# cordic_fixedpoint_angledenormalize

Fig. 1: cordic_fixedpoint_angledenormalize, sequential cells coloured by netlist name
Scale: 2 px per um.
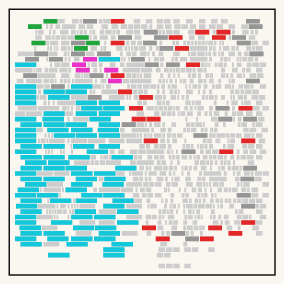
Fig. 2: cordic_fixedpoint_angledenormalize, routing congestion map
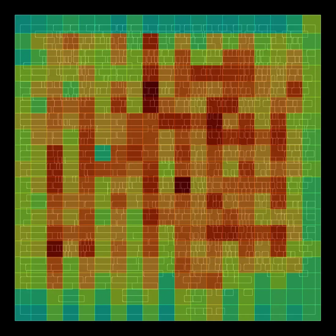
## config.mk

```make
export PLATFORM = sky130hd
export DESIGN_NAME = cordic_fixedpoint_angledenormalize
export DESIGN_NICKNAME = d
export VERILOG_FILES = /design/src/rtl/cordic_fixedpoint_pkg.sv /design/src/rtl/cordic_fixedpoint_angledenormalize_infofifo.sv /design/src/rtl/cordic_fixedpoint_angledenormalize.sv
export SDC_FILE = /design/constraint.sdc
export NUM_CORES = 1
export LEC_CHECK = 0
export CAP_MARGIN = 20
export CORE_MARGIN = 2
export CORE_UTILIZATION = 56
export CTS_CLUSTER_DIAMETER = 150
export CTS_CLUSTER_SIZE = 24
export DETAILED_ROUTE_END_ITERATION = 8
export PLACE_DENSITY = 0.8
export SETUP_SLACK_MARGIN = 0.2
export SYNTH_ARGS = -nofsm -noshare
export SYNTH_HDL_FRONTEND = slang
export SYNTH_SLANG_ARGS = --single-unit
```

## constraint.sdc

```tcl
create_clock -name iClk -period 6.4 [get_ports iClk]
set_input_delay 1.6 -clock iClk [delete_from_list [all_inputs] [get_ports iClk]]
set_output_delay 1.6 -clock iClk [all_outputs]
set_load 0.005 [all_outputs]
```

## src/rtl/cordic_fixedpoint_pkg.sv

```systemverilog
// Shared CORDIC fixed-point definitions: info word layout and saturating negate.
package cordic_fixedpoint_pkg;

  localparam int unsigned DATA_W_DEF   = 24;
  localparam int unsigned INFO_W       = 4;
  localparam int unsigned INFO_SWAP    = 3;
  localparam int unsigned INFO_NEG_SIN = 2;
  localparam int unsigned INFO_NEG_COS = 1;

  // Negate a w-bit two's-complement value held sign-extended in 64 bits.
  // The most negative w-bit value maps to the most positive one.
  function automatic logic signed [63:0] sat_neg(input logic signed [63:0] x,
                                                 input int unsigned       w);
    logic signed [63:0] lim;
    lim = 64'sd1 <<< (w - 1);
    return (x == -lim) ? (lim - 64'sd1) : -x;
  endfunction

endpackage

```

## src/rtl/cordic_fixedpoint_angledenormalize_infofifo.sv

```systemverilog
// Circular info-word FIFO with occupancy and sticky overflow/underflow flags.
// Read is asynchronous; an empty pop yields an all-zero word.
module cordic_fixedpoint_angledenormalize_infofifo #(
  parameter int unsigned DEPTH  = 32,
  parameter int unsigned ADDR_W = 5,
  parameter int unsigned INFO_W = 4
) (
  input  logic              iClk,
  input  logic              iReset_n,
  input  logic              iPush,
  input  logic [INFO_W-1:0] iPush_info,
  input  logic              iPop,
  output logic [INFO_W-1:0] oPop_info,
  output logic [ADDR_W:0]   oLevel,
  output logic              oOverflow,
  output logic              oUnderflow
);

  logic [INFO_W-1:0] mem [DEPTH];
  logic [ADDR_W-1:0] wr_ptr;
  logic [ADDR_W-1:0] rd_ptr;
  logic [ADDR_W:0]   level;
  logic              empty;
  logic              full;
  logic              pop_ok;
  logic              push_ok;

  // Full FIFO still accepts a push when a pop frees a slot in the same cycle;
  // no bypass, so a push never satisfies a same-cycle pop on an empty FIFO.
  always_comb begin
    empty     = (level == '0);
    full      = (level == (ADDR_W + 1)'(DEPTH));
    pop_ok    = iPop && !empty;
    push_ok   = iPush && (!full || pop_ok);
    oPop_info = pop_ok ? mem[rd_ptr] : '0;
  end

  // Storage write; contents are intentionally not reset.
  always_ff @(posedge iClk) begin
    if (iReset_n && push_ok)
      mem[wr_ptr] <= iPush_info;
  end

  // Pointers, occupancy and sticky error flags.
  always_ff @(posedge iClk) begin
    if (!iReset_n) begin
      wr_ptr     <= '0;
      rd_ptr     <= '0;
      level      <= '0;
      oOverflow  <= 1'b0;
      oUnderflow <= 1'b0;
    end else begin
      if (push_ok)
        wr_ptr <= wr_ptr + 1'b1;
      if (pop_ok)
        rd_ptr <= rd_ptr + 1'b1;
      unique case ({push_ok, pop_ok})
        2'b10:   level <= level + 1'b1;
        2'b01:   level <= level - 1'b1;
        default: level <= level;
      endcase
      if (iPush && !push_ok)
        oOverflow <= 1'b1;
      if (iPop && empty)
        oUnderflow <= 1'b1;
    end
  end

  assign oLevel = level;

endmodule

```

## src/rtl/cordic_fixedpoint_angledenormalize.sv

```systemverilog
// Rebuilds true sin/cos of the original phase from the CORDIC result and the
// buffered quadrant/octant info word (swap, then saturating negate).
module cordic_fixedpoint_angledenormalize
  import cordic_fixedpoint_pkg::*;
#(
  parameter int unsigned DATA_W = DATA_W_DEF,
  parameter int unsigned DEPTH  = 32,
  parameter int unsigned ADDR_W = 5
) (
  input  logic                     iClk,
  input  logic                     iReset_n,
  input  logic                     iInfo_valid,
  input  logic [INFO_W-1:0]        iInfo,
  input  logic                     iCordic_valid,
  input  logic signed [DATA_W-1:0] iCordic_cos,
  input  logic signed [DATA_W-1:0] iCordic_sin,
  output logic                     oValid,
  output logic signed [DATA_W-1:0] oCos,
  output logic signed [DATA_W-1:0] oSin,
  output logic [ADDR_W:0]          oLevel,
  output logic                     oOverflow,
  output logic                     oUnderflow
);

  logic [INFO_W-1:0]        info;
  logic signed [DATA_W-1:0] sel_cos;
  logic signed [DATA_W-1:0] sel_sin;
  logic signed [DATA_W-1:0] rec_cos;
  logic signed [DATA_W-1:0] rec_sin;

  cordic_fixedpoint_angledenormalize_infofifo #(
    .DEPTH  (DEPTH),
    .ADDR_W (ADDR_W),
    .INFO_W (INFO_W)
  ) u_infofifo (
    .iClk       (iClk),
    .iReset_n   (iReset_n),
    .iPush      (iInfo_valid),
    .iPush_info (iInfo),
    .iPop       (iCordic_valid),
    .oPop_info  (info),
    .oLevel     (oLevel),
    .oOverflow  (oOverflow),
    .oUnderflow (oUnderflow)
  );

  // Swap then conditionally negate; bit 0 of the info word is reserved.
  always_comb begin
    sel_sin = info[INFO_SWAP] ? iCordic_cos : iCordic_sin;
    sel_cos = info[INFO_SWAP] ? iCordic_sin : iCordic_cos;
    rec_sin = info[INFO_NEG_SIN] ? DATA_W'(sat_neg(64'(sel_sin), DATA_W)) : sel_sin;
    rec_cos = info[INFO_NEG_COS] ? DATA_W'(sat_neg(64'(sel_cos), DATA_W)) : sel_cos;
  end

  // Result registers: one-cycle pulse on oValid, data held between results.
  always_ff @(posedge iClk) begin
    if (!iReset_n) begin
      oValid <= 1'b0;
      oCos   <= '0;
      oSin   <= '0;
    end else begin
      oValid <= iCordic_valid;
      if (iCordic_valid) begin
        oCos <= rec_cos;
        oSin <= rec_sin;
      end
    end
  end

endmodule

```

==> summary.json <==
{
  "finish": {
    "antenna_cells": 0,
    "final.signal_inverter_count": 17,
    "comb_area_share_pct": 40.7,
    "final-comb-area_um2": 4500,
    "top_library_cells_by_usage_in_the_layout_fill_and_taps_aside": "sky130_fd_sc_hd__nor2_1, sky130_fd_sc_hd__clkdlybuf4s50_1, sky130_fd_sc_hd__edfxtp_1, sky130_fd_sc_hd__dfxtp_1, sky130_fd_sc_hd__o21ai_0",
    "most_frequent_logic_cell_in_the_layout": "sky130_fd_sc_hd__nor2_1",
    "mi_comb_cells": 652,
    "flops": 168,
    "nNetsFinal": 1055
  },
  "critical_path": {
    "worst-path-stages": 13,
    "critical_path.slowest_cell": "sky130_fd_sc_hd__dfxtp_1",
    "cp_num_buf_inv": 1,
    "regToRegEndpoint": "oCos[22]$_SDFFE_PN0P_",
    "cell_family_with_most_cp_delay": "simple AND/OR/NAND/NOR gates",
    "rr_worst_depth": 13,
    "cp-endpoint": "oCos[22]$_SDFFE_PN0P_",
    "setup.worst_path.class": "reg2reg"
  },
  "cts": {
    "cts_made_buffers": 17,
    "cts_htree_levels": 4,
    "cts_setup_buffers": 0,
    "clock_tree.buffer_depth": 2
  },
  "power_and_ir_drop": {
    "power.leakage_uw": 0.00365,
    "ir_drop_uv": 292
  },
  "route": {
    "drt.antenna.violating_nets": 0,
    "route.detailed.drc": 0,
    "drt_pre_antenna_iters": 7,
    "via_count": 7957
  },
  "outcome": {
    "run_status": "finished, final reports clean"
  },
  "global_routing": {
    "number_of_global_route_vias_before_repair": 7479,
    "initial_antenna_violation_count": 0
  },
  "synthesis": {
    "async_set_reset_flop_share_out_of_synthesis_pct": 0,
    "postSynthCellCount": 905,
    "synthMostInstantiatedCell": "sky130_fd_sc_hd__nor2_1",
    "area_fraction_in_compound_gates_after_synthesis_pct": 16.1
  },
  "run": {
    "drv_cap": 0
  },
  "final_timing": {
    "final-max-slew-violation-count": 0,
    "whs_ns": 0.483,
    "timing.final.ws_setup_ns": 0.986,
    "setup-violations-final": 0
  },
  "die": {
    "fp-row-count": 46
  }
}
About Fig. 1:
`u_infofifo.mem` -> cyan  # flops 96
`u_infofifo.rd_ptr` -> magenta  # flops 5
`oSin` -> red  # flops 24
`u_infofifo.oLevel` -> green  # flops 6, where top left
final core area utilization: 69.3%
seq pwr: 1310 uW
register area: 4320 um^2
share of cell area taken by flip-flops and latches: 39.1%

About Fig. 2:
WL/cell: 21.4 um
global-route track usage on met2: 48.8%
GR Util met1: 37.7%
met3 routing resource usage after global routing: 6.88%

-- state kept, by name (all words and copies together) (netlist names), named ones only --
| name | count |
|---|---|
| u_infofifo.mem | 96 |
| oCos | 24 |
| oSin | 24 |
| u_infofifo.oLevel | 6 |
| u_infofifo.rd_ptr | 5 |
| u_infofifo.wr_ptr | 5 |
| oValid | 1 |
| u_infofifo.oOverflow | 1 |
| u_infofifo.oUnderflow | 1 |
-- metal layers --
metal  wire length (um)  share of wire [%]
met1              10100                 39
met2              12700                 49
met3               2110                8.1
met4               1090                4.2
met5                  0                  0

# lcplc_stream_tagger

Fig. 3: lcplc_stream_tagger, sequential cells coloured by netlist name
Scale: 2 px per um.
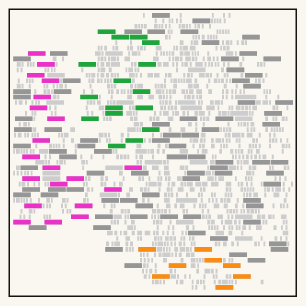
## config.mk

```make
export PLATFORM = sky130hd
export DESIGN_NAME = lcplc_stream_tagger
export DESIGN_NICKNAME = d
export VERILOG_FILES = /design/src/rtl/lcplc_stream_tagger.sv
export SDC_FILE = /design/constraint.sdc
export NUM_CORES = 1
export LEC_CHECK = 0
export ABC_AREA = 1
export CORE_UTILIZATION = 40
export DETAILED_ROUTE_END_ITERATION = 8
export DONT_BUFFER_PORTS = 1
export SLEW_MARGIN = 25
export SYNTH_ARGS = -nofsm -noshare
export SYNTH_HDL_FRONTEND = slang
export SYNTH_SLANG_ARGS = --single-unit
```

## constraint.sdc

```tcl
create_clock -name clk -period 3.7 [get_ports clk]
set_input_delay 0.74 -clock clk [delete_from_list [all_inputs] [get_ports clk]]
set_output_delay 0.74 -clock clk [all_outputs]
set_load 0.02 [all_outputs]
```

## src/rtl/lcplc_stream_tagger.sv

```systemverilog
// lcplc_stream_tagger: tags a raw sample stream with row/slice/block/image end flags
module lcplc_stream_tagger #(
    parameter int DATA_WIDTH      = 16,
    parameter int DIM_WIDTH       = 8,
    parameter int BLOCK_CNT_WIDTH = 16
) (
    input  logic                       clk,
    input  logic                       rst,
    input  logic [DIM_WIDTH-1:0]       cfg_cols,
    input  logic [DIM_WIDTH-1:0]       cfg_rows,
    input  logic [DIM_WIDTH-1:0]       cfg_bands,
    input  logic [BLOCK_CNT_WIDTH-1:0] cfg_blocks,
    input  logic                       x_valid,
    output logic                       x_ready,
    input  logic [DATA_WIDTH-1:0]      x_data,
    input  logic                       x_last,
    output logic                       y_valid,
    input  logic                       y_ready,
    output logic [DATA_WIDTH-1:0]      y_data,
    output logic                       y_last_r,
    output logic                       y_last_s,
    output logic                       y_last_b,
    output logic                       y_last_i,
    output logic                       busy,
    output logic                       err_last
);
    localparam int BW = DATA_WIDTH + 4;
    localparam logic [DIM_WIDTH-1:0] D1 = DIM_WIDTH'(1);
    localparam logic [BLOCK_CNT_WIDTH-1:0] B1 = BLOCK_CNT_WIDTH'(1);

    typedef enum logic {IDLE, RUN} state_t;

    state_t                     state_q;
    logic [DIM_WIDTH-1:0]       cols_q, rows_q, bands_q, col_q, row_q, band_q;
    logic [DIM_WIDTH-1:0]       cols, rows, bands, col_d, row_d, band_d;
    logic [BLOCK_CNT_WIDTH-1:0] blocks_q, blk_q, blocks, blk_d;
    logic                       x_ready_q, y_valid_q, sk_valid_q, err_q;
    logic [BW-1:0]              out_q, sk_q, beat;
    logic                       accept, out_free, lr, ls, lb, li_c;

    // In IDLE the live config governs the first beat of an image; zero counts as one
    assign cols   = (state_q == IDLE) ? ((cfg_cols   == '0) ? D1 : cfg_cols)   : cols_q;
    assign rows   = (state_q == IDLE) ? ((cfg_rows   == '0) ? D1 : cfg_rows)   : rows_q;
    assign bands  = (state_q == IDLE) ? ((cfg_bands  == '0) ? D1 : cfg_bands)  : bands_q;
    assign blocks = (state_q == IDLE) ? ((cfg_blocks == '0) ? B1 : cfg_blocks) : blocks_q;

    assign accept   = x_valid & x_ready_q;
    assign out_free = ~y_valid_q | y_ready;

    // Flags come from the counters before they advance
    assign lr   = col_q == cols - D1;
    assign ls   = lr & (row_q == rows - D1);
    assign lb   = ls & (band_q == bands - D1);
    assign li_c = lb & (blk_q == blocks - B1);

    // Upstream x_last is authoritative: it forces every end flag so the stream resyncs
    assign beat = {x_last, lb | x_last, ls | x_last, lr | x_last, x_data};

    // Column-fastest nested counters, each wrap carrying into the next
    assign col_d  = lr ? '0 : col_q + D1;
    assign row_d  = lr ? (ls ? '0 : row_q + D1) : row_q;
    assign band_d = ls ? (lb ? '0 : band_q + D1) : band_q;
    assign blk_d  = lb ? (li_c ? '0 : blk_q + B1) : blk_q;

    // Image FSM, config latch and position counters
    always_ff @(posedge clk or negedge rst) begin
        if (!rst) begin
            state_q  <= IDLE;
            cols_q   <= '0;
            rows_q   <= '0;
            bands_q  <= '0;
            blocks_q <= '0;
            col_q    <= '0;
            row_q    <= '0;
            band_q   <= '0;
            blk_q    <= '0;
            err_q    <= 1'b0;
        end else if (accept) begin
            cols_q   <= cols;
            rows_q   <= rows;
            bands_q  <= bands;
            blocks_q <= blocks;
            err_q    <= err_q | (x_last != li_c);
            state_q  <= x_last ? IDLE : RUN;
            col_q    <= x_last ? '0 : col_d;
            row_q    <= x_last ? '0 : row_d;
            band_q   <= x_last ? '0 : band_d;
            blk_q    <= x_last ? '0 : blk_d;
        end
    end

    // Output register plus one skid entry; x_ready drops only while the skid is occupied
    always_ff @(posedge clk or negedge rst) begin
        if (!rst) begin
            x_ready_q  <= 1'b0;
            y_valid_q  <= 1'b0;
            sk_valid_q <= 1'b0;
            out_q      <= '0;
            sk_q       <= '0;
        end else if (sk_valid_q) begin
            if (out_free) begin
                out_q      <= sk_q;
                sk_valid_q <= 1'b0;
                x_ready_q  <= 1'b1;
            end
        end else if (accept) begin
            if (out_free) begin
                out_q     <= beat;
                y_valid_q <= 1'b1;
            end else begin
                sk_q       <= beat;
                sk_valid_q <= 1'b1;
                x_ready_q  <= 1'b0;
            end
        end else begin
            if (y_ready) y_valid_q <= 1'b0;
            x_ready_q <= 1'b1;
        end
    end

    assign x_ready  = x_ready_q;
    assign y_valid  = y_valid_q;
    assign y_data   = out_q[DATA_WIDTH-1:0];
    assign y_last_r = out_q[DATA_WIDTH];
    assign y_last_s = out_q[DATA_WIDTH+1];
    assign y_last_b = out_q[DATA_WIDTH+2];
    assign y_last_i = out_q[DATA_WIDTH+3];
    assign busy     = (state_q == RUN) | sk_valid_q;
    assign err_last = err_q;
endmodule

```

==> summary.json <==
{
  "outcome": {
    "run_status": "finished, final reports clean"
  },
  "power_and_ir_drop": {
    "combinationalPower_uw": 1400,
    "power_total_uw": 5090,
    "p_seq_share_pct": 38.4,
    "p_int_uw": 3250,
    "power.leakage_uw": 0.00437,
    "ir_drop_uv": 428
  },
  "die": {
    "core_area_um2": 19500,
    "die_h_um": 143,
    "tapcell.inserted": 265
  },
  "synthesis": {
    "synthMostInstantiatedCell": "sky130_fd_sc_hd__nand2_1",
    "synthesis.nets": 1208,
    "synth.ff_latch_count": 125
  },
  "critical_path": {
    "setup.worst_path.class": "reg2reg",
    "r2r_setup_slk_ns": 0.32,
    "slowest_delay_ns": 0.59,
    "cp_cell_sequence": "buf_4, nor2_1, o21ai_0, nand2_2, ha_1, nand3_1, nor2_1, nand2_1, nand2_1, nand2_1, a21oi_1, nand3_1, nor2_4, inv_2, nand2_2, nand2_2, inv_2, nand2_1, o21ai_0",
    "critical_path.slowest_cell": "sky130_fd_sc_hd__dfrtp_4",
    "critPathRequiredTime_ns": 4.04
  },
  "finish": {
    "final.signal_inverter_count": 126,
    "bufAreaShareNonClock_pct": 0.918,
    "final-comb-area_um2": 4100,
    "nNetsFinal": 1198
  },
  "global_routing": {
    "initial_antenna_violation_count": 0,
    "total_grt_usage_pct": 20.5
  },
  "route": {
    "drt.antenna.violating_nets": 0,
    "highest-signal-layer": "met4"
  },
  "cts": {
    "cts_made_buffers": 17,
    "cts_hold_buf": 1,
    "tritoncts": "done"
  },
  "final_timing": {
    "tightestPinTransition_ns": 0.883
  },
  "run": {
    "drv_cap": 0
  }
}
Notes on Fig. 3 above:
`sk_q` -> magenta  # flops 20
`rows_q` -> orange  # flops 8
`blk_q` -> green  # flops 16
not coloured = 81
share of cell area taken by flip-flops and latches: 35.9%
register area: 3130 um^2

## kinds of logic after synthesis
| group | after synthesis | synth area share (%) |
|---|---|---|
| xor gates and xnor gates | 52 | 5.74 |
| DFF | 125 | 39.5 |
| adders and majority gates | 8 | 1.26 |
| and+or+nand+nor | 663 | 35.8 |
| buffers and inverters | 166 | 8.92 |
| AOI/OAI and AO/OA | 125 | 8.81 |
## state kept, by name, summed over array words and instances, names as in the netlist
signal,cells
band_q,8
bands_q,8
blk_q,16
blocks_q,16
col_q,8
cols_q,8
err_last,1
out_q,20
row_q,8
rows_q,8
sk_q,20
sk_valid_q,1
state_q,1
x_ready,1
y_valid,1

# game_ctrl_flat

### config.mk
export PLATFORM = sky130hd
export DESIGN_NAME = game_ctrl_flat
export DESIGN_NICKNAME = d
export VERILOG_FILES = /design/src/rtl/game_ctrl_if.sv /design/src/rtl/game_ctrl.sv /design/src/flat_wrapper.sv
export SDC_FILE = /design/constraint.sdc
export NUM_CORES = 1
export LEC_CHECK = 0
export ABC_AREA = 0
export CAP_MARGIN = 0
export CORE_UTILIZATION = 55
export CTS_BUF_LIST = sky130_fd_sc_hd__clkbuf_2
export CTS_CLUSTER_SIZE = 24
export DETAILED_ROUTE_END_ITERATION = 12
export PLACE_DENSITY = 0.79
export SKIP_CTS_REPAIR_TIMING = 1
export SYNTH_ARGS = -nofsm -noshare
export SYNTH_HDL_FRONTEND = slang
export SYNTH_SLANG_ARGS = --single-unit
### constraint.sdc
create_clock -name clk -period 10.7 [get_ports clk]
set_input_delay 2.14 -clock clk [delete_from_list [all_inputs] [get_ports clk]]
set_output_delay 2.14 -clock clk [all_outputs]
set_load 0.02 [all_outputs]
### src/rtl/game_ctrl_if.sv
// Bird/pipe position bus between the position generator (master) and the
// game controller (slave); carries positions one way and control/score back.
interface game_ctrl_if;
  logic [9:0]  birdy;
  logic [9:0]  upx1;
  logic [9:0]  upx2;
  logic [9:0]  upy1;
  logic [9:0]  upy2;
  logic        start;
  logic        fail;
  logic [11:0] score;
  logic [11:0] best;
  logic [1:0]  state;

  modport master (
    output birdy, upx1, upx2, upy1, upy2,
    input  start, fail, score, best, state
  );

  modport slave (
    input  birdy, upx1, upx2, upy1, upy2,
    output start, fail, score, best, state
  );
endinterface

### src/rtl/game_ctrl.sv
// Game control and judging: key handling, collision confirm, BCD score/best,
// and the start/fail levels that run, freeze or reload the position generator.
module game_ctrl #(
  parameter int BIRD_X      = 280,
  parameter int BIRD_W      = 34,
  parameter int BIRD_H      = 24,
  parameter int PIPE_W      = 52,
  parameter int UP_LEN      = 150,
  parameter int DN_OFS      = 250,
  parameter int GROUND_Y    = 400,
  parameter int HIT_CONFIRM = 2
) (
  input  logic        clk,
  input  logic        rst,
  input  logic        key,
  game_ctrl_if.slave  pos
);
  typedef enum logic [1:0] {
    IDLE = 2'b00,
    PLAY = 2'b01,
    DEAD = 2'b10
  } state_t;

  localparam logic [10:0] BX_L = 11'(BIRD_X);
  localparam logic [10:0] BX_R = 11'(BIRD_X + BIRD_W);
  localparam logic [10:0] BH   = 11'(BIRD_H);
  localparam logic [10:0] PW   = 11'(PIPE_W);
  localparam logic [10:0] UL   = 11'(UP_LEN);
  localparam logic [10:0] DO   = 11'(DN_OFS);
  localparam logic [10:0] GY   = 11'(GROUND_Y);
  localparam logic [2:0]  HC   = 3'(HIT_CONFIRM);

  state_t      state_reg, state_next;
  logic        start_reg, start_next;
  logic        fail_reg, fail_next;
  logic [11:0] score_reg, score_next;
  logic [11:0] best_reg, best_next;
  logic [2:0]  hit_cnt_reg, hit_cnt_next;
  logic        key_meta_reg, key_s1_reg, key_s2_reg;
  logic        kpress;
  logic [9:0]  upx [2];
  logic [9:0]  upy [2];
  logic [1:0]  overlap;
  logic [1:0]  wrap;
  logic [10:0] bird_top, bird_bot;
  logic        hit_now, hit_confirm;
  logic [11:0] score_inc1, score_inc;

  function automatic logic [11:0] bcd_inc(input logic [11:0] v);
    logic [11:0] r;
    r = v;
    if (v != 12'h999) begin
      if (v[3:0] == 4'd9) begin
        r[3:0] = 4'd0;
        if (v[7:4] == 4'd9) begin
          r[7:4]  = 4'd0;
          r[11:8] = v[11:8] + 4'd1;
        end else begin
          r[7:4] = v[7:4] + 4'd1;
        end
      end else begin
        r[3:0] = v[3:0] + 4'd1;
      end
    end
    return r;
  endfunction

  assign upx[0]   = pos.upx1;
  assign upx[1]   = pos.upx2;
  assign upy[0]   = pos.upy1;
  assign upy[1]   = pos.upy2;
  assign bird_top = {1'b0, pos.birdy};
  assign bird_bot = bird_top + BH;

  // Per-pipe overlap and wrap detection; 11-bit sums so nothing wraps.
  genvar gi;
  generate
    for (gi = 0; gi < 2; gi++) begin : g_pipe
      logic [9:0]  prev_x_reg;
      logic [10:0] px, py;
      logic        h, v;

      assign px = {1'b0, upx[gi]};
      assign py = {1'b0, upy[gi]};
      assign h  = (BX_R > px) && (BX_L < px + PW);
      assign v  = (bird_top < py + UL) || (bird_bot > py + DO);
      assign overlap[gi] = h && v;
      assign wrap[gi]    = (state_reg == PLAY) && (upx[gi] > prev_x_reg);

      always_ff @(posedge clk or negedge rst) begin
        if (!rst) prev_x_reg <= '0;
        else      prev_x_reg <= upx[gi];
      end
    end
  endgenerate

  assign hit_now    = (|overlap) || (bird_bot >= GY);
  assign kpress     = key_s1_reg & ~key_s2_reg;
  assign score_inc1 = wrap[0] ? bcd_inc(score_reg) : score_reg;
  assign score_inc  = wrap[1] ? bcd_inc(score_inc1) : score_inc1;

  always_comb begin
    hit_cnt_next = '0;
    if (state_reg == PLAY && hit_now)
      hit_cnt_next = (hit_cnt_reg >= HC) ? HC : hit_cnt_reg + 3'd1;
  end

  // Confirm on the edge where the counter reaches the threshold.
  assign hit_confirm = (state_reg == PLAY) && hit_now && (hit_cnt_next == HC);

  always_comb begin
    state_next = state_reg;
    score_next = score_reg;
    best_next  = best_reg;
    case (state_reg)
      IDLE: begin
        if (kpress) begin
          state_next = PLAY;
          score_next = '0;
        end
      end
      PLAY: begin
        score_next = score_inc;
        if (hit_confirm) begin
          state_next = DEAD;
          if (score_inc > best_reg) best_next = score_inc;
        end
      end
      DEAD: begin
        if (kpress) state_next = IDLE;
      end
      default: state_next = IDLE;
    endcase
    start_next = (state_next == PLAY);
    fail_next  = (state_next == DEAD);
  end

  always_ff @(posedge clk or negedge rst) begin
    if (!rst) begin
      state_reg    <= IDLE;
      start_reg    <= 1'b0;
      fail_reg     <= 1'b0;
      score_reg    <= '0;
      best_reg     <= '0;
      hit_cnt_reg  <= '0;
      key_meta_reg <= 1'b0;
      key_s1_reg   <= 1'b0;
      key_s2_reg   <= 1'b0;
    end else begin
      state_reg    <= state_next;
      start_reg    <= start_next;
      fail_reg     <= fail_next;
      score_reg    <= score_next;
      best_reg     <= best_next;
      hit_cnt_reg  <= hit_cnt_next;
      key_meta_reg <= key;
      key_s1_reg   <= key_meta_reg;
      key_s2_reg   <= key_s1_reg;
    end
  end

  assign pos.start = start_reg;
  assign pos.fail  = fail_reg;
  assign pos.score = score_reg;
  assign pos.best  = best_reg;
  assign pos.state = state_reg;
endmodule
### src/flat_wrapper.sv
// flat-port wrapper written by rule: the top's interface ports become plain ports
module game_ctrl_flat 
#(
  parameter int BIRD_X      = 280,
  parameter int BIRD_W      = 34,
  parameter int BIRD_H      = 24,
  parameter int PIPE_W      = 52,
  parameter int UP_LEN      = 150,
  parameter int DN_OFS      = 250,
  parameter int GROUND_Y    = 400,
  parameter int HIT_CONFIRM = 2
)
  (clk, rst, key, pos_birdy, pos_upx1, pos_upx2, pos_upy1, pos_upy2, pos_start, pos_fail, pos_score, pos_best, pos_state);
  game_ctrl_if pos_i ();
  input  logic clk;
  input  logic rst;
  input  logic key;
  input wire logic [$bits(pos_i.birdy)-1:0] pos_birdy;
  input wire logic [$bits(pos_i.upx1)-1:0] pos_upx1;
  input wire logic [$bits(pos_i.upx2)-1:0] pos_upx2;
  input wire logic [$bits(pos_i.upy1)-1:0] pos_upy1;
  input wire logic [$bits(pos_i.upy2)-1:0] pos_upy2;
  output wire logic [$bits(pos_i.start)-1:0] pos_start;
  output wire logic [$bits(pos_i.fail)-1:0] pos_fail;
  output wire logic [$bits(pos_i.score)-1:0] pos_score;
  output wire logic [$bits(pos_i.best)-1:0] pos_best;
  output wire logic [$bits(pos_i.state)-1:0] pos_state;
  assign pos_i.birdy = pos_birdy;
  assign pos_i.upx1 = pos_upx1;
  assign pos_i.upx2 = pos_upx2;
  assign pos_i.upy1 = pos_upy1;
  assign pos_i.upy2 = pos_upy2;
  assign pos_start = pos_i.start;
  assign pos_fail = pos_i.fail;
  assign pos_score = pos_i.score;
  assign pos_best = pos_i.best;
  assign pos_state = pos_i.state;
  game_ctrl #(.BIRD_X(BIRD_X), .BIRD_W(BIRD_W), .BIRD_H(BIRD_H), .PIPE_W(PIPE_W), .UP_LEN(UP_LEN), .DN_OFS(DN_OFS), .GROUND_Y(GROUND_Y), .HIT_CONFIRM(HIT_CONFIRM)) u_core (.clk(clk), .rst(rst), .key(key), .pos(pos_i));
endmodule
Fig. 4: game_ctrl_flat, gate-type map
Scale: 3 px per um.
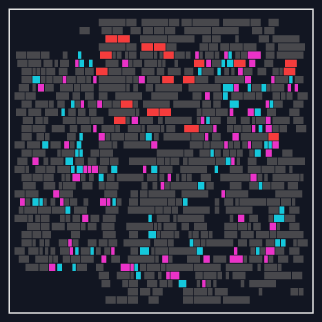
NAND gates -> magenta  # cells 74, most used nand2_1, where widely spread
NOR gates -> cyan  # cells 63, most used nor2_1
multiplexers -> red  # cells 19, most used mux2_2
fraction of standard cell area in multi-input logic: 58.5%
number of standard cells in the layout, taps in and fillers out: 803
most frequent logic cell in the layout: sky130_fd_sc_hd__ha_1

==> summary.json <==
{
  "outcome": {
    "run_status": "finished, final reports clean"
  },
  "finish": {
    "flops": 54,
    "areaGrowthSynthToFinish_pct": 18.4,
    "num-nonclk-buffers": 83,
    "fillerInstances": 769,
    "top_library_cells_by_usage_in_the_layout_fill_and_taps_aside": "sky130_fd_sc_hd__ha_1, sky130_fd_sc_hd__clkdlybuf4s50_1, sky130_fd_sc_hd__inv_1, sky130_fd_sc_hd__dfrtp_1, sky130_fd_sc_hd__nand2_1",
    "bufAreaShareNonClock_pct": 12.9
  },
  "power_and_ir_drop": {
    "pwr.group.clock_uw": 106,
    "comb_power_share_pct": 54.5,
    "combinationalPower_uw": 440,
    "p_int_uw": 457,
    "p_seq_share_pct": 32.4
  },
  "route": {
    "drt-total-wl_um": 12800,
    "routed_via_density": 5.94,
    "drt-initial-drc-count": 269
  },
  "critical_path": {
    "cp-endpoint": "u_core.pos.best[8]$_DFFE_PN0P_",
    "worst-path-stages": 20,
    "cp_num_buf_inv": 1,
    "critPathMostFrequentCell": "sky130_fd_sc_hd__ha_1",
    "r2r_setup_slk_ns": 4.14,
    "critical_path.slowest_cell": "sky130_fd_sc_hd__a21oi_1"
  },
  "cts": {
    "cts_made_buffers": 5,
    "clock_tree.buffer_depth": 2,
    "clkTransAtPathRegs_ns": 0.27,
    "worstSkewPairLatency_ns": 0.43
  },
  "global_routing": {
    "grt_start_max_net_pins": 55,
    "total_grt_usage_pct": 26.2,
    "grt_first_pass_wirelength_um": 21500
  },
  "synthesis": {
    "synthTopLogicFamily": "AND-OR/OR-AND gates",
    "dominantRegCellSynth": "sky130_fd_sc_hd__dfrtp_1",
    "async_set_reset_flop_share_out_of_synthesis_pct": 100,
    "number_of_enable_type_register_cells_in_the_synthesized_netlist": 0
  },
  "die": {
    "die_h_um": 101,
    "dieWidth_um": 101
  },
  "hold_path": {
    "worst_hold_path_startpoint": "u_core.key_meta_reg$_DFF_PN0_",
    "holdCritPathClass": "reg2reg"
  },
  "run": {
    "drv_cap": 0
  }
}
Fig. 5: game_ctrl_flat, routing congestion map
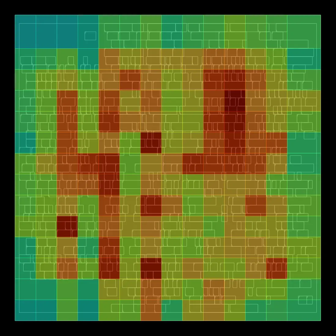
final core area utilization: 68.0%
met3 routing resource usage after global routing: 2.50%
global-route track usage on met2: 46.2%

==> metrics by stage <==
step	instance area [um^2]	hold slack, ns	worst slack, ns	std cells
after floorplan	5360	0.331	3.45	596
after global placement	6280	0.337	2.12	795
after detailed placement	6280	0.350	1.87	795
after CTS	6350	0.383	2.33	803
after global routing	6350	0.392	1.94	803
final	6350	0.389	2.26	803
==> per-layer routing <==
layer  vias up  global-route usage, %  routed length [um]
li1       2347                      -                   -
met1      2265                   33.8                5480
met2       136                   46.2                6470
met3        20                   2.50                 593
met4         0                   8.25                 223
met5         -                      0                   0

# abuf2ddr

**src/rtl/abuf2ddr_pkg.sv**
```systemverilog
// Shared constants for the accumulation-buffer to DDR write-back path.
// Package GLOBAL_PARAM: beat/slice widths, trans-type encodings, FSM state type, bw().
package GLOBAL_PARAM;

  localparam int DATA_W  = 8;
  localparam int BATCH   = 4;
  localparam int TAIL_W  = 16;
  localparam int DDR_W   = BATCH * DATA_W;
  localparam int TD_RATE = TAIL_W / DATA_W;

  localparam logic [1:0] TRANS_DATA = 2'b00;
  localparam logic [1:0] TRANS_TAIL = 2'b01;

  typedef enum logic [1:0] {
    ST_IDLE  = 2'd0,
    ST_READ  = 2'd1,
    ST_DRAIN = 2'd2
  } abuf_state_e;

  function automatic int bw(input int x);
    return (x > 1) ? $clog2(x) : 1;
  endfunction

endpackage

```
**src/rtl/abuf2ddr_fifo.sv**
```systemverilog
// Small output FIFO with valid/ready on both sides and an occupancy count.
// Depth and width are parameters; storage is a register array, head is registered.
module abuf2ddr_fifo #(
  parameter int DEPTH = 2,
  parameter int WIDTH = 8,
  parameter int CNT_W = $clog2(DEPTH + 1)
) (
  input  logic             clk,
  input  logic             rst,
  input  logic             i_wr_valid,
  output logic             o_wr_ready,
  input  logic [WIDTH-1:0] i_wr_data,
  output logic             o_rd_valid,
  input  logic             i_rd_ready,
  output logic [WIDTH-1:0] o_rd_data,
  output logic [CNT_W-1:0] o_count
);

  localparam int PTR_W = (DEPTH > 1) ? $clog2(DEPTH) : 1;

  logic [WIDTH-1:0] r_mem [DEPTH];
  logic [PTR_W-1:0] r_wr_ptr;
  logic [PTR_W-1:0] r_rd_ptr;
  logic [CNT_W-1:0] r_count;
  logic             w_wr;
  logic             w_rd;

  assign o_wr_ready = (r_count != CNT_W'(DEPTH));
  assign o_rd_valid = (r_count != '0);
  assign o_rd_data  = r_mem[r_rd_ptr];
  assign o_count    = r_count;
  assign w_wr       = i_wr_valid && o_wr_ready;
  assign w_rd       = o_rd_valid && i_rd_ready;

  function automatic logic [PTR_W-1:0] ptr_inc(input logic [PTR_W-1:0] p);
    return (p == PTR_W'(DEPTH - 1)) ? '0 : p + PTR_W'(1);
  endfunction

  always_ff @(posedge clk) begin
    if (w_wr) r_mem[r_wr_ptr] <= i_wr_data;
  end

  always_ff @(posedge clk) begin
    if (rst) begin
      r_wr_ptr <= '0;
      r_rd_ptr <= '0;
      r_count  <= '0;
    end else begin
      if (w_wr) r_wr_ptr <= ptr_inc(r_wr_ptr);
      if (w_rd) r_rd_ptr <= ptr_inc(r_rd_ptr);
      if (w_wr && !w_rd)      r_count <= r_count + CNT_W'(1);
      else if (!w_wr && w_rd) r_count <= r_count - CNT_W'(1);
    end
  end

endmodule

```
**src/rtl/abuf2ddr.sv**
```systemverilog
// Drains one PE's accumulation buffer to a DDR write-back stream (data or tail mode).
// Tail mode is compiled in only when ABUF2DDR_TAIL_EN is defined.
//
// state    | meaning
// IDLE     | conf_ready high, waiting for a configuration
// READ     | issuing buffer reads 0..num-1 as output credit allows
// DRAIN    | all reads issued, emptying pipeline/FIFO until the last beat
module abuf2ddr
  import GLOBAL_PARAM::*;
#(
  parameter int BUF_DEPTH = 256,
  parameter int PE_NUM    = 32,
  parameter int ADDR_W    = bw(BUF_DEPTH)
) (
  input  logic                          clk,
  input  logic                          rst,
  input  logic                          conf_valid,
  output logic                          conf_ready,
  input  logic [1:0]                    conf_trans_type,
  input  logic [15:0]                   conf_trans_num,
  input  logic [bw(PE_NUM)-1:0]         conf_pe_sel,
  output logic [ADDR_W-1:0]             abuf_rd_addr,
  output logic                          abuf_rd_en,
  input  logic [PE_NUM*BATCH*DATA_W-1:0] abuf_rd_data,
`ifdef ABUF2DDR_TAIL_EN
  input  logic [PE_NUM*BATCH*TAIL_W-1:0] abuf_rd_tail,
`endif
  output logic [DDR_W-1:0]              ddr_data,
  output logic                          ddr_valid,
  input  logic                          ddr_ready,
  output logic                          ddr_last
);

  localparam int PS_W     = bw(PE_NUM);
  localparam int DSLICE_W = BATCH * DATA_W;
  localparam int TSLICE_W = BATCH * TAIL_W;
`ifdef ABUF2DDR_TAIL_EN
  localparam int FIFO_DEPTH = (TD_RATE > 2) ? TD_RATE : 2;
`else
  localparam int FIFO_DEPTH = 2;
`endif
  localparam int FCNT_W = $clog2(FIFO_DEPTH + 1);
  localparam int CW     = bw(FIFO_DEPTH + 2 * TD_RATE + 2) + 1;

  abuf_state_e r_state, w_state_nxt;

  logic [15:0]         r_num;
  logic [PS_W-1:0]     r_pe_sel;
  logic                r_tail_mode;
  logic [ADDR_W-1:0]   r_addr;
  logic [15:0]         r_rd_cnt;
  logic                r_rd_pend;
  logic                r_rd_pend_last;
  logic [TSLICE_W-1:0] r_ser_data;
  logic [CW-1:0]       r_ser_cnt;
  logic                r_ser_last;

  logic                w_accept;
  logic                w_start;
  logic                w_tail_req;
  logic                w_type_ok;
  logic                w_rd_issue;
  logic                w_last_rd;
  logic                w_pop;
  logic [CW-1:0]       w_beats;
  logic [CW-1:0]       w_occ_after;
  logic [CW-1:0]       w_inflight;
  logic                w_credit_ok;
  logic [DSLICE_W-1:0] w_arr_data;
  logic [TSLICE_W-1:0] w_arr_tail;
  logic                w_push;
  logic [DDR_W-1:0]    w_push_data;
  logic                w_push_last;
  logic                w_fifo_wr_ready;
  logic                w_fifo_valid;
  logic [DDR_W:0]      w_fifo_head;
  logic [FCNT_W-1:0]   w_fifo_count;

`ifdef ABUF2DDR_TAIL_EN
  assign w_tail_req = (conf_trans_type == TRANS_TAIL);
`else
  assign w_tail_req = 1'b0;
`endif
  assign w_type_ok  = (conf_trans_type == TRANS_DATA) || w_tail_req;

  assign conf_ready   = (r_state == ST_IDLE);
  assign abuf_rd_en   = w_rd_issue;
  assign abuf_rd_addr = r_addr;

  // Credit: FIFO occupancy after this cycle's pop, plus beats still in flight,
  // plus the beats this read would add, must fit in the FIFO.
  assign w_pop       = w_fifo_valid && ddr_ready;
  assign w_beats     = r_tail_mode ? CW'(TD_RATE) : CW'(1);
  assign w_occ_after = CW'(w_fifo_count) - CW'(w_pop);
  assign w_inflight  = (r_rd_pend ? w_beats : '0) + r_ser_cnt;
  assign w_credit_ok = (w_occ_after + w_inflight + w_beats) <= CW'(FIFO_DEPTH);
  assign w_rd_issue  = (r_state == ST_READ) && w_credit_ok;
  assign w_last_rd   = (r_rd_cnt == r_num - 16'd1);

  always_comb begin
    w_state_nxt = r_state;
    w_accept    = 1'b0;
    w_start     = 1'b0;
    case (r_state)
      ST_IDLE: begin
        if (conf_valid) begin
          w_accept = 1'b1;
          if (w_type_ok && (conf_trans_num != 16'd0)) begin
            w_start     = 1'b1;
            w_state_nxt = ST_READ;
          end
        end
      end
      ST_READ:  if (w_rd_issue && w_last_rd) w_state_nxt = ST_DRAIN;
      ST_DRAIN: if (w_pop && w_fifo_head[DDR_W]) w_state_nxt = ST_IDLE;
      default:  w_state_nxt = ST_IDLE;
    endcase
  end

  always_ff @(posedge clk) begin
    if (rst) r_state <= ST_IDLE;
    else     r_state <= w_state_nxt;
  end

  always_ff @(posedge clk) begin
    if (rst) begin
      r_num       <= '0;
      r_pe_sel    <= '0;
      r_tail_mode <= 1'b0;
    end else if (w_accept) begin
      r_num       <= conf_trans_num;
      r_pe_sel    <= conf_pe_sel;
      r_tail_mode <= w_tail_req;
    end
  end

  always_ff @(posedge clk) begin
    if (rst) begin
      r_addr         <= '0;
      r_rd_cnt       <= '0;
      r_rd_pend      <= 1'b0;
      r_rd_pend_last <= 1'b0;
    end else begin
      r_rd_pend      <= w_rd_issue;
      r_rd_pend_last <= w_rd_issue && w_last_rd;
      if (w_start) begin
        r_addr   <= '0;
        r_rd_cnt <= '0;
      end else if (w_rd_issue) begin
        r_addr   <= (r_addr == ADDR_W'(BUF_DEPTH - 1)) ? '0 : r_addr + ADDR_W'(1);
        r_rd_cnt <= r_rd_cnt + 16'd1;
      end
    end
  end

  always_comb begin
    w_arr_data = '0;
    w_arr_tail = '0;
    for (int p = 0; p < PE_NUM; p++) begin
      if (r_pe_sel == PS_W'(p)) begin
        w_arr_data = abuf_rd_data[p*DSLICE_W +: DSLICE_W];
`ifdef ABUF2DDR_TAIL_EN
        w_arr_tail = abuf_rd_tail[p*TSLICE_W +: TSLICE_W];
`endif
      end
    end
  end

  // Fresh read data goes straight into the FIFO so the first beat costs no
  // extra cycle; remaining tail slices are serialised from r_ser_data.
  always_comb begin
    w_push      = 1'b0;
    w_push_data = '0;
    w_push_last = 1'b0;
    if (r_rd_pend) begin
      w_push = 1'b1;
      if (r_tail_mode) begin
        w_push_data = w_arr_tail[DDR_W-1:0];
        w_push_last = r_rd_pend_last && (TD_RATE == 1);
      end else begin
        w_push_data = w_arr_data;
        w_push_last = r_rd_pend_last;
      end
    end else if (r_ser_cnt != '0) begin
      w_push      = 1'b1;
      w_push_data = r_ser_data[DDR_W-1:0];
      w_push_last = r_ser_last && (r_ser_cnt == CW'(1));
    end
  end

  always_ff @(posedge clk) begin
    if (rst) begin
      r_ser_data <= '0;
      r_ser_cnt  <= '0;
      r_ser_last <= 1'b0;
    end else if (r_rd_pend && r_tail_mode) begin
      r_ser_data <= w_arr_tail >> DDR_W;
      r_ser_cnt  <= CW'(TD_RATE - 1);
      r_ser_last <= r_rd_pend_last;
    end else if (r_ser_cnt != '0) begin
      r_ser_data <= r_ser_data >> DDR_W;
      r_ser_cnt  <= r_ser_cnt - CW'(1);
    end
  end

  abuf2ddr_fifo #(
    .DEPTH (FIFO_DEPTH),
    .WIDTH (DDR_W + 1),
    .CNT_W (FCNT_W)
  ) u_fifo (
    .clk        (clk),
    .rst        (rst),
    .i_wr_valid (w_push && w_fifo_wr_ready),
    .o_wr_ready (w_fifo_wr_ready),
    .i_wr_data  ({w_push_last, w_push_data}),
    .o_rd_valid (w_fifo_valid),
    .i_rd_ready (ddr_ready),
    .o_rd_data  (w_fifo_head),
    .o_count    (w_fifo_count)
  );

  assign ddr_valid = w_fifo_valid;
  assign ddr_data  = w_fifo_head[DDR_W-1:0];
  assign ddr_last  = w_fifo_head[DDR_W];

endmodule
```
**config.mk**
```make
export PLATFORM = sky130hd
export DESIGN_NAME = abuf2ddr
export DESIGN_NICKNAME = d
export VERILOG_FILES = /design/src/rtl/abuf2ddr_pkg.sv /design/src/rtl/abuf2ddr_fifo.sv /design/src/rtl/abuf2ddr.sv
export SDC_FILE = /design/constraint.sdc
export NUM_CORES = 1
export LEC_CHECK = 0
export ABC_AREA = 1
export CELL_PAD_IN_SITES_DETAIL_PLACEMENT = 2
export CELL_PAD_IN_SITES_GLOBAL_PLACEMENT = 2
export CORE_AREA = 10 10 420 422
export CTS_CLUSTER_SIZE = 12
export DETAILED_ROUTE_END_ITERATION = 6
export DIE_AREA = 0 0 430 432
export PLACE_DENSITY = 0.47
export SYNTH_ARGS = -nofsm -noshare
export SYNTH_HDL_FRONTEND = slang
export SYNTH_SLANG_ARGS = --single-unit
export TNS_END_PERCENT = 100
```
**constraint.sdc**
```tcl
create_clock -name clk -period 12.1 [get_ports clk]
set_input_delay 2.42 -clock clk [delete_from_list [all_inputs] [get_ports clk]]
set_output_delay 2.42 -clock clk [all_outputs]
set_load 0.01 [all_outputs]
```
Fig. 6: abuf2ddr, ports around the boundary
Scale: 1 px per um. Pins as bars across the die edge, other pins in grey.
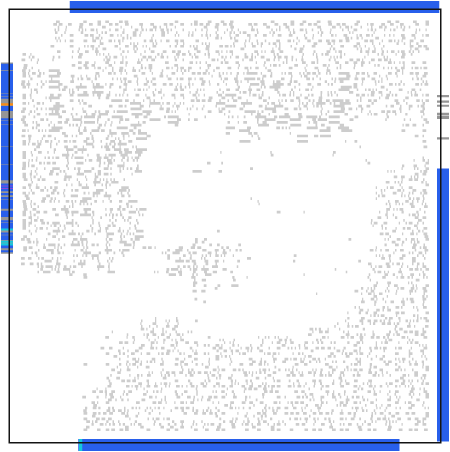
`conf_trans_type` -> magenta  # pins 2, direction input, edge left
`ddr_valid` -> orange  # pins 1, direction output, edge left
`abuf_rd_data` -> blue  # pins 1024, direction input, edge 385 top, 346 bottom, 200 right, 93 left
`conf_pe_sel` -> cyan  # pins 5, direction input, edge 3 left, 2 bottom
all pins by edge = 400 top, 348 bottom, 207 right, 140 left
horizontal die size: 430 um
height of the die: 432 um
count of port buffers added during placement: 1094

==> summary.json <==
{
  "cts": {
    "cts_hold_buf": 0
  },
  "finish": {
    "areaGrowthSynthToFinish_pct": 103,
    "post-route-cell-area_um2": 28300,
    "final.signal_inverter_count": 281,
    "final_core_area_utilization_pct": 16.8,
    "fin_cells": 5790,
    "nClkBuffers": 20,
    "clk_share_pct": 2.10
  },
  "die": {
    "tapcell.inserted": 2218,
    "num_io_pins": 1095,
    "fp-row-count": 151,
    "chip_area_um2": 186000
  },
  "critical_path": {
    "regToRegEndpoint": "u_fifo.r_mem[0][17]$_DFFE_PP_",
    "critical_path.slowest_cell": "sky130_fd_sc_hd__clkdlybuf4s50_1",
    "worstSetupEndpointType": "output pin",
    "worst-endpoint-arrival_ns": 5.74,
    "cp-endpoint": "abuf_rd_en",
    "r2r-start": "r_pe_sel[4]$_SDFFE_PP0P_",
    "startpoint": "ddr_ready"
  },
  "route": {
    "route.detailed.drc": 0,
    "via_count": 21300,
    "routed_via_density": 3.67
  },
  "power_and_ir_drop": {
    "switchingPower_uw": 1220,
    "power.largest_group": "combinational cells",
    "power_density_nw_per_um2": 99.4
  },
  "synthesis": {
    "synth.area.top_cells": "sky130_fd_sc_hd__nand2_1, sky130_fd_sc_hd__edfxtp_1, sky130_fd_sc_hd__nor2_1, sky130_fd_sc_hd__nand4_1, sky130_fd_sc_hd__dfxtp_1",
    "synth-area-yosys_um2": 13900,
    "simple_gate_share_pct": 55.0,
    "synthMostInstantiatedCell": "sky130_fd_sc_hd__nand2_1",
    "yosys-mux-area-fraction_pct": 2.67,
    "synth_warnings": 0
  },
  "final_timing": {
    "clock_skew_ns": 0.0132
  },
  "outcome": {
    "run_status": "finished, final reports clean"
  }
}
-- metal layers --
| metal | GRT usage, % | wire length, um | vias up |
|---|---|---|---|
| met1 | 20.6 | 70100 | 10400 |
| li1 | - | - | 10200 |
| met5 | 0 | 197 | - |
| met2 | 32.7 | 89500 | 602 |
| met3 | 3.72 | 8610 | 93 |
| met4 | 2.10 | 1170 | 34 |
-- worst min-delay path, cell delays in order (launching register included) --
cell,delay (ns)
sky130_fd_sc_hd__dfxtp_1,0.32
sky130_fd_sc_hd__nand2_1,0.06
sky130_fd_sc_hd__a21oi_1,0.06

# image_rotate_scanner

Fig. 7: image_rotate_scanner, routing congestion map
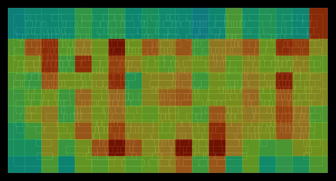
Fig. 8: image_rotate_scanner, sequential cells coloured by netlist name
Scale: 3 px per um.
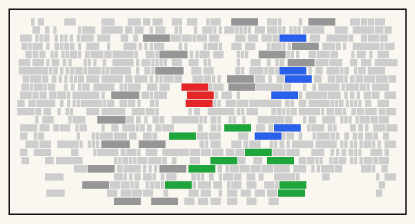
--- src/rtl/image_rotate_scanner.sv ---
// Purpose: raster-scans the destination frame, asks the rotation engine where each pixel comes from, then copies the source pixel or fills background.
// Latency: per pixel 1 REQ + L WAIT + 1 READ (in range only) + 1 WRITE; one DONE cycle closes the frame.
// Backpressure: stalls in WAIT until i_rot_done; both RAMs have a fixed one-cycle latency, so writes are never held off.
module image_rotate_scanner #(
   parameter int                     IMAGE_SIZE     = 60,
   parameter int                     IMAGE_COOR_BIT = 6,
   parameter int                     ANG_WIDTH      = 9,
   parameter int                     PIXEL_WIDTH    = 8,
   parameter int                     ADDR_WIDTH     = 12,
   parameter logic [PIXEL_WIDTH-1:0] BG_PIXEL       = '0
) (
   input  logic                      i_clk,
   input  logic                      i_rst_n,
   input  logic                      i_start,
   input  logic [ANG_WIDTH-1:0]      i_angle,
   output logic                      o_rot_start,
   output logic [IMAGE_COOR_BIT-1:0] o_rot_H,
   output logic [IMAGE_COOR_BIT-1:0] o_rot_V,
   output logic [ANG_WIDTH-1:0]      o_rot_angle,
   input  logic [IMAGE_COOR_BIT-1:0] i_rot_H,
   input  logic [IMAGE_COOR_BIT-1:0] i_rot_V,
   input  logic                      i_rot_outOfRange,
   input  logic                      i_rot_done,
   output logic                      o_src_rd,
   output logic [ADDR_WIDTH-1:0]     o_src_addr,
   input  logic [PIXEL_WIDTH-1:0]    i_src_data,
   output logic                      o_dst_we,
   output logic [ADDR_WIDTH-1:0]     o_dst_addr,
   output logic [PIXEL_WIDTH-1:0]    o_dst_data,
   output logic                      o_busy,
   output logic                      o_done
);

   localparam logic [2:0] S_IDLE  = 3'd0;
   localparam logic [2:0] S_REQ   = 3'd1;
   localparam logic [2:0] S_WAIT  = 3'd2;
   localparam logic [2:0] S_READ  = 3'd3;
   localparam logic [2:0] S_WRITE = 3'd4;
   localparam logic [2:0] S_DONE  = 3'd5;

   localparam logic [IMAGE_COOR_BIT-1:0] COOR_LAST = IMAGE_COOR_BIT'(IMAGE_SIZE - 1);
   localparam logic [IMAGE_COOR_BIT-1:0] COOR_ONE  = IMAGE_COOR_BIT'(1);
   localparam logic [IMAGE_COOR_BIT-1:0] COOR_ZERO = '0;
   localparam logic [ADDR_WIDTH-1:0]     SIZE_A    = ADDR_WIDTH'(IMAGE_SIZE);
   localparam logic [ANG_WIDTH-1:0]      ANG_ZERO  = '0;

   logic [2:0]                state;
   logic [2:0]                state_nxt;
   logic [IMAGE_COOR_BIT-1:0] h_r;
   logic [IMAGE_COOR_BIT-1:0] v_r;
   logic [IMAGE_COOR_BIT-1:0] rot_h_r;
   logic [IMAGE_COOR_BIT-1:0] rot_v_r;
   logic [ANG_WIDTH-1:0]      angle_r;
   logic                      oor_r;

   // The engine flag is trusted, but a coordinate past the frame edge is also
   // treated as background so a misbehaving engine can never address outside the RAM.
   logic rot_oor;
   logic last_h;
   logic last_pix;

   assign rot_oor  = i_rot_outOfRange | (i_rot_H > COOR_LAST) | (i_rot_V > COOR_LAST);
   assign last_h   = (h_r == COOR_LAST);
   assign last_pix = last_h & (v_r == COOR_LAST);

   // Next-state decode; i_rot_done only matters while waiting on the engine.
   always_comb begin
      state_nxt = state;
      case (state)
         S_IDLE:  if (i_start) state_nxt = S_REQ;
         S_REQ:   state_nxt = S_WAIT;
         S_WAIT:  if (i_rot_done) state_nxt = rot_oor ? S_WRITE : S_READ;
         S_READ:  state_nxt = S_WRITE;
         S_WRITE: state_nxt = last_pix ? S_DONE : S_REQ;
         S_DONE:  state_nxt = S_IDLE;
         default: state_nxt = S_IDLE;
      endcase
   end

   // State register.
   always_ff @(posedge i_clk or negedge i_rst_n) begin
      if (!i_rst_n) state <= S_IDLE;
      else          state <= state_nxt;
   end

   // Frame datapath: angle latch, raster counters and captured engine result.
   always_ff @(posedge i_clk or negedge i_rst_n) begin
      if (!i_rst_n) begin
         h_r     <= '0;
         v_r     <= '0;
         rot_h_r <= '0;
         rot_v_r <= '0;
         angle_r <= '0;
         oor_r   <= 1'b0;
      end else begin
         case (state)
            S_IDLE: begin
               if (i_start) begin
                  angle_r <= i_angle;
                  h_r     <= '0;
                  v_r     <= '0;
               end
            end
            S_WAIT: begin
               if (i_rot_done) begin
                  rot_h_r <= i_rot_H;
                  rot_v_r <= i_rot_V;
                  oor_r   <= rot_oor;
               end
            end
            S_WRITE: begin
               if (!last_pix) begin
                  if (last_h) begin
                     h_r <= COOR_ZERO;
                     v_r <= v_r + COOR_ONE;
                  end else begin
                     h_r <= h_r + COOR_ONE;
                  end
               end
            end
            default: ;
         endcase
      end
   end

   // All outputs are decodes of registered state; data is forced to zero outside
   // WRITE so nothing leaks from the source bus while idle or in reset.
   assign o_rot_start = (state == S_REQ);
   assign o_rot_H     = h_r;
   assign o_rot_V     = v_r;
   assign o_rot_angle = ANG_ZERO - angle_r;
   assign o_src_rd    = (state == S_READ);
   assign o_src_addr  = ADDR_WIDTH'(rot_v_r) * SIZE_A + ADDR_WIDTH'(rot_h_r);
   assign o_dst_we    = (state == S_WRITE);
   assign o_dst_addr  = ADDR_WIDTH'(v_r) * SIZE_A + ADDR_WIDTH'(h_r);
   assign o_dst_data  = (state != S_WRITE) ? '0 : (oor_r ? BG_PIXEL : i_src_data);
   assign o_busy      = (state != S_IDLE);
   assign o_done      = (state == S_DONE);

endmodule

--- config.mk ---
export PLATFORM = sky130hd
export DESIGN_NAME = image_rotate_scanner
export DESIGN_NICKNAME = d
export VERILOG_FILES = /design/src/rtl/image_rotate_scanner.sv
export SDC_FILE = /design/constraint.sdc
export NUM_CORES = 1
export LEC_CHECK = 0
export ABC_AREA = 1
export CAP_MARGIN = 20
export CORE_ASPECT_RATIO = 0.5
export CORE_MARGIN = 2
export CORE_UTILIZATION = 46
export CTS_CLUSTER_SIZE = 40
export DETAILED_ROUTE_END_ITERATION = 8
export PLACE_DENSITY = 0.85
export SETUP_SLACK_MARGIN = 0.05
export SYNTH_ARGS = -nofsm -noshare
export SYNTH_HDL_FRONTEND = slang
export SYNTH_SLANG_ARGS = --single-unit
--- constraint.sdc ---
create_clock -name i_clk -period 3.66 [get_ports i_clk]
set_clock_uncertainty 0.15 [all_clocks]
set_input_delay 0.549 -clock i_clk [delete_from_list [all_inputs] [get_ports i_clk]]
set_output_delay 0.549 -clock i_clk [all_outputs]
set_load 0.02 [all_outputs]
==> summary.json <==
{
  "outcome": {
    "run_status": "finished with violations",
    "violated_checks": "negative setup slack"
  },
  "route": {
    "drt_pre_antenna_iters": 4,
    "route.detailed.drc": 0,
    "met3_wirelength_um": 235
  },
  "cts": {
    "cts_num_sinks": 37,
    "post_cts.resized_instances": 106,
    "clock_tree.buffer_depth": 2
  },
  "final_timing": {
    "timing.final.ws_setup_ns": -0.459,
    "slew_headroom_pct": 44.6,
    "setup-violations-final": 14,
    "hold_viol": 0,
    "final_min_period_over_clock_period_pct": 113
  },
  "finish": {
    "most_frequent_logic_cell_in_the_layout": "sky130_fd_sc_hd__nand2_1",
    "top_library_cells_by_usage_in_the_layout_fill_and_taps_aside": "sky130_fd_sc_hd__nand2_1, sky130_fd_sc_hd__clkdlybuf4s50_1, sky130_fd_sc_hd__inv_1, sky130_fd_sc_hd__buf_4, sky130_fd_sc_hd__ha_1",
    "clk_share_pct": 3.14
  },
  "synthesis": {
    "postSynthCellCount": 493,
    "synth.ff_latch_count": 37,
    "synth-area-yosys_um2": 3750,
    "async_set_reset_flop_share_out_of_synthesis_pct": 100
  },
  "run": {
    "drv_cap": 0,
    "tool_warnings": 42
  },
  "critical_path": {
    "cp_cell_sequence": "fa_1, fa_1, inv_2, fa_1, inv_2, ha_4, nand3_2, nand3_2, buf_4, buf_6, a31oi_4, nor2_4, buf_6",
    "critical_path.slowest_cell": "sky130_fd_sc_hd__fa_1",
    "r2r_setup_slk_ns": 1.69,
    "setup.worst_path.start_class": "flop"
  },
  "global_routing": {
    "grt_first_pass_wirelength_um": 15400,
    "grt_start_max_net_pins": 38
  }
}
Notes on Fig. 7 above:
layer with the highest usage: met2
met3 routing resource usage after global routing: 2.00%

Notes on Fig. 8 above:
`state` -> red  # flops 3
`rot_v_r` -> blue  # flops 6
`angle_r` -> green  # flops 9, where bottom middle
not coloured = 19
register area: 932 um^2
share of cell area taken by flip-flops and latches: 16.6%
final core area utilization: 70.4%

-- through the flow --
step | setup TNS (ns) | instance area [um^2]
after global placement | -5.70 | 5220
after CTS | -4.91 | 5510
final | -4.33 | 5620
after global routing | -5.86 | 5620
after floorplan | -0.126 | 3840
after detailed placement | -6.44 | 5220
-- sequential cells by signal (all words and copies together), names as in the netlist --
name and flops:
o_rot_H 6, angle_r 9, oor_r 1, rot_v_r 6, state 3, rot_h_r 6, o_rot_V 6

# ser_link_tx_sched

Fig. 9: ser_link_tx_sched, gate-type map
Scale: 3 px per um.
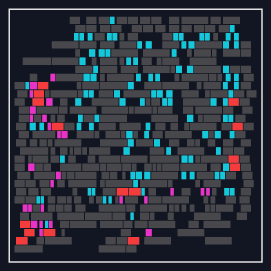
Fig. 10: ser_link_tx_sched, zoomed window
Window x 29 to 54, y 13 to 38 um. Cells in grey, sequential cells in the stronger grey; small squares are vias.
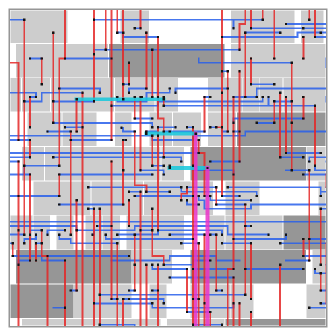
Fig. 11: ser_link_tx_sched, sequential cells coloured by netlist name
Scale: 3 px per um.
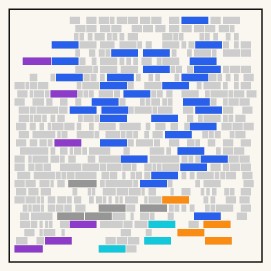
File: src/rtl/ser_link_tx_sched.sv
// ser_link_tx_sched: schedules flits from NUM_VCS virtual channels onto one
// credit-controlled serial link. A round-robin arbiter grants one eligible VC
// (valid, credit available, link up). The flit goes out as a header beat
// carrying the VC id, followed by FLIT_W/SER_W data beats, LSB nibble first.
//
// Ports
//   CLK, RST_N   clock (rising edge), async active-low reset
//   vc_valid     per-VC flit available
//   vc_flit      per-VC flit, VC i at [i*FLIT_W +: FLIT_W]
//   vc_deq       one-hot dequeue pulse in the grant cycle
//   credit_ret   far end returned one credit for VC credit_vc
//   credit_vc    VC of the returned credit
//   link_up      serial link synchronised; gates new grants only
//   ser_out      serial lane data
//   ser_frame    high on header and data beats
//   busy         a frame is in flight
//   credit_cnt   per-VC credit counters, VC i at [i*CW +: CW]
//   credit_ovf   sticky: credit return beyond CREDITS or to a bad VC
module ser_link_tx_sched #(
  parameter int NUM_VCS = 2,
  parameter int FLIT_W  = 32,
  parameter int SER_W   = 4,
  parameter int CREDITS = 4,
  localparam int BEATS  = FLIT_W / SER_W,
  localparam int CW     = $clog2(CREDITS + 1),
  localparam int VW     = (NUM_VCS > 1) ? $clog2(NUM_VCS) : 1,
  localparam int BW     = (BEATS > 1) ? $clog2(BEATS) : 1
) (
  input  logic                      CLK,
  input  logic                      RST_N,
  input  logic [NUM_VCS-1:0]        vc_valid,
  input  logic [NUM_VCS*FLIT_W-1:0] vc_flit,
  output logic [NUM_VCS-1:0]        vc_deq,
  input  logic                      credit_ret,
  input  logic [VW-1:0]             credit_vc,
  input  logic                      link_up,
  output logic [SER_W-1:0]          ser_out,
  output logic                      ser_frame,
  output logic                      busy,
  output logic [NUM_VCS*CW-1:0]     credit_cnt,
  output logic                      credit_ovf
);

  typedef enum logic [1:0] {S_IDLE, S_HDR, S_DATA} state_t;

  state_t                       r_state;
  logic [VW-1:0]                r_last;
  logic [FLIT_W-1:0]            r_flit;
  logic [BW-1:0]                r_beat;
  logic [NUM_VCS-1:0][CW-1:0]   r_credit;
  logic                         r_ovf;
  logic                         r_frame;
  logic                         r_busy;
  logic [SER_W-1:0]             r_ser;

  logic [NUM_VCS-1:0]           w_elig;
  logic                         w_found;
  logic [VW-1:0]                w_gnt;
  logic                         w_grant;
  logic [FLIT_W-1:0]            w_sel_flit;
  logic [NUM_VCS-1:0]           w_inc;
  logic [NUM_VCS-1:0]           w_dec;
  logic                         w_ovf;

  // Eligibility uses registered credits, so a credit returned this cycle
  // only counts from the next cycle on.
  always_comb begin
    for (int i = 0; i < NUM_VCS; i++)
      w_elig[i] = vc_valid[i] & (r_credit[i] != '0) & link_up;
  end

  // Round-robin: search starts just after the last granted VC.
  always_comb begin
    w_found = 1'b0;
    w_gnt   = '0;
    for (int k = 1; k <= NUM_VCS; k++) begin
      if (!w_found && w_elig[(int'(r_last) + k) % NUM_VCS]) begin
        w_found = 1'b1;
        w_gnt   = VW'((int'(r_last) + k) % NUM_VCS);
      end
    end
  end

  // RST_N gating keeps the combinational dequeue quiet while held in reset.
  assign w_grant    = (r_state == S_IDLE) & w_found & RST_N;
  assign w_sel_flit = vc_flit[int'(w_gnt)*FLIT_W +: FLIT_W];

  always_comb begin
    vc_deq = '0;
    if (w_grant) vc_deq[w_gnt] = 1'b1;
  end

  // Return and grant on the same VC cancel; a return at a full counter is
  // dropped and flagged.
  always_comb begin
    w_ovf = credit_ret & (int'(credit_vc) >= NUM_VCS);
    for (int i = 0; i < NUM_VCS; i++) begin
      w_inc[i] = credit_ret & (int'(credit_vc) == i);
      w_dec[i] = w_grant & (int'(w_gnt) == i);
      if (w_inc[i] && !w_dec[i] && r_credit[i] == CW'(CREDITS)) w_ovf = 1'b1;
    end
  end

  always_ff @(posedge CLK or negedge RST_N) begin
    if (!RST_N) begin
      r_ovf <= 1'b0;
      for (int i = 0; i < NUM_VCS; i++) r_credit[i] <= CW'(CREDITS);
    end else begin
      if (w_ovf) r_ovf <= 1'b1;
      for (int i = 0; i < NUM_VCS; i++) begin
        if (w_inc[i] && !w_dec[i] && r_credit[i] != CW'(CREDITS))
          r_credit[i] <= r_credit[i] + CW'(1);
        else if (w_dec[i] && !w_inc[i])
          r_credit[i] <= r_credit[i] - CW'(1);
      end
    end
  end

  // Outputs are registered one cycle ahead of the state they belong to, so
  // the grant edge already loads the header beat. The flit is shifted right
  // so the next beat is always in the low SER_W bits.
  always_ff @(posedge CLK or negedge RST_N) begin
    if (!RST_N) begin
      r_state <= S_IDLE;
      r_last  <= VW'(NUM_VCS - 1);
      r_flit  <= '0;
      r_beat  <= '0;
      r_ser   <= '0;
      r_frame <= 1'b0;
      r_busy  <= 1'b0;
    end else begin
      case (r_state)
        S_IDLE: begin
          if (w_grant) begin
            r_state <= S_HDR;
            r_last  <= w_gnt;
            r_flit  <= w_sel_flit;
            r_ser   <= SER_W'(w_gnt);
            r_frame <= 1'b1;
            r_busy  <= 1'b1;
          end
        end
        S_HDR: begin
          r_state <= S_DATA;
          r_beat  <= '0;
          r_ser   <= r_flit[SER_W-1:0];
          r_flit  <= r_flit >> SER_W;
        end
        S_DATA: begin
          if (r_beat == BW'(BEATS - 1)) begin
            r_state <= S_IDLE;
            r_ser   <= '0;
            r_frame <= 1'b0;
            r_busy  <= 1'b0;
          end else begin
            r_beat  <= r_beat + BW'(1);
            r_ser   <= r_flit[SER_W-1:0];
            r_flit  <= r_flit >> SER_W;
          end
        end
        default: r_state <= S_IDLE;
      endcase
    end
  end

  assign ser_out    = r_ser;
  assign ser_frame  = r_frame;
  assign busy       = r_busy;
  assign credit_cnt = r_credit;
  assign credit_ovf = r_ovf;

endmodule

File: config.mk
export PLATFORM = sky130hd
export DESIGN_NAME = ser_link_tx_sched
export DESIGN_NICKNAME = d
export VERILOG_FILES = /design/src/rtl/ser_link_tx_sched.sv
export SDC_FILE = /design/constraint.sdc
export NUM_CORES = 1
export LEC_CHECK = 0
export CORE_MARGIN = 1
export CORE_UTILIZATION = 50
export DETAILED_ROUTE_END_ITERATION = 6
export HOLD_SLACK_MARGIN = 0.1
export MAX_ROUTING_LAYER = met4
export PLACE_DENSITY = 0.82
export SYNTH_ARGS = -nofsm -noshare
export SYNTH_HDL_FRONTEND = slang
export SYNTH_SLANG_ARGS = --single-unit
File: constraint.sdc
create_clock -name CLK -period 2.9 [get_ports CLK]
set_clock_uncertainty 0.15 [all_clocks]
set_input_delay 0.58 -clock CLK [delete_from_list [all_inputs] [get_ports CLK]]
set_output_delay 0.58 -clock CLK [all_outputs]
set_load 0.005 [all_outputs]
==> summary.json <==
{
  "outcome": {
    "run_status": "finished, final reports clean"
  },
  "synthesis": {
    "simple_gate_share_pct": 19.7,
    "synthMostInstantiatedCell": "sky130_fd_sc_hd__nor3_1",
    "yosysTopAreaCellShare_pct": 35.2,
    "yosysUniqueCellTypes": 45,
    "netlist.top_cell.by_area": "sky130_fd_sc_hd__dfrtp_1",
    "dominantRegCellSynth": "sky130_fd_sc_hd__dfrtp_1",
    "syn_area_per_cell_um2": 9.85,
    "synth.area.top_cells": "sky130_fd_sc_hd__dfrtp_1, sky130_fd_sc_hd__o41ai_2, sky130_fd_sc_hd__nor3_1, sky130_fd_sc_hd__o21ai_0, sky130_fd_sc_hd__nor2b_1",
    "async_set_reset_flop_share_out_of_synthesis_pct": 100,
    "fa_ha_maj_area_share_pct": 3.45
  },
  "route": {
    "route.detailed.drc": 0,
    "wl_met1_um": 3870,
    "drt-wirelength-per-cell_um": 16.7,
    "drt.antenna.violating_nets": 0,
    "drt-initial-drc-count": 199,
    "drt_pre_antenna_iters": 4,
    "highest-signal-layer": "met4",
    "route.met2.wl_um": 3970
  },
  "final_timing": {
    "timing.final.ws_setup_ns": 0.0893,
    "final-max-slew-violation-count": 0,
    "hold_viol": 0,
    "rsz0062_at_grt": "false",
    "fmax_mhz": 356
  },
  "place": {
    "dpl_worst_slack_ns": -0.0863,
    "detailedPlacementHpwl_um": 5930,
    "finalWeightedCongestion": 0.763,
    "placement.cell_area_um2": 4360
  },
  "power_and_ir_drop": {
    "power_density_nw_per_um2": 980,
    "power.largest_group": "combinational cells"
  },
  "critical_path": {
    "r2r-start": "credit_cnt[5]$_DFFE_PN1P_",
    "cp_cell_sequence": "clkdlybuf4s50_1, o311a_4, o2111ai_2, inv_1, clkdlybuf4s50_1",
    "regToRegEndpoint": "credit_cnt[2]$_DFFE_PN1P_"
  },
  "die": {
    "core_area_um2": 6390,
    "num_io_pins": 86
  },
  "finish": {
    "antenna_cells": 0,
    "top_library_cells_by_usage_in_the_layout_fill_and_taps_aside": "sky130_fd_sc_hd__clkdlybuf4s50_1, sky130_fd_sc_hd__nor3_1, sky130_fd_sc_hd__dfrtp_1, sky130_fd_sc_hd__o21ai_0, sky130_fd_sc_hd__nor2b_1",
    "areaGrowthSynthToFinish_pct": 34.4,
    "nNetsFinal": 504,
    "final-comb-area_um2": 1960
  },
  "run": {
    "drv_cap": 0
  },
  "cts": {
    "worstSkewPairLatency_ns": 0.29
  },
  "global_routing": {
    "grt_first_pass_wirelength_um": 13900
  }
}
## Picture notes: Fig. 9
NOR gates -> cyan  # cells 98, most used nor3_1
multiplexers -> red  # cells 15, most used mux2i_1
NAND gates -> magenta  # cells 26, most used nand2_1
most frequent logic cell in the layout: sky130_fd_sc_hd__clkdlybuf4s50_1
number of standard cells in the layout, taps in and fillers out: 503
fraction of standard cell area in multi-input logic: 43.7%

## Picture notes: Fig. 10
met3 -> cyan
met2 -> red
met4 -> magenta
met1 -> blue
netlist names of flops here include = `r_flit` (3), `r_state` (2)
sequential cells in the window = 6
most frequent = dfrtp_1 (6), o21ai_0 (5)
cells with their middle in the window = 50

## Picture notes: Fig. 11
`credit_cnt` -> purple  # flops 6
`r_beat` -> cyan  # flops 3
`r_flit` -> blue  # flops 32
`ser_out` -> orange  # flops 4, where bottom right
not coloured = 5
final core area utilization: 70.2%
register area: 1250 um^2

-- worst max-delay path, delay by kind of cell --
family | cells | cell delay, ns
buffers and inverters | 3 | 1.12
AND-OR/OR-AND | 2 | 0.38
-- cell type report --
cell class              count  area share (%)
clock buffers               7            1.92
inverters                   5           0.418
multi-input cells         256            43.7
flip-flops and latches     50            28.0
well taps                  77            2.15
clock inverters             1           0.112
repair buffers            107            23.8
-- sequential cells by signal (all words and copies together) (netlist names) --
register	count
busy	1
credit_cnt	6
credit_ovf	1
r_beat	3
r_flit	32
r_last	1
r_state	2
ser_out	4

# instr_fetch_stage

Fig. 12: instr_fetch_stage, routing congestion map
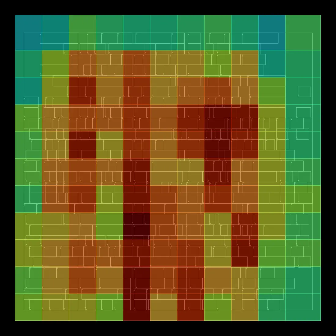
Fig. 13: instr_fetch_stage, sequential cells coloured by netlist name
Scale: 4 px per um.
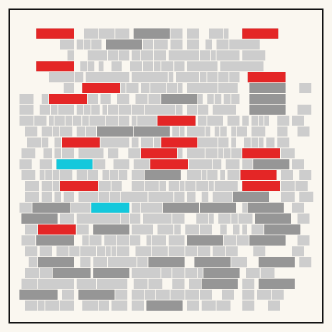
[src/rtl/instr_fetch_stage_pkg.sv]
`default_nettype none
// ============================================================================
// Module   : instr_fetch_stage_pkg
// Purpose  : Shared ISA definitions for the 16-bit pipeline. Holds the opcode
//            encodings, the NOP instruction word and the fetch FSM state
//            encodings. The control decoder imports the same package.
// Ports    : none (package)
// Revision : 1.0 - initial release
// ============================================================================
package instr_fetch_stage_pkg;

  // Opcode field = instr[INSTR_WIDTH-1 -: 4]
  localparam logic [3:0] OP_LW    = 4'b0000;
  localparam logic [3:0] OP_SW    = 4'b0001;
  localparam logic [3:0] OP_ADD   = 4'b0010;
  localparam logic [3:0] OP_MOV   = 4'b0011;
  localparam logic [3:0] OP_SUB   = 4'b0100;
  localparam logic [3:0] OP_JMPZ  = 4'b0101;
  localparam logic [3:0] OP_STOP  = 4'b0111;
  localparam logic [3:0] OP_ADDF  = 4'b1000;
  localparam logic [3:0] OP_MULTF = 4'b1001;
  localparam logic [3:0] OP_NOP   = 4'b1111;

  localparam logic [15:0] NOP_INSTR = 16'hF000;

  typedef enum logic [1:0] {
    ST_IDLE = 2'd0,
    ST_RUN  = 2'd1,
    ST_HALT = 2'd2
  } fetch_state_t;

  function automatic logic is_stop(input logic [3:0] opcode);
    return (opcode == OP_STOP);
  endfunction

endpackage
`default_nettype wire

[src/rtl/instr_fetch_stage_if_id_reg.sv]
`default_nettype none
// ============================================================================
// Module   : if_id_reg
// Purpose  : IF/ID pipeline latch (instruction, PC+1, valid) with flush and
//            hold controls. Flush wins over hold; flush loads a NOP bubble.
// Ports    : clk, rst_n        - clock, async active-low reset
//            flush_i           - load NOP bubble (valid=0, pc=0)
//            hold_i            - keep all three fields unchanged
//            instr_i, pc_i     - next instruction word and its PC+1
//            instr_o, pc_o, valid_o - latched contents
// Revision : 1.0 - initial release
// ============================================================================
module if_id_reg
  import instr_fetch_stage_pkg::*;
#(
  parameter int ADDR_WIDTH  = 16,
  parameter int INSTR_WIDTH = 16
) (
  input  logic                   clk,
  input  logic                   rst_n,
  input  logic                   flush_i,
  input  logic                   hold_i,
  input  logic [INSTR_WIDTH-1:0] instr_i,
  input  logic [ADDR_WIDTH-1:0]  pc_i,
  output logic [INSTR_WIDTH-1:0] instr_o,
  output logic [ADDR_WIDTH-1:0]  pc_o,
  output logic                   valid_o
);

  localparam logic [INSTR_WIDTH-1:0] NOP_WORD = {OP_NOP, {(INSTR_WIDTH-4){1'b0}}};

  logic [INSTR_WIDTH-1:0] r_instr;
  logic [ADDR_WIDTH-1:0]  r_pc;
  logic                   r_valid;

  always_ff @(posedge clk or negedge rst_n) begin
    if (!rst_n) begin
      r_instr <= NOP_WORD;
      r_pc    <= '0;
      r_valid <= 1'b0;
    end else if (flush_i) begin
      r_instr <= NOP_WORD;
      r_pc    <= '0;
      r_valid <= 1'b0;
    end else if (!hold_i) begin
      r_instr <= instr_i;
      r_pc    <= pc_i;
      r_valid <= 1'b1;
    end
  end

  assign instr_o = r_instr;
  assign pc_o    = r_pc;
  assign valid_o = r_valid;

endmodule
`default_nettype wire

[src/rtl/instr_fetch_stage.sv]
`default_nettype none
// ============================================================================
// Module   : instr_fetch_stage
// Purpose  : IF stage. Owns the PC and fetch FSM (IDLE/RUN/HALT), drives the
//            instruction-memory address and fills the IF/ID latch. Handles
//            hazard stalls, branch redirects with flush, and STOP halting.
// Ports    : clk, rst_n                - clock, async active-low reset
//            start_i                   - leave IDLE, begin fetching at RESET_PC
//            stall_i                   - hold PC and IF/ID
//            redirect_i, redirect_pc_i - taken branch/jump and its target
//            imem_addr_o, imem_rdata_i - instruction memory (combinational read)
//            if_id_instr_o, if_id_pc_o, if_id_valid_o - IF/ID latch
//            halted_o                  - high while in HALT
// Revision : 1.0 - initial release
// ============================================================================
module instr_fetch_stage
  import instr_fetch_stage_pkg::*;
#(
  parameter int                    ADDR_WIDTH  = 16,
  parameter int                    INSTR_WIDTH = 16,
  parameter logic [ADDR_WIDTH-1:0] RESET_PC    = '0
) (
  input  logic                   clk,
  input  logic                   rst_n,
  input  logic                   start_i,
  input  logic                   stall_i,
  input  logic                   redirect_i,
  input  logic [ADDR_WIDTH-1:0]  redirect_pc_i,
  output logic [ADDR_WIDTH-1:0]  imem_addr_o,
  input  logic [INSTR_WIDTH-1:0] imem_rdata_i,
  output logic [INSTR_WIDTH-1:0] if_id_instr_o,
  output logic [ADDR_WIDTH-1:0]  if_id_pc_o,
  output logic                   if_id_valid_o,
  output logic                   halted_o
);

  fetch_state_t          r_state;
  logic [ADDR_WIDTH-1:0] r_pc;
  logic                  r_halted;

  logic [ADDR_WIDTH-1:0] w_pc_inc;
  logic                  w_stop_seen;
  logic                  w_flush;
  logic                  w_run;

  // Wraps modulo 2^ADDR_WIDTH by construction
  assign w_pc_inc    = r_pc + {{(ADDR_WIDTH-1){1'b0}}, 1'b1};
  assign w_run       = (r_state == ST_RUN);
  assign w_stop_seen = w_run && if_id_valid_o && is_stop(if_id_instr_o[INSTR_WIDTH-1 -: 4]);

  // Bubble the latch outside RUN, on redirect, and behind a STOP so the word
  // fetched after it never reaches the decoder.
  assign w_flush = !w_run || redirect_i || w_stop_seen;

  always_ff @(posedge clk or negedge rst_n) begin
    if (!rst_n) begin
      r_state  <= ST_IDLE;
      r_pc     <= RESET_PC;
      r_halted <= 1'b0;
    end else begin
      case (r_state)
        ST_IDLE: begin
          if (start_i) begin
            r_state <= ST_RUN;
            r_pc    <= RESET_PC;
          end
        end
        ST_RUN: begin
          if (redirect_i) begin
            r_pc <= redirect_pc_i;
          end else begin
            if (w_stop_seen) begin
              r_state  <= ST_HALT;
              r_halted <= 1'b1;
            end
            if (!stall_i) begin
              r_pc <= w_pc_inc;
            end
          end
        end
        ST_HALT: begin
          r_halted <= 1'b1;
        end
        default: begin
          r_state <= ST_IDLE;
        end
      endcase
    end
  end

  if_id_reg #(
    .ADDR_WIDTH  (ADDR_WIDTH),
    .INSTR_WIDTH (INSTR_WIDTH)
  ) u_if_id_reg (
    .clk     (clk),
    .rst_n   (rst_n),
    .flush_i (w_flush),
    .hold_i  (stall_i),
    .instr_i (imem_rdata_i),
    .pc_i    (w_pc_inc),
    .instr_o (if_id_instr_o),
    .pc_o    (if_id_pc_o),
    .valid_o (if_id_valid_o)
  );

  assign imem_addr_o = r_pc;
  assign halted_o    = r_halted;

endmodule
`default_nettype wire

[config.mk]
export PLATFORM = sky130hd
export DESIGN_NAME = instr_fetch_stage
export DESIGN_NICKNAME = d
export VERILOG_FILES = /design/src/rtl/instr_fetch_stage_pkg.sv /design/src/rtl/instr_fetch_stage_if_id_reg.sv /design/src/rtl/instr_fetch_stage.sv
export SDC_FILE = /design/constraint.sdc
export NUM_CORES = 1
export LEC_CHECK = 0
export CAP_MARGIN = 10
export CORE_MARGIN = 2
export CORE_UTILIZATION = 45
export CTS_CLUSTER_SIZE = 16
export DETAILED_ROUTE_END_ITERATION = 16
export MAX_ROUTING_LAYER = met4
export PLACE_DENSITY = 0.85
export SETUP_SLACK_MARGIN = 0.3
export SYNTH_ARGS = -nofsm -noshare
export SYNTH_HDL_FRONTEND = slang
export SYNTH_SLANG_ARGS = --single-unit
[constraint.sdc]
create_clock -name clk -period 1.8 [get_ports clk]
set_input_delay 0.18 -clock clk [delete_from_list [all_inputs] [get_ports clk]]
set_output_delay 0.18 -clock clk [all_outputs]
set_load 0.03 [all_outputs]
==> summary.json <==
{
  "global_routing": {
    "number_of_global_route_vias_before_repair": 2489,
    "grt_first_pass_wirelength_um": 12700
  },
  "die": {
    "num_io_pins": 87,
    "fp-row-count": 26
  },
  "cts": {
    "cts-root-buf": "sky130_fd_sc_hd__clkbuf_8",
    "clkTransAtPathRegs_ns": 0.09,
    "post_cts.resized_instances": 67,
    "clock_tree.buffer_depth": 2
  },
  "route": {
    "drt.antenna.violating_nets": 0,
    "via_count": 2700
  },
  "critical_path": {
    "r2r_setup_slk_ns": 0.16,
    "cp-endpoint": "imem_addr_o[12]$_DFFE_PN0P_",
    "rr_worst_depth": 7,
    "critical_path.slowest_cell": "sky130_fd_sc_hd__dfrtp_2"
  },
  "outcome": {
    "run_status": "finished, final reports clean"
  },
  "synthesis": {
    "number_of_enable_type_register_cells_in_the_synthesized_netlist": 0,
    "synth.area.top_cells": "sky130_fd_sc_hd__dfrtp_1, sky130_fd_sc_hd__o21ai_0, sky130_fd_sc_hd__a22o_1, sky130_fd_sc_hd__dfstp_2, sky130_fd_sc_hd__nand2_1",
    "leading_cell_types_by_count_after_synthesis": "sky130_fd_sc_hd__dfrtp_1, sky130_fd_sc_hd__o21ai_0, sky130_fd_sc_hd__nand2_1",
    "mappedNetlistArea_um2": 2460,
    "synthMostInstantiatedCell": "sky130_fd_sc_hd__dfrtp_1",
    "synth.ff_latch_count": 52,
    "async_set_reset_flop_share_out_of_synthesis_pct": 100
  },
  "finish": {
    "final-comb-area_um2": 1390,
    "num-nonclk-buffers": 140,
    "areaGrowthSynthToFinish_pct": 73.6,
    "bufAreaShareNonClock_pct": 30.5,
    "flops": 52,
    "post-route-cell-area_um2": 4280
  },
  "place": {
    "finalWeightedCongestion": 0.842
  },
  "power_and_ir_drop": {
    "clock_power_share_pct": 24.6,
    "power_density_nw_per_um2": 1050,
    "p_seq_share_pct": 35.6,
    "power.leakage_uw": 0.00200,
    "p_int_uw": 2820
  },
  "hold_path": {
    "holdCritPathClass": "in2async"
  },
  "final_timing": {
    "slew_headroom_pct": 74.7,
    "final-max-slew-violation-count": 0,
    "timing.final.ws_setup_ns": 0.162
  }
}
## Picture notes: Fig. 12
global-route track usage on met2: 46.7%
WL/cell: 21.4 um
layer with the highest usage: met2
met3 routing resource usage after global routing: 5.12%

## Picture notes: Fig. 13
`r_state` -> cyan  # flops 2
`imem_addr_o` -> red  # flops 16
not coloured = 34
share of cell area taken by flip-flops and latches: 30.9%
seq pwr: 1590 uW
final core area utilization: 82.2%
register area: 1320 um^2

metal layers:
metal  wire, um  GRT usage, %  part of all wire (%)
met1       3640          35.1                    38
met2       4920          46.7                    51
met3        665          5.12                   7.0
met4        327          9.12                   3.4
met5          0             -                     0
registers in the layout, indices dropped and copies added, names as in the netlist:
signal and flops:
imem_addr_o 16, u_if_id_reg.instr_o 16, u_if_id_reg.pc_o 16, r_state 2, halted_o 1, u_if_id_reg.valid_o 1

# chain_feeder

Fig. 14: chain_feeder, ports around the boundary
Scale: 3 px per um. Pins as bars across the die edge, other pins in grey.
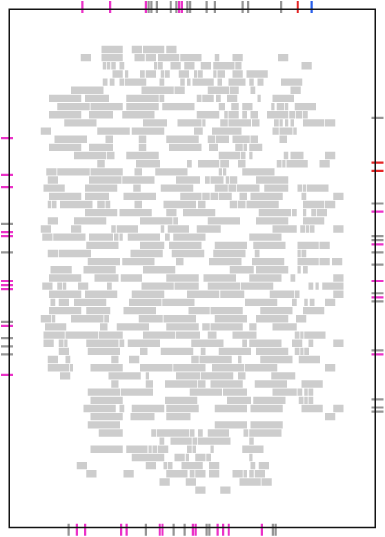
Fig. 15: chain_feeder, sequential cells coloured by netlist name
Scale: 1.5 px per um.
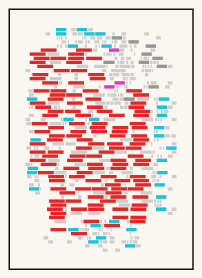
`src/rtl/chain_pkg.sv`:
```
// Shared types for the delay-chain feeder: lane vector, feeder FSM states, count width helper.
package chain_pkg;

  localparam int CHAIN_DWIDTH = 8;
  localparam int CHAIN_LANES  = 4;

  typedef logic [CHAIN_LANES-1:0][CHAIN_DWIDTH-1:0] lane_vec_t;

  typedef enum logic {
    FILL = 1'b0,
    HOLD = 1'b1
  } feeder_state_e;

  // Bits needed to hold values 0..n inclusive.
  function automatic int count_width(input int n);
    return (n < 1) ? 1 : $clog2(n + 1);
  endfunction

endpackage

```
`src/rtl/chain_feeder_fifo.sv`:
```
// Synchronous FIFO of an arbitrary packed type; head is shown combinationally from the read pointer.
// Latency: a push is visible at the head one cycle later. Backpressure: push ignored when full, pop ignored when empty.
module chain_feeder_fifo #(
  parameter int  DEPTH = 4,
  parameter type T     = chain_pkg::lane_vec_t,
  localparam int AW    = $clog2(DEPTH)
) (
  input  logic        clk,
  input  logic        rst,
  input  logic        push,
  input  T            push_dat,
  input  logic        pop,
  output T            pop_dat,
  output logic        full,
  output logic        empty,
  output logic [AW:0] count
);

  // Extra MSB on each pointer separates full from empty when the low bits match.
  logic [AW:0] wr_ptr;
  logic [AW:0] rd_ptr;
  T            mem [DEPTH];

  always_ff @(posedge clk) begin
    if (!rst) begin
      wr_ptr <= '0;
      rd_ptr <= '0;
    end else begin
      if (push && !full) wr_ptr <= wr_ptr + 1'b1;
      if (pop && !empty) rd_ptr <= rd_ptr + 1'b1;
    end
  end

  always_ff @(posedge clk) begin
    if (push && !full) mem[wr_ptr[AW-1:0]] <= push_dat;
  end

  assign pop_dat = mem[rd_ptr[AW-1:0]];
  assign empty   = (wr_ptr == rd_ptr);
  assign full    = (wr_ptr[AW] != rd_ptr[AW]) && (wr_ptr[AW-1:0] == rd_ptr[AW-1:0]);
  assign count   = wr_ptr - rd_ptr;

endmodule

```
`src/rtl/chain_feeder.sv`:
```
// Feeds buffered lane vectors into the delay chain and freezes once DEPTH shifts form a window.
// Latency: 2 cycles input-to-chain minimum. Backpressure: o_ready drops when the FIFO is full; ack releases the window.
// CHAIN_FEEDER_SLIDE_EN: sliding window (stride 1) on ack; tumbling window when undefined.
module chain_feeder
  import chain_pkg::*;
#(
  parameter int  DWIDTH     = 8,
  parameter int  LANES      = 4,
  parameter int  DEPTH      = 4,
  parameter int  FIFO_DEPTH = 4,
  localparam int CW         = count_width(DEPTH)
) (
  input  logic                          clk,
  input  logic                          rst,
  input  logic                          i_valid,
  input  logic [LANES-1:0][DWIDTH-1:0]  i_data,
  output logic                          o_ready,
  output logic                          o_chain_en,
  output logic [LANES-1:0][DWIDTH-1:0]  o_chain_data,
  output logic                          o_window_valid,
  input  logic                          i_window_ack,
  output logic [CW-1:0]                 o_fill_count
);

  typedef logic [LANES-1:0][DWIDTH-1:0] vec_t;

`ifdef CHAIN_FEEDER_SLIDE_EN
  localparam logic [CW-1:0] ACK_FILL = CW'(DEPTH - 1);
`else
  localparam logic [CW-1:0] ACK_FILL = '0;
`endif

  localparam int FAW = $clog2(FIFO_DEPTH);

  feeder_state_e state;
  feeder_state_e state_nxt;

  logic         rdy_en;
  logic         push;
  logic         pop;
  logic         ack_take;
  logic         fifo_full;
  logic         fifo_empty;
  logic [FAW:0] fifo_count;
  vec_t         fifo_head;
  logic         unused_fifo_count;

  // Holds o_ready low through reset, independent of the FIFO flags.
  always_ff @(posedge clk) begin
    if (!rst) rdy_en <= 1'b0;
    else      rdy_en <= 1'b1;
  end

  assign o_ready           = rdy_en && !fifo_full;
  assign push              = i_valid && o_ready;
  assign unused_fifo_count = ^fifo_count;

  chain_feeder_fifo #(
    .DEPTH (FIFO_DEPTH),
    .T     (vec_t)
  ) u_fifo (
    .clk      (clk),
    .rst      (rst),
    .push     (push),
    .push_dat (i_data),
    .pop      (pop),
    .pop_dat  (fifo_head),
    .full     (fifo_full),
    .empty    (fifo_empty),
    .count    (fifo_count)
  );

  always_ff @(posedge clk) begin
    if (!rst) state <= FILL;
    else      state <= state_nxt;
  end

  always_comb begin
    state_nxt = state;
    pop       = 1'b0;
    ack_take  = 1'b0;
    case (state)
      FILL: begin
        pop = !fifo_empty && (o_fill_count < CW'(DEPTH));
        if (pop && (o_fill_count == CW'(DEPTH - 1))) state_nxt = HOLD;
      end
      HOLD: begin
        ack_take = i_window_ack;
        if (i_window_ack) state_nxt = FILL;
      end
      default: state_nxt = FILL;
    endcase
  end

  // Window valid trails the final shift by one edge, so it rises once the chain holds that vector.
  always_ff @(posedge clk) begin
    if (!rst) begin
      o_chain_en     <= 1'b0;
      o_chain_data   <= '0;
      o_window_valid <= 1'b0;
      o_fill_count   <= '0;
    end else begin
      o_chain_en     <= pop;
      o_window_valid <= (state == HOLD) && !i_window_ack;
      if (pop) begin
        o_chain_data <= fifo_head;
        o_fill_count <= o_fill_count + 1'b1;
      end else if (ack_take) begin
        o_fill_count <= ACK_FILL;
      end
    end
  end

endmodule

```
`config.mk`:
```
export PLATFORM = sky130hd
export DESIGN_NAME = chain_feeder
export DESIGN_NICKNAME = d
export VERILOG_FILES = /design/src/rtl/chain_pkg.sv /design/src/rtl/chain_feeder_fifo.sv /design/src/rtl/chain_feeder.sv
export SDC_FILE = /design/constraint.sdc
export NUM_CORES = 1
export LEC_CHECK = 0
export CAP_MARGIN = 20
export CORE_ASPECT_RATIO = 1.5
export CORE_MARGIN = 10
export CORE_UTILIZATION = 42
export CTS_BUF_LIST = sky130_fd_sc_hd__clkbuf_4
export CTS_CLUSTER_DIAMETER = 100
export DETAILED_ROUTE_END_ITERATION = 10
export HOLD_SLACK_MARGIN = 0.06
export SYNTH_ARGS = -nofsm -noshare
export SYNTH_HDL_FRONTEND = slang
export SYNTH_SLANG_ARGS = --single-unit
```
`constraint.sdc`:
```
create_clock -name clk -period 3.1 [get_ports clk]
set_input_delay 0.31 -clock clk [delete_from_list [all_inputs] [get_ports clk]]
set_output_delay 0.31 -clock clk [all_outputs]
set_load 0.01 [all_outputs]
```
==> summary.json <==
{
  "global_routing": {
    "met2_usage_pct": 22.8,
    "total_grt_usage_pct": 12.5,
    "overflow_after_grt": 0,
    "initial_antenna_violation_count": 1
  },
  "hold_path": {
    "worst_hold_path_startpoint": "rst",
    "holdCritPathClass": "in2reg"
  },
  "final_timing": {
    "final.min_clock_period_ns": 2.32,
    "hold_viol": 0,
    "clock_skew_ns": 0.0185,
    "totalNegativeSetupSlack_ns": 0,
    "tightestPinTransition_ns": 0.835,
    "whs_ns": 0.152
  },
  "synthesis": {
    "postSynthCellCount": 381,
    "yosysTopAreaCellShare_pct": 59.2,
    "synth.area.top_cells": "sky130_fd_sc_hd__edfxtp_1, sky130_fd_sc_hd__dfxtp_1, sky130_fd_sc_hd__mux4_2, sky130_fd_sc_hd__nand3_1, sky130_fd_sc_hd__nand2_1",
    "synth.ff_latch_count": 173,
    "fa_ha_maj_area_share_pct": 1.35,
    "leading_cell_types_by_count_after_synthesis": "sky130_fd_sc_hd__edfxtp_1, sky130_fd_sc_hd__nand3_1, sky130_fd_sc_hd__dfxtp_1"
  },
  "critical_path": {
    "cp_num_buf_inv": 1,
    "r2r_setup_slk_ns": 1.04,
    "r2r-start": "u_fifo.wr_ptr[0]$_SDFFE_PN0P_",
    "setup.worst_path.start_class": "flop",
    "worst-path-stages": 3,
    "worst-endpoint-arrival_ns": 2.01,
    "cp_cell_sequence": "xor2_4, o31a_2, clkdlybuf4s50_1"
  },
  "finish": {
    "fin_cells": 674,
    "most_frequent_logic_cell_in_the_layout": "sky130_fd_sc_hd__edfxtp_1"
  },
  "die": {
    "core_area_um2": 15100,
    "floorplanUtilization_pct": 42.9
  },
  "route": {
    "drt-wirelength-per-cell_um": 18.3
  },
  "cts": {
    "worstSkewPairLatency_ns": 0.54,
    "post_cts.resized_instances": 0
  },
  "outcome": {
    "run_status": "finished, final reports clean"
  },
  "power_and_ir_drop": {
    "power_density_nw_per_um2": 725
  }
}
Notes on Fig. 14 above:
`o_chain_en` -> blue  # pins 1, direction output, edge top
`i_data` -> magenta  # pins 32, direction input, edge 12 bottom, 10 left, 5 right, 5 top
`o_fill_count` -> red  # pins 3, direction output, edge 2 right, 1 top
all pins by edge = 20 bottom, 19 right, 19 top, 16 left
count of port buffers added during placement: 73
height of the die: 172 um

Notes on Fig. 15 above:
`u_fifo.mem` -> red  # flops 128
`u_fifo.wr_ptr` -> magenta  # flops 3
`o_chain_data` -> cyan  # flops 32, where widely spread
not coloured = 10
share of cell area taken by flip-flops and latches: 61.7%
seq pwr: 2860 uW
register area: 4750 um^2
final core area utilization: 50.8%

==> layer usage <==
metal  vias to the layer above  part of all wire (%)
li1                       1622                     -
met1                      1701                    39
met2                        64                    55
met3                        17                   4.6
met4                         0                   1.5
met5                         -                     0
==> area by class of cell <==
cell class,instances,area (um^2)
fill,1305,7450
sequential,173,4750
multi-input combinational,180,1580
antenna,1,2.50
timing repair buffer,83,838
inverter,6,22.5
tap,199,249
clock buffer,21,158
clock inverter,11,95.1
==> report_power, final <==
part	internal [uW]	leakage [uW]	switching (uW)
clock network	429	0.000131	720
logic	776	0.000928	798
registers	2730	0.00153	124

# codec_adc_rx

Fig. 16: codec_adc_rx, gate-type map
Scale: 2 px per um.
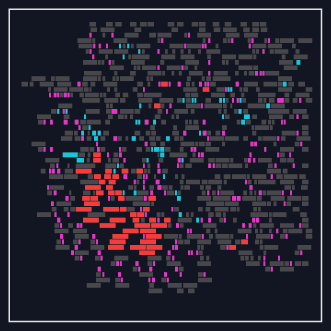
Fig. 17: codec_adc_rx, cell classes on the final placement
Scale: 2 px per um.
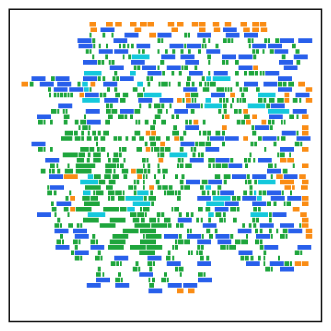
<file path="src/rtl/codec_pkg.sv">
// Shared constants for the codec serial audio link: default word/slot widths,
// receive FSM state encodings and channel select codes.
package codec_pkg;

    localparam int CODEC_DATA_W = 24;
    localparam int CODEC_SLOT_W = 32;

    localparam logic [1:0] RX_WAIT_FRAME = 2'd0;
    localparam logic [1:0] RX_DELAY      = 2'd1;
    localparam logic [1:0] RX_SHIFT      = 2'd2;
    localparam logic [1:0] RX_PAD        = 2'd3;

    localparam logic CH_LEFT  = 1'b0;
    localparam logic CH_RIGHT = 1'b1;

    typedef enum logic [1:0] {
        ST_WAIT_FRAME = RX_WAIT_FRAME,
        ST_DELAY      = RX_DELAY,
        ST_SHIFT      = RX_SHIFT,
        ST_PAD        = RX_PAD
    } rx_state_t;

endpackage

</file>
<file path="src/rtl/codec_edge_sync.sv">
// Multi-stage synchronizer for a slow serial-link signal sampled in the clk
// domain, with registered single-cycle rise/fall pulses on the synced copy.
module codec_edge_sync #(
    parameter int SYNC_STAGES = 2
) (
    input  logic clk,
    input  logic rst,
    input  logic din,
    output logic dout,
    output logic rise,
    output logic fall
);

    logic [SYNC_STAGES-1:0] sync_q;
    logic                   prev_q;

    // Shift the input through the synchronizer and compare against the previous synced value.
    always_ff @(posedge clk) begin
        if (!rst) begin
            sync_q <= '0;
            prev_q <= 1'b0;
            rise   <= 1'b0;
            fall   <= 1'b0;
        end else begin
            sync_q <= {sync_q[SYNC_STAGES-2:0], din};
            prev_q <= sync_q[SYNC_STAGES-1];
            rise   <= sync_q[SYNC_STAGES-1] & ~prev_q;
            fall   <= ~sync_q[SYNC_STAGES-1] & prev_q;
        end
    end

    assign dout = sync_q[SYNC_STAGES-1];

endmodule

</file>
<file path="src/rtl/codec_adc_rx.sv">
// I2S receive deserializer: turns the codec ADC serial stream (SDTI) framed by
// BCLK/LRCK into 24-bit left/right words, reported together once per frame.
// Optional frame-length checking is enabled by defining CODEC_ADC_RX_FRAME_CHECK_EN,
// which adds FRAME_ERR and ERR_CNT outputs.
module codec_adc_rx
    import codec_pkg::*;
#(
    parameter int DATA_W      = CODEC_DATA_W,
    parameter int SLOT_W      = CODEC_SLOT_W,
    parameter int SYNC_STAGES = 2
) (
    input  logic              clk,
    input  logic              rst,
    input  logic              BCLK,
    input  logic              LRCK,
    input  logic              SDTI,
    output logic [DATA_W-1:0] LCH_ADC,
    output logic [DATA_W-1:0] RCH_ADC,
    output logic              ADC_VALID
`ifdef CODEC_ADC_RX_FRAME_CHECK_EN
    ,
    output logic              FRAME_ERR,
    output logic [7:0]        ERR_CNT
`endif
);

    localparam int IDX_W = $clog2(SLOT_W + 1);

    logic bclk_lvl, bclk_rise, bclk_fall;
    logic lrck_lvl, lr_rise, lr_fall, lr_edge;
    logic sync_unused;

    logic [SYNC_STAGES-1:0] sdti_q;
    logic                   sdti_s;

    rx_state_t         state_q, state_d;
    logic [IDX_W-1:0]  bit_idx_q, bit_idx_d;
    logic [DATA_W-1:0] shift_q, shift_d, shift_in, aligned;
    logic              ch_q, ch_d;
    logic [DATA_W-1:0] left_q, left_d, right_q, right_d;
    logic [DATA_W-1:0] lch_d, rch_d;
    logic              valid_d;

    codec_edge_sync #(.SYNC_STAGES(SYNC_STAGES)) u_bclk_sync (
        .clk  (clk),
        .rst  (rst),
        .din  (BCLK),
        .dout (bclk_lvl),
        .rise (bclk_rise),
        .fall (bclk_fall)
    );

    codec_edge_sync #(.SYNC_STAGES(SYNC_STAGES)) u_lrck_sync (
        .clk  (clk),
        .rst  (rst),
        .din  (LRCK),
        .dout (lrck_lvl),
        .rise (lr_rise),
        .fall (lr_fall)
    );

    // Only BCLK rises matter; its level and fall pulse are not used.
    assign sync_unused = bclk_lvl ^ bclk_fall;

    // SDTI synchronizer of the same depth, so data stays aligned with the BCLK rise pulse.
    always_ff @(posedge clk) begin
        if (!rst) sdti_q <= '0;
        else      sdti_q <= {sdti_q[SYNC_STAGES-2:0], SDTI};
    end

    assign sdti_s   = sdti_q[SYNC_STAGES-1];
    assign lr_edge  = lr_rise | lr_fall;
    assign shift_in = {shift_q[DATA_W-2:0], sdti_s};
    // Bits received so far, moved up to the MSB end with zero-filled LSBs.
    assign aligned  = shift_q << (DATA_W - int'(bit_idx_q));

    // State, counters, holding and output registers.
    always_ff @(posedge clk) begin
        if (!rst) begin
            state_q   <= ST_WAIT_FRAME;
            bit_idx_q <= '0;
            shift_q   <= '0;
            ch_q      <= CH_LEFT;
            left_q    <= '0;
            right_q   <= '0;
            LCH_ADC   <= '0;
            RCH_ADC   <= '0;
            ADC_VALID <= 1'b0;
        end else begin
            state_q   <= state_d;
            bit_idx_q <= bit_idx_d;
            shift_q   <= shift_d;
            ch_q      <= ch_d;
            left_q    <= left_d;
            right_q   <= right_d;
            LCH_ADC   <= lch_d;
            RCH_ADC   <= rch_d;
            ADC_VALID <= valid_d;
        end
    end

    // Next-state logic: LRCK edges take priority over a same-cycle BCLK rise,
    // and that rise becomes the delay bit of the half just started.
    always_comb begin
        state_d   = state_q;
        bit_idx_d = bit_idx_q;
        shift_d   = shift_q;
        ch_d      = ch_q;
        left_d    = left_q;
        right_d   = right_q;
        lch_d     = LCH_ADC;
        rch_d     = RCH_ADC;
        valid_d   = 1'b0;

        case (state_q)
            ST_WAIT_FRAME: begin
                if (lr_fall) begin
                    ch_d      = CH_LEFT;
                    bit_idx_d = '0;
                    shift_d   = '0;
                    state_d   = bclk_rise ? ST_SHIFT : ST_DELAY;
                end
            end
            default: begin
                if (lr_edge) begin
                    // Close the current half; in PAD the word is already latched.
                    if (state_q != ST_PAD) begin
                        if (ch_q == CH_LEFT) left_d  = aligned;
                        else                 right_d = aligned;
                    end
                    if (lr_fall && (ch_q == CH_RIGHT)) begin
                        valid_d = 1'b1;
                        lch_d   = left_q;
                        rch_d   = (state_q == ST_PAD) ? right_q : aligned;
                    end
                    ch_d      = lrck_lvl ? CH_RIGHT : CH_LEFT;
                    bit_idx_d = '0;
                    shift_d   = '0;
                    state_d   = bclk_rise ? ST_SHIFT : ST_DELAY;
                end else if (bclk_rise) begin
                    case (state_q)
                        ST_DELAY: state_d = ST_SHIFT;
                        ST_SHIFT: begin
                            shift_d   = shift_in;
                            bit_idx_d = bit_idx_q + IDX_W'(1);
                            if (bit_idx_q == IDX_W'(DATA_W - 1)) begin
                                if (ch_q == CH_LEFT) left_d  = shift_in;
                                else                 right_d = shift_in;
                                state_d = ST_PAD;
                            end
                        end
                        default: state_d = state_q;
                    endcase
                end
            end
        endcase
    end

`ifdef CODEC_ADC_RX_FRAME_CHECK_EN
    logic [IDX_W-1:0] slot_q;
    logic             err_q;
    logic [7:0]       cnt_q;

    // Count BCLK rises per half (delay bit included) and flag halves of the wrong length.
    always_ff @(posedge clk) begin
        if (!rst) begin
            slot_q <= '0;
            err_q  <= 1'b0;
            cnt_q  <= '0;
        end else begin
            if (lr_edge && (state_q != ST_WAIT_FRAME) && (slot_q != IDX_W'(SLOT_W))) begin
                err_q <= 1'b1;
                if (cnt_q != 8'hFF) cnt_q <= cnt_q + 8'd1;
            end
            if (lr_edge && ((state_q != ST_WAIT_FRAME) || lr_fall))
                slot_q <= bclk_rise ? IDX_W'(1) : '0;
            else if (bclk_rise && (state_q != ST_WAIT_FRAME) && (slot_q != '1))
                slot_q <= slot_q + IDX_W'(1);
        end
    end

    assign FRAME_ERR = err_q;
    assign ERR_CNT   = cnt_q;
`endif

endmodule
</file>
<file path="config.mk">
export PLATFORM = sky130hd
export DESIGN_NAME = codec_adc_rx
export DESIGN_NICKNAME = d
export VERILOG_FILES = /design/src/rtl/codec_pkg.sv /design/src/rtl/codec_edge_sync.sv /design/src/rtl/codec_adc_rx.sv
export SDC_FILE = /design/constraint.sdc
export NUM_CORES = 1
export LEC_CHECK = 0
export CAP_MARGIN = 10
export CORE_MARGIN = 4
export CORE_UTILIZATION = 32
export DETAILED_ROUTE_END_ITERATION = 10
export PLACE_DENSITY = 0.49
export SLEW_MARGIN = 20
export SYNTH_ARGS = -nofsm -noshare
export SYNTH_HDL_FRONTEND = slang
export SYNTH_SLANG_ARGS = --single-unit
</file>
<file path="constraint.sdc">
create_clock -name clk -period 3.1 [get_ports clk]
set_input_delay 0.62 -clock clk [delete_from_list [all_inputs] [get_ports clk]]
set_output_delay 0.62 -clock clk [all_outputs]
set_load 0.01 [all_outputs]
</file>
==> summary.json <==
{
  "outcome": {
    "run_status": "finished, final reports clean"
  },
  "finish": {
    "fillerInstances": 2198,
    "mi_comb_cells": 591,
    "clk_share_pct": 6.96,
    "flops": 141,
    "nNetsFinal": 849
  },
  "cts": {
    "tritoncts": "done",
    "cts_made_buffers": 17
  },
  "synthesis": {
    "xor_xnor_area_share_pct": 1.64,
    "yosysUniqueCellTypes": 70,
    "simple_gate_share_pct": 18.8,
    "synth.area.top_cells": "sky130_fd_sc_hd__dfxtp_1, sky130_fd_sc_hd__nand2_1, sky130_fd_sc_hd__mux4_2, sky130_fd_sc_hd__o21ai_0, sky130_fd_sc_hd__a21boi_0",
    "dominantRegCellSynth": "sky130_fd_sc_hd__dfxtp_1"
  },
  "power_and_ir_drop": {
    "ir_drop_uv": 273,
    "power.leakage_uw": 0.00280
  },
  "critical_path": {
    "startpoint": "bit_idx_q[2]$_SDFFE_PN0P_",
    "cp_cell_sequence": "or4_1, nand2_1, mux2i_1, a21oi_1, nand3_1, a31oi_1",
    "setup.worst_path.start_class": "flop"
  },
  "route": {
    "drt.antenna.violating_nets": 0,
    "routed_via_density": 5.49,
    "drt-total-wl_um": 22200,
    "drt_pre_antenna_iters": 5
  },
  "die": {
    "die_h_um": 155
  },
  "final_timing": {
    "tightestPinTransition_ns": 0.818,
    "final.min_clock_period_ns": 2.79,
    "final-max-slew-violation-count": 0
  },
  "place": {
    "buffer_ports.inserted": 53
  },
  "hold_path": {
    "timing.hold.worst_path_depth": 1
  },
  "global_routing": {
    "total_grt_usage_pct": 18.5
  }
}
About Fig. 16:
multiplexers -> red  # cells 50, most used mux2i_1
NOR gates -> cyan  # cells 51, most used nor2_1
NAND gates -> magenta  # cells 200, most used nand2_1, where widely spread
number of standard cells in the layout, taps in and fillers out: 1130
most frequent logic cell in the layout: sky130_fd_sc_hd__dfxtp_1
fraction of standard cell area in multi-input logic: 45.5%

About Fig. 17:
flip-flops -> blue  # cells 141, share of their area 35%
clock drivers and dummy loads -> cyan  # cells 32, share of their area 7.3%
all other logic -> green  # cells 599, share of their area 48%
other buffers and delay cells -> orange  # cells 83, share of their area 9.7%
finished layout cell area: 8360 um^2
Core Box Area: 21200 um^2
final core area utilization: 39.4%
share of cell area taken by flip-flops and latches: 33.8%
Site Rows: 53

## through the flow
stage	hold WS (ns)	instances
6_report	0.392	1130
5_1_grt	0.418	1130
4_1_cts	0.398	1130
3_5_place_dp	0.379	1098
3_3_place_gp	0.375	1098
2_1_floorplan	0.367	810
## critical path: cells and delay by family, from the launching register on
family           cells  cell delay [ns]
multiplexers         1             0.22
AND/OR/NAND/NOR      3             1.28
flip-flops           1             0.56
AND-OR/OR-AND        2             0.64
## report_power, final
part	total, uW	switching, uW	internal (uW)
sequential	1820	3.67	1820
combinational	71.7	48.9	22.8
clock	2050	910	1140
total	3940	962	2980

# rburst_master

Fig. 18: rburst_master, ports around the boundary
Scale: 4 px per um. Pins as bars across the die edge, other pins in grey.
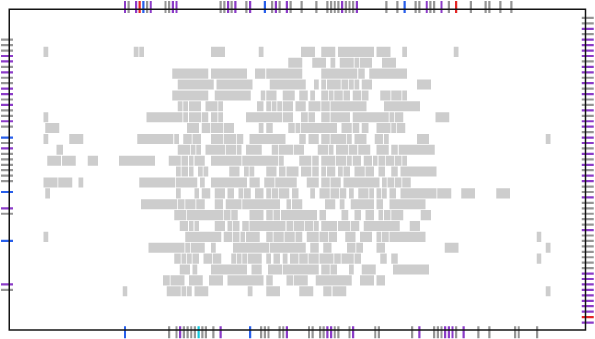
$ cat src/rtl/rburst_master.sv
// AXI4 read-burst initiator: issues fixed-length INCR bursts over one frame
// buffer and pushes every returned beat into the pixel read FIFO.
//
// Optional build macro: RBURST_ERR_HALT_EN
//   defined   - once err_o is set, the current burst completes and no
//               further AR is issued until reset
//   undefined - err_o is a status flag only
//
// Ports:
//   clk_i, rst_ni        clock, async active-low reset
//   en_i                 enable streaming (low in IDLE rewinds address)
//   fifo_rdy_i           FIFO has room for a full burst
//   fifo_incr_o          FIFO push strobe (one per accepted R beat)
//   fifo_data_o          FIFO push data
//   araddr_o .. arvalid_o, arready_i   AXI AR channel
//   rdata_i .. rvalid_i, rready_o      AXI R channel
//   busy_o               FSM not in IDLE
//   err_o                sticky protocol/response error
module rburst_master #(
    parameter int unsigned    AW          = 32,
    parameter int unsigned    DATA_W      = 64,
    parameter int unsigned    BURST_LEN   = 16,
    parameter logic [AW-1:0]  BASE_ADDR   = AW'(32'h1000_0000),
    parameter logic [AW-1:0]  FRAME_BYTES = AW'(32'h0020_0000)
) (
    input  logic              clk_i,
    input  logic              rst_ni,
    input  logic              en_i,
    input  logic              fifo_rdy_i,
    output logic              fifo_incr_o,
    output logic [DATA_W-1:0] fifo_data_o,
    output logic [AW-1:0]     araddr_o,
    output logic [7:0]        arlen_o,
    output logic [2:0]        arsize_o,
    output logic [1:0]        arburst_o,
    output logic              arvalid_o,
    input  logic              arready_i,
    input  logic [DATA_W-1:0] rdata_i,
    input  logic [1:0]        rresp_i,
    input  logic              rlast_i,
    input  logic              rvalid_i,
    output logic              rready_o,
    output logic              busy_o,
    output logic              err_o
);

    localparam logic [AW-1:0] BURST_BYTES =
        AW'(BURST_LEN * (DATA_W / 8));
    localparam logic [AW-1:0] END_ADDR   = BASE_ADDR + FRAME_BYTES;
    localparam logic [7:0]    LAST_BEAT  = 8'(BURST_LEN - 1);
    localparam logic [2:0]    SIZE_CODE  = 3'($clog2(DATA_W / 8));

    typedef enum logic [1:0] {
        IDLE = 2'd0,
        ADDR = 2'd1,
        DATA = 2'd2
    } state_t;

    state_t        state_q;
    logic [AW-1:0] addr_q;
    logic [7:0]    count_q;
    logic          arvalid_q;
    logic          rready_q;
    logic          busy_q;
    logic          err_q;

    logic          beat;
    logic          is_last;
    logic          beat_err;
    logic          halt;
    logic          go;
    logic [AW-1:0] next_addr;
    logic [AW-1:0] wrap_addr;

    // rready_q is only ever high in DATA, so it qualifies the beat alone.
    assign beat     = rvalid_i & rready_q;
    assign is_last  = (count_q == LAST_BEAT);
    assign beat_err = beat & ((rresp_i != 2'b00) | (rlast_i != is_last));

`ifdef RBURST_ERR_HALT_EN
    // Include the error of the beat being accepted right now so an error
    // on the final beat already blocks the back-to-back issue.
    assign halt = err_q | beat_err;
`else
    assign halt = 1'b0;
`endif

    assign go        = en_i & fifo_rdy_i & ~halt;
    assign next_addr = addr_q + BURST_BYTES;
    assign wrap_addr = (next_addr == END_ADDR) ? BASE_ADDR : next_addr;

    always_ff @(posedge clk_i or negedge rst_ni) begin
        if (!rst_ni) begin
            state_q   <= IDLE;
            addr_q    <= BASE_ADDR;
            count_q   <= 8'd0;
            arvalid_q <= 1'b0;
            rready_q  <= 1'b0;
            busy_q    <= 1'b0;
            err_q     <= 1'b0;
        end else begin
            if (beat_err) begin
                err_q <= 1'b1;
            end
            unique case (state_q)
                IDLE: begin
                    if (go) begin
                        state_q   <= ADDR;
                        arvalid_q <= 1'b1;
                        busy_q    <= 1'b1;
                    end else if (!en_i) begin
                        addr_q <= BASE_ADDR;
                    end
                end
                ADDR: begin
                    // arvalid_q stays high until the handshake.
                    if (arready_i) begin
                        state_q   <= DATA;
                        arvalid_q <= 1'b0;
                        rready_q  <= 1'b1;
                        count_q   <= 8'd0;
                    end
                end
                DATA: begin
                    if (beat) begin
                        count_q <= count_q + 8'd1;
                        // Burst length is fixed; rlast_i only flags errors.
                        if (is_last) begin
                            addr_q   <= wrap_addr;
                            rready_q <= 1'b0;
                            if (go) begin
                                state_q   <= ADDR;
                                arvalid_q <= 1'b1;
                            end else begin
                                state_q <= IDLE;
                                busy_q  <= 1'b0;
                            end
                        end
                    end
                end
                default: begin
                    state_q   <= IDLE;
                    arvalid_q <= 1'b0;
                    rready_q  <= 1'b0;
                    busy_q    <= 1'b0;
                end
            endcase
        end
    end

    assign fifo_incr_o = beat;
    assign fifo_data_o = rdata_i;
    assign araddr_o    = addr_q;
    assign arlen_o     = LAST_BEAT;
    assign arsize_o    = SIZE_CODE;
    assign arburst_o   = 2'b01;
    assign arvalid_o   = arvalid_q;
    assign rready_o    = rready_q;
    assign busy_o      = busy_q;
    assign err_o       = err_q;

endmodule

$ cat config.mk
export PLATFORM = sky130hd
export DESIGN_NAME = rburst_master
export DESIGN_NICKNAME = d
export VERILOG_FILES = /design/src/rtl/rburst_master.sv
export SDC_FILE = /design/constraint.sdc
export NUM_CORES = 1
export LEC_CHECK = 0
export ABC_AREA = 0
export CAP_MARGIN = 30
export CORE_ASPECT_RATIO = 0.5
export CORE_MARGIN = 8
export CORE_UTILIZATION = 38
export DETAILED_ROUTE_END_ITERATION = 8
export PLACE_DENSITY = 0.85
export SYNTH_ARGS = -nofsm -noshare
export SYNTH_HDL_FRONTEND = slang
export SYNTH_SLANG_ARGS = --single-unit
$ cat constraint.sdc
create_clock -name clk_i -period 2.59 [get_ports clk_i]
set_clock_uncertainty 0.2 [all_clocks]
set_input_delay 0.259 -clock clk_i [delete_from_list [all_inputs] [get_ports clk_i]]
set_output_delay 0.259 -clock clk_i [all_outputs]
set_load 0.01 [all_outputs]
==> summary.json <==
{
  "finish": {
    "final.signal_inverter_count": 4,
    "dominant_cells": "combinational gates",
    "flops": 39,
    "fin_cells": 476,
    "antenna_cells": 0,
    "nClkBuffers": 6
  },
  "die": {
    "chip_area_um2": 11500,
    "fp-row-count": 23
  },
  "power_and_ir_drop": {
    "power.largest_group": "sequential cells",
    "p_seq_share_pct": 40.8,
    "p_int_uw": 1240
  },
  "final_timing": {
    "slew_headroom_pct": 41.8
  },
  "synthesis": {
    "synth-area-yosys_um2": 3100,
    "synth_warnings": 0,
    "leading_cell_types_by_count_after_synthesis": "sky130_fd_sc_hd__buf_4, sky130_fd_sc_hd__dfrtp_1, sky130_fd_sc_hd__nor2_1, sky130_fd_sc_hd__o21ai_0, sky130_fd_sc_hd__nand2_1",
    "yosysUniqueCellTypes": 49
  },
  "outcome": {
    "run_status": "finished, final reports clean"
  },
  "route": {
    "drt-total-wl_um": 7830
  }
}
Notes on Fig. 18 above:
`arlen_o` -> blue  # pins 8, direction output, edge 3 left, 3 top, 2 bottom
`arsize_o` -> red  # pins 3, direction output, edge 2 top, 1 right
`arvalid_o` -> cyan  # pins 1, direction output, edge bottom
`fifo_data_o` -> purple  # pins 64, direction output, edge 29 right, 14 top, 11 bottom, 10 left
all pins by edge = 57 right, 51 top, 47 bottom, 32 left
height of the die: 79.8 um
count of port buffers added during placement: 38
horizontal die size: 144 um

-- registers in the layout (all words and copies together), names as in the netlist --
name and count:
araddr_o 25, arvalid_o 1, busy_o 1, count_q 8
err_o 1, rready_o 1, state_q 2
-- through the flow --
stage	TNS, ns	total power, uW	cell area, um^2	setup slack (ns)	util (%)
2_1_floorplan	0	1120	3160	0.199	-
3_3_place_gp	0	1160	3110	0.165	39.1
3_5_place_dp	0	1180	3110	0.0878	39.1
4_1_cts	0	1790	3260	0.0663	41.0
5_1_grt	-0.0133	1900	3280	-0.0133	41.3
6_report	0	1790	3280	0.104	41.3

# toggle_cover_collector

[config.mk]
export PLATFORM = sky130hd
export DESIGN_NAME = toggle_cover_collector
export DESIGN_NICKNAME = d
export VERILOG_FILES = /design/src/rtl/toggle_cover_pkg.sv /design/src/rtl/toggle_cover_prio_enc.sv /design/src/rtl/toggle_cover_collector.sv
export SDC_FILE = /design/constraint.sdc
export NUM_CORES = 1
export LEC_CHECK = 0
export CAP_MARGIN = 20
export CORE_ASPECT_RATIO = 1.25
export CORE_UTILIZATION = 40
export CTS_CLUSTER_DIAMETER = 150
export DETAILED_ROUTE_END_ITERATION = 10
export GPL_ROUTABILITY_DRIVEN = 0
export PLACE_DENSITY = 0.66
export SLEW_MARGIN = 20
export SYNTH_ARGS = -nofsm -noshare
export SYNTH_HDL_FRONTEND = slang
export SYNTH_SLANG_ARGS = --single-unit --ignore-timing --ignore-initial --compat-mode --unroll-limit 50000
[constraint.sdc]
create_clock -name clock -period 8 [get_ports clock]
set_input_delay 2.4 -clock clock [delete_from_list [all_inputs] [get_ports clock]]
set_output_delay 2.4 -clock clock [all_outputs]
set_load 0.01 [all_outputs]
[src/rtl/toggle_cover_pkg.sv]
// Shared parameters and helpers for the toggle-coverage collector.
// The popcount helper works on the maximum supported width; callers zero-extend.
package toggle_cover_pkg;

    localparam int unsigned IDX_W_DEF = 32;
    localparam int unsigned MAX_WIDTH = 4096;
    localparam int unsigned MAX_CNT_W = 13;

    function automatic int unsigned cnt_w(input int unsigned width);
        return $clog2(width + 1);
    endfunction

    function automatic logic [MAX_CNT_W-1:0] popcount(input logic [MAX_WIDTH-1:0] vec);
        logic [MAX_CNT_W-1:0] n;
        n = '0;
        for (int i = 0; i < MAX_WIDTH; i++) begin
            n = n + MAX_CNT_W'(vec[i]);
        end
        return n;
    endfunction

endpackage

[src/rtl/toggle_cover_prio_enc.sv]
// Lowest-set-bit priority encoder with an any-set flag (combinational).
module toggle_cover_prio_enc
    import toggle_cover_pkg::*;
#(
    parameter int unsigned WIDTH = 64,
    parameter int unsigned SEL_W = (WIDTH > 1) ? $clog2(WIDTH) : 1
) (
    input  logic [WIDTH-1:0] vec,
    output logic [SEL_W-1:0] idx,
    output logic             any
);

    // Scan from the top down so the lowest set bit is the last one written.
    always_comb begin
        idx = '0;
        for (int i = WIDTH - 1; i >= 0; i--) begin
            if (vec[i]) begin
                idx = SEL_W'(i);
            end
        end
    end

    assign any = |vec;

endmodule

[src/rtl/toggle_cover_collector.sv]
// Sticky toggle-coverage collector: latches first hits and reports each newly
// covered point exactly once as a global index over a valid/ready stream.
module toggle_cover_collector
    import toggle_cover_pkg::*;
#(
    parameter int unsigned WIDTH       = 64,
    parameter int unsigned COVER_INDEX = 0,
    parameter int unsigned COVER_TOTAL = 8744,
    parameter int unsigned IDX_W       = IDX_W_DEF
) (
    input  logic                      clock,
    input  logic                      reset,
    input  logic [WIDTH-1:0]          valid,
    input  logic                      enable,
    input  logic                      clear,
    output logic                      out_valid,
    input  logic                      out_ready,
    output logic [IDX_W-1:0]          out_index,
    output logic [cnt_w(WIDTH)-1:0]   hit_count,
    output logic                      all_hit
);

    localparam int unsigned CNT_W = cnt_w(WIDTH);
    localparam int unsigned SEL_W = (WIDTH > 1) ? $clog2(WIDTH) : 1;

    if (WIDTH < 1 || WIDTH > MAX_WIDTH) begin : g_bad_width
        $error("toggle_cover_collector: WIDTH must be within 1..4096");
    end
    if (COVER_INDEX + WIDTH > COVER_TOTAL) begin : g_bad_range
        $error("toggle_cover_collector: COVER_INDEX+WIDTH exceeds COVER_TOTAL");
    end

    logic [WIDTH-1:0] hit;
    logic [WIDTH-1:0] pending;

    logic [WIDTH-1:0] new_bits;
    logic [WIDTH-1:0] hit_nxt;
    logic [WIDTH-1:0] pending_nxt;
    logic [CNT_W-1:0] hit_count_nxt;
    logic             all_hit_nxt;
    logic             out_valid_nxt;
    logic [IDX_W-1:0] out_index_nxt;

    logic [SEL_W-1:0] sel;
    logic             sel_any;
    logic             slot_free;

    toggle_cover_prio_enc #(
        .WIDTH (WIDTH),
        .SEL_W (SEL_W)
    ) u_prio_enc (
        .vec (pending),
        .idx (sel),
        .any (sel_any)
    );

    assign new_bits  = valid & ~hit & {WIDTH{enable}};
    assign slot_free = ~out_valid | out_ready;

    // Next-state: sticky hits, pending queue and the report slot.
    always_comb begin
        hit_nxt       = hit | new_bits;
        pending_nxt   = pending | new_bits;
        hit_count_nxt = hit_count + CNT_W'(popcount(MAX_WIDTH'(new_bits)));
        all_hit_nxt   = (hit_count_nxt == CNT_W'(WIDTH));
        out_valid_nxt = out_valid;
        out_index_nxt = out_index;

        if (slot_free) begin
            if (sel_any) begin
                // sel is already hit, so new_bits cannot re-set it this cycle.
                pending_nxt[sel] = 1'b0;
                out_valid_nxt    = 1'b1;
                out_index_nxt    = IDX_W'(COVER_INDEX) + IDX_W'(sel);
            end else begin
                out_valid_nxt = 1'b0;
            end
        end

        if (clear) begin
            hit_nxt       = '0;
            pending_nxt   = '0;
            hit_count_nxt = '0;
            all_hit_nxt   = 1'b0;
            out_valid_nxt = 1'b0;
            out_index_nxt = '0;
        end
    end

    always_ff @(posedge clock or negedge reset) begin
        if (!reset) begin
            hit       <= '0;
            pending   <= '0;
            hit_count <= '0;
            all_hit   <= 1'b0;
            out_valid <= 1'b0;
            out_index <= '0;
        end else begin
            hit       <= hit_nxt;
            pending   <= pending_nxt;
            hit_count <= hit_count_nxt;
            all_hit   <= all_hit_nxt;
            out_valid <= out_valid_nxt;
            out_index <= out_index_nxt;
        end
    end

`ifndef SYNTHESIS
    // A stalled report must stay put until accepted or cleared.
    a_hold_stable: assert property (
        @(posedge clock) disable iff (!reset)
        (out_valid && !out_ready && !clear) |=> (out_valid && $stable(out_index))
    );
`endif

endmodule

Fig. 19: toggle_cover_collector, gate-type map
Scale: 1.5 px per um.
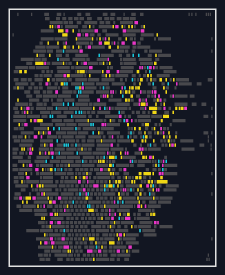
inverters -> cyan  # cells 81, most used inv_1
NOR gates -> yellow  # cells 217, most used nor2_1
NAND gates -> magenta  # cells 134, most used nand2_1
most frequent logic cell in the layout: sky130_fd_sc_hd__buf_4
fraction of standard cell area in multi-input logic: 41.0%

Fig. 20: toggle_cover_collector, routing congestion map
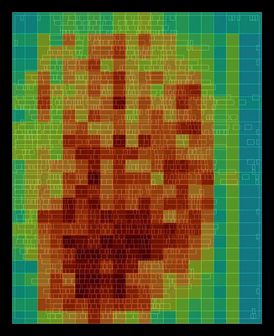
layer with the highest usage: met2
GR Util met1: 35.5%

==> summary.json <==
{
  "synthesis": {
    "yosysUniqueCellTypes": 66,
    "fa_ha_maj_area_share_pct": 15.3,
    "synthMostInstantiatedCell": "sky130_fd_sc_hd__nor2_1",
    "simple_gate_share_pct": 20.8,
    "ys_cells": 984,
    "xor_xnor_area_share_pct": 0.773
  },
  "route": {
    "drt-initial-drc-count": 1187,
    "drt-total-wl_um": 33200
  },
  "die": {
    "dieWidth_um": 137,
    "floorplanUtilization_pct": 40.8,
    "chip_area_um2": 23300
  },
  "critical_path": {
    "critPathRequiredTime_ns": 8.34,
    "critPathMostFrequentCell": "sky130_fd_sc_hd__buf_4",
    "slowest_delay_ns": 0.19,
    "worst-path-max-fanout": 5
  },
  "run": {
    "drv_cap": 0
  },
  "final_timing": {
    "setup-violations-final": 6,
    "final.min_clock_period_ns": 8.58,
    "timing.final.ws_setup_ns": -0.577,
    "rsz0062_at_grt": "true"
  },
  "global_routing": {
    "grt_start_max_net_pins": 82,
    "number_of_global_route_vias_before_repair": 8882,
    "met3_usage_pct": 6.26
  },
  "place": {
    "placedCellCount": 1384
  },
  "power_and_ir_drop": {
    "comb_power_share_pct": 72.7
  },
  "cts": {
    "worstSkewPairLatency_ns": 0.44
  },
  "outcome": {
    "run_status": "finished with violations",
    "violated_checks": "negative setup slack"
  }
}
Fig. 21: toggle_cover_collector, zoomed window
Window x 56 to 81, y 39 to 64 um. Cells in grey, sequential cells in the stronger grey; small squares are vias.
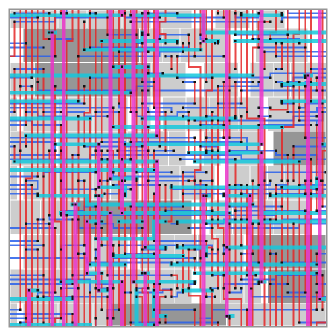
met2 -> red
met1 -> blue
met3 -> cyan
met4 -> magenta
most frequent = buf_4 (19)
sequential cells in the window = 6
cells with their middle in the window = 75
netlist names of flops here include = `pending` (6)

[worst paths after layout]
path | endpoint | start | slack, ns | cells after the start
min | hit[19]$_DFF_PN0_ | hit[19]$_DFF_PN0_ | 0.48 | 2
min reg2reg | hit[19]$_DFF_PN0_ | hit[19]$_DFF_PN0_ | 0.48 | 2
min in group asynchronous | hit[44]$_DFF_PN0_ | reset | 2.02 | 1
max in group asynchronous | hit[2]$_DFF_PN0_ | reset | 4.61 | 2
max reg2reg | pending[50]$_DFF_PN0_ | hit[50]$_DFF_PN0_ | 1.12 | 49
max | pending[50]$_DFF_PN0_ | enable | -0.58 | 51

# alu_scheduler_flat

Fig. 22: alu_scheduler_flat, zoomed window
Window x 45 to 70, y 22 to 47 um. Cells in grey, sequential cells in the stronger grey; small squares are vias.
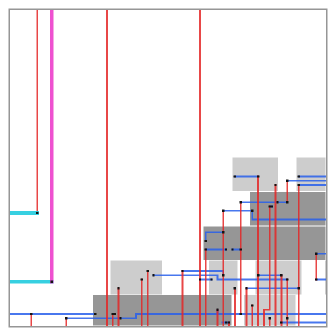
Fig. 23: alu_scheduler_flat, routing congestion map
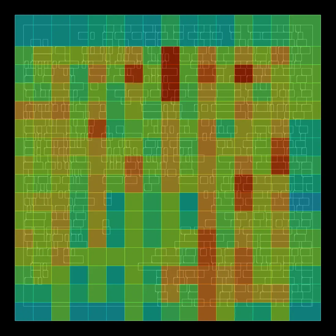
$ cat src/rtl/alu_pkg.sv
// ---------------------------------------------------------------------------
// alu_pkg
// Shared definitions for the ALU scheduler slice: default operand width,
// command width, opcode constants, scheduler state encoding and an opcode
// legality helper.
// No ports (package).
// ---------------------------------------------------------------------------
package alu_pkg;

  localparam int ALU_N_DEFAULT = 16;
  localparam int CMD_W         = 5;

  localparam logic [3:0] OP_ADD  = 4'd0;
  localparam logic [3:0] OP_SUB  = 4'd1;
  localparam logic [3:0] OP_MULT = 4'd2;
  localparam logic [3:0] OP_DIV  = 4'd3;
  localparam logic [3:0] OP_SLL  = 4'd4;
  localparam logic [3:0] OP_SRL  = 4'd5;
  localparam logic [3:0] OP_AND  = 4'd6;
  localparam logic [3:0] OP_OR   = 4'd7;
  localparam logic [3:0] OP_XOR  = 4'd8;
  localparam logic [3:0] OP_NOT  = 4'd9;
  localparam logic [3:0] OP_NAND = 4'd10;
  localparam logic [3:0] OP_NOR  = 4'd11;

  typedef enum logic [1:0] {
    IDLE = 2'd0,
    LOAD = 2'd1,
    EXEC = 2'd2,
    RESP = 2'd3
  } sched_state_t;

  // Opcodes 12..15 are reserved and rejected by the scheduler.
  function automatic logic op_is_legal(input logic [3:0] op);
    return (op <= OP_NOR);
  endfunction

endpackage

$ cat src/rtl/alu_scheduler_if.sv
// ---------------------------------------------------------------------------
// alu_scheduler_if
// Bundles the two requester channels, the ALU datapath connection and the
// response channel of the ALU scheduler.
//   req0_*/req1_* : valid/ready request channels with cmd (5b) and a/b (N)
//   alu_*         : operands/command to the ALU, noop, 2N result and ovf
//   resp_*        : valid/ready response with id, 2N data, err, ovf
//   busy          : scheduler not idle
// Modports: slave  = scheduler side
//           master = environment side (requesters, ALU, response sink)
// ---------------------------------------------------------------------------
interface alu_scheduler_if
  import alu_pkg::*;
#(
  parameter int N = ALU_N_DEFAULT
);

  logic             req0_valid;
  logic             req0_ready;
  logic [CMD_W-1:0] req0_cmd;
  logic [N-1:0]     req0_a;
  logic [N-1:0]     req0_b;

  logic             req1_valid;
  logic             req1_ready;
  logic [CMD_W-1:0] req1_cmd;
  logic [N-1:0]     req1_a;
  logic [N-1:0]     req1_b;

  logic [N-1:0]     alu_a;
  logic [N-1:0]     alu_b;
  logic [CMD_W-1:0] alu_cmd;
  logic             alu_noop;
  logic [2*N-1:0]   alu_result;
  logic             alu_ovf;

  logic             resp_valid;
  logic             resp_ready;
  logic             resp_id;
  logic [2*N-1:0]   resp_data;
  logic             resp_err;
  logic             resp_ovf;

  logic             busy;

  modport slave (
    input  req0_valid, req0_cmd, req0_a, req0_b,
    output req0_ready,
    input  req1_valid, req1_cmd, req1_a, req1_b,
    output req1_ready,
    output alu_a, alu_b, alu_cmd, alu_noop,
    input  alu_result, alu_ovf,
    output resp_valid, resp_id, resp_data, resp_err, resp_ovf,
    input  resp_ready,
    output busy
  );

  modport master (
    output req0_valid, req0_cmd, req0_a, req0_b,
    input  req0_ready,
    output req1_valid, req1_cmd, req1_a, req1_b,
    input  req1_ready,
    input  alu_a, alu_b, alu_cmd, alu_noop,
    output alu_result, alu_ovf,
    input  resp_valid, resp_id, resp_data, resp_err, resp_ovf,
    output resp_ready,
    input  busy
  );

endinterface

$ cat src/rtl/alu_scheduler_rr_arbiter2.sv
// ---------------------------------------------------------------------------
// rr_arbiter2
// Two-input round-robin arbiter, purely combinational.
//   valid0/valid1 : requests
//   last          : id of the requester granted last time
//   grant[1:0]    : one-hot grant (all zero when nothing is requesting)
// On a tie the requester that was not granted last wins.
// ---------------------------------------------------------------------------
module rr_arbiter2 (
  input  logic       valid0,
  input  logic       valid1,
  input  logic       last,
  output logic [1:0] grant
);

  always_comb begin
    grant = 2'b00;
    if (valid0 && valid1) begin
      grant = last ? 2'b01 : 2'b10;
    end else if (valid0) begin
      grant = 2'b01;
    end else if (valid1) begin
      grant = 2'b10;
    end
  end

endmodule

$ cat src/rtl/alu_scheduler.sv
// ---------------------------------------------------------------------------
// alu_scheduler
// Accepts one operation at a time from two requesters (round-robin), drives
// it into an external multi-cycle ALU, waits EXEC_CYCLES and returns the
// result on a valid/ready response channel. Illegal opcodes and divide by
// zero are answered with an error response without touching the ALU.
// Ports:
//   clk : clock, rising edge
//   clr : synchronous active-low reset
//   bus : alu_scheduler_if.slave (requests, ALU connection, response, busy)
// Parameters: N operand width, EXEC_CYCLES issue-to-result cycles (1..15).
// Build option: ALU_SCHED_ACCUM_EN adds a 2N-bit accumulator; ops with
// cmd[4]=1 add their result into it and respond with the new sum.
// ---------------------------------------------------------------------------
module alu_scheduler
  import alu_pkg::*;
#(
  parameter int N           = ALU_N_DEFAULT,
  parameter int EXEC_CYCLES = 1
) (
  input  logic           clk,
  input  logic           clr,
  alu_scheduler_if.slave bus
);

  localparam int              CNT_W    = 4;
  localparam logic [CNT_W-1:0] CNT_LOAD = CNT_W'(EXEC_CYCLES - 1);

  sched_state_t     state_q;
  sched_state_t     state_d;

  logic             last_q;
  logic [1:0]       grant;
  logic             take;
  logic             sel_id;
  logic [CMD_W-1:0] sel_cmd;
  logic [N-1:0]     sel_a;
  logic [N-1:0]     sel_b;
  logic             sel_err;

  logic [CMD_W-1:0] cmd_q;
  logic [N-1:0]     a_q;
  logic [N-1:0]     b_q;
  logic [CNT_W-1:0] cnt_q;
  logic             exec_done;

  logic [2*N-1:0]   resp_data_q;
  logic             resp_err_q;
  logic             resp_ovf_q;
  logic             resp_id_q;

`ifdef ALU_SCHED_ACCUM_EN
  logic [2*N-1:0]   acc_q;
  logic [2*N-1:0]   acc_sum;
`endif

  // Operations the ALU must never see: reserved opcodes and divide by zero.
  function automatic logic req_is_error(input logic [CMD_W-1:0] cmd,
                                        input logic [N-1:0]     b);
    return !op_is_legal(cmd[3:0]) || ((cmd[3:0] == OP_DIV) && (b == '0));
  endfunction

  rr_arbiter2 u_arb (
    .valid0 (bus.req0_valid),
    .valid1 (bus.req1_valid),
    .last   (last_q),
    .grant  (grant)
  );

  assign take      = (state_q == IDLE) && (grant != 2'b00);
  assign sel_id    = grant[1];
  assign sel_cmd   = sel_id ? bus.req1_cmd : bus.req0_cmd;
  assign sel_a     = sel_id ? bus.req1_a   : bus.req0_a;
  assign sel_b     = sel_id ? bus.req1_b   : bus.req0_b;
  assign sel_err   = req_is_error(sel_cmd, sel_b);
  assign exec_done = (state_q == EXEC) && (cnt_q == '0);

`ifdef ALU_SCHED_ACCUM_EN
  assign acc_sum = acc_q + bus.alu_result;
`endif

  // Next state and combinational outputs
  always_comb begin
    state_d        = state_q;
    bus.req0_ready = 1'b0;
    bus.req1_ready = 1'b0;
    bus.alu_noop   = 1'b1;
    bus.alu_a      = '0;
    bus.alu_b      = '0;
    bus.alu_cmd    = '0;
    bus.resp_valid = 1'b0;
    case (state_q)
      IDLE: begin
        bus.req0_ready = grant[0];
        bus.req1_ready = grant[1];
        if (take) begin
          state_d = sel_err ? RESP : LOAD;
        end
      end
      LOAD: begin
        bus.alu_noop = 1'b0;
        bus.alu_a    = a_q;
        bus.alu_b    = b_q;
        bus.alu_cmd  = cmd_q;
        state_d      = EXEC;
      end
      EXEC: begin
        bus.alu_noop = 1'b0;
        bus.alu_a    = a_q;
        bus.alu_b    = b_q;
        bus.alu_cmd  = cmd_q;
        if (cnt_q == '0) begin
          state_d = RESP;
        end
      end
      RESP: begin
        bus.resp_valid = 1'b1;
        if (bus.resp_ready) begin
          state_d = IDLE;
        end
      end
      default: state_d = IDLE;
    endcase
  end

  assign bus.busy      = (state_q != IDLE);
  assign bus.resp_id   = resp_id_q;
  assign bus.resp_data = resp_data_q;
  assign bus.resp_err  = resp_err_q;
  assign bus.resp_ovf  = resp_ovf_q;

  // Control state, response registers and accumulator
  always_ff @(posedge clk) begin
    if (!clr) begin
      state_q     <= IDLE;
      cnt_q       <= '0;
      last_q      <= 1'b1;
      resp_id_q   <= 1'b0;
      resp_data_q <= '0;
      resp_err_q  <= 1'b0;
      resp_ovf_q  <= 1'b0;
`ifdef ALU_SCHED_ACCUM_EN
      acc_q       <= '0;
`endif
    end else begin
      state_q <= state_d;

      // The count is armed while operands sit in LOAD so that the first
      // EXEC cycle already sees EXEC_CYCLES-1.
      if (state_q == LOAD) begin
        cnt_q <= CNT_LOAD;
      end else if ((state_q == EXEC) && (cnt_q != '0)) begin
        cnt_q <= cnt_q - 1'b1;
      end

      if (take) begin
        resp_id_q <= sel_id;
        if (sel_err) begin
          resp_data_q <= '0;
          resp_err_q  <= 1'b1;
          resp_ovf_q  <= 1'b0;
        end
      end

      if (exec_done) begin
        resp_err_q <= 1'b0;
        resp_ovf_q <= bus.alu_ovf;
`ifdef ALU_SCHED_ACCUM_EN
        if (cmd_q[4]) begin
          acc_q       <= acc_sum;
          resp_data_q <= acc_sum;
        end else begin
          resp_data_q <= bus.alu_result;
        end
`else
        resp_data_q <= bus.alu_result;
`endif
      end

      if ((state_q == RESP) && bus.resp_ready) begin
        last_q <= resp_id_q;
      end
    end
  end

  // Captured operation, held for the whole LOAD/EXEC window
  always_ff @(posedge clk) begin
    if (take) begin
      cmd_q <= sel_cmd;
      a_q   <= sel_a;
      b_q   <= sel_b;
    end
  end

endmodule

$ cat src/flat_wrapper.sv
// flat-port wrapper written by rule: the top's interface ports become plain ports
module alu_scheduler_flat import alu_pkg::*;
#(
  parameter int N           = ALU_N_DEFAULT,
  parameter int EXEC_CYCLES = 1
)
  (clk, clr, bus_req0_valid, bus_req0_cmd, bus_req0_a, bus_req0_b, bus_req0_ready, bus_req1_valid, bus_req1_cmd, bus_req1_a, bus_req1_b, bus_req1_ready, bus_alu_a, bus_alu_b, bus_alu_cmd, bus_alu_noop, bus_alu_result, bus_alu_ovf, bus_resp_valid, bus_resp_id, bus_resp_data, bus_resp_err, bus_resp_ovf, bus_resp_ready, bus_busy);
  alu_scheduler_if #(.N(N)) bus_i ();
  input  logic clk;
  input  logic clr;
  input wire logic [$bits(bus_i.req0_valid)-1:0] bus_req0_valid;
  input wire logic [$bits(bus_i.req0_cmd)-1:0] bus_req0_cmd;
  input wire logic [$bits(bus_i.req0_a)-1:0] bus_req0_a;
  input wire logic [$bits(bus_i.req0_b)-1:0] bus_req0_b;
  output wire logic [$bits(bus_i.req0_ready)-1:0] bus_req0_ready;
  input wire logic [$bits(bus_i.req1_valid)-1:0] bus_req1_valid;
  input wire logic [$bits(bus_i.req1_cmd)-1:0] bus_req1_cmd;
  input wire logic [$bits(bus_i.req1_a)-1:0] bus_req1_a;
  input wire logic [$bits(bus_i.req1_b)-1:0] bus_req1_b;
  output wire logic [$bits(bus_i.req1_ready)-1:0] bus_req1_ready;
  output wire logic [$bits(bus_i.alu_a)-1:0] bus_alu_a;
  output wire logic [$bits(bus_i.alu_b)-1:0] bus_alu_b;
  output wire logic [$bits(bus_i.alu_cmd)-1:0] bus_alu_cmd;
  output wire logic [$bits(bus_i.alu_noop)-1:0] bus_alu_noop;
  input wire logic [$bits(bus_i.alu_result)-1:0] bus_alu_result;
  input wire logic [$bits(bus_i.alu_ovf)-1:0] bus_alu_ovf;
  output wire logic [$bits(bus_i.resp_valid)-1:0] bus_resp_valid;
  output wire logic [$bits(bus_i.resp_id)-1:0] bus_resp_id;
  output wire logic [$bits(bus_i.resp_data)-1:0] bus_resp_data;
  output wire logic [$bits(bus_i.resp_err)-1:0] bus_resp_err;
  output wire logic [$bits(bus_i.resp_ovf)-1:0] bus_resp_ovf;
  input wire logic [$bits(bus_i.resp_ready)-1:0] bus_resp_ready;
  output wire logic [$bits(bus_i.busy)-1:0] bus_busy;
  assign bus_i.req0_valid = bus_req0_valid;
  assign bus_i.req0_cmd = bus_req0_cmd;
  assign bus_i.req0_a = bus_req0_a;
  assign bus_i.req0_b = bus_req0_b;
  assign bus_req0_ready = bus_i.req0_ready;
  assign bus_i.req1_valid = bus_req1_valid;
  assign bus_i.req1_cmd = bus_req1_cmd;
  assign bus_i.req1_a = bus_req1_a;
  assign bus_i.req1_b = bus_req1_b;
  assign bus_req1_ready = bus_i.req1_ready;
  assign bus_alu_a = bus_i.alu_a;
  assign bus_alu_b = bus_i.alu_b;
  assign bus_alu_cmd = bus_i.alu_cmd;
  assign bus_alu_noop = bus_i.alu_noop;
  assign bus_i.alu_result = bus_alu_result;
  assign bus_i.alu_ovf = bus_alu_ovf;
  assign bus_resp_valid = bus_i.resp_valid;
  assign bus_resp_id = bus_i.resp_id;
  assign bus_resp_data = bus_i.resp_data;
  assign bus_resp_err = bus_i.resp_err;
  assign bus_resp_ovf = bus_i.resp_ovf;
  assign bus_i.resp_ready = bus_resp_ready;
  assign bus_busy = bus_i.busy;
  alu_scheduler #(.N(N), .EXEC_CYCLES(EXEC_CYCLES)) u_core (.clk(clk), .clr(clr), .bus(bus_i));
endmodule
$ cat config.mk
export PLATFORM = sky130hd
export DESIGN_NAME = alu_scheduler_flat
export DESIGN_NICKNAME = d
export VERILOG_FILES = /design/src/rtl/alu_pkg.sv /design/src/rtl/alu_scheduler_if.sv /design/src/rtl/alu_scheduler_rr_arbiter2.sv /design/src/rtl/alu_scheduler.sv /design/src/flat_wrapper.sv
export SDC_FILE = /design/constraint.sdc
export NUM_CORES = 1
export LEC_CHECK = 0
export ABC_CLOCK_PERIOD_IN_PS = 3500
export CAP_MARGIN = 0
export CELL_PAD_IN_SITES_DETAIL_PLACEMENT = 1
export CELL_PAD_IN_SITES_GLOBAL_PLACEMENT = 1
export CORE_MARGIN = 3
export CORE_UTILIZATION = 30
export CTS_BUF_LIST = sky130_fd_sc_hd__clkbuf_4
export DETAILED_ROUTE_END_ITERATION = 7
export GPL_TIMING_DRIVEN = 0
export PLACE_DENSITY = 0.94
export SLEW_MARGIN = 25
export SYNTH_ARGS = -nofsm -noshare
export SYNTH_HDL_FRONTEND = slang
export SYNTH_SLANG_ARGS = --single-unit
export TNS_END_PERCENT = 20
$ cat constraint.sdc
create_clock -name clk -period 3.5 [get_ports clk]
set_clock_uncertainty 0.2 [all_clocks]
set_input_delay 1.05 -clock clk [delete_from_list [all_inputs] [get_ports clk]]
set_output_delay 1.05 -clock clk [all_outputs]
set_load 0.05 [all_outputs]
==> summary.json <==
{
  "outcome": {
    "run_status": "finished, final reports clean"
  },
  "critical_path": {
    "r2r_setup_slk_ns": 0.75,
    "critPathRequiredTime_ns": 2.25
  },
  "route": {
    "routed_via_density": 4.79,
    "route.detailed.drc": 0,
    "drt_pre_antenna_iters": 4,
    "highest-signal-layer": "met4"
  },
  "synthesis": {
    "ys_cells": 343,
    "number_of_enable_type_register_cells_in_the_synthesized_netlist": 37,
    "postSynthCellCount": 343,
    "syn_area_per_cell_um2": 10.4,
    "fa_ha_maj_area_share_pct": 2.09
  },
  "global_routing": {
    "initial_antenna_violation_count": 0
  },
  "finish": {
    "final-comb-area_um2": 1500,
    "post-route-cell-area_um2": 5740,
    "dominant_cells": "buffers",
    "areaGrowthSynthToFinish_pct": 60.1
  },
  "cts": {
    "post_cts.resized_instances": 134
  },
  "final_timing": {
    "totalNegativeSetupSlack_ns": 0
  },
  "run": {
    "tool_warnings": 31,
    "drv_cap": 0
  },
  "die": {
    "fp-row-count": 39
  }
}
About Fig. 22:
met2 -> red
met3 -> cyan
met1 -> blue
met4 -> magenta
most frequent = clkdlybuf4s50_1 (3), edfxtp_1 (3), mux2_2 (2)
netlist names of flops here include = `u_core.a_q` (3)
sequential cells in the window = 3
cells with their middle in the window = 9

About Fig. 23:
Total GRT Usage: 18.0%
final core area utilization: 49.6%
met3 routing resource usage after global routing: 7.26%

[sequential cells by signal (all words and copies together) (netlist names)]
| name | count |
|---|---|
| u_core.bus.resp_data | 32 |
| u_core.bus.resp_ovf | 1 |
| u_core.b_q | 16 |
| u_core.last_q | 1 |
| u_core.cmd_q | 5 |
| u_core.cnt_q | 4 |
| u_core.state_q | 2 |
| u_core.bus.resp_id | 1 |
| u_core.a_q | 16 |
| u_core.bus.resp_err | 1 |
[where the power goes]
part / total [uW] / switching (uW) / internal [uW]
sequential: 1320 / 78.9 / 1240
combinational: 2630 / 1850 / 782
clock: 470 / 329 / 141
total: 4420 / 2250 / 2160

# uart_transceiver_core

Fig. 24: uart_transceiver_core, routing congestion map
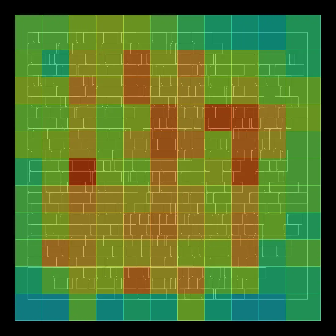
Fig. 25: uart_transceiver_core, gate-type map
Scale: 4 px per um.
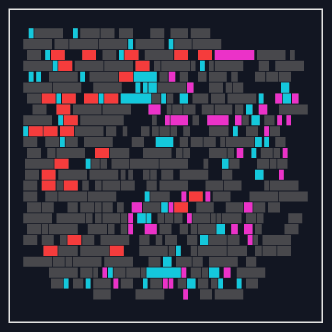
**src/rtl/uart_pkg.sv**
```systemverilog
// Shared types and helpers for the 8N1 UART transceiver (uart_transceiver_core, uart_rx).
package uart_pkg;

  typedef enum logic [1:0] {
    IDLE  = 2'd0,
    START = 2'd1,
    DATA  = 2'd2,
    STOP  = 2'd3
  } uart_state_e;

  localparam int DATA_BITS = 8;
  localparam int STOP_BITS = 1;

  function automatic int clks_per_bit(input int clk, input int baud);
    return clk / baud;
  endfunction

endpackage

```
**src/rtl/uart_rx.sv**
```systemverilog
// UART receiver: 2-FF synchroniser, mid-bit sampler and RX FSM.
// Optional rx_frame_err output when UART_FRAME_ERR_EN is defined.
module uart_rx
  import uart_pkg::*;
#(
  parameter int CPB = 434
) (
  input  logic       clk,
  input  logic       rst,
  input  logic       rx,
  output logic [7:0] rx_data,
  output logic       rx_valid
`ifdef UART_FRAME_ERR_EN
  ,
  output logic       rx_frame_err
`endif
);

  localparam int CW = $clog2(CPB + 1);
  localparam logic [CW-1:0] BIT_LAST  = CW'(CPB - 1);
  localparam logic [CW-1:0] HALF_LAST = CW'(CPB / 2 - 1);

  uart_state_e   state_q;
  logic [CW-1:0] cnt_q;
  logic [2:0]    bit_q;
  logic [7:0]    shreg_q;
  logic [7:0]    data_q;
  logic          valid_q;
  logic          ferr_q;
  logic          wait_hi_q;
  logic          rx_meta_q;
  logic          rx_sync_q;

  // Synchroniser, receive FSM and output registers
  always_ff @(posedge clk) begin
    if (rst) begin
      rx_meta_q <= 1'b1;
      rx_sync_q <= 1'b1;
      state_q   <= IDLE;
      cnt_q     <= '0;
      bit_q     <= 3'd0;
      shreg_q   <= 8'h00;
      data_q    <= 8'h00;
      valid_q   <= 1'b0;
      ferr_q    <= 1'b0;
      wait_hi_q <= 1'b0;
    end else begin
      rx_meta_q <= rx;
      rx_sync_q <= rx_meta_q;
      valid_q   <= 1'b0;
      ferr_q    <= 1'b0;
      case (state_q)
        IDLE: begin
          if (!rx_sync_q) begin
            cnt_q   <= '0;
            state_q <= START;
          end
        end
        START: begin
          // A start bit that is high again at its midpoint was a glitch
          if (cnt_q == HALF_LAST) begin
            cnt_q <= '0;
            bit_q <= 3'd0;
            state_q <= rx_sync_q ? IDLE : DATA;
          end else begin
            cnt_q <= cnt_q + CW'(1);
          end
        end
        DATA: begin
          if (cnt_q == BIT_LAST) begin
            cnt_q   <= '0;
            shreg_q <= {rx_sync_q, shreg_q[7:1]};
            if (bit_q == 3'(DATA_BITS - 1)) begin
              bit_q   <= 3'd0;
              state_q <= STOP;
            end else begin
              bit_q <= bit_q + 3'd1;
            end
          end else begin
            cnt_q <= cnt_q + CW'(1);
          end
        end
        STOP: begin
          // After a framing error, hold off until the line returns high
          if (wait_hi_q) begin
            if (rx_sync_q) begin
              wait_hi_q <= 1'b0;
              state_q   <= IDLE;
            end
          end else if (cnt_q == BIT_LAST) begin
            cnt_q <= '0;
            if (rx_sync_q) begin
              data_q  <= shreg_q;
              valid_q <= 1'b1;
              state_q <= IDLE;
            end else begin
              ferr_q    <= 1'b1;
              wait_hi_q <= 1'b1;
            end
          end else begin
            cnt_q <= cnt_q + CW'(1);
          end
        end
        default: begin
          state_q <= IDLE;
        end
      endcase
    end
  end

  assign rx_data  = data_q;
  assign rx_valid = valid_q;
`ifdef UART_FRAME_ERR_EN
  assign rx_frame_err = ferr_q;
`endif

endmodule

```
**src/rtl/uart_transceiver_core.sv**
```systemverilog
// Full-duplex 8N1 UART: inline TX FSM plus uart_rx receiver on a shared clock.
// Define UART_FRAME_ERR_EN to expose the rx_frame_err pulse output.
module uart_transceiver_core
  import uart_pkg::*;
#(
  parameter int CLK_FREQ  = 50000000,
  parameter int BAUD_RATE = 115200
) (
  input  logic       clk,
  input  logic       rst,
  input  logic       tx_start,
  input  logic [7:0] tx_data,
  output logic       tx,
  output logic       tx_busy,
  input  logic       rx,
  output logic [7:0] rx_data,
  output logic       rx_valid
`ifdef UART_FRAME_ERR_EN
  ,
  output logic       rx_frame_err
`endif
);

  localparam int CPB = clks_per_bit(CLK_FREQ, BAUD_RATE);
  localparam int CW  = $clog2(CPB + 1);
  localparam logic [CW-1:0] BIT_LAST = CW'(CPB - 1);

  uart_state_e   tx_state_q;
  logic [CW-1:0] tx_cnt_q;
  logic [2:0]    tx_bit_q;
  logic [7:0]    tx_shreg_q;
  logic          tx_q;
  logic          tx_busy_q;

  // Transmit FSM with registered line and busy outputs
  always_ff @(posedge clk) begin
    if (rst) begin
      tx_state_q <= IDLE;
      tx_cnt_q   <= '0;
      tx_bit_q   <= 3'd0;
      tx_shreg_q <= 8'h00;
      tx_q       <= 1'b1;
      tx_busy_q  <= 1'b0;
    end else begin
      case (tx_state_q)
        IDLE: begin
          if (tx_start) begin
            tx_shreg_q <= tx_data;
            tx_cnt_q   <= '0;
            tx_q       <= 1'b0;
            tx_busy_q  <= 1'b1;
            tx_state_q <= START;
          end
        end
        START: begin
          if (tx_cnt_q == BIT_LAST) begin
            tx_cnt_q   <= '0;
            tx_bit_q   <= 3'd0;
            tx_q       <= tx_shreg_q[0];
            tx_state_q <= DATA;
          end else begin
            tx_cnt_q <= tx_cnt_q + CW'(1);
          end
        end
        DATA: begin
          if (tx_cnt_q == BIT_LAST) begin
            tx_cnt_q <= '0;
            if (tx_bit_q == 3'(DATA_BITS - 1)) begin
              tx_bit_q   <= 3'd0;
              tx_q       <= 1'b1;
              tx_state_q <= STOP;
            end else begin
              tx_bit_q   <= tx_bit_q + 3'd1;
              tx_shreg_q <= {1'b0, tx_shreg_q[7:1]};
              tx_q       <= tx_shreg_q[1];
            end
          end else begin
            tx_cnt_q <= tx_cnt_q + CW'(1);
          end
        end
        STOP: begin
          if (tx_cnt_q == BIT_LAST) begin
            tx_cnt_q <= '0;
            if (tx_bit_q == 3'(STOP_BITS - 1)) begin
              tx_busy_q  <= 1'b0;
              tx_state_q <= IDLE;
            end else begin
              tx_bit_q <= tx_bit_q + 3'd1;
            end
          end else begin
            tx_cnt_q <= tx_cnt_q + CW'(1);
          end
        end
        default: begin
          tx_state_q <= IDLE;
        end
      endcase
    end
  end

  assign tx      = tx_q;
  assign tx_busy = tx_busy_q;

  uart_rx #(
    .CPB(CPB)
  ) u_rx (
    .clk         (clk),
    .rst         (rst),
    .rx          (rx),
    .rx_data     (rx_data),
    .rx_valid    (rx_valid)
`ifdef UART_FRAME_ERR_EN
    ,
    .rx_frame_err(rx_frame_err)
`endif
  );

endmodule

```
**config.mk**
```make
export PLATFORM = sky130hd
export DESIGN_NAME = uart_transceiver_core
export DESIGN_NICKNAME = d
export VERILOG_FILES = /design/src/rtl/uart_pkg.sv /design/src/rtl/uart_rx.sv /design/src/rtl/uart_transceiver_core.sv
export SDC_FILE = /design/constraint.sdc
export NUM_CORES = 1
export LEC_CHECK = 0
export CORE_MARGIN = 3
export CORE_UTILIZATION = 58
export CTS_CLUSTER_SIZE = 16
export DETAILED_ROUTE_END_ITERATION = 8
export GPL_TIMING_DRIVEN = 1
export PLACE_DENSITY = 0.79
export SETUP_SLACK_MARGIN = 0.02
export SLEW_MARGIN = 10
export SYNTH_ARGS = -nofsm -noshare
export SYNTH_HDL_FRONTEND = slang
export SYNTH_SLANG_ARGS = --single-unit
```
**constraint.sdc**
```tcl
create_clock -name clk -period 2.4 [get_ports clk]
set_input_delay 0.36 -clock clk [delete_from_list [all_inputs] [get_ports clk]]
set_output_delay 0.36 -clock clk [all_outputs]
set_load 0.01 [all_outputs]
```
==> summary.json <==
{
  "synthesis": {
    "synth_warnings": 0,
    "async_set_reset_flop_share_out_of_synthesis_pct": 0,
    "synthMostInstantiatedCell": "sky130_fd_sc_hd__dfxtp_1",
    "postSynthCellCount": 326
  },
  "finish": {
    "mi_comb_cells": 237,
    "nNetsFinal": 376
  },
  "critical_path": {
    "cell_family_with_most_cp_delay": "simple AND/OR/NAND/NOR gates",
    "cp-endpoint": "tx_cnt_q[7]$_SDFFE_PP0N_",
    "r2r_setup_slk_ns": 0.38,
    "startpoint": "tx_state_q[0]$_SDFFE_PP0P_"
  },
  "route": {
    "drt_pre_antenna_iters": 4,
    "met3_wirelength_um": 333,
    "via_count": 2472
  },
  "outcome": {
    "run_status": "finished, final reports clean"
  },
  "final_timing": {
    "totalNegativeSetupSlack_ns": 0
  },
  "place": {
    "placedCellCount": 404
  },
  "power_and_ir_drop": {
    "comb_power_share_pct": 28.4
  },
  "global_routing": {
    "grt_first_pass_wirelength_um": 11000
  }
}
About Fig. 24:
Total GRT Usage: 22.9%
met3 routing resource usage after global routing: 6.26%
global-route track usage on met2: 34.3%
GR Util met1: 30.4%

About Fig. 25:
NAND gates -> magenta  # cells 36, most used nand2_1
multiplexers -> red  # cells 27, most used mux2i_1
NOR gates -> cyan  # cells 53, most used nor2_1, where widely spread
most frequent logic cell in the layout: sky130_fd_sc_hd__dfxtp_1
fraction of standard cell area in multi-input logic: 49.4%

==> flip-flops by register name (all words and copies together), names as in the netlist, 2 cells and up, named ones only <==
| register | count |
|---|---|
| u_rx.shreg_q | 8 |
| tx_shreg_q | 8 |
| tx_bit_q | 3 |
| u_rx.rx_data | 8 |
| u_rx.cnt_q | 9 |
| tx_cnt_q | 9 |
| u_rx.bit_q | 3 |
| tx_state_q | 2 |
==> per-layer routing <==
metal / global-route usage (%) / vias to the layer above
met5: 0 / -
met4: 10.8 / 0
met3: 6.26 / 10
met2: 34.3 / 65
met1: 30.4 / 1160
li1: - / 1237

# gpr_write_arbiter

[src/rtl/gpr_write_arbiter.sv]
`default_nettype none
// ============================================================================
// Module   : gpr_write_arbiter
// Brief    : Shares the single GPR write port between the in-order writeback
//            stream and the multiply/divide result stream. Muldiv results are
//            buffered in a small FIFO; a starvation counter forces a one-cycle
//            pipeline stall so buffered results always drain. The winning
//            write is registered toward the register file.
// Options  : WB_ARB_WAW_KILL_EN - when defined, an accepted pipeline write
//            clears the valid bit of any buffered (or same-cycle pushed)
//            muldiv entry with the same destination register.
// Revision : 1.0 - initial release
// ============================================================================
module gpr_write_arbiter #(
    parameter int FIFO_DEPTH   = 2,
    parameter int STARVE_LIMIT = 4
) (
    input  logic                          clk,
    input  logic                          reset,
    input  logic                          wb_we,
    input  logic [4:0]                    wb_addr,
    input  logic [31:0]                   wb_data,
    output logic                          wb_stall,
    input  logic                          md_valid,
    output logic                          md_ready,
    input  logic [4:0]                    md_addr,
    input  logic [31:0]                   md_data,
    output logic                          gpr_we,
    output logic [4:0]                    gpr_addr,
    output logic [31:0]                   gpr_data,
    output logic [$clog2(FIFO_DEPTH):0]   md_pending
);

    localparam int IDX_W = $clog2(FIFO_DEPTH);
    localparam int PTR_W = IDX_W + 1;

    typedef enum logic [0:0] {
        ST_NORMAL = 1'b0,
        ST_FORCE  = 1'b1
    } state_t;

    // Control state
    state_t                 state_q, state_d;
    logic [3:0]             starve_q, starve_d;

    // FIFO storage; pointers carry one extra wrap bit for full/empty
    logic [PTR_W-1:0]       rd_ptr_q, wr_ptr_q;
    logic [FIFO_DEPTH-1:0]  ent_valid_q, ent_valid_d;
    logic [4:0]             ent_addr_q [FIFO_DEPTH];
    logic [31:0]            ent_data_q [FIFO_DEPTH];

    // Registered write port
    logic                   gpr_we_q, gpr_we_d;
    logic [4:0]             gpr_addr_q, gpr_addr_d;
    logic [31:0]            gpr_data_q, gpr_data_d;

    logic [PTR_W-1:0]       w_count;
    logic                   w_empty;
    logic                   w_full;
    logic [IDX_W-1:0]       w_rd_idx;
    logic [IDX_W-1:0]       w_wr_idx;
    logic                   w_head_valid;
    logic                   w_head_write;
    logic                   w_wbq;
    logic                   w_push;
    logic                   w_push_valid;
    logic                   w_pop;

    assign w_count      = wr_ptr_q - rd_ptr_q;
    assign w_empty      = (w_count == '0);
    assign w_full       = (w_count == PTR_W'(FIFO_DEPTH));
    assign w_rd_idx     = rd_ptr_q[IDX_W-1:0];
    assign w_wr_idx     = wr_ptr_q[IDX_W-1:0];
    assign w_head_valid = ~w_empty & ent_valid_q[w_rd_idx];
    // Entries targeting $0 are retired without using the port
    assign w_head_write = w_head_valid & (ent_addr_q[w_rd_idx] != 5'd0);

    // Stall depends on the state register only, never on an input
    assign wb_stall   = (state_q == ST_FORCE);
    assign w_wbq      = wb_we & (wb_addr != 5'd0) & ~wb_stall;
    // Space is judged from registered occupancy; a same-cycle pop does not help
    assign md_ready   = ~w_full;
    assign w_push     = md_valid & ~w_full;
    assign md_pending = w_count;

    assign gpr_we   = gpr_we_q;
    assign gpr_addr = gpr_addr_q;
    assign gpr_data = gpr_data_q;

    // Port arbitration: pipeline first in NORMAL, FIFO head in FORCE or when idle
    always_comb begin
        w_pop      = 1'b0;
        gpr_we_d   = 1'b0;
        gpr_addr_d = gpr_addr_q;
        gpr_data_d = gpr_data_q;
        if (state_q == ST_FORCE) begin
            w_pop = ~w_empty;
            if (w_head_write) begin
                gpr_we_d   = 1'b1;
                gpr_addr_d = ent_addr_q[w_rd_idx];
                gpr_data_d = ent_data_q[w_rd_idx];
            end
        end else if (w_wbq) begin
            gpr_we_d   = 1'b1;
            gpr_addr_d = wb_addr;
            gpr_data_d = wb_data;
            // A killed head does not need the port and is discarded meanwhile
            w_pop      = ~w_empty & ~ent_valid_q[w_rd_idx];
        end else if (~w_empty) begin
            w_pop = 1'b1;
            if (w_head_write) begin
                gpr_we_d   = 1'b1;
                gpr_addr_d = ent_addr_q[w_rd_idx];
                gpr_data_d = ent_data_q[w_rd_idx];
            end
        end
    end

    // Starvation tracking and NORMAL/FORCE sequencing
    always_comb begin
        starve_d = starve_q;
        state_d  = state_q;
        if (state_q == ST_FORCE) begin
            starve_d = 4'd0;
            state_d  = ST_NORMAL;
        end else begin
            if (w_pop || w_empty) begin
                starve_d = 4'd0;
            end else if (w_wbq && w_head_valid) begin
                starve_d = starve_q + 4'd1;
            end
            if (starve_d == 4'(STARVE_LIMIT)) begin
                state_d = ST_FORCE;
            end
        end
    end

    // Next valid bits: optional write-after-write kill, then the pushed entry
    always_comb begin
        ent_valid_d = ent_valid_q;
`ifdef WB_ARB_WAW_KILL_EN
        // The younger pipeline write supersedes any older muldiv result
        if (w_wbq) begin
            for (int i = 0; i < FIFO_DEPTH; i++) begin
                if (ent_addr_q[i] == wb_addr) begin
                    ent_valid_d[i] = 1'b0;
                end
            end
        end
        w_push_valid = ~(w_wbq && (md_addr == wb_addr));
`else
        w_push_valid = 1'b1;
`endif
        if (w_push) begin
            ent_valid_d[w_wr_idx] = w_push_valid;
        end
    end

    // Control state registers
    always_ff @(posedge clk or posedge reset) begin
        if (reset) begin
            state_q  <= ST_NORMAL;
            starve_q <= 4'd0;
        end else begin
            state_q  <= state_d;
            starve_q <= starve_d;
        end
    end

    // FIFO pointers and valid bits; reset flushes all buffered entries
    always_ff @(posedge clk or posedge reset) begin
        if (reset) begin
            rd_ptr_q    <= '0;
            wr_ptr_q    <= '0;
            ent_valid_q <= '0;
        end else begin
            ent_valid_q <= ent_valid_d;
            if (w_push) begin
                wr_ptr_q <= wr_ptr_q + PTR_W'(1);
            end
            if (w_pop) begin
                rd_ptr_q <= rd_ptr_q + PTR_W'(1);
            end
        end
    end

    // FIFO payload storage; contents are qualified by the valid bits and pointers
    always_ff @(posedge clk) begin
        if (w_push) begin
            ent_addr_q[w_wr_idx] <= md_addr;
            ent_data_q[w_wr_idx] <= md_data;
        end
    end

    // Registered write port toward the register file
    always_ff @(posedge clk or posedge reset) begin
        if (reset) begin
            gpr_we_q   <= 1'b0;
            gpr_addr_q <= 5'd0;
            gpr_data_q <= 32'd0;
        end else begin
            gpr_we_q   <= gpr_we_d;
            gpr_addr_q <= gpr_addr_d;
            gpr_data_q <= gpr_data_d;
        end
    end

endmodule
`default_nettype wire
[config.mk]
export PLATFORM = sky130hd
export DESIGN_NAME = gpr_write_arbiter
export DESIGN_NICKNAME = d
export VERILOG_FILES = /design/src/rtl/gpr_write_arbiter.sv
export SDC_FILE = /design/constraint.sdc
export NUM_CORES = 1
export LEC_CHECK = 0
export CAP_MARGIN = 25
export CORE_MARGIN = 5
export CORE_UTILIZATION = 30
export CTS_BUF_LIST = sky130_fd_sc_hd__clkbuf_2
export DETAILED_ROUTE_END_ITERATION = 8
export GPL_ROUTABILITY_DRIVEN = 0
export GPL_TIMING_DRIVEN = 0
export HOLD_SLACK_MARGIN = 0.08
export SYNTH_ARGS = -nofsm -noshare
export SYNTH_HDL_FRONTEND = slang
export SYNTH_SLANG_ARGS = --single-unit
[constraint.sdc]
create_clock -name clk -period 2.7 [get_ports clk]
set_input_delay 0.405 -clock clk [delete_from_list [all_inputs] [get_ports clk]]
set_output_delay 0.405 -clock clk [all_outputs]
set_load 0.05 [all_outputs]
Fig. 26: gpr_write_arbiter, gate-type map
Scale: 2 px per um.
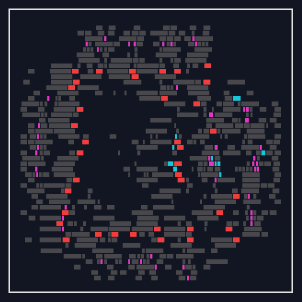
multiplexers -> red  # cells 38, most used mux2i_1
NAND gates -> magenta  # cells 45, most used nand2_1, where widely spread
NOR gates -> cyan  # cells 10, most used nor2_1, where right middle
fraction of standard cell area in multi-input logic: 22.0%
number of standard cells in the layout, taps in and fillers out: 755
most frequent logic cell in the layout: sky130_fd_sc_hd__clkdlybuf4s50_1

==> summary.json <==
{
  "power_and_ir_drop": {
    "comb_power_share_pct": 51.8,
    "power_density_nw_per_um2": 1260
  },
  "cts": {
    "cts_htree_levels": 4
  },
  "synthesis": {
    "postSynthCellCount": 382,
    "synth.area.top_cells": "sky130_fd_sc_hd__edfxtp_1, sky130_fd_sc_hd__dfrtp_1, sky130_fd_sc_hd__mux2i_1, sky130_fd_sc_hd__a31o_1, sky130_fd_sc_hd__a21oi_1",
    "synthMostInstantiatedCell": "sky130_fd_sc_hd__edfxtp_1",
    "ys_cells": 382,
    "async_set_reset_flop_share_out_of_synthesis_pct": 39.8
  },
  "die": {
    "die_h_um": 141,
    "chip_area_um2": 19800,
    "core_area_um2": 16700
  },
  "critical_path": {
    "cell_family_with_most_cp_delay": "flip-flops",
    "cp_cell_sequence": "inv_1, ha_1, nand2b_1, clkdlybuf4s18_2",
    "critPathRequiredTime_ns": 2.30
  },
  "finish": {
    "final-comb-area_um2": 1510,
    "antenna_cells": 0,
    "flops": 123
  },
  "run": {
    "tool_warnings": 26
  },
  "route": {
    "met3_wirelength_um": 888,
    "routed_via_density": 4.75,
    "wl_met1_um": 5770
  },
  "final_timing": {
    "setup-violations-final": 0
  },
  "outcome": {
    "run_status": "finished, final reports clean"
  },
  "global_routing": {
    "total_grt_usage_pct": 13.8
  },
  "place": {
    "buffer_ports.inserted": 119
  }
}
Fig. 27: gpr_write_arbiter, zoomed window
Window x 58 to 83, y 30 to 55 um. Cells in grey, sequential cells in the stronger grey; small squares are vias.
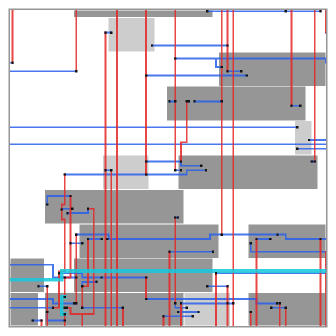
met3 -> cyan
met1 -> blue
met2 -> red
cells with their middle in the window = 13
sequential cells in the window = 9
netlist names of flops here include = `ent_data_q` (6), `ent_addr_q` (3)
most frequent = edfxtp_1 (9), clkdlybuf4s50_1 (2)

-- registers in the layout, summed over array words and instances, names as in the netlist --
signal	flops
rd_ptr_q	2
wb_stall	1
starve_q	4
gpr_we	1
gpr_addr	5
wr_ptr_q	2
ent_valid_q	2
ent_addr_q	10
gpr_data	32
ent_data_q	64
-- timing repair --
action                     4_1_cts  5_1_grt
hold buffers                     1        0
pin swaps                        0        0
buffers inserted                 0        0
resized                          9        1
setup endpoints to repair        3        1
hold endpoints to repair        23        0

# register_pipe

Fig. 28: register_pipe, routing congestion map
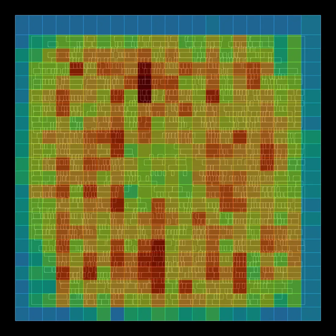
Fig. 29: register_pipe, ports around the boundary
Scale: 3 px per um. Pins as bars across the die edge, other pins in grey.
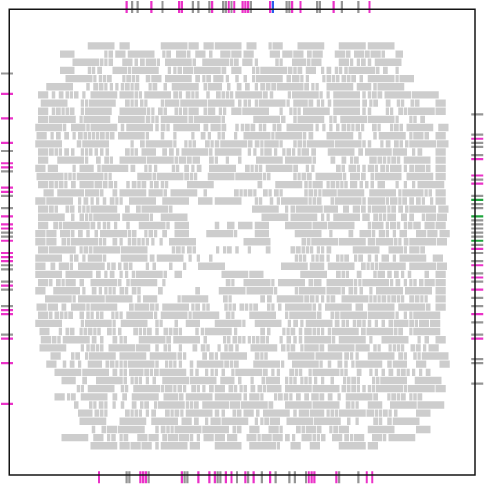
Fig. 30: register_pipe, gate-type map
Scale: 2 px per um.
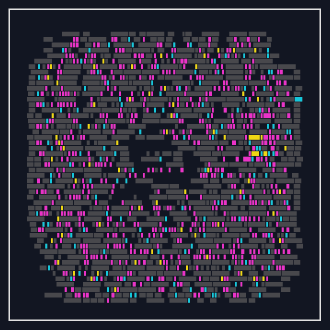
## src/rtl/register_pipe_pkg.sv

```systemverilog
// Shared helpers for the register_pipe elastic pipeline.
// REGISTER_PIPE_PARITY_EN adds one even-parity bit to every stored entry.
package register_pipe_pkg;

  // Upper bound on payload width the parity helper can reduce.
  localparam int unsigned PARITY_MAX_W = 1024;

`ifdef REGISTER_PIPE_PARITY_EN
  localparam int unsigned PARITY_W = 1;
`else
  localparam int unsigned PARITY_W = 0;
`endif

  function automatic int unsigned cnt_width(input int unsigned depth);
    return $clog2(2 * depth + 1);
  endfunction

  // Callers zero-extend narrower payloads, which leaves the parity unchanged.
  function automatic logic even_parity(input logic [PARITY_MAX_W-1:0] data);
    return ^data;
  endfunction

endpackage

```

## src/rtl/register_skid.sv

```systemverilog
// One two-entry skid stage: main register feeds the output, skid absorbs one
// extra entry so in_ready_o comes straight from a flop. Parity via REGISTER_PIPE_PARITY_EN.
module register_skid
  import register_pipe_pkg::*;
#(
  parameter int unsigned DATA_WIDTH = 64
) (
  input  logic                  i_clk,
  input  logic                  i_arst,
  input  logic                  flush_i,
  input  logic                  in_valid_i,
  output logic                  in_ready_o,
  input  logic [DATA_WIDTH-1:0] in_data_i,
`ifdef REGISTER_PIPE_PARITY_EN
  input  logic                  in_par_i,
  output logic                  out_par_o,
`endif
  output logic                  out_valid_o,
  input  logic                  out_ready_i,
  output logic [DATA_WIDTH-1:0] out_data_o,
  output logic                  out_hs_o
);

  localparam int unsigned ENTRY_W = DATA_WIDTH + PARITY_W;

  logic               main_valid_q, main_valid_d;
  logic               skid_valid_q, skid_valid_d;
  logic [ENTRY_W-1:0] main_q, main_d;
  logic [ENTRY_W-1:0] skid_q, skid_d;
  logic [ENTRY_W-1:0] in_entry;
  logic               in_hs;
  logic               out_hs;

`ifdef REGISTER_PIPE_PARITY_EN
  assign in_entry  = {in_par_i, in_data_i};
  assign out_par_o = main_q[DATA_WIDTH];
`else
  assign in_entry  = in_data_i;
`endif

  assign in_ready_o  = ~skid_valid_q;
  assign out_valid_o = main_valid_q;
  assign out_data_o  = main_q[DATA_WIDTH-1:0];
  assign in_hs       = in_valid_i & ~skid_valid_q;
  assign out_hs      = main_valid_q & out_ready_i;
  assign out_hs_o    = out_hs;

  always_comb begin
    main_valid_d = main_valid_q;
    skid_valid_d = skid_valid_q;
    main_d       = main_q;
    skid_d       = skid_q;
    // Flush only clears valid bits; data registers hold their contents.
    if (flush_i) begin
      main_valid_d = 1'b0;
      skid_valid_d = 1'b0;
    end else if (out_hs) begin
      if (skid_valid_q) begin
        main_d       = skid_q;
        skid_valid_d = 1'b0;
      end else if (in_hs) begin
        main_d = in_entry;
      end else begin
        main_valid_d = 1'b0;
      end
    end else if (in_hs) begin
      if (!main_valid_q) begin
        main_d       = in_entry;
        main_valid_d = 1'b1;
      end else begin
        skid_d       = in_entry;
        skid_valid_d = 1'b1;
      end
    end
  end

  always_ff @(posedge i_clk or posedge i_arst) begin
    if (i_arst) begin
      main_valid_q <= 1'b0;
      skid_valid_q <= 1'b0;
      main_q       <= '0;
      skid_q       <= '0;
    end else begin
      main_valid_q <= main_valid_d;
      skid_valid_q <= skid_valid_d;
      main_q       <= main_d;
      skid_q       <= skid_d;
    end
  end

  a_skid_implies_main: assert property (@(posedge i_clk) disable iff (i_arst)
    skid_valid_q |-> main_valid_q);

endmodule

```

## src/rtl/register_pipe.sv

```systemverilog
// Elastic pipeline of DEPTH skid stages with flush and occupancy count.
// Define REGISTER_PIPE_PARITY_EN to carry and check a per-entry parity bit.
module register_pipe
  import register_pipe_pkg::*;
#(
  parameter  int unsigned DATA_WIDTH = 64,
  parameter  int unsigned DEPTH      = 2,
  localparam int unsigned CNT_WIDTH  = cnt_width(DEPTH)
) (
  input  logic                  i_clk,
  input  logic                  i_arst,
  input  logic                  i_flush,
  input  logic                  i_valid,
  output logic                  o_ready,
  input  logic [DATA_WIDTH-1:0] i_data,
  output logic                  o_valid,
  input  logic                  i_ready,
  output logic [DATA_WIDTH-1:0] o_data,
  output logic [CNT_WIDTH-1:0]  o_count,
  output logic                  o_parity_err
);

  // Index k is the input side of stage k; index DEPTH is the pipeline output.
  logic [DEPTH:0]          st_valid;
  logic [DEPTH:0]          st_ready;
  logic [DATA_WIDTH-1:0]   st_data [DEPTH+1];
`ifdef REGISTER_PIPE_PARITY_EN
  logic [DEPTH:0]          st_par;
  logic [PARITY_MAX_W-1:0] in_data_ext;
`endif
  logic                    last_hs;
  logic                    in_hs;
  logic [CNT_WIDTH-1:0]    count_q, count_d;

  assign st_valid[0]     = i_valid;
  assign st_data[0]      = i_data;
  assign st_ready[DEPTH] = i_ready;

  for (genvar k = 0; k < DEPTH; k++) begin : g_stage
    logic hs;

    register_skid #(
      .DATA_WIDTH (DATA_WIDTH)
    ) u_stage (
      .i_clk       (i_clk),
      .i_arst      (i_arst),
      .flush_i     (i_flush),
      .in_valid_i  (st_valid[k]),
      .in_ready_o  (st_ready[k]),
      .in_data_i   (st_data[k]),
`ifdef REGISTER_PIPE_PARITY_EN
      .in_par_i    (st_par[k]),
      .out_par_o   (st_par[k+1]),
`endif
      .out_valid_o (st_valid[k+1]),
      .out_ready_i (st_ready[k+1]),
      .out_data_o  (st_data[k+1]),
      .out_hs_o    (hs)
    );

    if (k == DEPTH - 1) begin : g_last
      assign last_hs = hs;
    end else begin : g_mid
      logic unused_hs;
      assign unused_hs = hs;
    end
  end

  assign o_ready = st_ready[0];
  assign o_valid = st_valid[DEPTH];
  assign o_data  = st_data[DEPTH];

`ifdef REGISTER_PIPE_PARITY_EN
  always_comb begin
    in_data_ext                 = '0;
    in_data_ext[DATA_WIDTH-1:0] = i_data;
  end
  assign st_par[0]    = even_parity(in_data_ext);
  assign o_parity_err = o_valid & (^o_data ^ st_par[DEPTH]);
`else
  assign o_parity_err = 1'b0;
`endif

  // Occupancy tracks boundary handshakes only; internal stage moves preserve it.
  assign in_hs = i_valid & o_ready;

  always_comb begin
    count_d = count_q;
    if (i_flush) begin
      count_d = '0;
    end else if (in_hs && !last_hs) begin
      count_d = count_q + CNT_WIDTH'(1);
    end else if (!in_hs && last_hs) begin
      count_d = count_q - CNT_WIDTH'(1);
    end
  end

  always_ff @(posedge i_clk or posedge i_arst) begin
    if (i_arst) begin
      count_q <= '0;
    end else begin
      count_q <= count_d;
    end
  end

  assign o_count = count_q;

  a_count_bound: assert property (@(posedge i_clk) disable iff (i_arst)
    count_q <= CNT_WIDTH'(2 * DEPTH));

endmodule

```

## config.mk

```make
export PLATFORM = sky130hd
export DESIGN_NAME = register_pipe
export DESIGN_NICKNAME = d
export VERILOG_FILES = /design/src/rtl/register_pipe_pkg.sv /design/src/rtl/register_skid.sv /design/src/rtl/register_pipe.sv
export SDC_FILE = /design/constraint.sdc
export NUM_CORES = 1
export LEC_CHECK = 0
export ABC_AREA = 1
export CORE_MARGIN = 8
export CORE_UTILIZATION = 60
export CTS_BUF_LIST = sky130_fd_sc_hd__clkbuf_2 sky130_fd_sc_hd__clkbuf_4 sky130_fd_sc_hd__clkbuf_8
export DETAILED_ROUTE_END_ITERATION = 12
export PLACE_DENSITY = 0.85
export REMOVE_ABC_BUFFERS = 1
export SKIP_CTS_REPAIR_TIMING = 1
export SLEW_MARGIN = 0
export SYNTH_ARGS = -nofsm -noshare
export SYNTH_HDL_FRONTEND = slang
export SYNTH_SLANG_ARGS = --single-unit
```

## constraint.sdc

```tcl
create_clock -name i_clk -period 19 [get_ports i_clk]
set_input_delay 3.8 -clock i_clk [delete_from_list [all_inputs] [get_ports i_clk]]
set_output_delay 3.8 -clock i_clk [all_outputs]
set_load 0.01 [all_outputs]
```

==> summary.json <==
{
  "power_and_ir_drop": {
    "comb_power_share_pct": 24.0,
    "pwr.group.sequential_uw": 813,
    "clock_power_share_pct": 28.6,
    "p_int_uw": 1210
  },
  "route": {
    "drt-total-wl_um": 26600,
    "drt.antenna.violating_nets": 0,
    "met3_wirelength_um": 1850
  },
  "global_routing": {
    "grt_first_pass_wirelength_um": 45100,
    "met2_usage_pct": 37.6,
    "total_grt_usage_pct": 22.7
  },
  "run": {
    "tool_warnings": 31,
    "drv_cap": 0
  },
  "synthesis": {
    "yosysUniqueCellTypes": 24,
    "postSynthCellCount": 1433,
    "yosys-mux-area-fraction_pct": 0,
    "area_fraction_in_compound_gates_after_synthesis_pct": 11.6,
    "netlist.top_cell.by_area": "sky130_fd_sc_hd__dfrtp_1"
  },
  "critical_path": {
    "setup.worst_path.class": "in2reg",
    "cp_cell_sequence": "clkdlybuf4s50_1, inv_2, nand3_1, a21oi_4, buf_4, inv_2, buf_4, nand2_1, nand2_1",
    "worst-endpoint-arrival_ns": 6.49,
    "slowest_delay_ns": 0.65,
    "r2r_setup_slk_ns": 16.25,
    "worst-path-stages": 9,
    "worstSetupEndpointType": "flop",
    "r2r-start": "g_stage[0].u_stage.skid_valid_q$_DFFE_PP0P_",
    "worst-path-max-fanout": 65,
    "cell_family_with_most_cp_delay": "buffers and inverters",
    "startpoint": "i_flush"
  },
  "outcome": {
    "run_status": "finished, final reports clean"
  },
  "place": {
    "detailedPlacementHpwl_um": 15800
  },
  "die": {
    "fp-row-count": 50
  },
  "finish": {
    "fillerInstances": 1425,
    "bufAreaShareNonClock_pct": 10.6,
    "final.signal_inverter_count": 142
  },
  "hold_path": {
    "holdCritPathClass": "reg2reg",
    "worstHoldEndpoint": "g_stage[0].u_stage.skid_q[16]$_DFFE_PP0P_",
    "timing.hold.worst_path_depth": 2
  },
  "final_timing": {
    "final_min_period_over_clock_period_pct": 32.0,
    "final.min_clock_period_ns": 6.08,
    "rsz0062_at_grt": "false"
  },
  "cts": {
    "tritoncts": "done",
    "worstSkewPairLatency_ns": 0.53,
    "cts-root-buf": "sky130_fd_sc_hd__clkbuf_8"
  }
}
## Picture notes: Fig. 28
WL/cell: 14.6 um
final core area utilization: 73.3%
GR Util met1: 29.6%

## Picture notes: Fig. 29
`i_data` -> magenta  # pins 64, direction input, edge 20 left, 19 bottom, 15 top, 10 right
`o_parity_err` -> blue  # pins 1, direction output, edge top
`o_count` -> green  # pins 3, direction output, edge right
all pins by edge = 39 right, 35 bottom, 33 left, 32 top
height of the die: 155 um
horizontal die size: 155 um

## Picture notes: Fig. 30
inverters -> cyan  # cells 142, most used inv_1, where widely spread
NAND gates -> magenta  # cells 602, most used nand2_1, where widely spread
NOR gates -> yellow  # cells 69, most used nor2_1, where widely spread
fraction of standard cell area in multi-input logic: 29.2%
number of standard cells in the layout, taps in and fillers out: 1823
most frequent logic cell in the layout: sky130_fd_sc_hd__nand2_1

-- through the flow --
step / power, uW / cell area (um^2) / utilization, % / hold WS (ns) / worst slack, ns
2_1_floorplan: 1040 / 11100 / - / 0.454 / 7.96
3_3_place_gp: 1210 / 12900 / 68.7 / 0.467 / 12.51
3_5_place_dp: 1230 / 12900 / 68.7 / 0.474 / 12.44
4_1_cts: 1730 / 13800 / 73.3 / 0.489 / 12.99
5_1_grt: 1820 / 13800 / 73.3 / 0.503 / 12.78
6_report: 1710 / 13800 / 73.3 / 0.486 / 12.92

# exc_ctrl

$ cat config.mk
export PLATFORM = sky130hd
export DESIGN_NAME = exc_ctrl
export DESIGN_NICKNAME = d
export VERILOG_FILES = /design/src/rtl/exc_ctrl.sv
export SDC_FILE = /design/constraint.sdc
export NUM_CORES = 1
export LEC_CHECK = 0
export CAP_MARGIN = 20
export CORE_MARGIN = 2
export CORE_UTILIZATION = 35
export CTS_CLUSTER_SIZE = 25
export DETAILED_ROUTE_END_ITERATION = 10
export PLACE_DENSITY = 0.91
export SLEW_MARGIN = 30
export SYNTH_ARGS = -nofsm -noshare
export SYNTH_HDL_FRONTEND = slang
export SYNTH_SLANG_ARGS = --single-unit
$ cat constraint.sdc
create_clock -name clk -period 2.03 [get_ports clk]
set_input_delay 0.3045 -clock clk [delete_from_list [all_inputs] [get_ports clk]]
set_output_delay 0.3045 -clock clk [all_outputs]
set_load 0.01 [all_outputs]
$ cat src/rtl/exc_ctrl.sv
// exc_ctrl -- MEM-stage exception/interrupt controller.
//
// Picks one winning event per MEM instruction and sends a one-cycle
// one-hot pulse to CP0 (FLUSH state). It then requests a fetch redirect
// to EXC_VECTOR, or to EPC for eret, and holds the request until fetch
// accepts it (REDIRECT state).
//
// Optional feature: define EXC_INT_EN to enable the 2-flop interrupt
// synchronizer and int_flag_o. Without it, int_i is ignored and no
// interrupt is ever taken.
//
// Ports:
//   clk, rst                 clock, synchronous active-high reset
//   mem_valid_i              MEM holds a real instruction
//   mem_pc_i, mem_delayslot_i  PC / delay-slot bit of MEM instruction
//   mem_*_i                  per-instruction event flags
//   int_i                    asynchronous hardware interrupt lines
//   status_i, epc_i          CP0 Status (IE, EXL, IM7..IM2) and EPC
//   fetch_ready_i            fetch accepts the redirect this cycle
//   *_flag_o                 one-hot event pulses to CP0
//   delayslot_flag_o         delay-slot bit of the pulsed event
//   current_pc_addr_o        PC of the pulsed instruction
//   flush_o, stall_o         pipeline kill / freeze
//   redirect_valid_o/pc_o    redirect request to fetch
module exc_ctrl #(
  parameter logic [31:0] EXC_VECTOR = 32'hBFC00380
) (
  input  logic        clk,
  input  logic        rst,
  input  logic        mem_valid_i,
  input  logic [31:0] mem_pc_i,
  input  logic        mem_delayslot_i,
  input  logic        mem_syscall_i,
  input  logic        mem_break_i,
  input  logic        mem_overflow_i,
  input  logic        mem_adel_i,
  input  logic        mem_ades_i,
  input  logic        mem_eret_i,
  input  logic [5:0]  int_i,
  input  logic [31:0] status_i,
  input  logic [31:0] epc_i,
  input  logic        fetch_ready_i,
  output logic        syscall_flag_o,
  output logic        break_flag_o,
  output logic        overflow_flag_o,
  output logic        addr_read_error_flag_o,
  output logic        addr_write_error_flag_o,
  output logic        eret_flag_o,
  output logic        int_flag_o,
  output logic        delayslot_flag_o,
  output logic [31:0] current_pc_addr_o,
  output logic        flush_o,
  output logic        stall_o,
  output logic        redirect_valid_o,
  output logic [31:0] redirect_pc_o
);

  typedef enum logic [1:0] {ST_IDLE, ST_FLUSH, ST_REDIRECT} state_t;

  state_t      r_state, w_next;
  // Event one-hot, bit order {int, adel, ades, overflow, syscall, break, eret}
  logic [6:0]  r_evt, w_evt;
  logic [31:0] r_pc, r_target;
  logic        r_ds;
  logic        w_int_pend;
  logic        w_take;

`ifdef EXC_INT_EN
  logic [5:0] r_int_s1, r_int_s2;
  logic       w_unused_status;

  always_ff @(posedge clk) begin
    if (rst) begin
      r_int_s1 <= '0;
      r_int_s2 <= '0;
    end else begin
      r_int_s1 <= int_i;
      r_int_s2 <= r_int_s1;
    end
  end

  assign w_int_pend = (|(r_int_s2 & status_i[15:10])) & status_i[0] & ~status_i[1];
  assign w_unused_status = ^{status_i[31:16], status_i[9:2]};
`else
  logic w_unused_in;
  assign w_int_pend  = 1'b0;
  assign w_unused_in = ^{int_i, status_i};
`endif

  // Fixed priority: interrupt, adel, ades, overflow, syscall, break, eret.
  always_comb begin
    w_evt = '0;
    if      (w_int_pend)     w_evt[6] = 1'b1;
    else if (mem_adel_i)     w_evt[5] = 1'b1;
    else if (mem_ades_i)     w_evt[4] = 1'b1;
    else if (mem_overflow_i) w_evt[3] = 1'b1;
    else if (mem_syscall_i)  w_evt[2] = 1'b1;
    else if (mem_break_i)    w_evt[1] = 1'b1;
    else if (mem_eret_i)     w_evt[0] = 1'b1;
  end

  assign w_take = (r_state == ST_IDLE) && mem_valid_i && (|w_evt);

  always_comb begin
    w_next = r_state;
    case (r_state)
      ST_IDLE:     if (w_take) w_next = ST_FLUSH;
      ST_FLUSH:    w_next = ST_REDIRECT;
      ST_REDIRECT: if (fetch_ready_i) w_next = ST_IDLE;
      default:     w_next = ST_IDLE;
    endcase
  end

  always_ff @(posedge clk) begin
    if (rst) begin
      r_state  <= ST_IDLE;
      r_evt    <= '0;
      r_pc     <= '0;
      r_ds     <= 1'b0;
      r_target <= '0;
    end else begin
      r_state <= w_next;
      if (w_take) begin
        r_evt    <= w_evt;
        r_pc     <= mem_pc_i;
        r_ds     <= mem_delayslot_i;
        r_target <= w_evt[0] ? epc_i : EXC_VECTOR;
      end
    end
  end

  always_comb begin
    int_flag_o              = 1'b0;
    addr_read_error_flag_o  = 1'b0;
    addr_write_error_flag_o = 1'b0;
    overflow_flag_o         = 1'b0;
    syscall_flag_o          = 1'b0;
    break_flag_o            = 1'b0;
    eret_flag_o             = 1'b0;
    delayslot_flag_o        = 1'b0;
    flush_o                 = 1'b0;
    stall_o                 = 1'b0;
    redirect_valid_o        = 1'b0;
    case (r_state)
      ST_FLUSH: begin
        {int_flag_o, addr_read_error_flag_o, addr_write_error_flag_o,
         overflow_flag_o, syscall_flag_o, break_flag_o, eret_flag_o} = r_evt;
        delayslot_flag_o = r_ds;
        flush_o          = 1'b1;
        stall_o          = 1'b1;
      end
      ST_REDIRECT: begin
        stall_o          = 1'b1;
        redirect_valid_o = 1'b1;
      end
      default: ;
    endcase
  end

  assign current_pc_addr_o = r_pc;
  assign redirect_pc_o     = r_target;

endmodule

Fig. 31: exc_ctrl, sequential cells coloured by netlist name
Scale: 3 px per um.
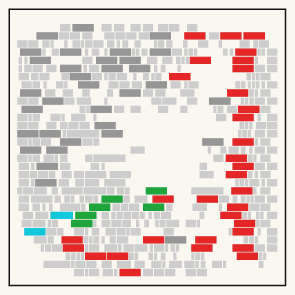
`r_evt` -> green  # flops 6
`r_state` -> cyan  # flops 2
`current_pc_addr_o` -> red  # flops 32
seq pwr: 1750 uW
share of cell area taken by flip-flops and latches: 31.8%
final core area utilization: 62.8%

Fig. 32: exc_ctrl, ports around the boundary
Scale: 4 px per um. Pins as bars across the die edge, other pins in grey.
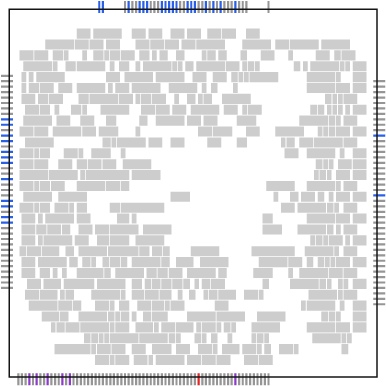
`break_flag_o` -> red  # pins 1, direction output, edge bottom
`int_i` -> purple  # pins 6, direction input, edge bottom
`redirect_pc_o` -> blue  # pins 32, direction output, edge 18 top, 12 left, 2 right
all pins by edge = 69 bottom, 42 right, 40 left, 37 top
count of port buffers added during placement: 148
height of the die: 91.6 um
horizontal die size: 91.6 um

==> summary.json <==
{
  "global_routing": {
    "grt_first_pass_wirelength_um": 12700
  },
  "finish": {
    "num-nonclk-buffers": 161,
    "final.signal_inverter_count": 5,
    "nClkBuffers": 9,
    "final-comb-area_um2": 1110
  },
  "synthesis": {
    "postSynthCellCount": 309,
    "leading_cell_types_by_count_after_synthesis": "sky130_fd_sc_hd__dfxtp_1, sky130_fd_sc_hd__nand2_1, sky130_fd_sc_hd__nor2_1",
    "mappedNetlistArea_um2": 2690,
    "async_set_reset_flop_share_out_of_synthesis_pct": 0,
    "simple_gate_share_pct": 19.5,
    "synth_warnings": 0,
    "synth-area-yosys_um2": 2690
  },
  "power_and_ir_drop": {
    "clock_power_share_pct": 29.1,
    "p_int_uw": 3280,
    "combinationalPower_uw": 1570
  },
  "route": {
    "drt-wirelength-per-cell_um": 13.8,
    "route.detailed.drc": 0
  },
  "critical_path": {
    "critical_path.slowest_cell": "sky130_fd_sc_hd__clkdlybuf4s50_1",
    "cp_num_buf_inv": 2,
    "r2r-start": "r_state[0]$_SDFFE_PP0P_",
    "startpoint": "r_state[1]$_SDFFE_PP0P_"
  },
  "hold_path": {
    "worst_hold_path_startpoint": "rst"
  },
  "final_timing": {
    "totalNegativeSetupSlack_ns": 0
  },
  "place": {
    "finalWeightedCongestion": 0.736
  },
  "cts": {
    "cts_htree_levels": 3,
    "post_cts.resized_instances": 2
  },
  "die": {
    "core_area_um2": 7330
  },
  "outcome": {
    "run_status": "finished, final reports clean"
  }
}
[metrics by stage]
stage | instance area (um^2) | worst slack (ns) | hold slack, ns | util [%] | instances
4_1_cts | 4590 | 0.0144 | 0.425 | 62.6 | 562
6_report | 4610 | 0.0883 | 0.414 | 62.8 | 562
5_1_grt | 4610 | 0.000654 | 0.424 | 62.8 | 562
3_5_place_dp | 4330 | -0.133 | 0.447 | 59.1 | 546
2_1_floorplan | 2690 | 0.298 | 0.427 | - | 309
3_3_place_gp | 4330 | -0.0604 | 0.438 | 59.1 | 546

# uart_rx_deserializer

`src/rtl/uart_rx_deserializer.sv`:
```
`default_nettype none
// uart_rx_deserializer: oversampled UART receiver (start, data LSB-first, even parity, stop) feeding a
// one-entry valid/ack holding register. Define UART_RX_MAJORITY_VOTE_EN for 2-of-3 bit voting.
module uart_rx_deserializer #(
  parameter int WORD_LENGTH = 8,
  parameter int CLKRATE     = 50_000_000,
  parameter int BAUD        = 115200,
  parameter int OVERSAMPLE  = 16
) (
  input  logic                   clk,
  input  logic                   rst,
  input  logic                   UART_Rx_IN,
  input  logic                   UART_Rx_ACK,
  output logic [WORD_LENGTH-1:0] UART_Rx_DATA,
  output logic                   UART_Rx_VALID,
  output logic                   UART_Rx_PARITY_ERR,
  output logic                   UART_Rx_FRAME_ERR,
  output logic                   UART_Rx_OVERRUN
);

  localparam int DIV    = CLKRATE / (BAUD * OVERSAMPLE);
  localparam int DIV_W  = (DIV > 1) ? $clog2(DIV) : 1;
  localparam int TCNT_W = $clog2(OVERSAMPLE);
  localparam int BCNT_W = $clog2(WORD_LENGTH + 1);
  localparam logic [TCNT_W-1:0] START_MID = TCNT_W'(OVERSAMPLE / 2 - 1);
  localparam logic [TCNT_W-1:0] BIT_MID   = TCNT_W'(OVERSAMPLE - 1);

  generate
    if (DIV < 1) begin : g_div_check
      $error("uart_rx_deserializer: CLKRATE/(BAUD*OVERSAMPLE) must be >= 1");
    end
  endgenerate

  typedef enum logic [2:0] {
    S_IDLE   = 3'd0,
    S_START  = 3'd1,
    S_DATA   = 3'd2,
    S_PARITY = 3'd3,
    S_STOP   = 3'd4,
    S_BREAK  = 3'd5
  } state_t;

  logic [DIV_W-1:0]       div_q;
  logic [1:0]             sync_q;
  state_t                 state_q, state_d;
  logic [TCNT_W-1:0]      tcnt_q, tcnt_d;
  logic [BCNT_W-1:0]      bcnt_q, bcnt_d;
  logic [WORD_LENGTH-1:0] shreg_q, shreg_d;
  logic                   perr_q, perr_d;
  logic                   ferr_q, ferr_d;
  logic                   deliver_q, deliver_d;
  logic [WORD_LENGTH-1:0] data_q;
  logic                   valid_q, poerr_q, foerr_q, ovr_q;

  logic                   tick;
  logic                   rxs;
  logic [TCNT_W-1:0]      mid;
  logic                   decide;
  logic                   sample;
  logic [TCNT_W-1:0]      tcnt_reload;

  assign tick = (div_q == DIV_W'(DIV - 1));
  assign rxs  = sync_q[1];
  assign mid  = (state_q == S_START) ? START_MID : BIT_MID;

  always_ff @(posedge clk or negedge rst) begin
    if (!rst) begin
      div_q  <= '0;
      sync_q <= 2'b11;
    end else begin
      div_q  <= tick ? '0 : div_q + DIV_W'(1);
      sync_q <= {sync_q[0], UART_Rx_IN};
    end
  end

`ifdef UART_RX_MAJORITY_VOTE_EN
  // Decision lands one tick after mid; START reloads tcnt to 1 so later sample points stay put.
  localparam logic [TCNT_W-1:0] START_MID_P1 = TCNT_W'(OVERSAMPLE / 2);
  logic [1:0] vote_q;

  always_ff @(posedge clk or negedge rst) begin
    if (!rst) begin
      vote_q <= '0;
    end else if (tick && (tcnt_q == mid - TCNT_W'(1))) begin
      vote_q[0] <= rxs;
    end else if (tick && (tcnt_q == mid)) begin
      vote_q[1] <= rxs;
    end
  end

  assign decide      = tick && (tcnt_q == ((state_q == S_START) ? START_MID_P1 : '0));
  assign sample      = (vote_q[0] & vote_q[1]) | (vote_q[0] & rxs) | (vote_q[1] & rxs);
  assign tcnt_reload = TCNT_W'(1);
`else
  assign decide      = tick && (tcnt_q == mid);
  assign sample      = rxs;
  assign tcnt_reload = '0;
`endif

  always_ff @(posedge clk or negedge rst) begin
    if (!rst) begin
      state_q   <= S_IDLE;
      tcnt_q    <= '0;
      bcnt_q    <= '0;
      shreg_q   <= '0;
      perr_q    <= 1'b0;
      ferr_q    <= 1'b0;
      deliver_q <= 1'b0;
    end else begin
      state_q   <= state_d;
      tcnt_q    <= tcnt_d;
      bcnt_q    <= bcnt_d;
      shreg_q   <= shreg_d;
      perr_q    <= perr_d;
      ferr_q    <= ferr_d;
      deliver_q <= deliver_d;
    end
  end

  always_comb begin
    state_d   = state_q;
    tcnt_d    = tcnt_q;
    bcnt_d    = bcnt_q;
    shreg_d   = shreg_q;
    perr_d    = perr_q;
    ferr_d    = ferr_q;
    deliver_d = 1'b0;
    if (tick) begin
      tcnt_d = (tcnt_q == BIT_MID) ? '0 : tcnt_q + TCNT_W'(1);
    end
    case (state_q)
      S_IDLE: begin
        if (tick && !rxs) begin
          state_d = S_START;
          tcnt_d  = '0;
        end
      end
      S_START: begin
        if (decide) begin
          if (sample) begin
            state_d = S_IDLE;
          end else begin
            state_d = S_DATA;
            tcnt_d  = tcnt_reload;
            bcnt_d  = '0;
          end
        end
      end
      S_DATA: begin
        if (decide) begin
          shreg_d = {sample, shreg_q[WORD_LENGTH-1:1]};
          bcnt_d  = bcnt_q + BCNT_W'(1);
          if (bcnt_q == BCNT_W'(WORD_LENGTH - 1)) begin
            state_d = S_PARITY;
          end
        end
      end
      S_PARITY: begin
        if (decide) begin
          perr_d  = (^shreg_q) ^ sample;
          state_d = S_STOP;
        end
      end
      S_STOP: begin
        if (decide) begin
          ferr_d    = !sample;
          deliver_d = 1'b1;
          state_d   = sample ? S_IDLE : S_BREAK;
        end
      end
      S_BREAK: begin
        if (tick && rxs) begin
          state_d = S_IDLE;
        end
      end
      default: state_d = S_IDLE;
    endcase
  end

  // Holding register: a delivery only lands if the slot is empty or being acked this same cycle.
  always_ff @(posedge clk or negedge rst) begin
    if (!rst) begin
      data_q  <= '0;
      valid_q <= 1'b0;
      poerr_q <= 1'b0;
      foerr_q <= 1'b0;
      ovr_q   <= 1'b0;
    end else if (deliver_q) begin
      if (!valid_q || UART_Rx_ACK) begin
        data_q  <= shreg_q;
        poerr_q <= perr_q;
        foerr_q <= ferr_q;
        valid_q <= 1'b1;
        if (UART_Rx_ACK) begin
          ovr_q <= 1'b0;
        end
      end else begin
        ovr_q <= 1'b1;
      end
    end else if (UART_Rx_ACK && valid_q) begin
      valid_q <= 1'b0;
      poerr_q <= 1'b0;
      foerr_q <= 1'b0;
      ovr_q   <= 1'b0;
    end
  end

  assign UART_Rx_DATA       = data_q;
  assign UART_Rx_VALID      = valid_q;
  assign UART_Rx_PARITY_ERR = poerr_q;
  assign UART_Rx_FRAME_ERR  = foerr_q;
  assign UART_Rx_OVERRUN    = ovr_q;

endmodule
`default_nettype wire

```
`config.mk`:
```
export PLATFORM = sky130hd
export DESIGN_NAME = uart_rx_deserializer
export DESIGN_NICKNAME = d
export VERILOG_FILES = /design/src/rtl/uart_rx_deserializer.sv
export SDC_FILE = /design/constraint.sdc
export NUM_CORES = 1
export LEC_CHECK = 0
export ABC_AREA = 0
export CAP_MARGIN = 20
export CORE_UTILIZATION = 29
export DETAILED_ROUTE_END_ITERATION = 8
export PLACE_DENSITY = 0.5
export SLEW_MARGIN = 20
export SYNTH_ARGS = -nofsm -noshare
export SYNTH_HDL_FRONTEND = slang
export SYNTH_SLANG_ARGS = --single-unit
```
`constraint.sdc`:
```
create_clock -name clk -period 2.4 [get_ports clk]
set_input_delay 0.72 -clock clk [delete_from_list [all_inputs] [get_ports clk]]
set_output_delay 0.72 -clock clk [all_outputs]
set_load 0.05 [all_outputs]
```
Fig. 33: uart_rx_deserializer, sequential cells coloured by netlist name
Scale: 3 px per um.
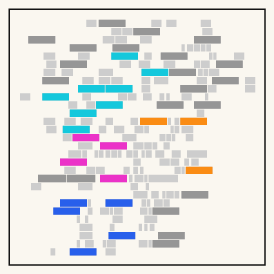
`div_q` -> blue  # flops 5
`bcnt_q` -> magenta  # flops 4
`state_q` -> orange  # flops 3
`shreg_q` -> cyan  # flops 8
not coloured = 21
share of cell area taken by flip-flops and latches: 44.4%
seq pwr: 728 uW

Fig. 34: uart_rx_deserializer, ports around the boundary
Scale: 6 px per um. Pins as bars across the die edge, other pins in grey.
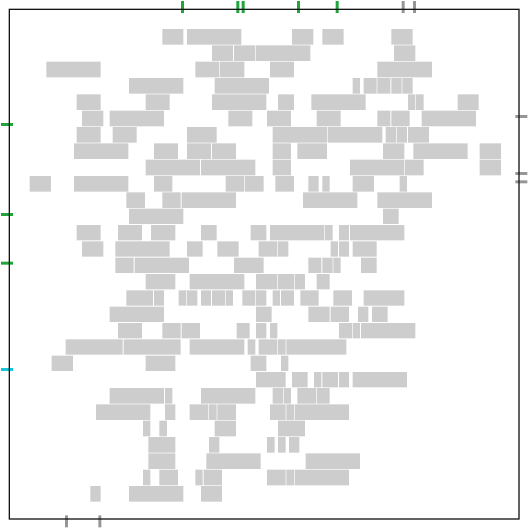
`UART_Rx_IN` -> cyan  # pins 1, direction input, edge left
`UART_Rx_DATA` -> green  # pins 8, direction output, edge 5 top, 3 left
all pins by edge = 7 top, 4 left, 3 right, 2 bottom
height of the die: 84.7 um
count of port buffers added during placement: 15

Fig. 35: uart_rx_deserializer, routing congestion map
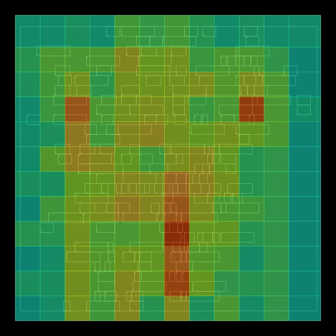
layer with the highest usage: met2
Total GRT Usage: 10.5%
met3 routing resource usage after global routing: 2.75%
final core area utilization: 35.7%

==> summary.json <==
{
  "outcome": {
    "run_status": "finished, final reports clean"
  },
  "final_timing": {
    "tightestPinTransition_ns": 0.581,
    "clock_skew_ns": 0.00625,
    "totalNegativeSetupSlack_ns": 0,
    "final.min_clock_period_ns": 2.27,
    "hold_viol": 0,
    "whs_ns": 0.357
  },
  "critical_path": {
    "worst-path-stages": 1,
    "setup.worst_path.class": "reg2out",
    "r2r_setup_slk_ns": 0.38,
    "cp_num_buf_inv": 1,
    "worst-endpoint-arrival_ns": 1.55,
    "cp-endpoint": "UART_Rx_VALID"
  },
  "finish": {
    "nClkBuffers": 6,
    "bufAreaShareNonClock_pct": 8.53,
    "top_library_cells_by_usage_in_the_layout_fill_and_taps_aside": "sky130_fd_sc_hd__dfrtp_1, sky130_fd_sc_hd__mux2_2, sky130_fd_sc_hd__nand2_1, sky130_fd_sc_hd__clkdlybuf4s50_1, sky130_fd_sc_hd__xnor2_1",
    "most_frequent_logic_cell_in_the_layout": "sky130_fd_sc_hd__dfrtp_1",
    "nNetsFinal": 199,
    "register_area_um2": 1030
  },
  "global_routing": {
    "grt_start_max_net_pins": 27,
    "use_met1_pct": 13.6
  },
  "synthesis": {
    "synth_warnings": 0,
    "yosysUniqueCellTypes": 39,
    "yosysSeqAreaShare_pct": 51.8,
    "ys_cells": 170,
    "yosysTopAreaCellShare_pct": 49.2,
    "mappedNetlistArea_um2": 1980
  },
  "power_and_ir_drop": {
    "ir_drop_uv": 233,
    "switching_part_of_the_total_power_pct": 26.0,
    "p_seq_share_pct": 53.5,
    "power_density_nw_per_um2": 587
  },
  "die": {
    "fp-row-count": 29,
    "dieWidth_um": 84.7
  },
  "cts": {
    "cts-root-buf": "sky130_fd_sc_hd__clkbuf_8",
    "cts_htree_levels": 2,
    "post_cts.resized_instances": 0
  },
  "run": {
    "drv_cap": 0,
    "tool_warnings": 27
  },
  "route": {
    "drt.antenna.violating_nets": 0,
    "drt-total-wl_um": 3470
  },
  "hold_path": {
    "timing.hold.worst_path_depth": 0
  }
}
-- registers in the layout, indices dropped and copies added, names as in the netlist --
| signal | count |
|---|---|
| UART_Rx_OVERRUN | 1 |
| shreg_q | 8 |
| UART_Rx_FRAME_ERR | 1 |
| sync_q | 2 |
| div_q | 5 |
| tcnt_q | 4 |
| UART_Rx_VALID | 1 |
| ferr_q | 1 |
| deliver_q | 1 |
| UART_Rx_DATA | 8 |
| state_q | 3 |
| bcnt_q | 4 |
| perr_q | 1 |
| UART_Rx_PARITY_ERR | 1 |

# lnrv_icb_splt

Fig. 36: lnrv_icb_splt, routing congestion map
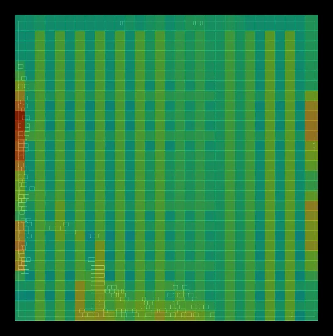
Fig. 37: lnrv_icb_splt, the metal 4 layer
Scale: 1 px per um. Supply wires on this layer in grey.
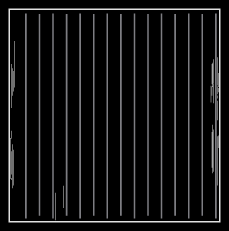
Fig. 38: lnrv_icb_splt, ports around the boundary
Scale: 2 px per um. Pins as bars across the die edge, other pins in grey.
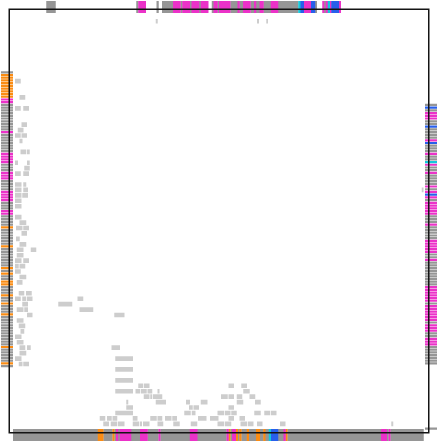
[src/rtl/lnrv_icb_splt.sv]
// 1-master to N-slave ICB splitter: decodes the command address to a slave port and
// returns responses in command order. Optional decode-error target: LNRV_ICB_SPLT_DEC_ERR_EN.
module lnrv_icb_splt #(
  parameter int P_ADDR_WIDTH = 32,
  parameter int P_DATA_WIDTH = 32,
  parameter int P_ICB_COUNT  = 4,
  parameter int P_OTS_COUNT  = 2,
  parameter logic [P_ICB_COUNT*P_ADDR_WIDTH-1:0] P_BASE_ADDR = '0,
  parameter logic [P_ICB_COUNT*P_ADDR_WIDTH-1:0] P_ADDR_MASK = '0
) (
  input  logic                                  clk,
  input  logic                                  reset,
  input  logic                                  m_icb_cmd_vld,
  output logic                                  m_icb_cmd_rdy,
  input  logic                                  m_icb_cmd_write,
  input  logic [P_ADDR_WIDTH-1:0]               m_icb_cmd_addr,
  input  logic [P_DATA_WIDTH-1:0]               m_icb_cmd_wdata,
  input  logic [P_DATA_WIDTH/8-1:0]             m_icb_cmd_wstrb,
  output logic                                  m_icb_rsp_vld,
  input  logic                                  m_icb_rsp_rdy,
  output logic [P_DATA_WIDTH-1:0]               m_icb_rsp_rdata,
  output logic                                  m_icb_rsp_err,
  output logic [P_ICB_COUNT-1:0]                sn_icb_cmd_vld,
  input  logic [P_ICB_COUNT-1:0]                sn_icb_cmd_rdy,
  output logic [P_ICB_COUNT-1:0]                sn_icb_cmd_write,
  output logic [P_ICB_COUNT*P_ADDR_WIDTH-1:0]   sn_icb_cmd_addr,
  output logic [P_ICB_COUNT*P_DATA_WIDTH-1:0]   sn_icb_cmd_wdata,
  output logic [P_ICB_COUNT*P_DATA_WIDTH/8-1:0] sn_icb_cmd_wstrb,
  input  logic [P_ICB_COUNT-1:0]                sn_icb_rsp_vld,
  output logic [P_ICB_COUNT-1:0]                sn_icb_rsp_rdy,
  input  logic [P_ICB_COUNT*P_DATA_WIDTH-1:0]   sn_icb_rsp_rdata,
  input  logic [P_ICB_COUNT-1:0]                sn_icb_rsp_err
);

  // Handshake: a transfer happens on any cycle where vld & rdy are both high at the
  // rising clock edge; vld never waits on rdy, payload is held stable while vld & !rdy.

  localparam int ID_W  = $clog2(P_ICB_COUNT + 1);
  localparam int PTR_W = (P_OTS_COUNT > 1) ? $clog2(P_OTS_COUNT) : 1;
  localparam int CNT_W = $clog2(P_OTS_COUNT + 1);
  localparam logic [ID_W-1:0] ERR_ID = ID_W'(P_ICB_COUNT);

  logic [P_ICB_COUNT-1:0] hit;
  logic [ID_W-1:0]        sel;
  logic                   sel_is_err;
  logic                   sel_rdy;
  logic                   fifo_full;
  logic                   fifo_empty;
  logic                   push;
  logic                   pop;
  logic [ID_W-1:0]        head;

  logic [ID_W-1:0]        id_mem [P_OTS_COUNT];
  logic [PTR_W-1:0]       wptr;
  logic [PTR_W-1:0]       rptr;
  logic [CNT_W-1:0]       cnt;

  function automatic logic [PTR_W-1:0] ptr_inc(input logic [PTR_W-1:0] p);
    if (p == PTR_W'(P_OTS_COUNT - 1)) return '0;
    return p + PTR_W'(1);
  endfunction

  // Address decode; the first matching window in index order wins.
  always_comb begin
    for (int i = 0; i < P_ICB_COUNT; i++) begin
      hit[i] = ((m_icb_cmd_addr ^ P_BASE_ADDR[i*P_ADDR_WIDTH +: P_ADDR_WIDTH])
                & P_ADDR_MASK[i*P_ADDR_WIDTH +: P_ADDR_WIDTH]) == '0;
    end
  end

  always_comb begin
`ifdef LNRV_ICB_SPLT_DEC_ERR_EN
    sel = ERR_ID;
`else
    sel = ID_W'(P_ICB_COUNT - 1);
`endif
    for (int i = P_ICB_COUNT - 1; i >= 0; i--) begin
      if (hit[i]) sel = ID_W'(i);
    end
  end

  assign sel_is_err = (sel == ERR_ID);

  always_comb begin
    sel_rdy = sel_is_err;
    for (int i = 0; i < P_ICB_COUNT; i++) begin
      if (sel == ID_W'(i)) sel_rdy = sn_icb_cmd_rdy[i];
    end
  end

  assign fifo_full     = (cnt == CNT_W'(P_OTS_COUNT));
  assign fifo_empty    = (cnt == '0);
  assign m_icb_cmd_rdy = !fifo_full && sel_rdy;

  always_comb begin
    for (int i = 0; i < P_ICB_COUNT; i++) begin
      sn_icb_cmd_vld[i] = m_icb_cmd_vld && !fifo_full && (sel == ID_W'(i));
    end
  end

  // Payload goes to every port; only the selected one sees vld.
  assign sn_icb_cmd_write = {P_ICB_COUNT{m_icb_cmd_write}};
  assign sn_icb_cmd_addr  = {P_ICB_COUNT{m_icb_cmd_addr}};
  assign sn_icb_cmd_wdata = {P_ICB_COUNT{m_icb_cmd_wdata}};
  assign sn_icb_cmd_wstrb = {P_ICB_COUNT{m_icb_cmd_wstrb}};

  assign push = m_icb_cmd_vld && m_icb_cmd_rdy;
  assign pop  = m_icb_rsp_vld && m_icb_rsp_rdy;
  assign head = id_mem[rptr];

  // Outstanding target-ID FIFO; a pop never frees a slot for a push in the same cycle.
  always_ff @(posedge clk or posedge reset) begin
    if (reset) begin
      wptr <= '0;
      rptr <= '0;
      cnt  <= '0;
    end else begin
      if (push) wptr <= ptr_inc(wptr);
      if (pop)  rptr <= ptr_inc(rptr);
      if (push && !pop)      cnt <= cnt + CNT_W'(1);
      else if (pop && !push) cnt <= cnt - CNT_W'(1);
    end
  end

  always_ff @(posedge clk) begin
    if (push) id_mem[wptr] <= sel;
  end

  // Only the head slave is connected back to the master, which keeps responses in order.
  always_comb begin
    m_icb_rsp_vld   = 1'b0;
    m_icb_rsp_rdata = '0;
    m_icb_rsp_err   = 1'b0;
    sn_icb_rsp_rdy  = '0;
    if (!fifo_empty) begin
`ifdef LNRV_ICB_SPLT_DEC_ERR_EN
      if (head == ERR_ID) begin
        m_icb_rsp_vld = 1'b1;
        m_icb_rsp_err = 1'b1;
      end
`endif
      for (int i = 0; i < P_ICB_COUNT; i++) begin
        if (head == ID_W'(i)) begin
          m_icb_rsp_vld     = sn_icb_rsp_vld[i];
          sn_icb_rsp_rdy[i] = m_icb_rsp_rdy;
          if (sn_icb_rsp_vld[i]) begin
            m_icb_rsp_rdata = sn_icb_rsp_rdata[i*P_DATA_WIDTH +: P_DATA_WIDTH];
            m_icb_rsp_err   = sn_icb_rsp_err[i];
          end
        end
      end
    end
  end

endmodule

[config.mk]
export PLATFORM = sky130hd
export DESIGN_NAME = lnrv_icb_splt
export DESIGN_NICKNAME = d
export VERILOG_FILES = /design/src/rtl/lnrv_icb_splt.sv
export SDC_FILE = /design/constraint.sdc
export NUM_CORES = 1
export LEC_CHECK = 0
export CAP_MARGIN = 20
export CORE_AREA = 2 2 207 209
export DETAILED_ROUTE_END_ITERATION = 7
export DIE_AREA = 0 0 209 211
export GPL_ROUTABILITY_DRIVEN = 0
export PLACE_DENSITY = 0.35
export SYNTH_ARGS = -nofsm -noshare
export SYNTH_HDL_FRONTEND = slang
export SYNTH_SLANG_ARGS = --single-unit
[constraint.sdc]
create_clock -name clk -period 1.8 [get_ports clk]
set_clock_uncertainty 0.1 [all_clocks]
set_input_delay 0.18 -clock clk [delete_from_list [all_inputs] [get_ports clk]]
set_output_delay 0.18 -clock clk [all_outputs]
set_load 0.005 [all_outputs]
==> summary.json <==
{
  "critical_path": {
    "startpoint": "cnt[0]$_DFFE_PP0P_",
    "r2r_setup_slk_ns": 0.13,
    "setup.worst_path.start_class": "flop",
    "worstSetupEndpointType": "output pin",
    "critical_path.slowest_cell": "sky130_fd_sc_hd__dfrtp_1"
  },
  "finish": {
    "fillerInstances": 4917,
    "comb_area_share_pct": 20.0
  },
  "route": {
    "drt_pre_antenna_iters": 4,
    "route.met2.wl_um": 2280
  },
  "outcome": {
    "run_status": "finished, final reports clean"
  },
  "global_routing": {
    "met3_usage_pct": 1.28
  },
  "cts": {
    "cts_hold_buf": 0
  },
  "synthesis": {
    "ys_cells": 334,
    "synthMostInstantiatedCell": "sky130_fd_sc_hd__buf_4"
  },
  "power_and_ir_drop": {
    "clock_power_share_pct": 27.0,
    "combinationalPower_uw": 809
  },
  "final_timing": {
    "final-max-slew-violation-count": 0
  }
}
## Picture notes: Fig. 36
Total GRT Usage: 2.02%
final core area utilization: 4.69%
WL/cell: 7.16 um
GR Util met1: 1.20%
layer with the highest usage: met4

## Picture notes: Fig. 37
nets with wire on the layer = 22
main direction = vertical
Total Wirelength: 4850 um
detailed-route via count: 829

## Picture notes: Fig. 38
`sn_icb_cmd_wdata` -> magenta  # pins 128, direction output, edge 48 top, 40 right, 24 bottom, 16 left
`sn_icb_cmd_wstrb` -> blue  # pins 16, direction output, edge 8 top, 4 right, 4 bottom
`m_icb_rsp_rdata` -> orange  # pins 32, direction output, edge 20 left, 12 bottom
`m_icb_cmd_wstrb` -> cyan  # pins 4, direction input, edge 2 top, 1 right, 1 bottom
horizontal die size: 209 um
height of the die: 211 um
count of port buffers added during placement: 75

-- cells by family (layout without fill, tap and decap cells) --
| logic type | count (synthesis) | in the layout | synth area share, % |
|---|---|---|---|
| other cells | 1 | 7 | 0.146 |
| simple gates | 39 | 39 | 11.6 |
| flops | 2 | 2 | 1.95 |
| buf+inv | 286 | 84 | 83.9 |
| xor+xnor | 3 | 3 | 1.02 |
| compound gates | 2 | 2 | 0.877 |
| fa+ha+maj | 1 | 1 | 0.487 |

# full_adder_sr_fsm

Fig. 39: full_adder_sr_fsm, routing congestion map
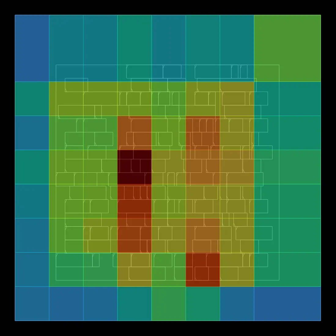
--- src/rtl/full_adder_sr_fsm.sv ---
// ----------------------------------------------------------------------------
// full_adder_sr_fsm
//
// Bit-serial 8-bit adder. Operands A and B are captured into right-shifting
// registers when an addition starts. A single full adder then consumes one bit
// pair per clock, LSB first, for eight clocks. A three-state controller
// sequences the work: IDLE, SHIFT, DONE.
//
// Ports:
//   clk       in   1  system clock, rising-edge active
//   rst       in   1  synchronous active-high reset
//   start     in   1  begin an addition (only looked at in IDLE)
//   data_a    in   8  operand A, captured on the accepted start edge
//   data_b    in   8  operand B, captured on the accepted start edge
//   sum_out   out  1  registered serial sum bit, LSB first
//   carry_out out  1  registered running carry (final carry after completion)
//   done      out  1  registered one-cycle completion pulse
//   a_bit     out  1  operand-A bit presented to the adder (0 outside SHIFT)
//   b_bit     out  1  operand-B bit presented to the adder (0 outside SHIFT)
// ----------------------------------------------------------------------------
module full_adder_sr_fsm (
  input  logic       clk,
  input  logic       rst,
  input  logic       start,
  input  logic [7:0] data_a,
  input  logic [7:0] data_b,
  output logic       sum_out,
  output logic       carry_out,
  output logic       done,
  output logic       a_bit,
  output logic       b_bit
);

  typedef enum logic [1:0] {
    ST_IDLE  = 2'd0,
    ST_SHIFT = 2'd1,
    ST_DONE  = 2'd2
  } state_t;

  // Majority of three inputs: the carry out of a full adder.
  function automatic logic maj3(input logic x, input logic y, input logic z);
    maj3 = (x & y) | (x & z) | (y & z);
  endfunction

  // Odd parity of three inputs: the sum out of a full adder.
  function automatic logic xor3(input logic x, input logic y, input logic z);
    xor3 = x ^ y ^ z;
  endfunction

  state_t     state_q, state_d;
  logic [7:0] sr_a_q, sr_a_d;
  logic [7:0] sr_b_q, sr_b_d;
  logic       carry_q, carry_d;
  logic       sum_q, sum_d;
  logic [2:0] cnt_q, cnt_d;
  logic       done_q, done_d;

  // Full-adder result for the bit pair currently at the bottom of the shifters.
  logic fa_sum_s;
  logic fa_carry_s;

  // Single full adder working on the LSBs of the shift registers.
  always_comb begin
    fa_sum_s   = xor3(sr_a_q[0], sr_b_q[0], carry_q);
    fa_carry_s = maj3(sr_a_q[0], sr_b_q[0], carry_q);
  end

  // Next-state and datapath update for every register.
  always_comb begin
    state_d = state_q;
    sr_a_d  = sr_a_q;
    sr_b_d  = sr_b_q;
    carry_d = carry_q;
    sum_d   = sum_q;
    cnt_d   = cnt_q;
    done_d  = 1'b0;

    case (state_q)
      ST_IDLE: begin
        if (start) begin
          sr_a_d  = data_a;
          sr_b_d  = data_b;
          carry_d = 1'b0;
          sum_d   = 1'b0;
          cnt_d   = 3'd0;
          state_d = ST_SHIFT;
        end else begin
          state_d = ST_IDLE;
        end
      end

      ST_SHIFT: begin
        sum_d   = fa_sum_s;
        carry_d = fa_carry_s;
        sr_a_d  = {1'b0, sr_a_q[7:1]};
        sr_b_d  = {1'b0, sr_b_q[7:1]};
        cnt_d   = cnt_q + 3'd1;
        if (cnt_q == 3'd7) begin
          // Last bit pair consumed; done rises together with the DONE state.
          state_d = ST_DONE;
          done_d  = 1'b1;
        end else begin
          state_d = ST_SHIFT;
        end
      end

      ST_DONE: begin
        // start is deliberately not looked at here.
        state_d = ST_IDLE;
      end

      default: begin
        state_d = ST_IDLE;
      end
    endcase
  end

  // State registers with synchronous reset.
  always_ff @(posedge clk) begin
    if (rst) begin
      state_q <= ST_IDLE;
      sr_a_q  <= 8'd0;
      sr_b_q  <= 8'd0;
      carry_q <= 1'b0;
      sum_q   <= 1'b0;
      cnt_q   <= 3'd0;
      done_q  <= 1'b0;
    end else begin
      state_q <= state_d;
      sr_a_q  <= sr_a_d;
      sr_b_q  <= sr_b_d;
      carry_q <= carry_d;
      sum_q   <= sum_d;
      cnt_q   <= cnt_d;
      done_q  <= done_d;
    end
  end

  // Operand bits are only exposed while the adder is actually consuming them.
  always_comb begin
    if (state_q == ST_SHIFT) begin
      a_bit = sr_a_q[0];
      b_bit = sr_b_q[0];
    end else begin
      a_bit = 1'b0;
      b_bit = 1'b0;
    end
  end

  assign sum_out   = sum_q;
  assign carry_out = carry_q;
  assign done      = done_q;

endmodule

--- config.mk ---
export PLATFORM = sky130hd
export DESIGN_NAME = full_adder_sr_fsm
export DESIGN_NICKNAME = d
export VERILOG_FILES = /design/src/rtl/full_adder_sr_fsm.sv
export SDC_FILE = /design/constraint.sdc
export NUM_CORES = 1
export LEC_CHECK = 0
export CAP_MARGIN = 20
export CORE_MARGIN = 8
export CORE_UTILIZATION = 52
export CTS_CLUSTER_DIAMETER = 30
export CTS_CLUSTER_SIZE = 30
export DETAILED_ROUTE_END_ITERATION = 16
export GPL_TIMING_DRIVEN = 0
export PLACE_DENSITY = 0.82
export RECOVER_POWER = 50
export SYNTH_ARGS = -nofsm -noshare
export SYNTH_HDL_FRONTEND = slang
export SYNTH_SLANG_ARGS = --single-unit
--- constraint.sdc ---
create_clock -name clk -period 2.3 [get_ports clk]
set_input_delay 0.345 -clock clk [delete_from_list [all_inputs] [get_ports clk]]
set_output_delay 0.345 -clock clk [all_outputs]
set_load 0.01 [all_outputs]
==> summary.json <==
{
  "die": {
    "dieWidth_um": 61.8,
    "floorplanUtilization_pct": 55.5,
    "num_io_pins": 24,
    "fp-row-count": 16
  },
  "global_routing": {
    "met3_usage_pct": 3.29,
    "total_grt_usage_pct": 14.6,
    "grt_first_pass_wirelength_um": 4160,
    "number_of_global_route_vias_before_repair": 910
  },
  "power_and_ir_drop": {
    "power.leakage_uw": 0.000527,
    "power_total_uw": 793
  },
  "place": {
    "buffer_ports.inserted": 23
  },
  "critical_path": {
    "r2r-start": "state_q[0]$_SDFF_PP0_",
    "slowest_delay_ns": 0.53,
    "worstSetupEndpointType": "output pin",
    "startpoint": "state_q[0]$_SDFF_PP0_",
    "cp-endpoint": "b_bit",
    "worst-endpoint-arrival_ns": 1.81
  },
  "final_timing": {
    "whs_ns": 0.489,
    "setup-violations-final": 0,
    "hold_viol": 0,
    "tightestPinTransition_ns": 0.639,
    "clock_skew_ns": 0.00162
  },
  "outcome": {
    "run_status": "finished, final reports clean"
  },
  "finish": {
    "bufAreaShareNonClock_pct": 20.4,
    "fillerInstances": 174
  },
  "synthesis": {
    "synth_warnings": 0,
    "syn_area_per_cell_um2": 10.7,
    "xor_xnor_area_share_pct": 0
  },
  "cts": {
    "cts-root-buf": "sky130_fd_sc_hd__clkbuf_4"
  },
  "route": {
    "routed_via_density": 5.50
  }
}
## Picture notes: Fig. 39
WL/cell: 15.6 um
final core area utilization: 68.9%
global-route track usage on met2: 25.0%

==> routing by layer <==
metal / vias up / part of all wire, % / routed length [um]
li1: 419 / - / -
met1: 413 / 42 / 1030
met2: 17 / 53 / 1270
met3: 4 / 3.8 / 91
met4: 0 / 1.2 / 28
met5: - / 0 / 0
==> where the power goes <==
group	switching (uW)	internal [uW]	total (uW)
logic	72.4	80.5	153
registers	16.3	444	461
clock network	119	61.1	180

# hazard_scheduler

Fig. 40: hazard_scheduler, sequential cells coloured by netlist name
Scale: 1.5 px per um.
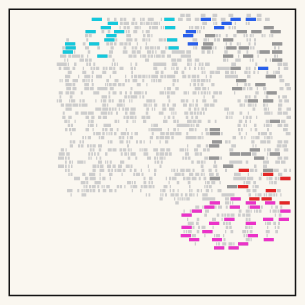
Fig. 41: hazard_scheduler, gate-type map
Scale: 1.5 px per um.
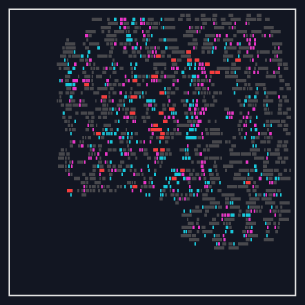
==> config.mk <==
export PLATFORM = sky130hd
export DESIGN_NAME = hazard_scheduler
export DESIGN_NICKNAME = d
export VERILOG_FILES = /design/src/rtl/hazard_scheduler.sv
export SDC_FILE = /design/constraint.sdc
export NUM_CORES = 1
export LEC_CHECK = 0
export ABC_CLOCK_PERIOD_IN_PS = 7300
export CAP_MARGIN = 20
export CORE_MARGIN = 2
export CORE_UTILIZATION = 25
export CTS_CLUSTER_DIAMETER = 40
export DETAILED_ROUTE_END_ITERATION = 10
export PLACE_DENSITY = 0.5
export SETUP_SLACK_MARGIN = 0.05
export SLEW_MARGIN = 20
export SYNTH_ARGS = -nofsm -noshare
export SYNTH_HDL_FRONTEND = slang
export SYNTH_SLANG_ARGS = --single-unit
==> constraint.sdc <==
create_clock -name clk -period 7.3 [get_ports clk]
set_input_delay 1.095 -clock clk [delete_from_list [all_inputs] [get_ports clk]]
set_output_delay 1.095 -clock clk [all_outputs]
set_load 0.01 [all_outputs]
==> src/rtl/hazard_scheduler.sv <==
// Game FSM and per-round GAP/WARN/FIRE hazard sequencer for the 3x3 grid.
// Drives warning/fire/gold masks, life and score to the VGA display controller.
module hazard_scheduler #(
    parameter int unsigned TICK_DIV   = 25_000_000,
    parameter int unsigned GAP_TICKS  = 2,
    parameter int unsigned WARN_TICKS = 2,
    parameter int unsigned FIRE_TICKS = 2,
    parameter int unsigned LIFE_MAX   = 3,
    parameter int unsigned SCORE_MAX  = 5,
    parameter logic [15:0] SEED       = 16'hACE1
) (
    input  logic       clk,
    input  logic       rst,
    input  logic       start,
    input  logic [8:0] box,
    output logic [1:0] game_state,
    output logic [8:0] warning_state,
    output logic [8:0] fire_state,
    output logic [8:0] gold_state,
    output logic [1:0] life,
    output logic [3:0] score,
    output logic       win
);

    localparam int unsigned TICK_W   = (TICK_DIV > 1) ? $clog2(TICK_DIV) : 1;
    localparam int unsigned PCNT_W   = 8;
    localparam logic [15:0] SEED_EFF = (SEED == 16'h0000) ? 16'hACE1 : SEED;

    typedef enum logic [1:0] {
        G_INIT   = 2'b00,
        G_PLAY   = 2'b01,
        G_FINISH = 2'b10
    } game_e;

    typedef enum logic [1:0] {
        PH_GAP  = 2'd0,
        PH_WARN = 2'd1,
        PH_FIRE = 2'd2
    } phase_e;

    game_e              game_q,  game_d;
    phase_e             phase_q, phase_d;
    logic [TICK_W-1:0]  tick_q,  tick_d;
    logic [PCNT_W-1:0]  pcnt_q,  pcnt_d;
    logic [15:0]        lfsr_q,  lfsr_d;
    logic [8:0]         pat_q,   pat_d;
    logic [8:0]         gold_q,  gold_d;
    logic [8:0]         warn_q,  warn_d;
    logic [8:0]         fire_q,  fire_d;
    logic [1:0]         life_q,  life_d;
    logic [3:0]         score_q, score_d;
    logic               win_q,   win_d;
    logic               hit_q,   hit_d;

    logic               tick_c;
    logic [PCNT_W-1:0]  plast_c;
    logic [8:0]         pat_c;
    logic [8:0]         gold_c;
    logic [3:0]         gidx_c;
    logic [4:0]         pos_c;
    logic               found_c;

    assign tick_c = (tick_q == TICK_W'(TICK_DIV - 1));

    // Round draw from the current LFSR value: hazard pattern plus a coin cell outside it
    always_comb begin
        pat_c = lfsr_q[8:0] & lfsr_q[15:7];
        if (pat_c == 9'd0) begin
            pat_c = 9'(1) << (lfsr_q[3:0] % 4'd9);
        end
        if (pat_c == 9'h1FF) begin
            pat_c[4] = 1'b0;
        end
        gidx_c  = lfsr_q[15:12] % 4'd9;
        gold_c  = 9'd0;
        found_c = 1'b0;
        pos_c   = 5'd0;
        for (int k = 0; k < 9; k++) begin
            pos_c = 5'(gidx_c) + 5'(k);
            if (pos_c >= 5'd9) begin
                pos_c = pos_c - 5'd9;
            end
            if (!found_c && !pat_c[pos_c[3:0]]) begin
                gold_c[pos_c[3:0]] = 1'b1;
                found_c            = 1'b1;
            end
        end
    end

    always_comb begin
        case (phase_q)
            PH_GAP:  plast_c = PCNT_W'(GAP_TICKS - 1);
            PH_WARN: plast_c = PCNT_W'(WARN_TICKS - 1);
            PH_FIRE: plast_c = PCNT_W'(FIRE_TICKS - 1);
            default: plast_c = '0;
        endcase
    end

    // Next-state: game FSM, phase sequencing, collect/hit scoring
    always_comb begin
        game_d  = game_q;
        phase_d = phase_q;
        tick_d  = tick_c ? '0 : tick_q + TICK_W'(1);
        pcnt_d  = pcnt_q;
        lfsr_d  = {lfsr_q[14:0], lfsr_q[15] ^ lfsr_q[13] ^ lfsr_q[12] ^ lfsr_q[10]};
        pat_d   = pat_q;
        gold_d  = gold_q;
        warn_d  = warn_q;
        fire_d  = fire_q;
        life_d  = life_q;
        score_d = score_q;
        win_d   = win_q;
        hit_d   = hit_q;

        case (game_q)
            G_INIT, G_FINISH: begin
                warn_d = 9'd0;
                fire_d = 9'd0;
                gold_d = 9'd0;
                if (start) begin
                    game_d  = G_PLAY;
                    phase_d = PH_GAP;
                    pcnt_d  = '0;
                    tick_d  = '0;
                    life_d  = 2'(LIFE_MAX);
                    score_d = 4'd0;
                    win_d   = 1'b0;
                    hit_d   = 1'b0;
                    pat_d   = pat_c;
                    gold_d  = gold_c;
                end
            end
            G_PLAY: begin
                // Loss is checked first so a simultaneous final coin still ends as a loss
                if (life_q == 2'd0) begin
                    game_d = G_FINISH;
                    win_d  = 1'b0;
                    warn_d = 9'd0;
                    fire_d = 9'd0;
                    gold_d = 9'd0;
                end else if (score_q >= 4'(SCORE_MAX)) begin
                    game_d = G_FINISH;
                    win_d  = 1'b1;
                    warn_d = 9'd0;
                    fire_d = 9'd0;
                    gold_d = 9'd0;
                end else begin
                    if ((box & gold_q) != 9'd0) begin
                        gold_d = 9'd0;
                        if (score_q < 4'(SCORE_MAX)) begin
                            score_d = score_q + 4'd1;
                        end
                    end
                    if (phase_q == PH_FIRE && (box & fire_q) != 9'd0 && !hit_q) begin
                        hit_d = 1'b1;
                        if (life_q != 2'd0) begin
                            life_d = life_q - 2'd1;
                        end
                    end
                    if (tick_c) begin
                        if (pcnt_q == plast_c) begin
                            pcnt_d = '0;
                            case (phase_q)
                                PH_GAP: begin
                                    phase_d = PH_WARN;
                                    warn_d  = pat_q;
                                end
                                PH_WARN: begin
                                    phase_d = PH_FIRE;
                                    warn_d  = 9'd0;
                                    fire_d  = pat_q;
                                    hit_d   = 1'b0;
                                end
                                default: begin
                                    phase_d = PH_GAP;
                                    fire_d  = 9'd0;
                                    pat_d   = pat_c;
                                    gold_d  = gold_c;
                                end
                            endcase
                        end else begin
                            pcnt_d = pcnt_q + PCNT_W'(1);
                        end
                    end
                end
            end
            default: begin
                game_d = G_INIT;
            end
        endcase
    end

    always_ff @(posedge clk) begin
        if (rst) begin
            game_q  <= G_INIT;
            phase_q <= PH_GAP;
            tick_q  <= '0;
            pcnt_q  <= '0;
            lfsr_q  <= SEED_EFF;
            pat_q   <= 9'd0;
            gold_q  <= 9'd0;
            warn_q  <= 9'd0;
            fire_q  <= 9'd0;
            life_q  <= 2'(LIFE_MAX);
            score_q <= 4'd0;
            win_q   <= 1'b0;
            hit_q   <= 1'b0;
        end else begin
            game_q  <= game_d;
            phase_q <= phase_d;
            tick_q  <= tick_d;
            pcnt_q  <= pcnt_d;
            lfsr_q  <= lfsr_d;
            pat_q   <= pat_d;
            gold_q  <= gold_d;
            warn_q  <= warn_d;
            fire_q  <= fire_d;
            life_q  <= life_d;
            score_q <= score_d;
            win_q   <= win_d;
            hit_q   <= hit_d;
        end
    end

    assign game_state    = game_q;
    assign warning_state = warn_q;
    assign fire_state    = fire_q;
    assign gold_state    = gold_q;
    assign life          = life_q;
    assign score         = score_q;
    assign win           = win_q;

endmodule
==> summary.json <==
{
  "cts": {
    "cts_hold_buf": 0,
    "post_cts.resized_instances": 0
  },
  "power_and_ir_drop": {
    "ir_drop_uv": 107,
    "combinationalPower_uw": 922
  },
  "final_timing": {
    "fmax_mhz": 157
  },
  "route": {
    "drt_pre_antenna_iters": 6
  },
  "finish": {
    "clk_share_pct": 3.01,
    "antenna_cells": 0
  },
  "synthesis": {
    "leading_cell_types_by_count_after_synthesis": "sky130_fd_sc_hd__nor2_1, sky130_fd_sc_hd__nand2_1, sky130_fd_sc_hd__dfxtp_1",
    "synthMostInstantiatedCell": "sky130_fd_sc_hd__nor2_1"
  },
  "run": {
    "tool_warnings": 46
  },
  "critical_path": {
    "slowest_delay_ns": 0.81,
    "worst-path-max-fanout": 26
  },
  "global_routing": {
    "overflow_after_grt": 0
  },
  "outcome": {
    "run_status": "finished, final reports clean"
  }
}
About Fig. 40:
`pcnt_q` -> red  # flops 8
`warning_state` -> blue  # flops 9, where top right
`tick_q` -> magenta  # flops 25, where bottom right
`lfsr_q` -> cyan  # flops 16
share of cell area taken by flip-flops and latches: 19.7%
final core area utilization: 28.7%
seq pwr: 571 uW
register area: 1940 um^2

About Fig. 41:
multiplexers -> red  # cells 32, most used mux2i_1
NOR gates -> cyan  # cells 217, most used nor2_1
NAND gates -> magenta  # cells 236, most used nand2_1
number of standard cells in the layout, taps in and fillers out: 1657
most frequent logic cell in the layout: sky130_fd_sc_hd__nor2_1
fraction of standard cell area in multi-input logic: 63.9%

cells by family (layout without fill, tap and decap cells):
| group | Yosys count | count (layout) | synth area share, % |
|---|---|---|---|
| adders and majority gates | 30 | 30 | 4.35 |
| buffers and inverters | 105 | 120 | 4.75 |
| muxes | 32 | 32 | 4.01 |
| xor gates and xnor gates | 40 | 40 | 4.14 |
| AOI/OAI and AO/OA | 358 | 358 | 29.3 |
| and+or+nand+nor | 525 | 525 | 30.9 |
| DFF | 97 | 97 | 22.5 |

# rotary_quad_gen_flat

Fig. 42: rotary_quad_gen_flat, ports around the boundary
Scale: 4 px per um. Pins as bars across the die edge, other pins in grey.
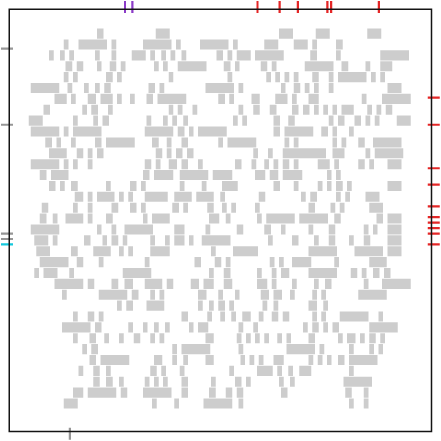
Fig. 43: rotary_quad_gen_flat, gate-type map
Scale: 3 px per um.
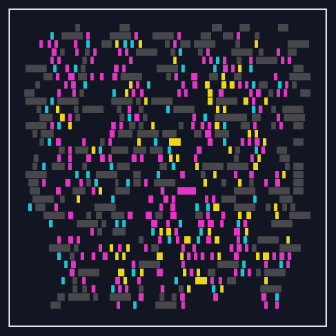
Fig. 44: rotary_quad_gen_flat, routing congestion map
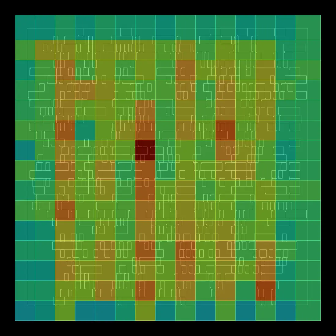
--- config.mk ---
export PLATFORM = sky130hd
export DESIGN_NAME = rotary_quad_gen_flat
export DESIGN_NICKNAME = d
export VERILOG_FILES = /design/src/rtl/rotary_pkg.sv /design/src/rtl/rotary_quad_gen_if.sv /design/src/rtl/rotary_quad_gen.sv /design/src/flat_wrapper.sv
export SDC_FILE = /design/constraint.sdc
export NUM_CORES = 1
export LEC_CHECK = 0
export ABC_AREA = 1
export CAP_MARGIN = 15
export CELL_PAD_IN_SITES_DETAIL_PLACEMENT = 1
export CELL_PAD_IN_SITES_GLOBAL_PLACEMENT = 2
export CORE_MARGIN = 4
export CORE_UTILIZATION = 31
export DETAILED_ROUTE_END_ITERATION = 10
export PLACE_DENSITY_LB_ADDON = 0.1
export SLEW_MARGIN = 0
export SYNTH_ARGS = -nofsm -noshare
export SYNTH_HDL_FRONTEND = slang
export SYNTH_SLANG_ARGS = --single-unit
export TNS_END_PERCENT = 100
--- constraint.sdc ---
create_clock -name clk -period 2.5 [get_ports clk]
set_clock_uncertainty 0.2 [all_clocks]
set_input_delay 0.5 -clock clk [delete_from_list [all_inputs] [get_ports clk]]
set_output_delay 0.5 -clock clk [all_outputs]
set_load 0.05 [all_outputs]
--- src/rtl/rotary_pkg.sv ---
// Shared quadrature definitions for the rotary source and decoder.
// Both ends take their direction convention from rot_next_phase().
package rotary_pkg;

    localparam logic ROT_CW  = 1'b1;
    localparam logic ROT_CCW = 1'b0;

    typedef logic [1:0] rot_phase_t;

    typedef enum logic [1:0] {
        ST_IDLE   = 2'd0,
        ST_BOUNCE = 2'd1,
        ST_DWELL  = 2'd2
    } rqg_state_t;

    // Clockwise walks 00 -> 01 -> 11 -> 10 -> 00
    function automatic rot_phase_t rot_next_phase(
        input rot_phase_t phase,
        input logic       dir
    );
        rot_phase_t nxt;
        unique case (phase)
            2'b00:   nxt = (dir == ROT_CW) ? 2'b01 : 2'b10;
            2'b01:   nxt = (dir == ROT_CW) ? 2'b11 : 2'b00;
            2'b11:   nxt = (dir == ROT_CW) ? 2'b10 : 2'b01;
            default: nxt = (dir == ROT_CW) ? 2'b00 : 2'b11;
        endcase
        return nxt;
    endfunction

endpackage

--- src/rtl/rotary_quad_gen_if.sv ---
// Step command handshake into the synthetic quadrature source.
// The master offers a direction, the generator takes it when idle.
interface rotary_quad_gen_if;

    logic step_valid;
    logic step_dir;
    logic step_ready;

    modport master (
        output step_valid,
        output step_dir,
        input  step_ready
    );

    modport slave (
        input  step_valid,
        input  step_dir,
        output step_ready
    );

endinterface

--- src/rtl/rotary_quad_gen.sv ---
// Synthetic rotary dial: turns step commands into Gray-coded A/B
// phases with a programmable dwell and optional contact bounce.
module rotary_quad_gen
    import rotary_pkg::*;
#(
    parameter int unsigned DWELL_CYCLES    = 1000,
    parameter int unsigned STEPS_PER_EVENT = 4,
    parameter int unsigned BOUNCE_PULSES   = 0
) (
    input  logic               clk,
    input  logic               reset,
    rotary_quad_gen_if.slave   step,
    output rot_phase_t         rotary_out,
    output logic               busy,
    output logic [15:0]        event_count
);

    localparam logic [15:0] DWELL_LD   = 16'(DWELL_CYCLES);
    localparam logic [3:0]  EDGE_LD    = 4'(STEPS_PER_EVENT);
    localparam logic [2:0]  BNC_LD     = 3'(BOUNCE_PULSES);
    localparam bit          HAS_BOUNCE = (BOUNCE_PULSES != 0);

    rqg_state_t  state_q, state_d;
    rot_phase_t  phase_q, phase_d;
    rot_phase_t  out_q, out_d;
    logic        dir_q, dir_d;
    logic [15:0] dwell_q, dwell_d;
    logic [3:0]  edge_q, edge_d;
    logic [2:0]  bnc_q, bnc_d;
    logic        glitch_q, glitch_d;
    logic        ready_q, ready_d;
    logic [15:0] event_count_q, event_count_d;

    always_comb begin
        state_d       = state_q;
        phase_d       = phase_q;
        out_d         = out_q;
        dir_d         = dir_q;
        dwell_d       = dwell_q;
        edge_d        = edge_q;
        bnc_d         = bnc_q;
        glitch_d      = glitch_q;
        event_count_d = event_count_q;

        unique case (state_q)
            ST_IDLE: begin
                if (step.step_valid && ready_q) begin
                    dir_d   = step.step_dir;
                    edge_d  = EDGE_LD;
                    phase_d = rot_next_phase(phase_q, step.step_dir);
                    out_d   = phase_d;
                    if (HAS_BOUNCE) begin
                        state_d  = ST_BOUNCE;
                        bnc_d    = BNC_LD;
                        glitch_d = 1'b0;
                    end else begin
                        state_d = ST_DWELL;
                        dwell_d = DWELL_LD;
                    end
                end
            end
            ST_BOUNCE: begin
                // phase_q is the new code; the glitch shows the old one
                if (!glitch_q) begin
                    out_d    = rot_next_phase(phase_q, ~dir_q);
                    glitch_d = 1'b1;
                end else begin
                    out_d    = phase_q;
                    glitch_d = 1'b0;
                    bnc_d    = bnc_q - 3'd1;
                    if (bnc_q == 3'd1) begin
                        state_d = ST_DWELL;
                        dwell_d = DWELL_LD;
                    end
                end
            end
            ST_DWELL: begin
                if (dwell_q == 16'd1) begin
                    edge_d = edge_q - 4'd1;
                    if (edge_q == 4'd1) begin
                        state_d       = ST_IDLE;
                        event_count_d = event_count_q + 16'd1;
                    end else begin
                        phase_d = rot_next_phase(phase_q, dir_q);
                        out_d   = phase_d;
                        if (HAS_BOUNCE) begin
                            state_d  = ST_BOUNCE;
                            bnc_d    = BNC_LD;
                            glitch_d = 1'b0;
                        end else begin
                            state_d = ST_DWELL;
                            dwell_d = DWELL_LD;
                        end
                    end
                end else begin
                    dwell_d = dwell_q - 16'd1;
                end
            end
            default: state_d = ST_IDLE;
        endcase

        ready_d = (state_d == ST_IDLE);
    end

    always_ff @(posedge clk) begin
        if (reset) begin
            state_q       <= ST_IDLE;
            phase_q       <= 2'b00;
            out_q         <= 2'b00;
            dir_q         <= 1'b0;
            dwell_q       <= 16'd0;
            edge_q        <= 4'd0;
            bnc_q         <= 3'd0;
            glitch_q      <= 1'b0;
            ready_q       <= 1'b1;
            event_count_q <= 16'd0;
        end else begin
            state_q       <= state_d;
            phase_q       <= phase_d;
            out_q         <= out_d;
            dir_q         <= dir_d;
            dwell_q       <= dwell_d;
            edge_q        <= edge_d;
            bnc_q         <= bnc_d;
            glitch_q      <= glitch_d;
            ready_q       <= ready_d;
            event_count_q <= event_count_d;
        end
    end

    assign step.step_ready = ready_q;
    assign busy            = ~ready_q;
    assign rotary_out      = out_q;
    assign event_count     = event_count_q;

endmodule

--- src/flat_wrapper.sv ---
// flat-port wrapper written by rule: the top's interface ports become plain ports
module rotary_quad_gen_flat import rotary_pkg::*;
#(
    parameter int unsigned DWELL_CYCLES    = 1000,
    parameter int unsigned STEPS_PER_EVENT = 4,
    parameter int unsigned BOUNCE_PULSES   = 0
)
  (clk, reset, rotary_out, busy, event_count, step_step_valid, step_step_dir, step_step_ready);
  rotary_quad_gen_if step_i ();
  input  logic clk;
  input  logic reset;
  output rot_phase_t rotary_out;
  output logic busy;
  output logic [15:0] event_count;
  input wire logic [$bits(step_i.step_valid)-1:0] step_step_valid;
  input wire logic [$bits(step_i.step_dir)-1:0] step_step_dir;
  output wire logic [$bits(step_i.step_ready)-1:0] step_step_ready;
  assign step_i.step_valid = step_step_valid;
  assign step_i.step_dir = step_step_dir;
  assign step_step_ready = step_i.step_ready;
  rotary_quad_gen #(.DWELL_CYCLES(DWELL_CYCLES), .STEPS_PER_EVENT(STEPS_PER_EVENT), .BOUNCE_PULSES(BOUNCE_PULSES)) u_core (.clk(clk), .reset(reset), .step(step_i), .rotary_out(rotary_out), .busy(busy), .event_count(event_count));
endmodule
==> summary.json <==
{
  "finish": {
    "fillerInstances": 1214,
    "share_of_cell_area_taken_by_flip_flops_and_latches_pct": 28.2,
    "nClkBuffers": 6
  },
  "hold_path": {
    "timing.hold.worst_path_depth": 2,
    "worstHoldEndpoint": "u_core.edge_q[2]$_SDFFE_PP0P_"
  },
  "critical_path": {
    "regToRegEndpoint": "u_core.dwell_q[15]$_SDFFE_PP0P_",
    "r2r-start": "u_core.state_q[0]$_SDFF_PP0_",
    "setup.worst_path.start_class": "flop",
    "worstSetupEndpointType": "output pin",
    "r2r_setup_slk_ns": 0.41,
    "worst-path-max-fanout": 5,
    "worst-path-stages": 1
  },
  "synthesis": {
    "fa_ha_maj_area_share_pct": 4.70,
    "postSynthCellCount": 465,
    "leading_cell_types_by_count_after_synthesis": "sky130_fd_sc_hd__nand2_1, sky130_fd_sc_hd__inv_1, sky130_fd_sc_hd__nor2_1",
    "simple_gate_share_pct": 37.9,
    "area_fraction_in_compound_gates_after_synthesis_pct": 12.0,
    "xor_xnor_area_share_pct": 2.09,
    "synthesis.nets": 480,
    "syn_area_per_cell_um2": 6.30,
    "yosysTopAreaCellShare_pct": 32.8,
    "dominantRegCellSynth": "sky130_fd_sc_hd__dfxtp_1"
  },
  "route": {
    "route.detailed.drc": 0,
    "drt_pre_antenna_iters": 4,
    "drt.antenna.violating_nets": 0
  },
  "place": {
    "finalWeightedCongestion": 0.790,
    "placement.cell_area_um2": 3300
  },
  "cts": {
    "cts_setup_buffers": 0,
    "cts_hold_buf": 0
  },
  "final_timing": {
    "tightestPinTransition_ns": 0.506,
    "setup-violations-final": 0
  },
  "global_routing": {
    "initial_antenna_violation_count": 0,
    "grt_start_max_net_pins": 28
  },
  "outcome": {
    "run_status": "finished, final reports clean"
  }
}
## Picture notes: Fig. 42
`step_step_ready` -> cyan  # pins 1, direction output, edge left
`event_count` -> red  # pins 16, direction output, edge 10 right, 6 top
`rotary_out` -> purple  # pins 2, direction output, edge top
all pins by edge = 10 right, 8 top, 5 left, 1 bottom
count of port buffers added during placement: 23
horizontal die size: 105 um
height of the die: 105 um

## Picture notes: Fig. 43
inverters -> cyan  # cells 65, most used inv_1, where widely spread
NAND gates -> magenta  # cells 186, most used nand2_1, where widely spread
NOR gates -> yellow  # cells 71, most used nor2_1
most frequent logic cell in the layout: sky130_fd_sc_hd__nand2_1
fraction of standard cell area in multi-input logic: 48.8%
number of standard cells in the layout, taps in and fillers out: 606

## Picture notes: Fig. 44
WL/cell: 13.8 um
met3 routing resource usage after global routing: 3.09%
GR Util met1: 21.0%

per-layer routing:
layer	share of wire, %	GRT usage (%)	vias to the layer above
li1	-	-	1539
met1	50	21.0	1398
met2	47	27.3	24
met3	2.0	3.09	4
met4	0.44	1.97	0
met5	0	0	-
worst register-to-register path, delay by kind of cell (launching register included):
family | cells | cell delay, ns
flops | 1 | 0.41
fa+ha+maj | 1 | 0.23
simple gates | 7 | 0.67
buf+inv | 3 | 0.49
where the power goes:
part / internal [uW] / switching (uW)
clock: 298 / 278
combinational: 212 / 426
sequential: 823 / 53.9

# pc_sequencer

Fig. 45: pc_sequencer, routing congestion map
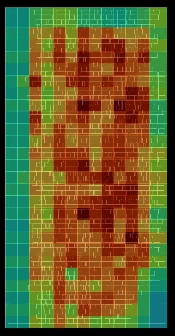
Fig. 46: pc_sequencer, gate-type map
Scale: 2 px per um.
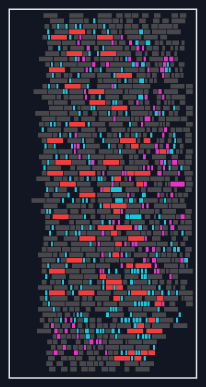
===== src/rtl/pc_sequencer.sv =====
// Program-counter sequencer: sequential fetch, execute-resolved redirects
// (branch/call/ret) with a circular return-address stack and a fixed flush window.
module pc_sequencer #(
    parameter int              PC_W         = 19,
    parameter int              RAS_DEPTH    = 8,
    parameter int              FLUSH_CYCLES = 2,
    parameter logic [PC_W-1:0] RESET_PC     = '0
) (
    input  logic            clk,
    input  logic            reset,
    output logic            fetch_valid_o,
    output logic [PC_W-1:0] fetch_pc_o,
    input  logic            fetch_ready_i,
    input  logic            ex_valid_i,
    input  logic [PC_W-1:0] ex_pc_i,
    input  logic            ex_is_branch_i,
    input  logic            ex_branch_taken_i,
    input  logic            ex_is_call_i,
    input  logic            ex_is_ret_i,
    input  logic [PC_W-1:0] ex_target_i,
    output logic            flush_o,
    output logic            ras_overflow_o,
    output logic            ras_underflow_o,
    output logic [1:0]      state_o
);
    localparam int PTR_W = $clog2(RAS_DEPTH);
    localparam int CNT_W = $clog2(RAS_DEPTH + 1);
    localparam int BUB_W = $clog2(FLUSH_CYCLES + 1);

    typedef enum logic [1:0] {BOOT = 2'd0, RUN = 2'd1, FLUSH = 2'd2, ERR = 2'd3} state_e;

    state_e                            state_q;
    logic [PC_W-1:0]                   pc_q;
    logic [RAS_DEPTH-1:0][PC_W-1:0]    ras_q;
    logic [PTR_W-1:0]                  ptr_q;
    logic [CNT_W-1:0]                  cnt_q;
    logic [BUB_W-1:0]                  bub_q;
    logic                              flush_q, ovf_q, unf_q;

    logic            redirect_d, ras_full_d, ras_empty_d;
    logic [PTR_W-1:0] top_idx_d;
    logic [PC_W-1:0]  ret_addr_d;

    assign redirect_d  = ex_valid_i & (ex_is_ret_i | ex_is_call_i |
                                       (ex_is_branch_i & ex_branch_taken_i));
    assign ras_full_d  = (cnt_q == CNT_W'(RAS_DEPTH));
    assign ras_empty_d = (cnt_q == '0);
    // ptr_q names the next free slot, so the top lives one below it
    assign top_idx_d   = ptr_q - 1'b1;
    assign ret_addr_d  = ex_pc_i + 1'b1;

    always_ff @(posedge clk) begin
        if (reset) begin
            state_q <= BOOT;
            pc_q    <= RESET_PC;
            ras_q   <= '0;
            ptr_q   <= '0;
            cnt_q   <= '0;
            bub_q   <= '0;
            flush_q <= 1'b0;
            ovf_q   <= 1'b0;
            unf_q   <= 1'b0;
        end else begin
            flush_q <= 1'b0;
            case (state_q)
                BOOT: state_q <= RUN;
                RUN: begin
                    if (redirect_d) begin
                        if (ex_is_ret_i && ras_empty_d) begin
                            state_q <= ERR;
                            unf_q   <= 1'b1;
                        end else begin
                            state_q <= FLUSH;
                            flush_q <= 1'b1;
                            bub_q   <= BUB_W'(FLUSH_CYCLES - 1);
                            if (ex_is_ret_i) begin
                                pc_q  <= ras_q[top_idx_d];
                                ptr_q <= top_idx_d;
                                cnt_q <= cnt_q - 1'b1;
                            end else begin
                                pc_q <= ex_target_i;
                                if (ex_is_call_i) begin
                                    // full stack: the slot at ptr_q is the oldest entry
                                    ras_q[ptr_q] <= ret_addr_d;
                                    ptr_q        <= ptr_q + 1'b1;
                                    if (ras_full_d) ovf_q <= 1'b1;
                                    else            cnt_q <= cnt_q + 1'b1;
                                end
                            end
                        end
                    end else if (fetch_ready_i) begin
                        pc_q <= pc_q + 1'b1;
                    end
                end
                FLUSH: begin
                    if (bub_q == '0) state_q <= RUN;
                    else             bub_q   <= bub_q - 1'b1;
                end
                default: ;
            endcase
        end
    end

    assign fetch_valid_o   = (state_q == RUN);
    assign fetch_pc_o      = pc_q;
    assign flush_o         = flush_q;
    assign ras_overflow_o  = ovf_q;
    assign ras_underflow_o = unf_q;
    assign state_o         = state_q;
endmodule


===== config.mk =====
export PLATFORM = sky130hd
export DESIGN_NAME = pc_sequencer
export DESIGN_NICKNAME = d
export VERILOG_FILES = /design/src/rtl/pc_sequencer.sv
export SDC_FILE = /design/constraint.sdc
export NUM_CORES = 1
export LEC_CHECK = 0
export CORE_ASPECT_RATIO = 2
export CORE_MARGIN = 1
export CORE_UTILIZATION = 53
export DETAILED_ROUTE_END_ITERATION = 7
export PLACE_DENSITY = 0.8
export SLEW_MARGIN = 20
export SYNTH_ARGS = -nofsm -noshare
export SYNTH_HDL_FRONTEND = slang
export SYNTH_SLANG_ARGS = --single-unit

===== constraint.sdc =====
create_clock -name clk -period 2.6 [get_ports clk]
set_clock_uncertainty 0.15 [all_clocks]
set_input_delay 0.65 -clock clk [delete_from_list [all_inputs] [get_ports clk]]
set_output_delay 0.65 -clock clk [all_outputs]
set_load 0.03 [all_outputs]

==> summary.json <==
{
  "outcome": {
    "run_status": "finished, final reports clean"
  },
  "finish": {
    "num-nonclk-buffers": 167,
    "flops": 185,
    "top_library_cells_by_usage_in_the_layout_fill_and_taps_aside": "sky130_fd_sc_hd__nor2_1, sky130_fd_sc_hd__dfxtp_1, sky130_fd_sc_hd__a211oi_1, sky130_fd_sc_hd__buf_4, sky130_fd_sc_hd__clkdlybuf4s50_1",
    "regMostFlops": "ras_q"
  },
  "cts": {
    "cts_hold_buf": 0,
    "worstSkewPairLatency_ns": 0.44,
    "cts_setup_buffers": 0,
    "clkTransAtPathRegs_ns": 0.07,
    "tritoncts": "done"
  },
  "route": {
    "drt_pre_antenna_iters": 5
  },
  "synthesis": {
    "synth_warnings": 0
  },
  "critical_path": {
    "worstSetupEndpointType": "flop",
    "rr_worst_depth": 8
  },
  "die": {
    "num_io_pins": 71,
    "die_h_um": 184
  },
  "global_routing": {
    "number_of_global_route_vias_before_repair": 8005
  },
  "place": {
    "detailedPlacementHpwl_um": 17200
  },
  "power_and_ir_drop": {
    "power_total_uw": 6290,
    "p_seq_share_pct": 46.4,
    "pwr.group.sequential_uw": 2920,
    "power_density_nw_per_um2": 580
  },
  "final_timing": {
    "hold_viol": 0
  }
}
Notes on Fig. 45 above:
WL/cell: 19.1 um
Total GRT Usage: 29.7%
final core area utilization: 67.0%
global-route track usage on met2: 52.3%
GR Util met1: 30.4%

Notes on Fig. 46 above:
NAND gates -> magenta  # cells 114, most used nand2_1
multiplexers -> red  # cells 62, most used mux4_2
NOR gates -> cyan  # cells 222, most used nor2_1
number of standard cells in the layout, taps in and fillers out: 1278
fraction of standard cell area in multi-input logic: 42.8%

## worst register-to-register path, delay by kind of cell (launching register included)
kind | cells | cell delay [ns]
flip-flops | 1 | 0.35
multiplexers | 2 | 0.80
AND/OR/NAND/NOR | 1 | 0.11
adder cells (fa/ha/maj) | 1 | 0.28
XOR/XNOR | 1 | 0.33
buffers and inverters | 2 | 0.29
AND-OR/OR-AND | 1 | 0.10
## metal layers
layer	up-vias	global-route usage, %	share of wire (%)
met1	3825	30.4	36
met2	275	52.3	53
met4	0	23.4	7.6
li1	3668	-	-
met5	-	0	0
met3	102	4.92	4.0

# sio_tx_flat

Fig. 47: sio_tx_flat, zoomed window
Window x 25 to 50, y 10 to 35 um. Cells in grey, sequential cells in the stronger grey; small squares are vias.
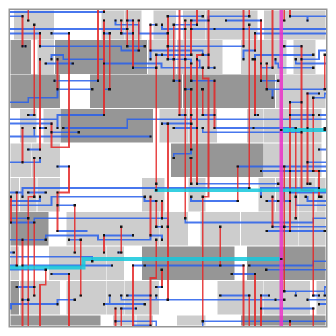
Fig. 48: sio_tx_flat, gate-type map
Scale: 4 px per um.
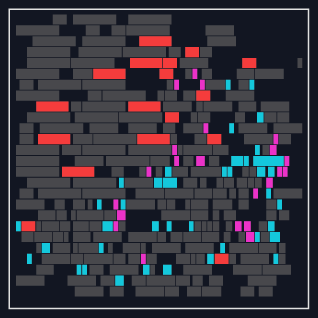
`src/rtl/sio_pkg.sv`:
```
// Shared definitions for the SIO transmit/receive blocks: FSM state type and STAT bit positions.
// Build with SIO_TX_PARITY_EN defined to add the even-parity state.
package sio_pkg;

`ifdef SIO_TX_PARITY_EN
    typedef enum logic [2:0] {IDLE, START, DATA, PARITY, STOP} sio_state_t;
`else
    typedef enum logic [1:0] {IDLE, START, DATA, STOP} sio_state_t;
`endif

    localparam int SIO_BUSY   = 0;
    localparam int SIO_FULL   = 1;
    localparam int SIO_EMPTY  = 2;
    localparam int SIO_OVF    = 3;
    localparam int SIO_LVL_LO = 4;
    localparam int SIO_LVL_W  = 3;

endpackage

```
`src/rtl/sio_tx_if.sv`:
```
// CPU-side bundle of the SIO transmitter: write strobe, data, overflow clear, serial line and status.
interface sio_tx_if;
    logic       WE;
    logic [7:0] DIN;
    logic       CLR_OVF;
    logic       TXD;
    logic [7:0] STAT;

    modport master (output WE, DIN, CLR_OVF, input TXD, STAT);
    modport slave  (input WE, DIN, CLR_OVF, output TXD, STAT);
endinterface

```
`src/rtl/sio_fifo.sv`:
```
// Small synchronous FIFO shared by the SIO transmit and receive paths.
module sio_fifo #(
    parameter int DEPTH = 4,
    parameter int WIDTH = 8
) (
    input  logic                       clk_i,
    input  logic                       rst_i,
    input  logic                       push_i,
    input  logic                       pop_i,
    input  logic [WIDTH-1:0]           din_i,
    output logic [WIDTH-1:0]           dout_o,
    output logic [$clog2(DEPTH+1)-1:0] level_o,
    output logic                       full_o,
    output logic                       empty_o
);
    localparam int PW = $clog2(DEPTH);
    localparam int LW = $clog2(DEPTH+1);

    logic [WIDTH-1:0] mem_q [DEPTH];
    logic [PW-1:0]    head_q, tail_q;
    logic [LW-1:0]    level_q;
    logic             wr, rd;

    // A pop on a full FIFO frees the slot the simultaneous push lands in.
    assign wr      = push_i && (!full_o || pop_i);
    assign rd      = pop_i && !empty_o;
    assign full_o  = (level_q == LW'(DEPTH));
    assign empty_o = (level_q == '0);
    assign dout_o  = mem_q[head_q];
    assign level_o = level_q;

    always_ff @(posedge clk_i) begin
        if (wr) begin
            mem_q[tail_q] <= din_i;
        end
    end

    always_ff @(posedge clk_i) begin
        if (rst_i) begin
            head_q  <= '0;
            tail_q  <= '0;
            level_q <= '0;
        end else begin
            if (wr) begin
                tail_q <= tail_q + PW'(1);
            end
            if (rd) begin
                head_q <= head_q + PW'(1);
            end
            level_q <= level_q + LW'(wr) - LW'(rd);
        end
    end
endmodule

```
`src/rtl/sio_tx.sv`:
```
// SIO serial transmitter: queues CPU writes and shifts them out as async 8N1 frames, LSB first.
// Defining SIO_TX_PARITY_EN inserts an even-parity bit before the stop bit.
module sio_tx
    import sio_pkg::*;
#(
    parameter int CLKS_PER_BIT = 16,
    parameter int FIFO_DEPTH   = 4
) (
    input  logic     CLK,
    input  logic     RESET,
    sio_tx_if.slave  bus
);
    localparam int LVL_W = $clog2(FIFO_DEPTH+1);

    sio_state_t       state_q, state_d;
    logic [7:0]       baud_q, baud_d;
    logic [2:0]       bit_q, bit_d;
    logic [7:0]       shift_q, shift_d;
    logic             txd_q, txd_d;
    logic             ovf_q, ovf_d;
    logic [7:0]       stat_q, stat_d;
`ifdef SIO_TX_PARITY_EN
    logic             par_q, par_d;
`endif
    logic             push, pop, fifo_full, fifo_empty, baud_end;
    logic [7:0]       fifo_dout;
    logic [LVL_W-1:0] level, level_d;

    sio_fifo #(.DEPTH(FIFO_DEPTH), .WIDTH(8)) u_fifo (
        .clk_i   (CLK),
        .rst_i   (RESET),
        .push_i  (push),
        .pop_i   (pop),
        .din_i   (bus.DIN),
        .dout_o  (fifo_dout),
        .level_o (level),
        .full_o  (fifo_full),
        .empty_o (fifo_empty)
    );

    assign baud_end = (baud_q == 8'(CLKS_PER_BIT-1));

    always_ff @(posedge CLK) begin
        if (RESET) begin
            state_q <= IDLE;
            baud_q  <= '0;
            bit_q   <= '0;
            shift_q <= '0;
            txd_q   <= 1'b1;
            ovf_q   <= 1'b0;
            stat_q  <= 8'b0000_0100;
`ifdef SIO_TX_PARITY_EN
            par_q   <= 1'b0;
`endif
        end else begin
            state_q <= state_d;
            baud_q  <= baud_d;
            bit_q   <= bit_d;
            shift_q <= shift_d;
            txd_q   <= txd_d;
            ovf_q   <= ovf_d;
            stat_q  <= stat_d;
`ifdef SIO_TX_PARITY_EN
            par_q   <= par_d;
`endif
        end
    end

    always_comb begin
        state_d = state_q;
        baud_d  = baud_q;
        bit_d   = bit_q;
        shift_d = shift_q;
        pop     = 1'b0;
`ifdef SIO_TX_PARITY_EN
        par_d   = par_q;
`endif
        if (state_q != IDLE) begin
            baud_d = baud_end ? 8'd0 : baud_q + 8'd1;
        end
        case (state_q)
            IDLE: begin
                if (!fifo_empty) begin
                    pop     = 1'b1;
                    shift_d = fifo_dout;
                    baud_d  = 8'd0;
                    state_d = START;
`ifdef SIO_TX_PARITY_EN
                    par_d   = ^fifo_dout;
`endif
                end
            end
            START: begin
                if (baud_end) begin
                    state_d = DATA;
                    bit_d   = 3'd0;
                end
            end
            DATA: begin
                if (baud_end) begin
                    shift_d = {1'b0, shift_q[7:1]};
                    bit_d   = bit_q + 3'd1;
                    if (bit_q == 3'd7) begin
`ifdef SIO_TX_PARITY_EN
                        state_d = PARITY;
`else
                        state_d = STOP;
`endif
                    end
                end
            end
`ifdef SIO_TX_PARITY_EN
            PARITY: begin
                if (baud_end) begin
                    state_d = STOP;
                end
            end
`endif
            STOP: begin
                // Chain straight into the next start bit when more data is waiting.
                if (baud_end) begin
                    if (!fifo_empty) begin
                        pop     = 1'b1;
                        shift_d = fifo_dout;
                        state_d = START;
`ifdef SIO_TX_PARITY_EN
                        par_d   = ^fifo_dout;
`endif
                    end else begin
                        state_d = IDLE;
                    end
                end
            end
            default: state_d = IDLE;
        endcase
    end

    always_comb begin
        case (state_d)
            START:   txd_d = 1'b0;
            DATA:    txd_d = shift_d[0];
`ifdef SIO_TX_PARITY_EN
            PARITY:  txd_d = par_d;
`endif
            default: txd_d = 1'b1;
        endcase
        push  = bus.WE && (!fifo_full || pop);
        ovf_d = ovf_q;
        if (bus.CLR_OVF) begin
            ovf_d = 1'b0;
        end
        if (bus.WE && fifo_full && !pop) begin
            ovf_d = 1'b1;
        end
        // Status is built from post-edge values so the register matches the state after the edge.
        level_d                      = level + LVL_W'(push) - LVL_W'(pop);
        stat_d                       = 8'b0;
        stat_d[SIO_BUSY]             = (state_d != IDLE);
        stat_d[SIO_FULL]             = (level_d == LVL_W'(FIFO_DEPTH));
        stat_d[SIO_EMPTY]            = (level_d == '0);
        stat_d[SIO_OVF]              = ovf_d;
        stat_d[SIO_LVL_LO +: SIO_LVL_W] = SIO_LVL_W'(level_d);
    end

    assign bus.TXD  = txd_q;
    assign bus.STAT = stat_q;
endmodule

```
`src/flat_wrapper.sv`:
```
// flat-port wrapper written by rule: the top's interface ports become plain ports
module sio_tx_flat import sio_pkg::*;
#(
    parameter int CLKS_PER_BIT = 16,
    parameter int FIFO_DEPTH   = 4
)
  (CLK, RESET, bus_WE, bus_DIN, bus_CLR_OVF, bus_TXD, bus_STAT);
  sio_tx_if bus_i ();
  input  logic CLK;
  input  logic RESET;
  input wire logic [$bits(bus_i.WE)-1:0] bus_WE;
  input wire logic [$bits(bus_i.DIN)-1:0] bus_DIN;
  input wire logic [$bits(bus_i.CLR_OVF)-1:0] bus_CLR_OVF;
  output wire logic [$bits(bus_i.TXD)-1:0] bus_TXD;
  output wire logic [$bits(bus_i.STAT)-1:0] bus_STAT;
  assign bus_i.WE = bus_WE;
  assign bus_i.DIN = bus_DIN;
  assign bus_i.CLR_OVF = bus_CLR_OVF;
  assign bus_TXD = bus_i.TXD;
  assign bus_STAT = bus_i.STAT;
  sio_tx #(.CLKS_PER_BIT(CLKS_PER_BIT), .FIFO_DEPTH(FIFO_DEPTH)) u_core (.CLK(CLK), .RESET(RESET), .bus(bus_i));
endmodule
```
`config.mk`:
```
export PLATFORM = sky130hd
export DESIGN_NAME = sio_tx_flat
export DESIGN_NICKNAME = d
export VERILOG_FILES = /design/src/rtl/sio_pkg.sv /design/src/rtl/sio_tx_if.sv /design/src/rtl/sio_fifo.sv /design/src/rtl/sio_tx.sv /design/src/flat_wrapper.sv
export SDC_FILE = /design/constraint.sdc
export NUM_CORES = 1
export LEC_CHECK = 0
export ABC_CLOCK_PERIOD_IN_PS = 4200
export CORE_UTILIZATION = 60
export CTS_CLUSTER_DIAMETER = 30
export DETAILED_ROUTE_END_ITERATION = 10
export PLACE_DENSITY = 0.81
export SLEW_MARGIN = 5
export SYNTH_ARGS = -nofsm -noshare
export SYNTH_HDL_FRONTEND = slang
export SYNTH_SLANG_ARGS = --single-unit
export TNS_END_PERCENT = 30
```
`constraint.sdc`:
```
create_clock -name CLK -period 4.2 [get_ports CLK]
set_input_delay 0.84 -clock CLK [delete_from_list [all_inputs] [get_ports CLK]]
set_output_delay 0.84 -clock CLK [all_outputs]
set_load 0.01 [all_outputs]
```
==> summary.json <==
{
  "synthesis": {
    "synthMostInstantiatedCell": "sky130_fd_sc_hd__dfxtp_1",
    "postSynthCellCount": 264,
    "syn_area_per_cell_um2": 11.9
  },
  "hold_path": {
    "worst_hold_path_startpoint": "u_core.shift_q[7]$_SDFFE_PP0P_"
  },
  "place": {
    "buffer_ports.inserted": 19
  },
  "cts": {
    "tritoncts": "done",
    "cts_hold_buf": 0,
    "clkTransAtPathRegs_ns": 0.09,
    "cts_htree_levels": 3
  },
  "critical_path": {
    "critPathRequiredTime_ns": 4.43,
    "startpoint": "u_core.state_q[1]$_SDFF_PP0_",
    "cp_num_buf_inv": 4
  },
  "outcome": {
    "run_status": "finished, final reports clean"
  },
  "route": {
    "drt.antenna.violating_nets": 0,
    "drt-wirelength-per-cell_um": 14.9
  },
  "finish": {
    "top_library_cells_by_usage_in_the_layout_fill_and_taps_aside": "sky130_fd_sc_hd__dfxtp_1, sky130_fd_sc_hd__edfxtp_1, sky130_fd_sc_hd__nor2_1, sky130_fd_sc_hd__clkdlybuf4s50_1, sky130_fd_sc_hd__o21ai_0",
    "regMostFlops": "u_core.u_fifo.mem_q"
  },
  "final_timing": {
    "final.min_clock_period_ns": 3.19
  },
  "run": {
    "tool_warnings": 33
  },
  "power_and_ir_drop": {
    "power.leakage_uw": 0.00131
  },
  "global_routing": {
    "total_grt_usage_pct": 21.6
  }
}
About Fig. 47:
met3 -> cyan
met4 -> magenta
met1 -> blue
met2 -> red
netlist names of flops here include = `u_core.shift_q` (2), `u_core.state_q` (2)
most frequent = dfxtp_1 (7), inv_1 (6), ha_1 (5)
sequential cells in the window = 7
cells with their middle in the window = 51

About Fig. 48:
NAND gates -> magenta  # cells 22, most used nand2_1
multiplexers -> red  # cells 17, most used mux2i_1
NOR gates -> cyan  # cells 39, most used nor2_1
fraction of standard cell area in multi-input logic: 36.8%
most frequent logic cell in the layout: sky130_fd_sc_hd__dfxtp_1
number of standard cells in the layout, taps in and fillers out: 356

-- power groups by stage --
| stage | registers, uW | clock network, uW | logic [uW] |
|---|---|---|---|
| 6_report | 930 | 516 | 689 |
| 5_1_grt | 947 | 549 | 775 |
| 4_1_cts | 932 | 524 | 695 |
| 3_5_place_dp | 946 | 0 | 692 |
| 3_3_place_gp | 940 | 0 | 679 |
| 2_1_floorplan | 923 | 0 | 526 |
-- routing by layer --
metal | wire [um] | GRT usage (%)
met1 | 2410 | 27.7
met2 | 2650 | 34.3
met3 | 167 | 4.88
met4 | 76 | 11.3
met5 | 0 | 0


==> gallery <==
Sequential cells coloured by netlist name.
Plate I
Scale: 2 px per um.
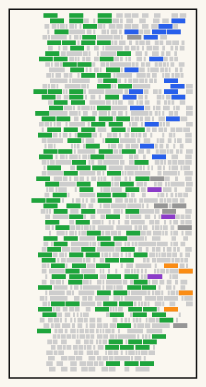
Plate II
Scale: 4 px per um.
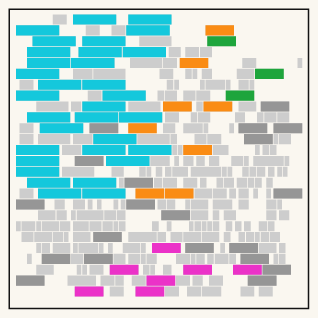
Plate III
Scale: 1.5 px per um.
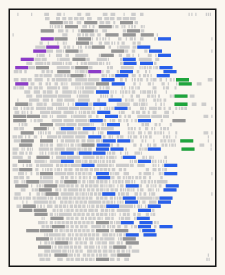
Plate IV
Scale: 2 px per um.
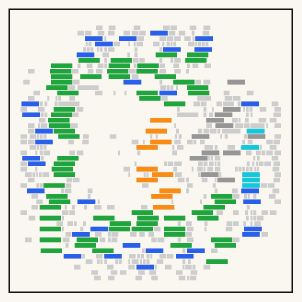
Plate V
Scale: 2 px per um.
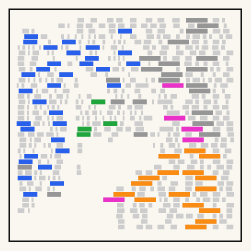
Plate VI
Scale: 4 px per um.
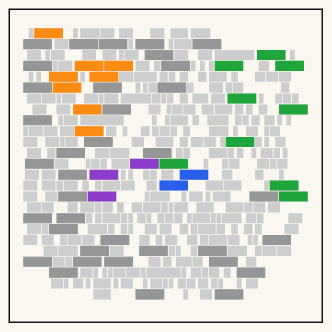
Plate III comes from toggle_cover_collector.
Plate I comes from pc_sequencer.
Plate V comes from alu_scheduler_flat.
Plate IV comes from gpr_write_arbiter.
Plate VI comes from uart_transceiver_core.
Plate II comes from sio_tx_flat.
- fewest sequential cells: Plate VI
- fewest cells: Plate II


## Gallery

Routing congestion map.
image #1
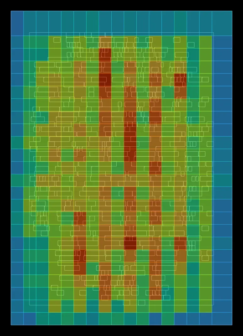
image #2
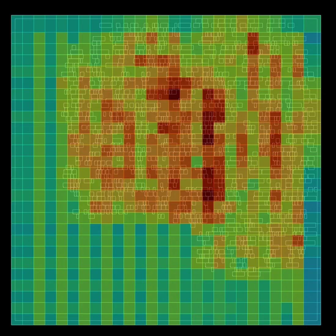
image #3
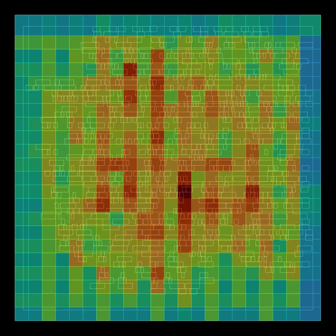
image #4
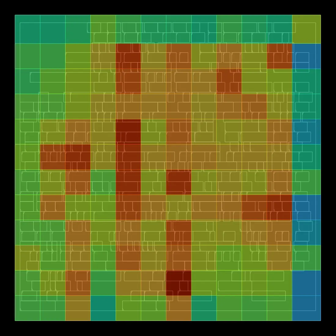
image #5
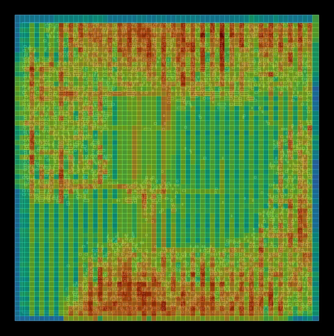
image #6
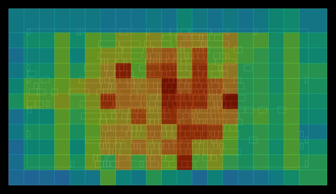
For chain_feeder, see image #1.
For ser_link_tx_sched, see image #4.
For hazard_scheduler, see image #2.
For rburst_master, see image #6.
For abuf2ddr, see image #5.
For codec_adc_rx, see image #3.
The one with the lowest utilization is image #5.
The one with the most wire per cell is image #5.

No activity file was given, so power comes from the tool's default toggle rates.
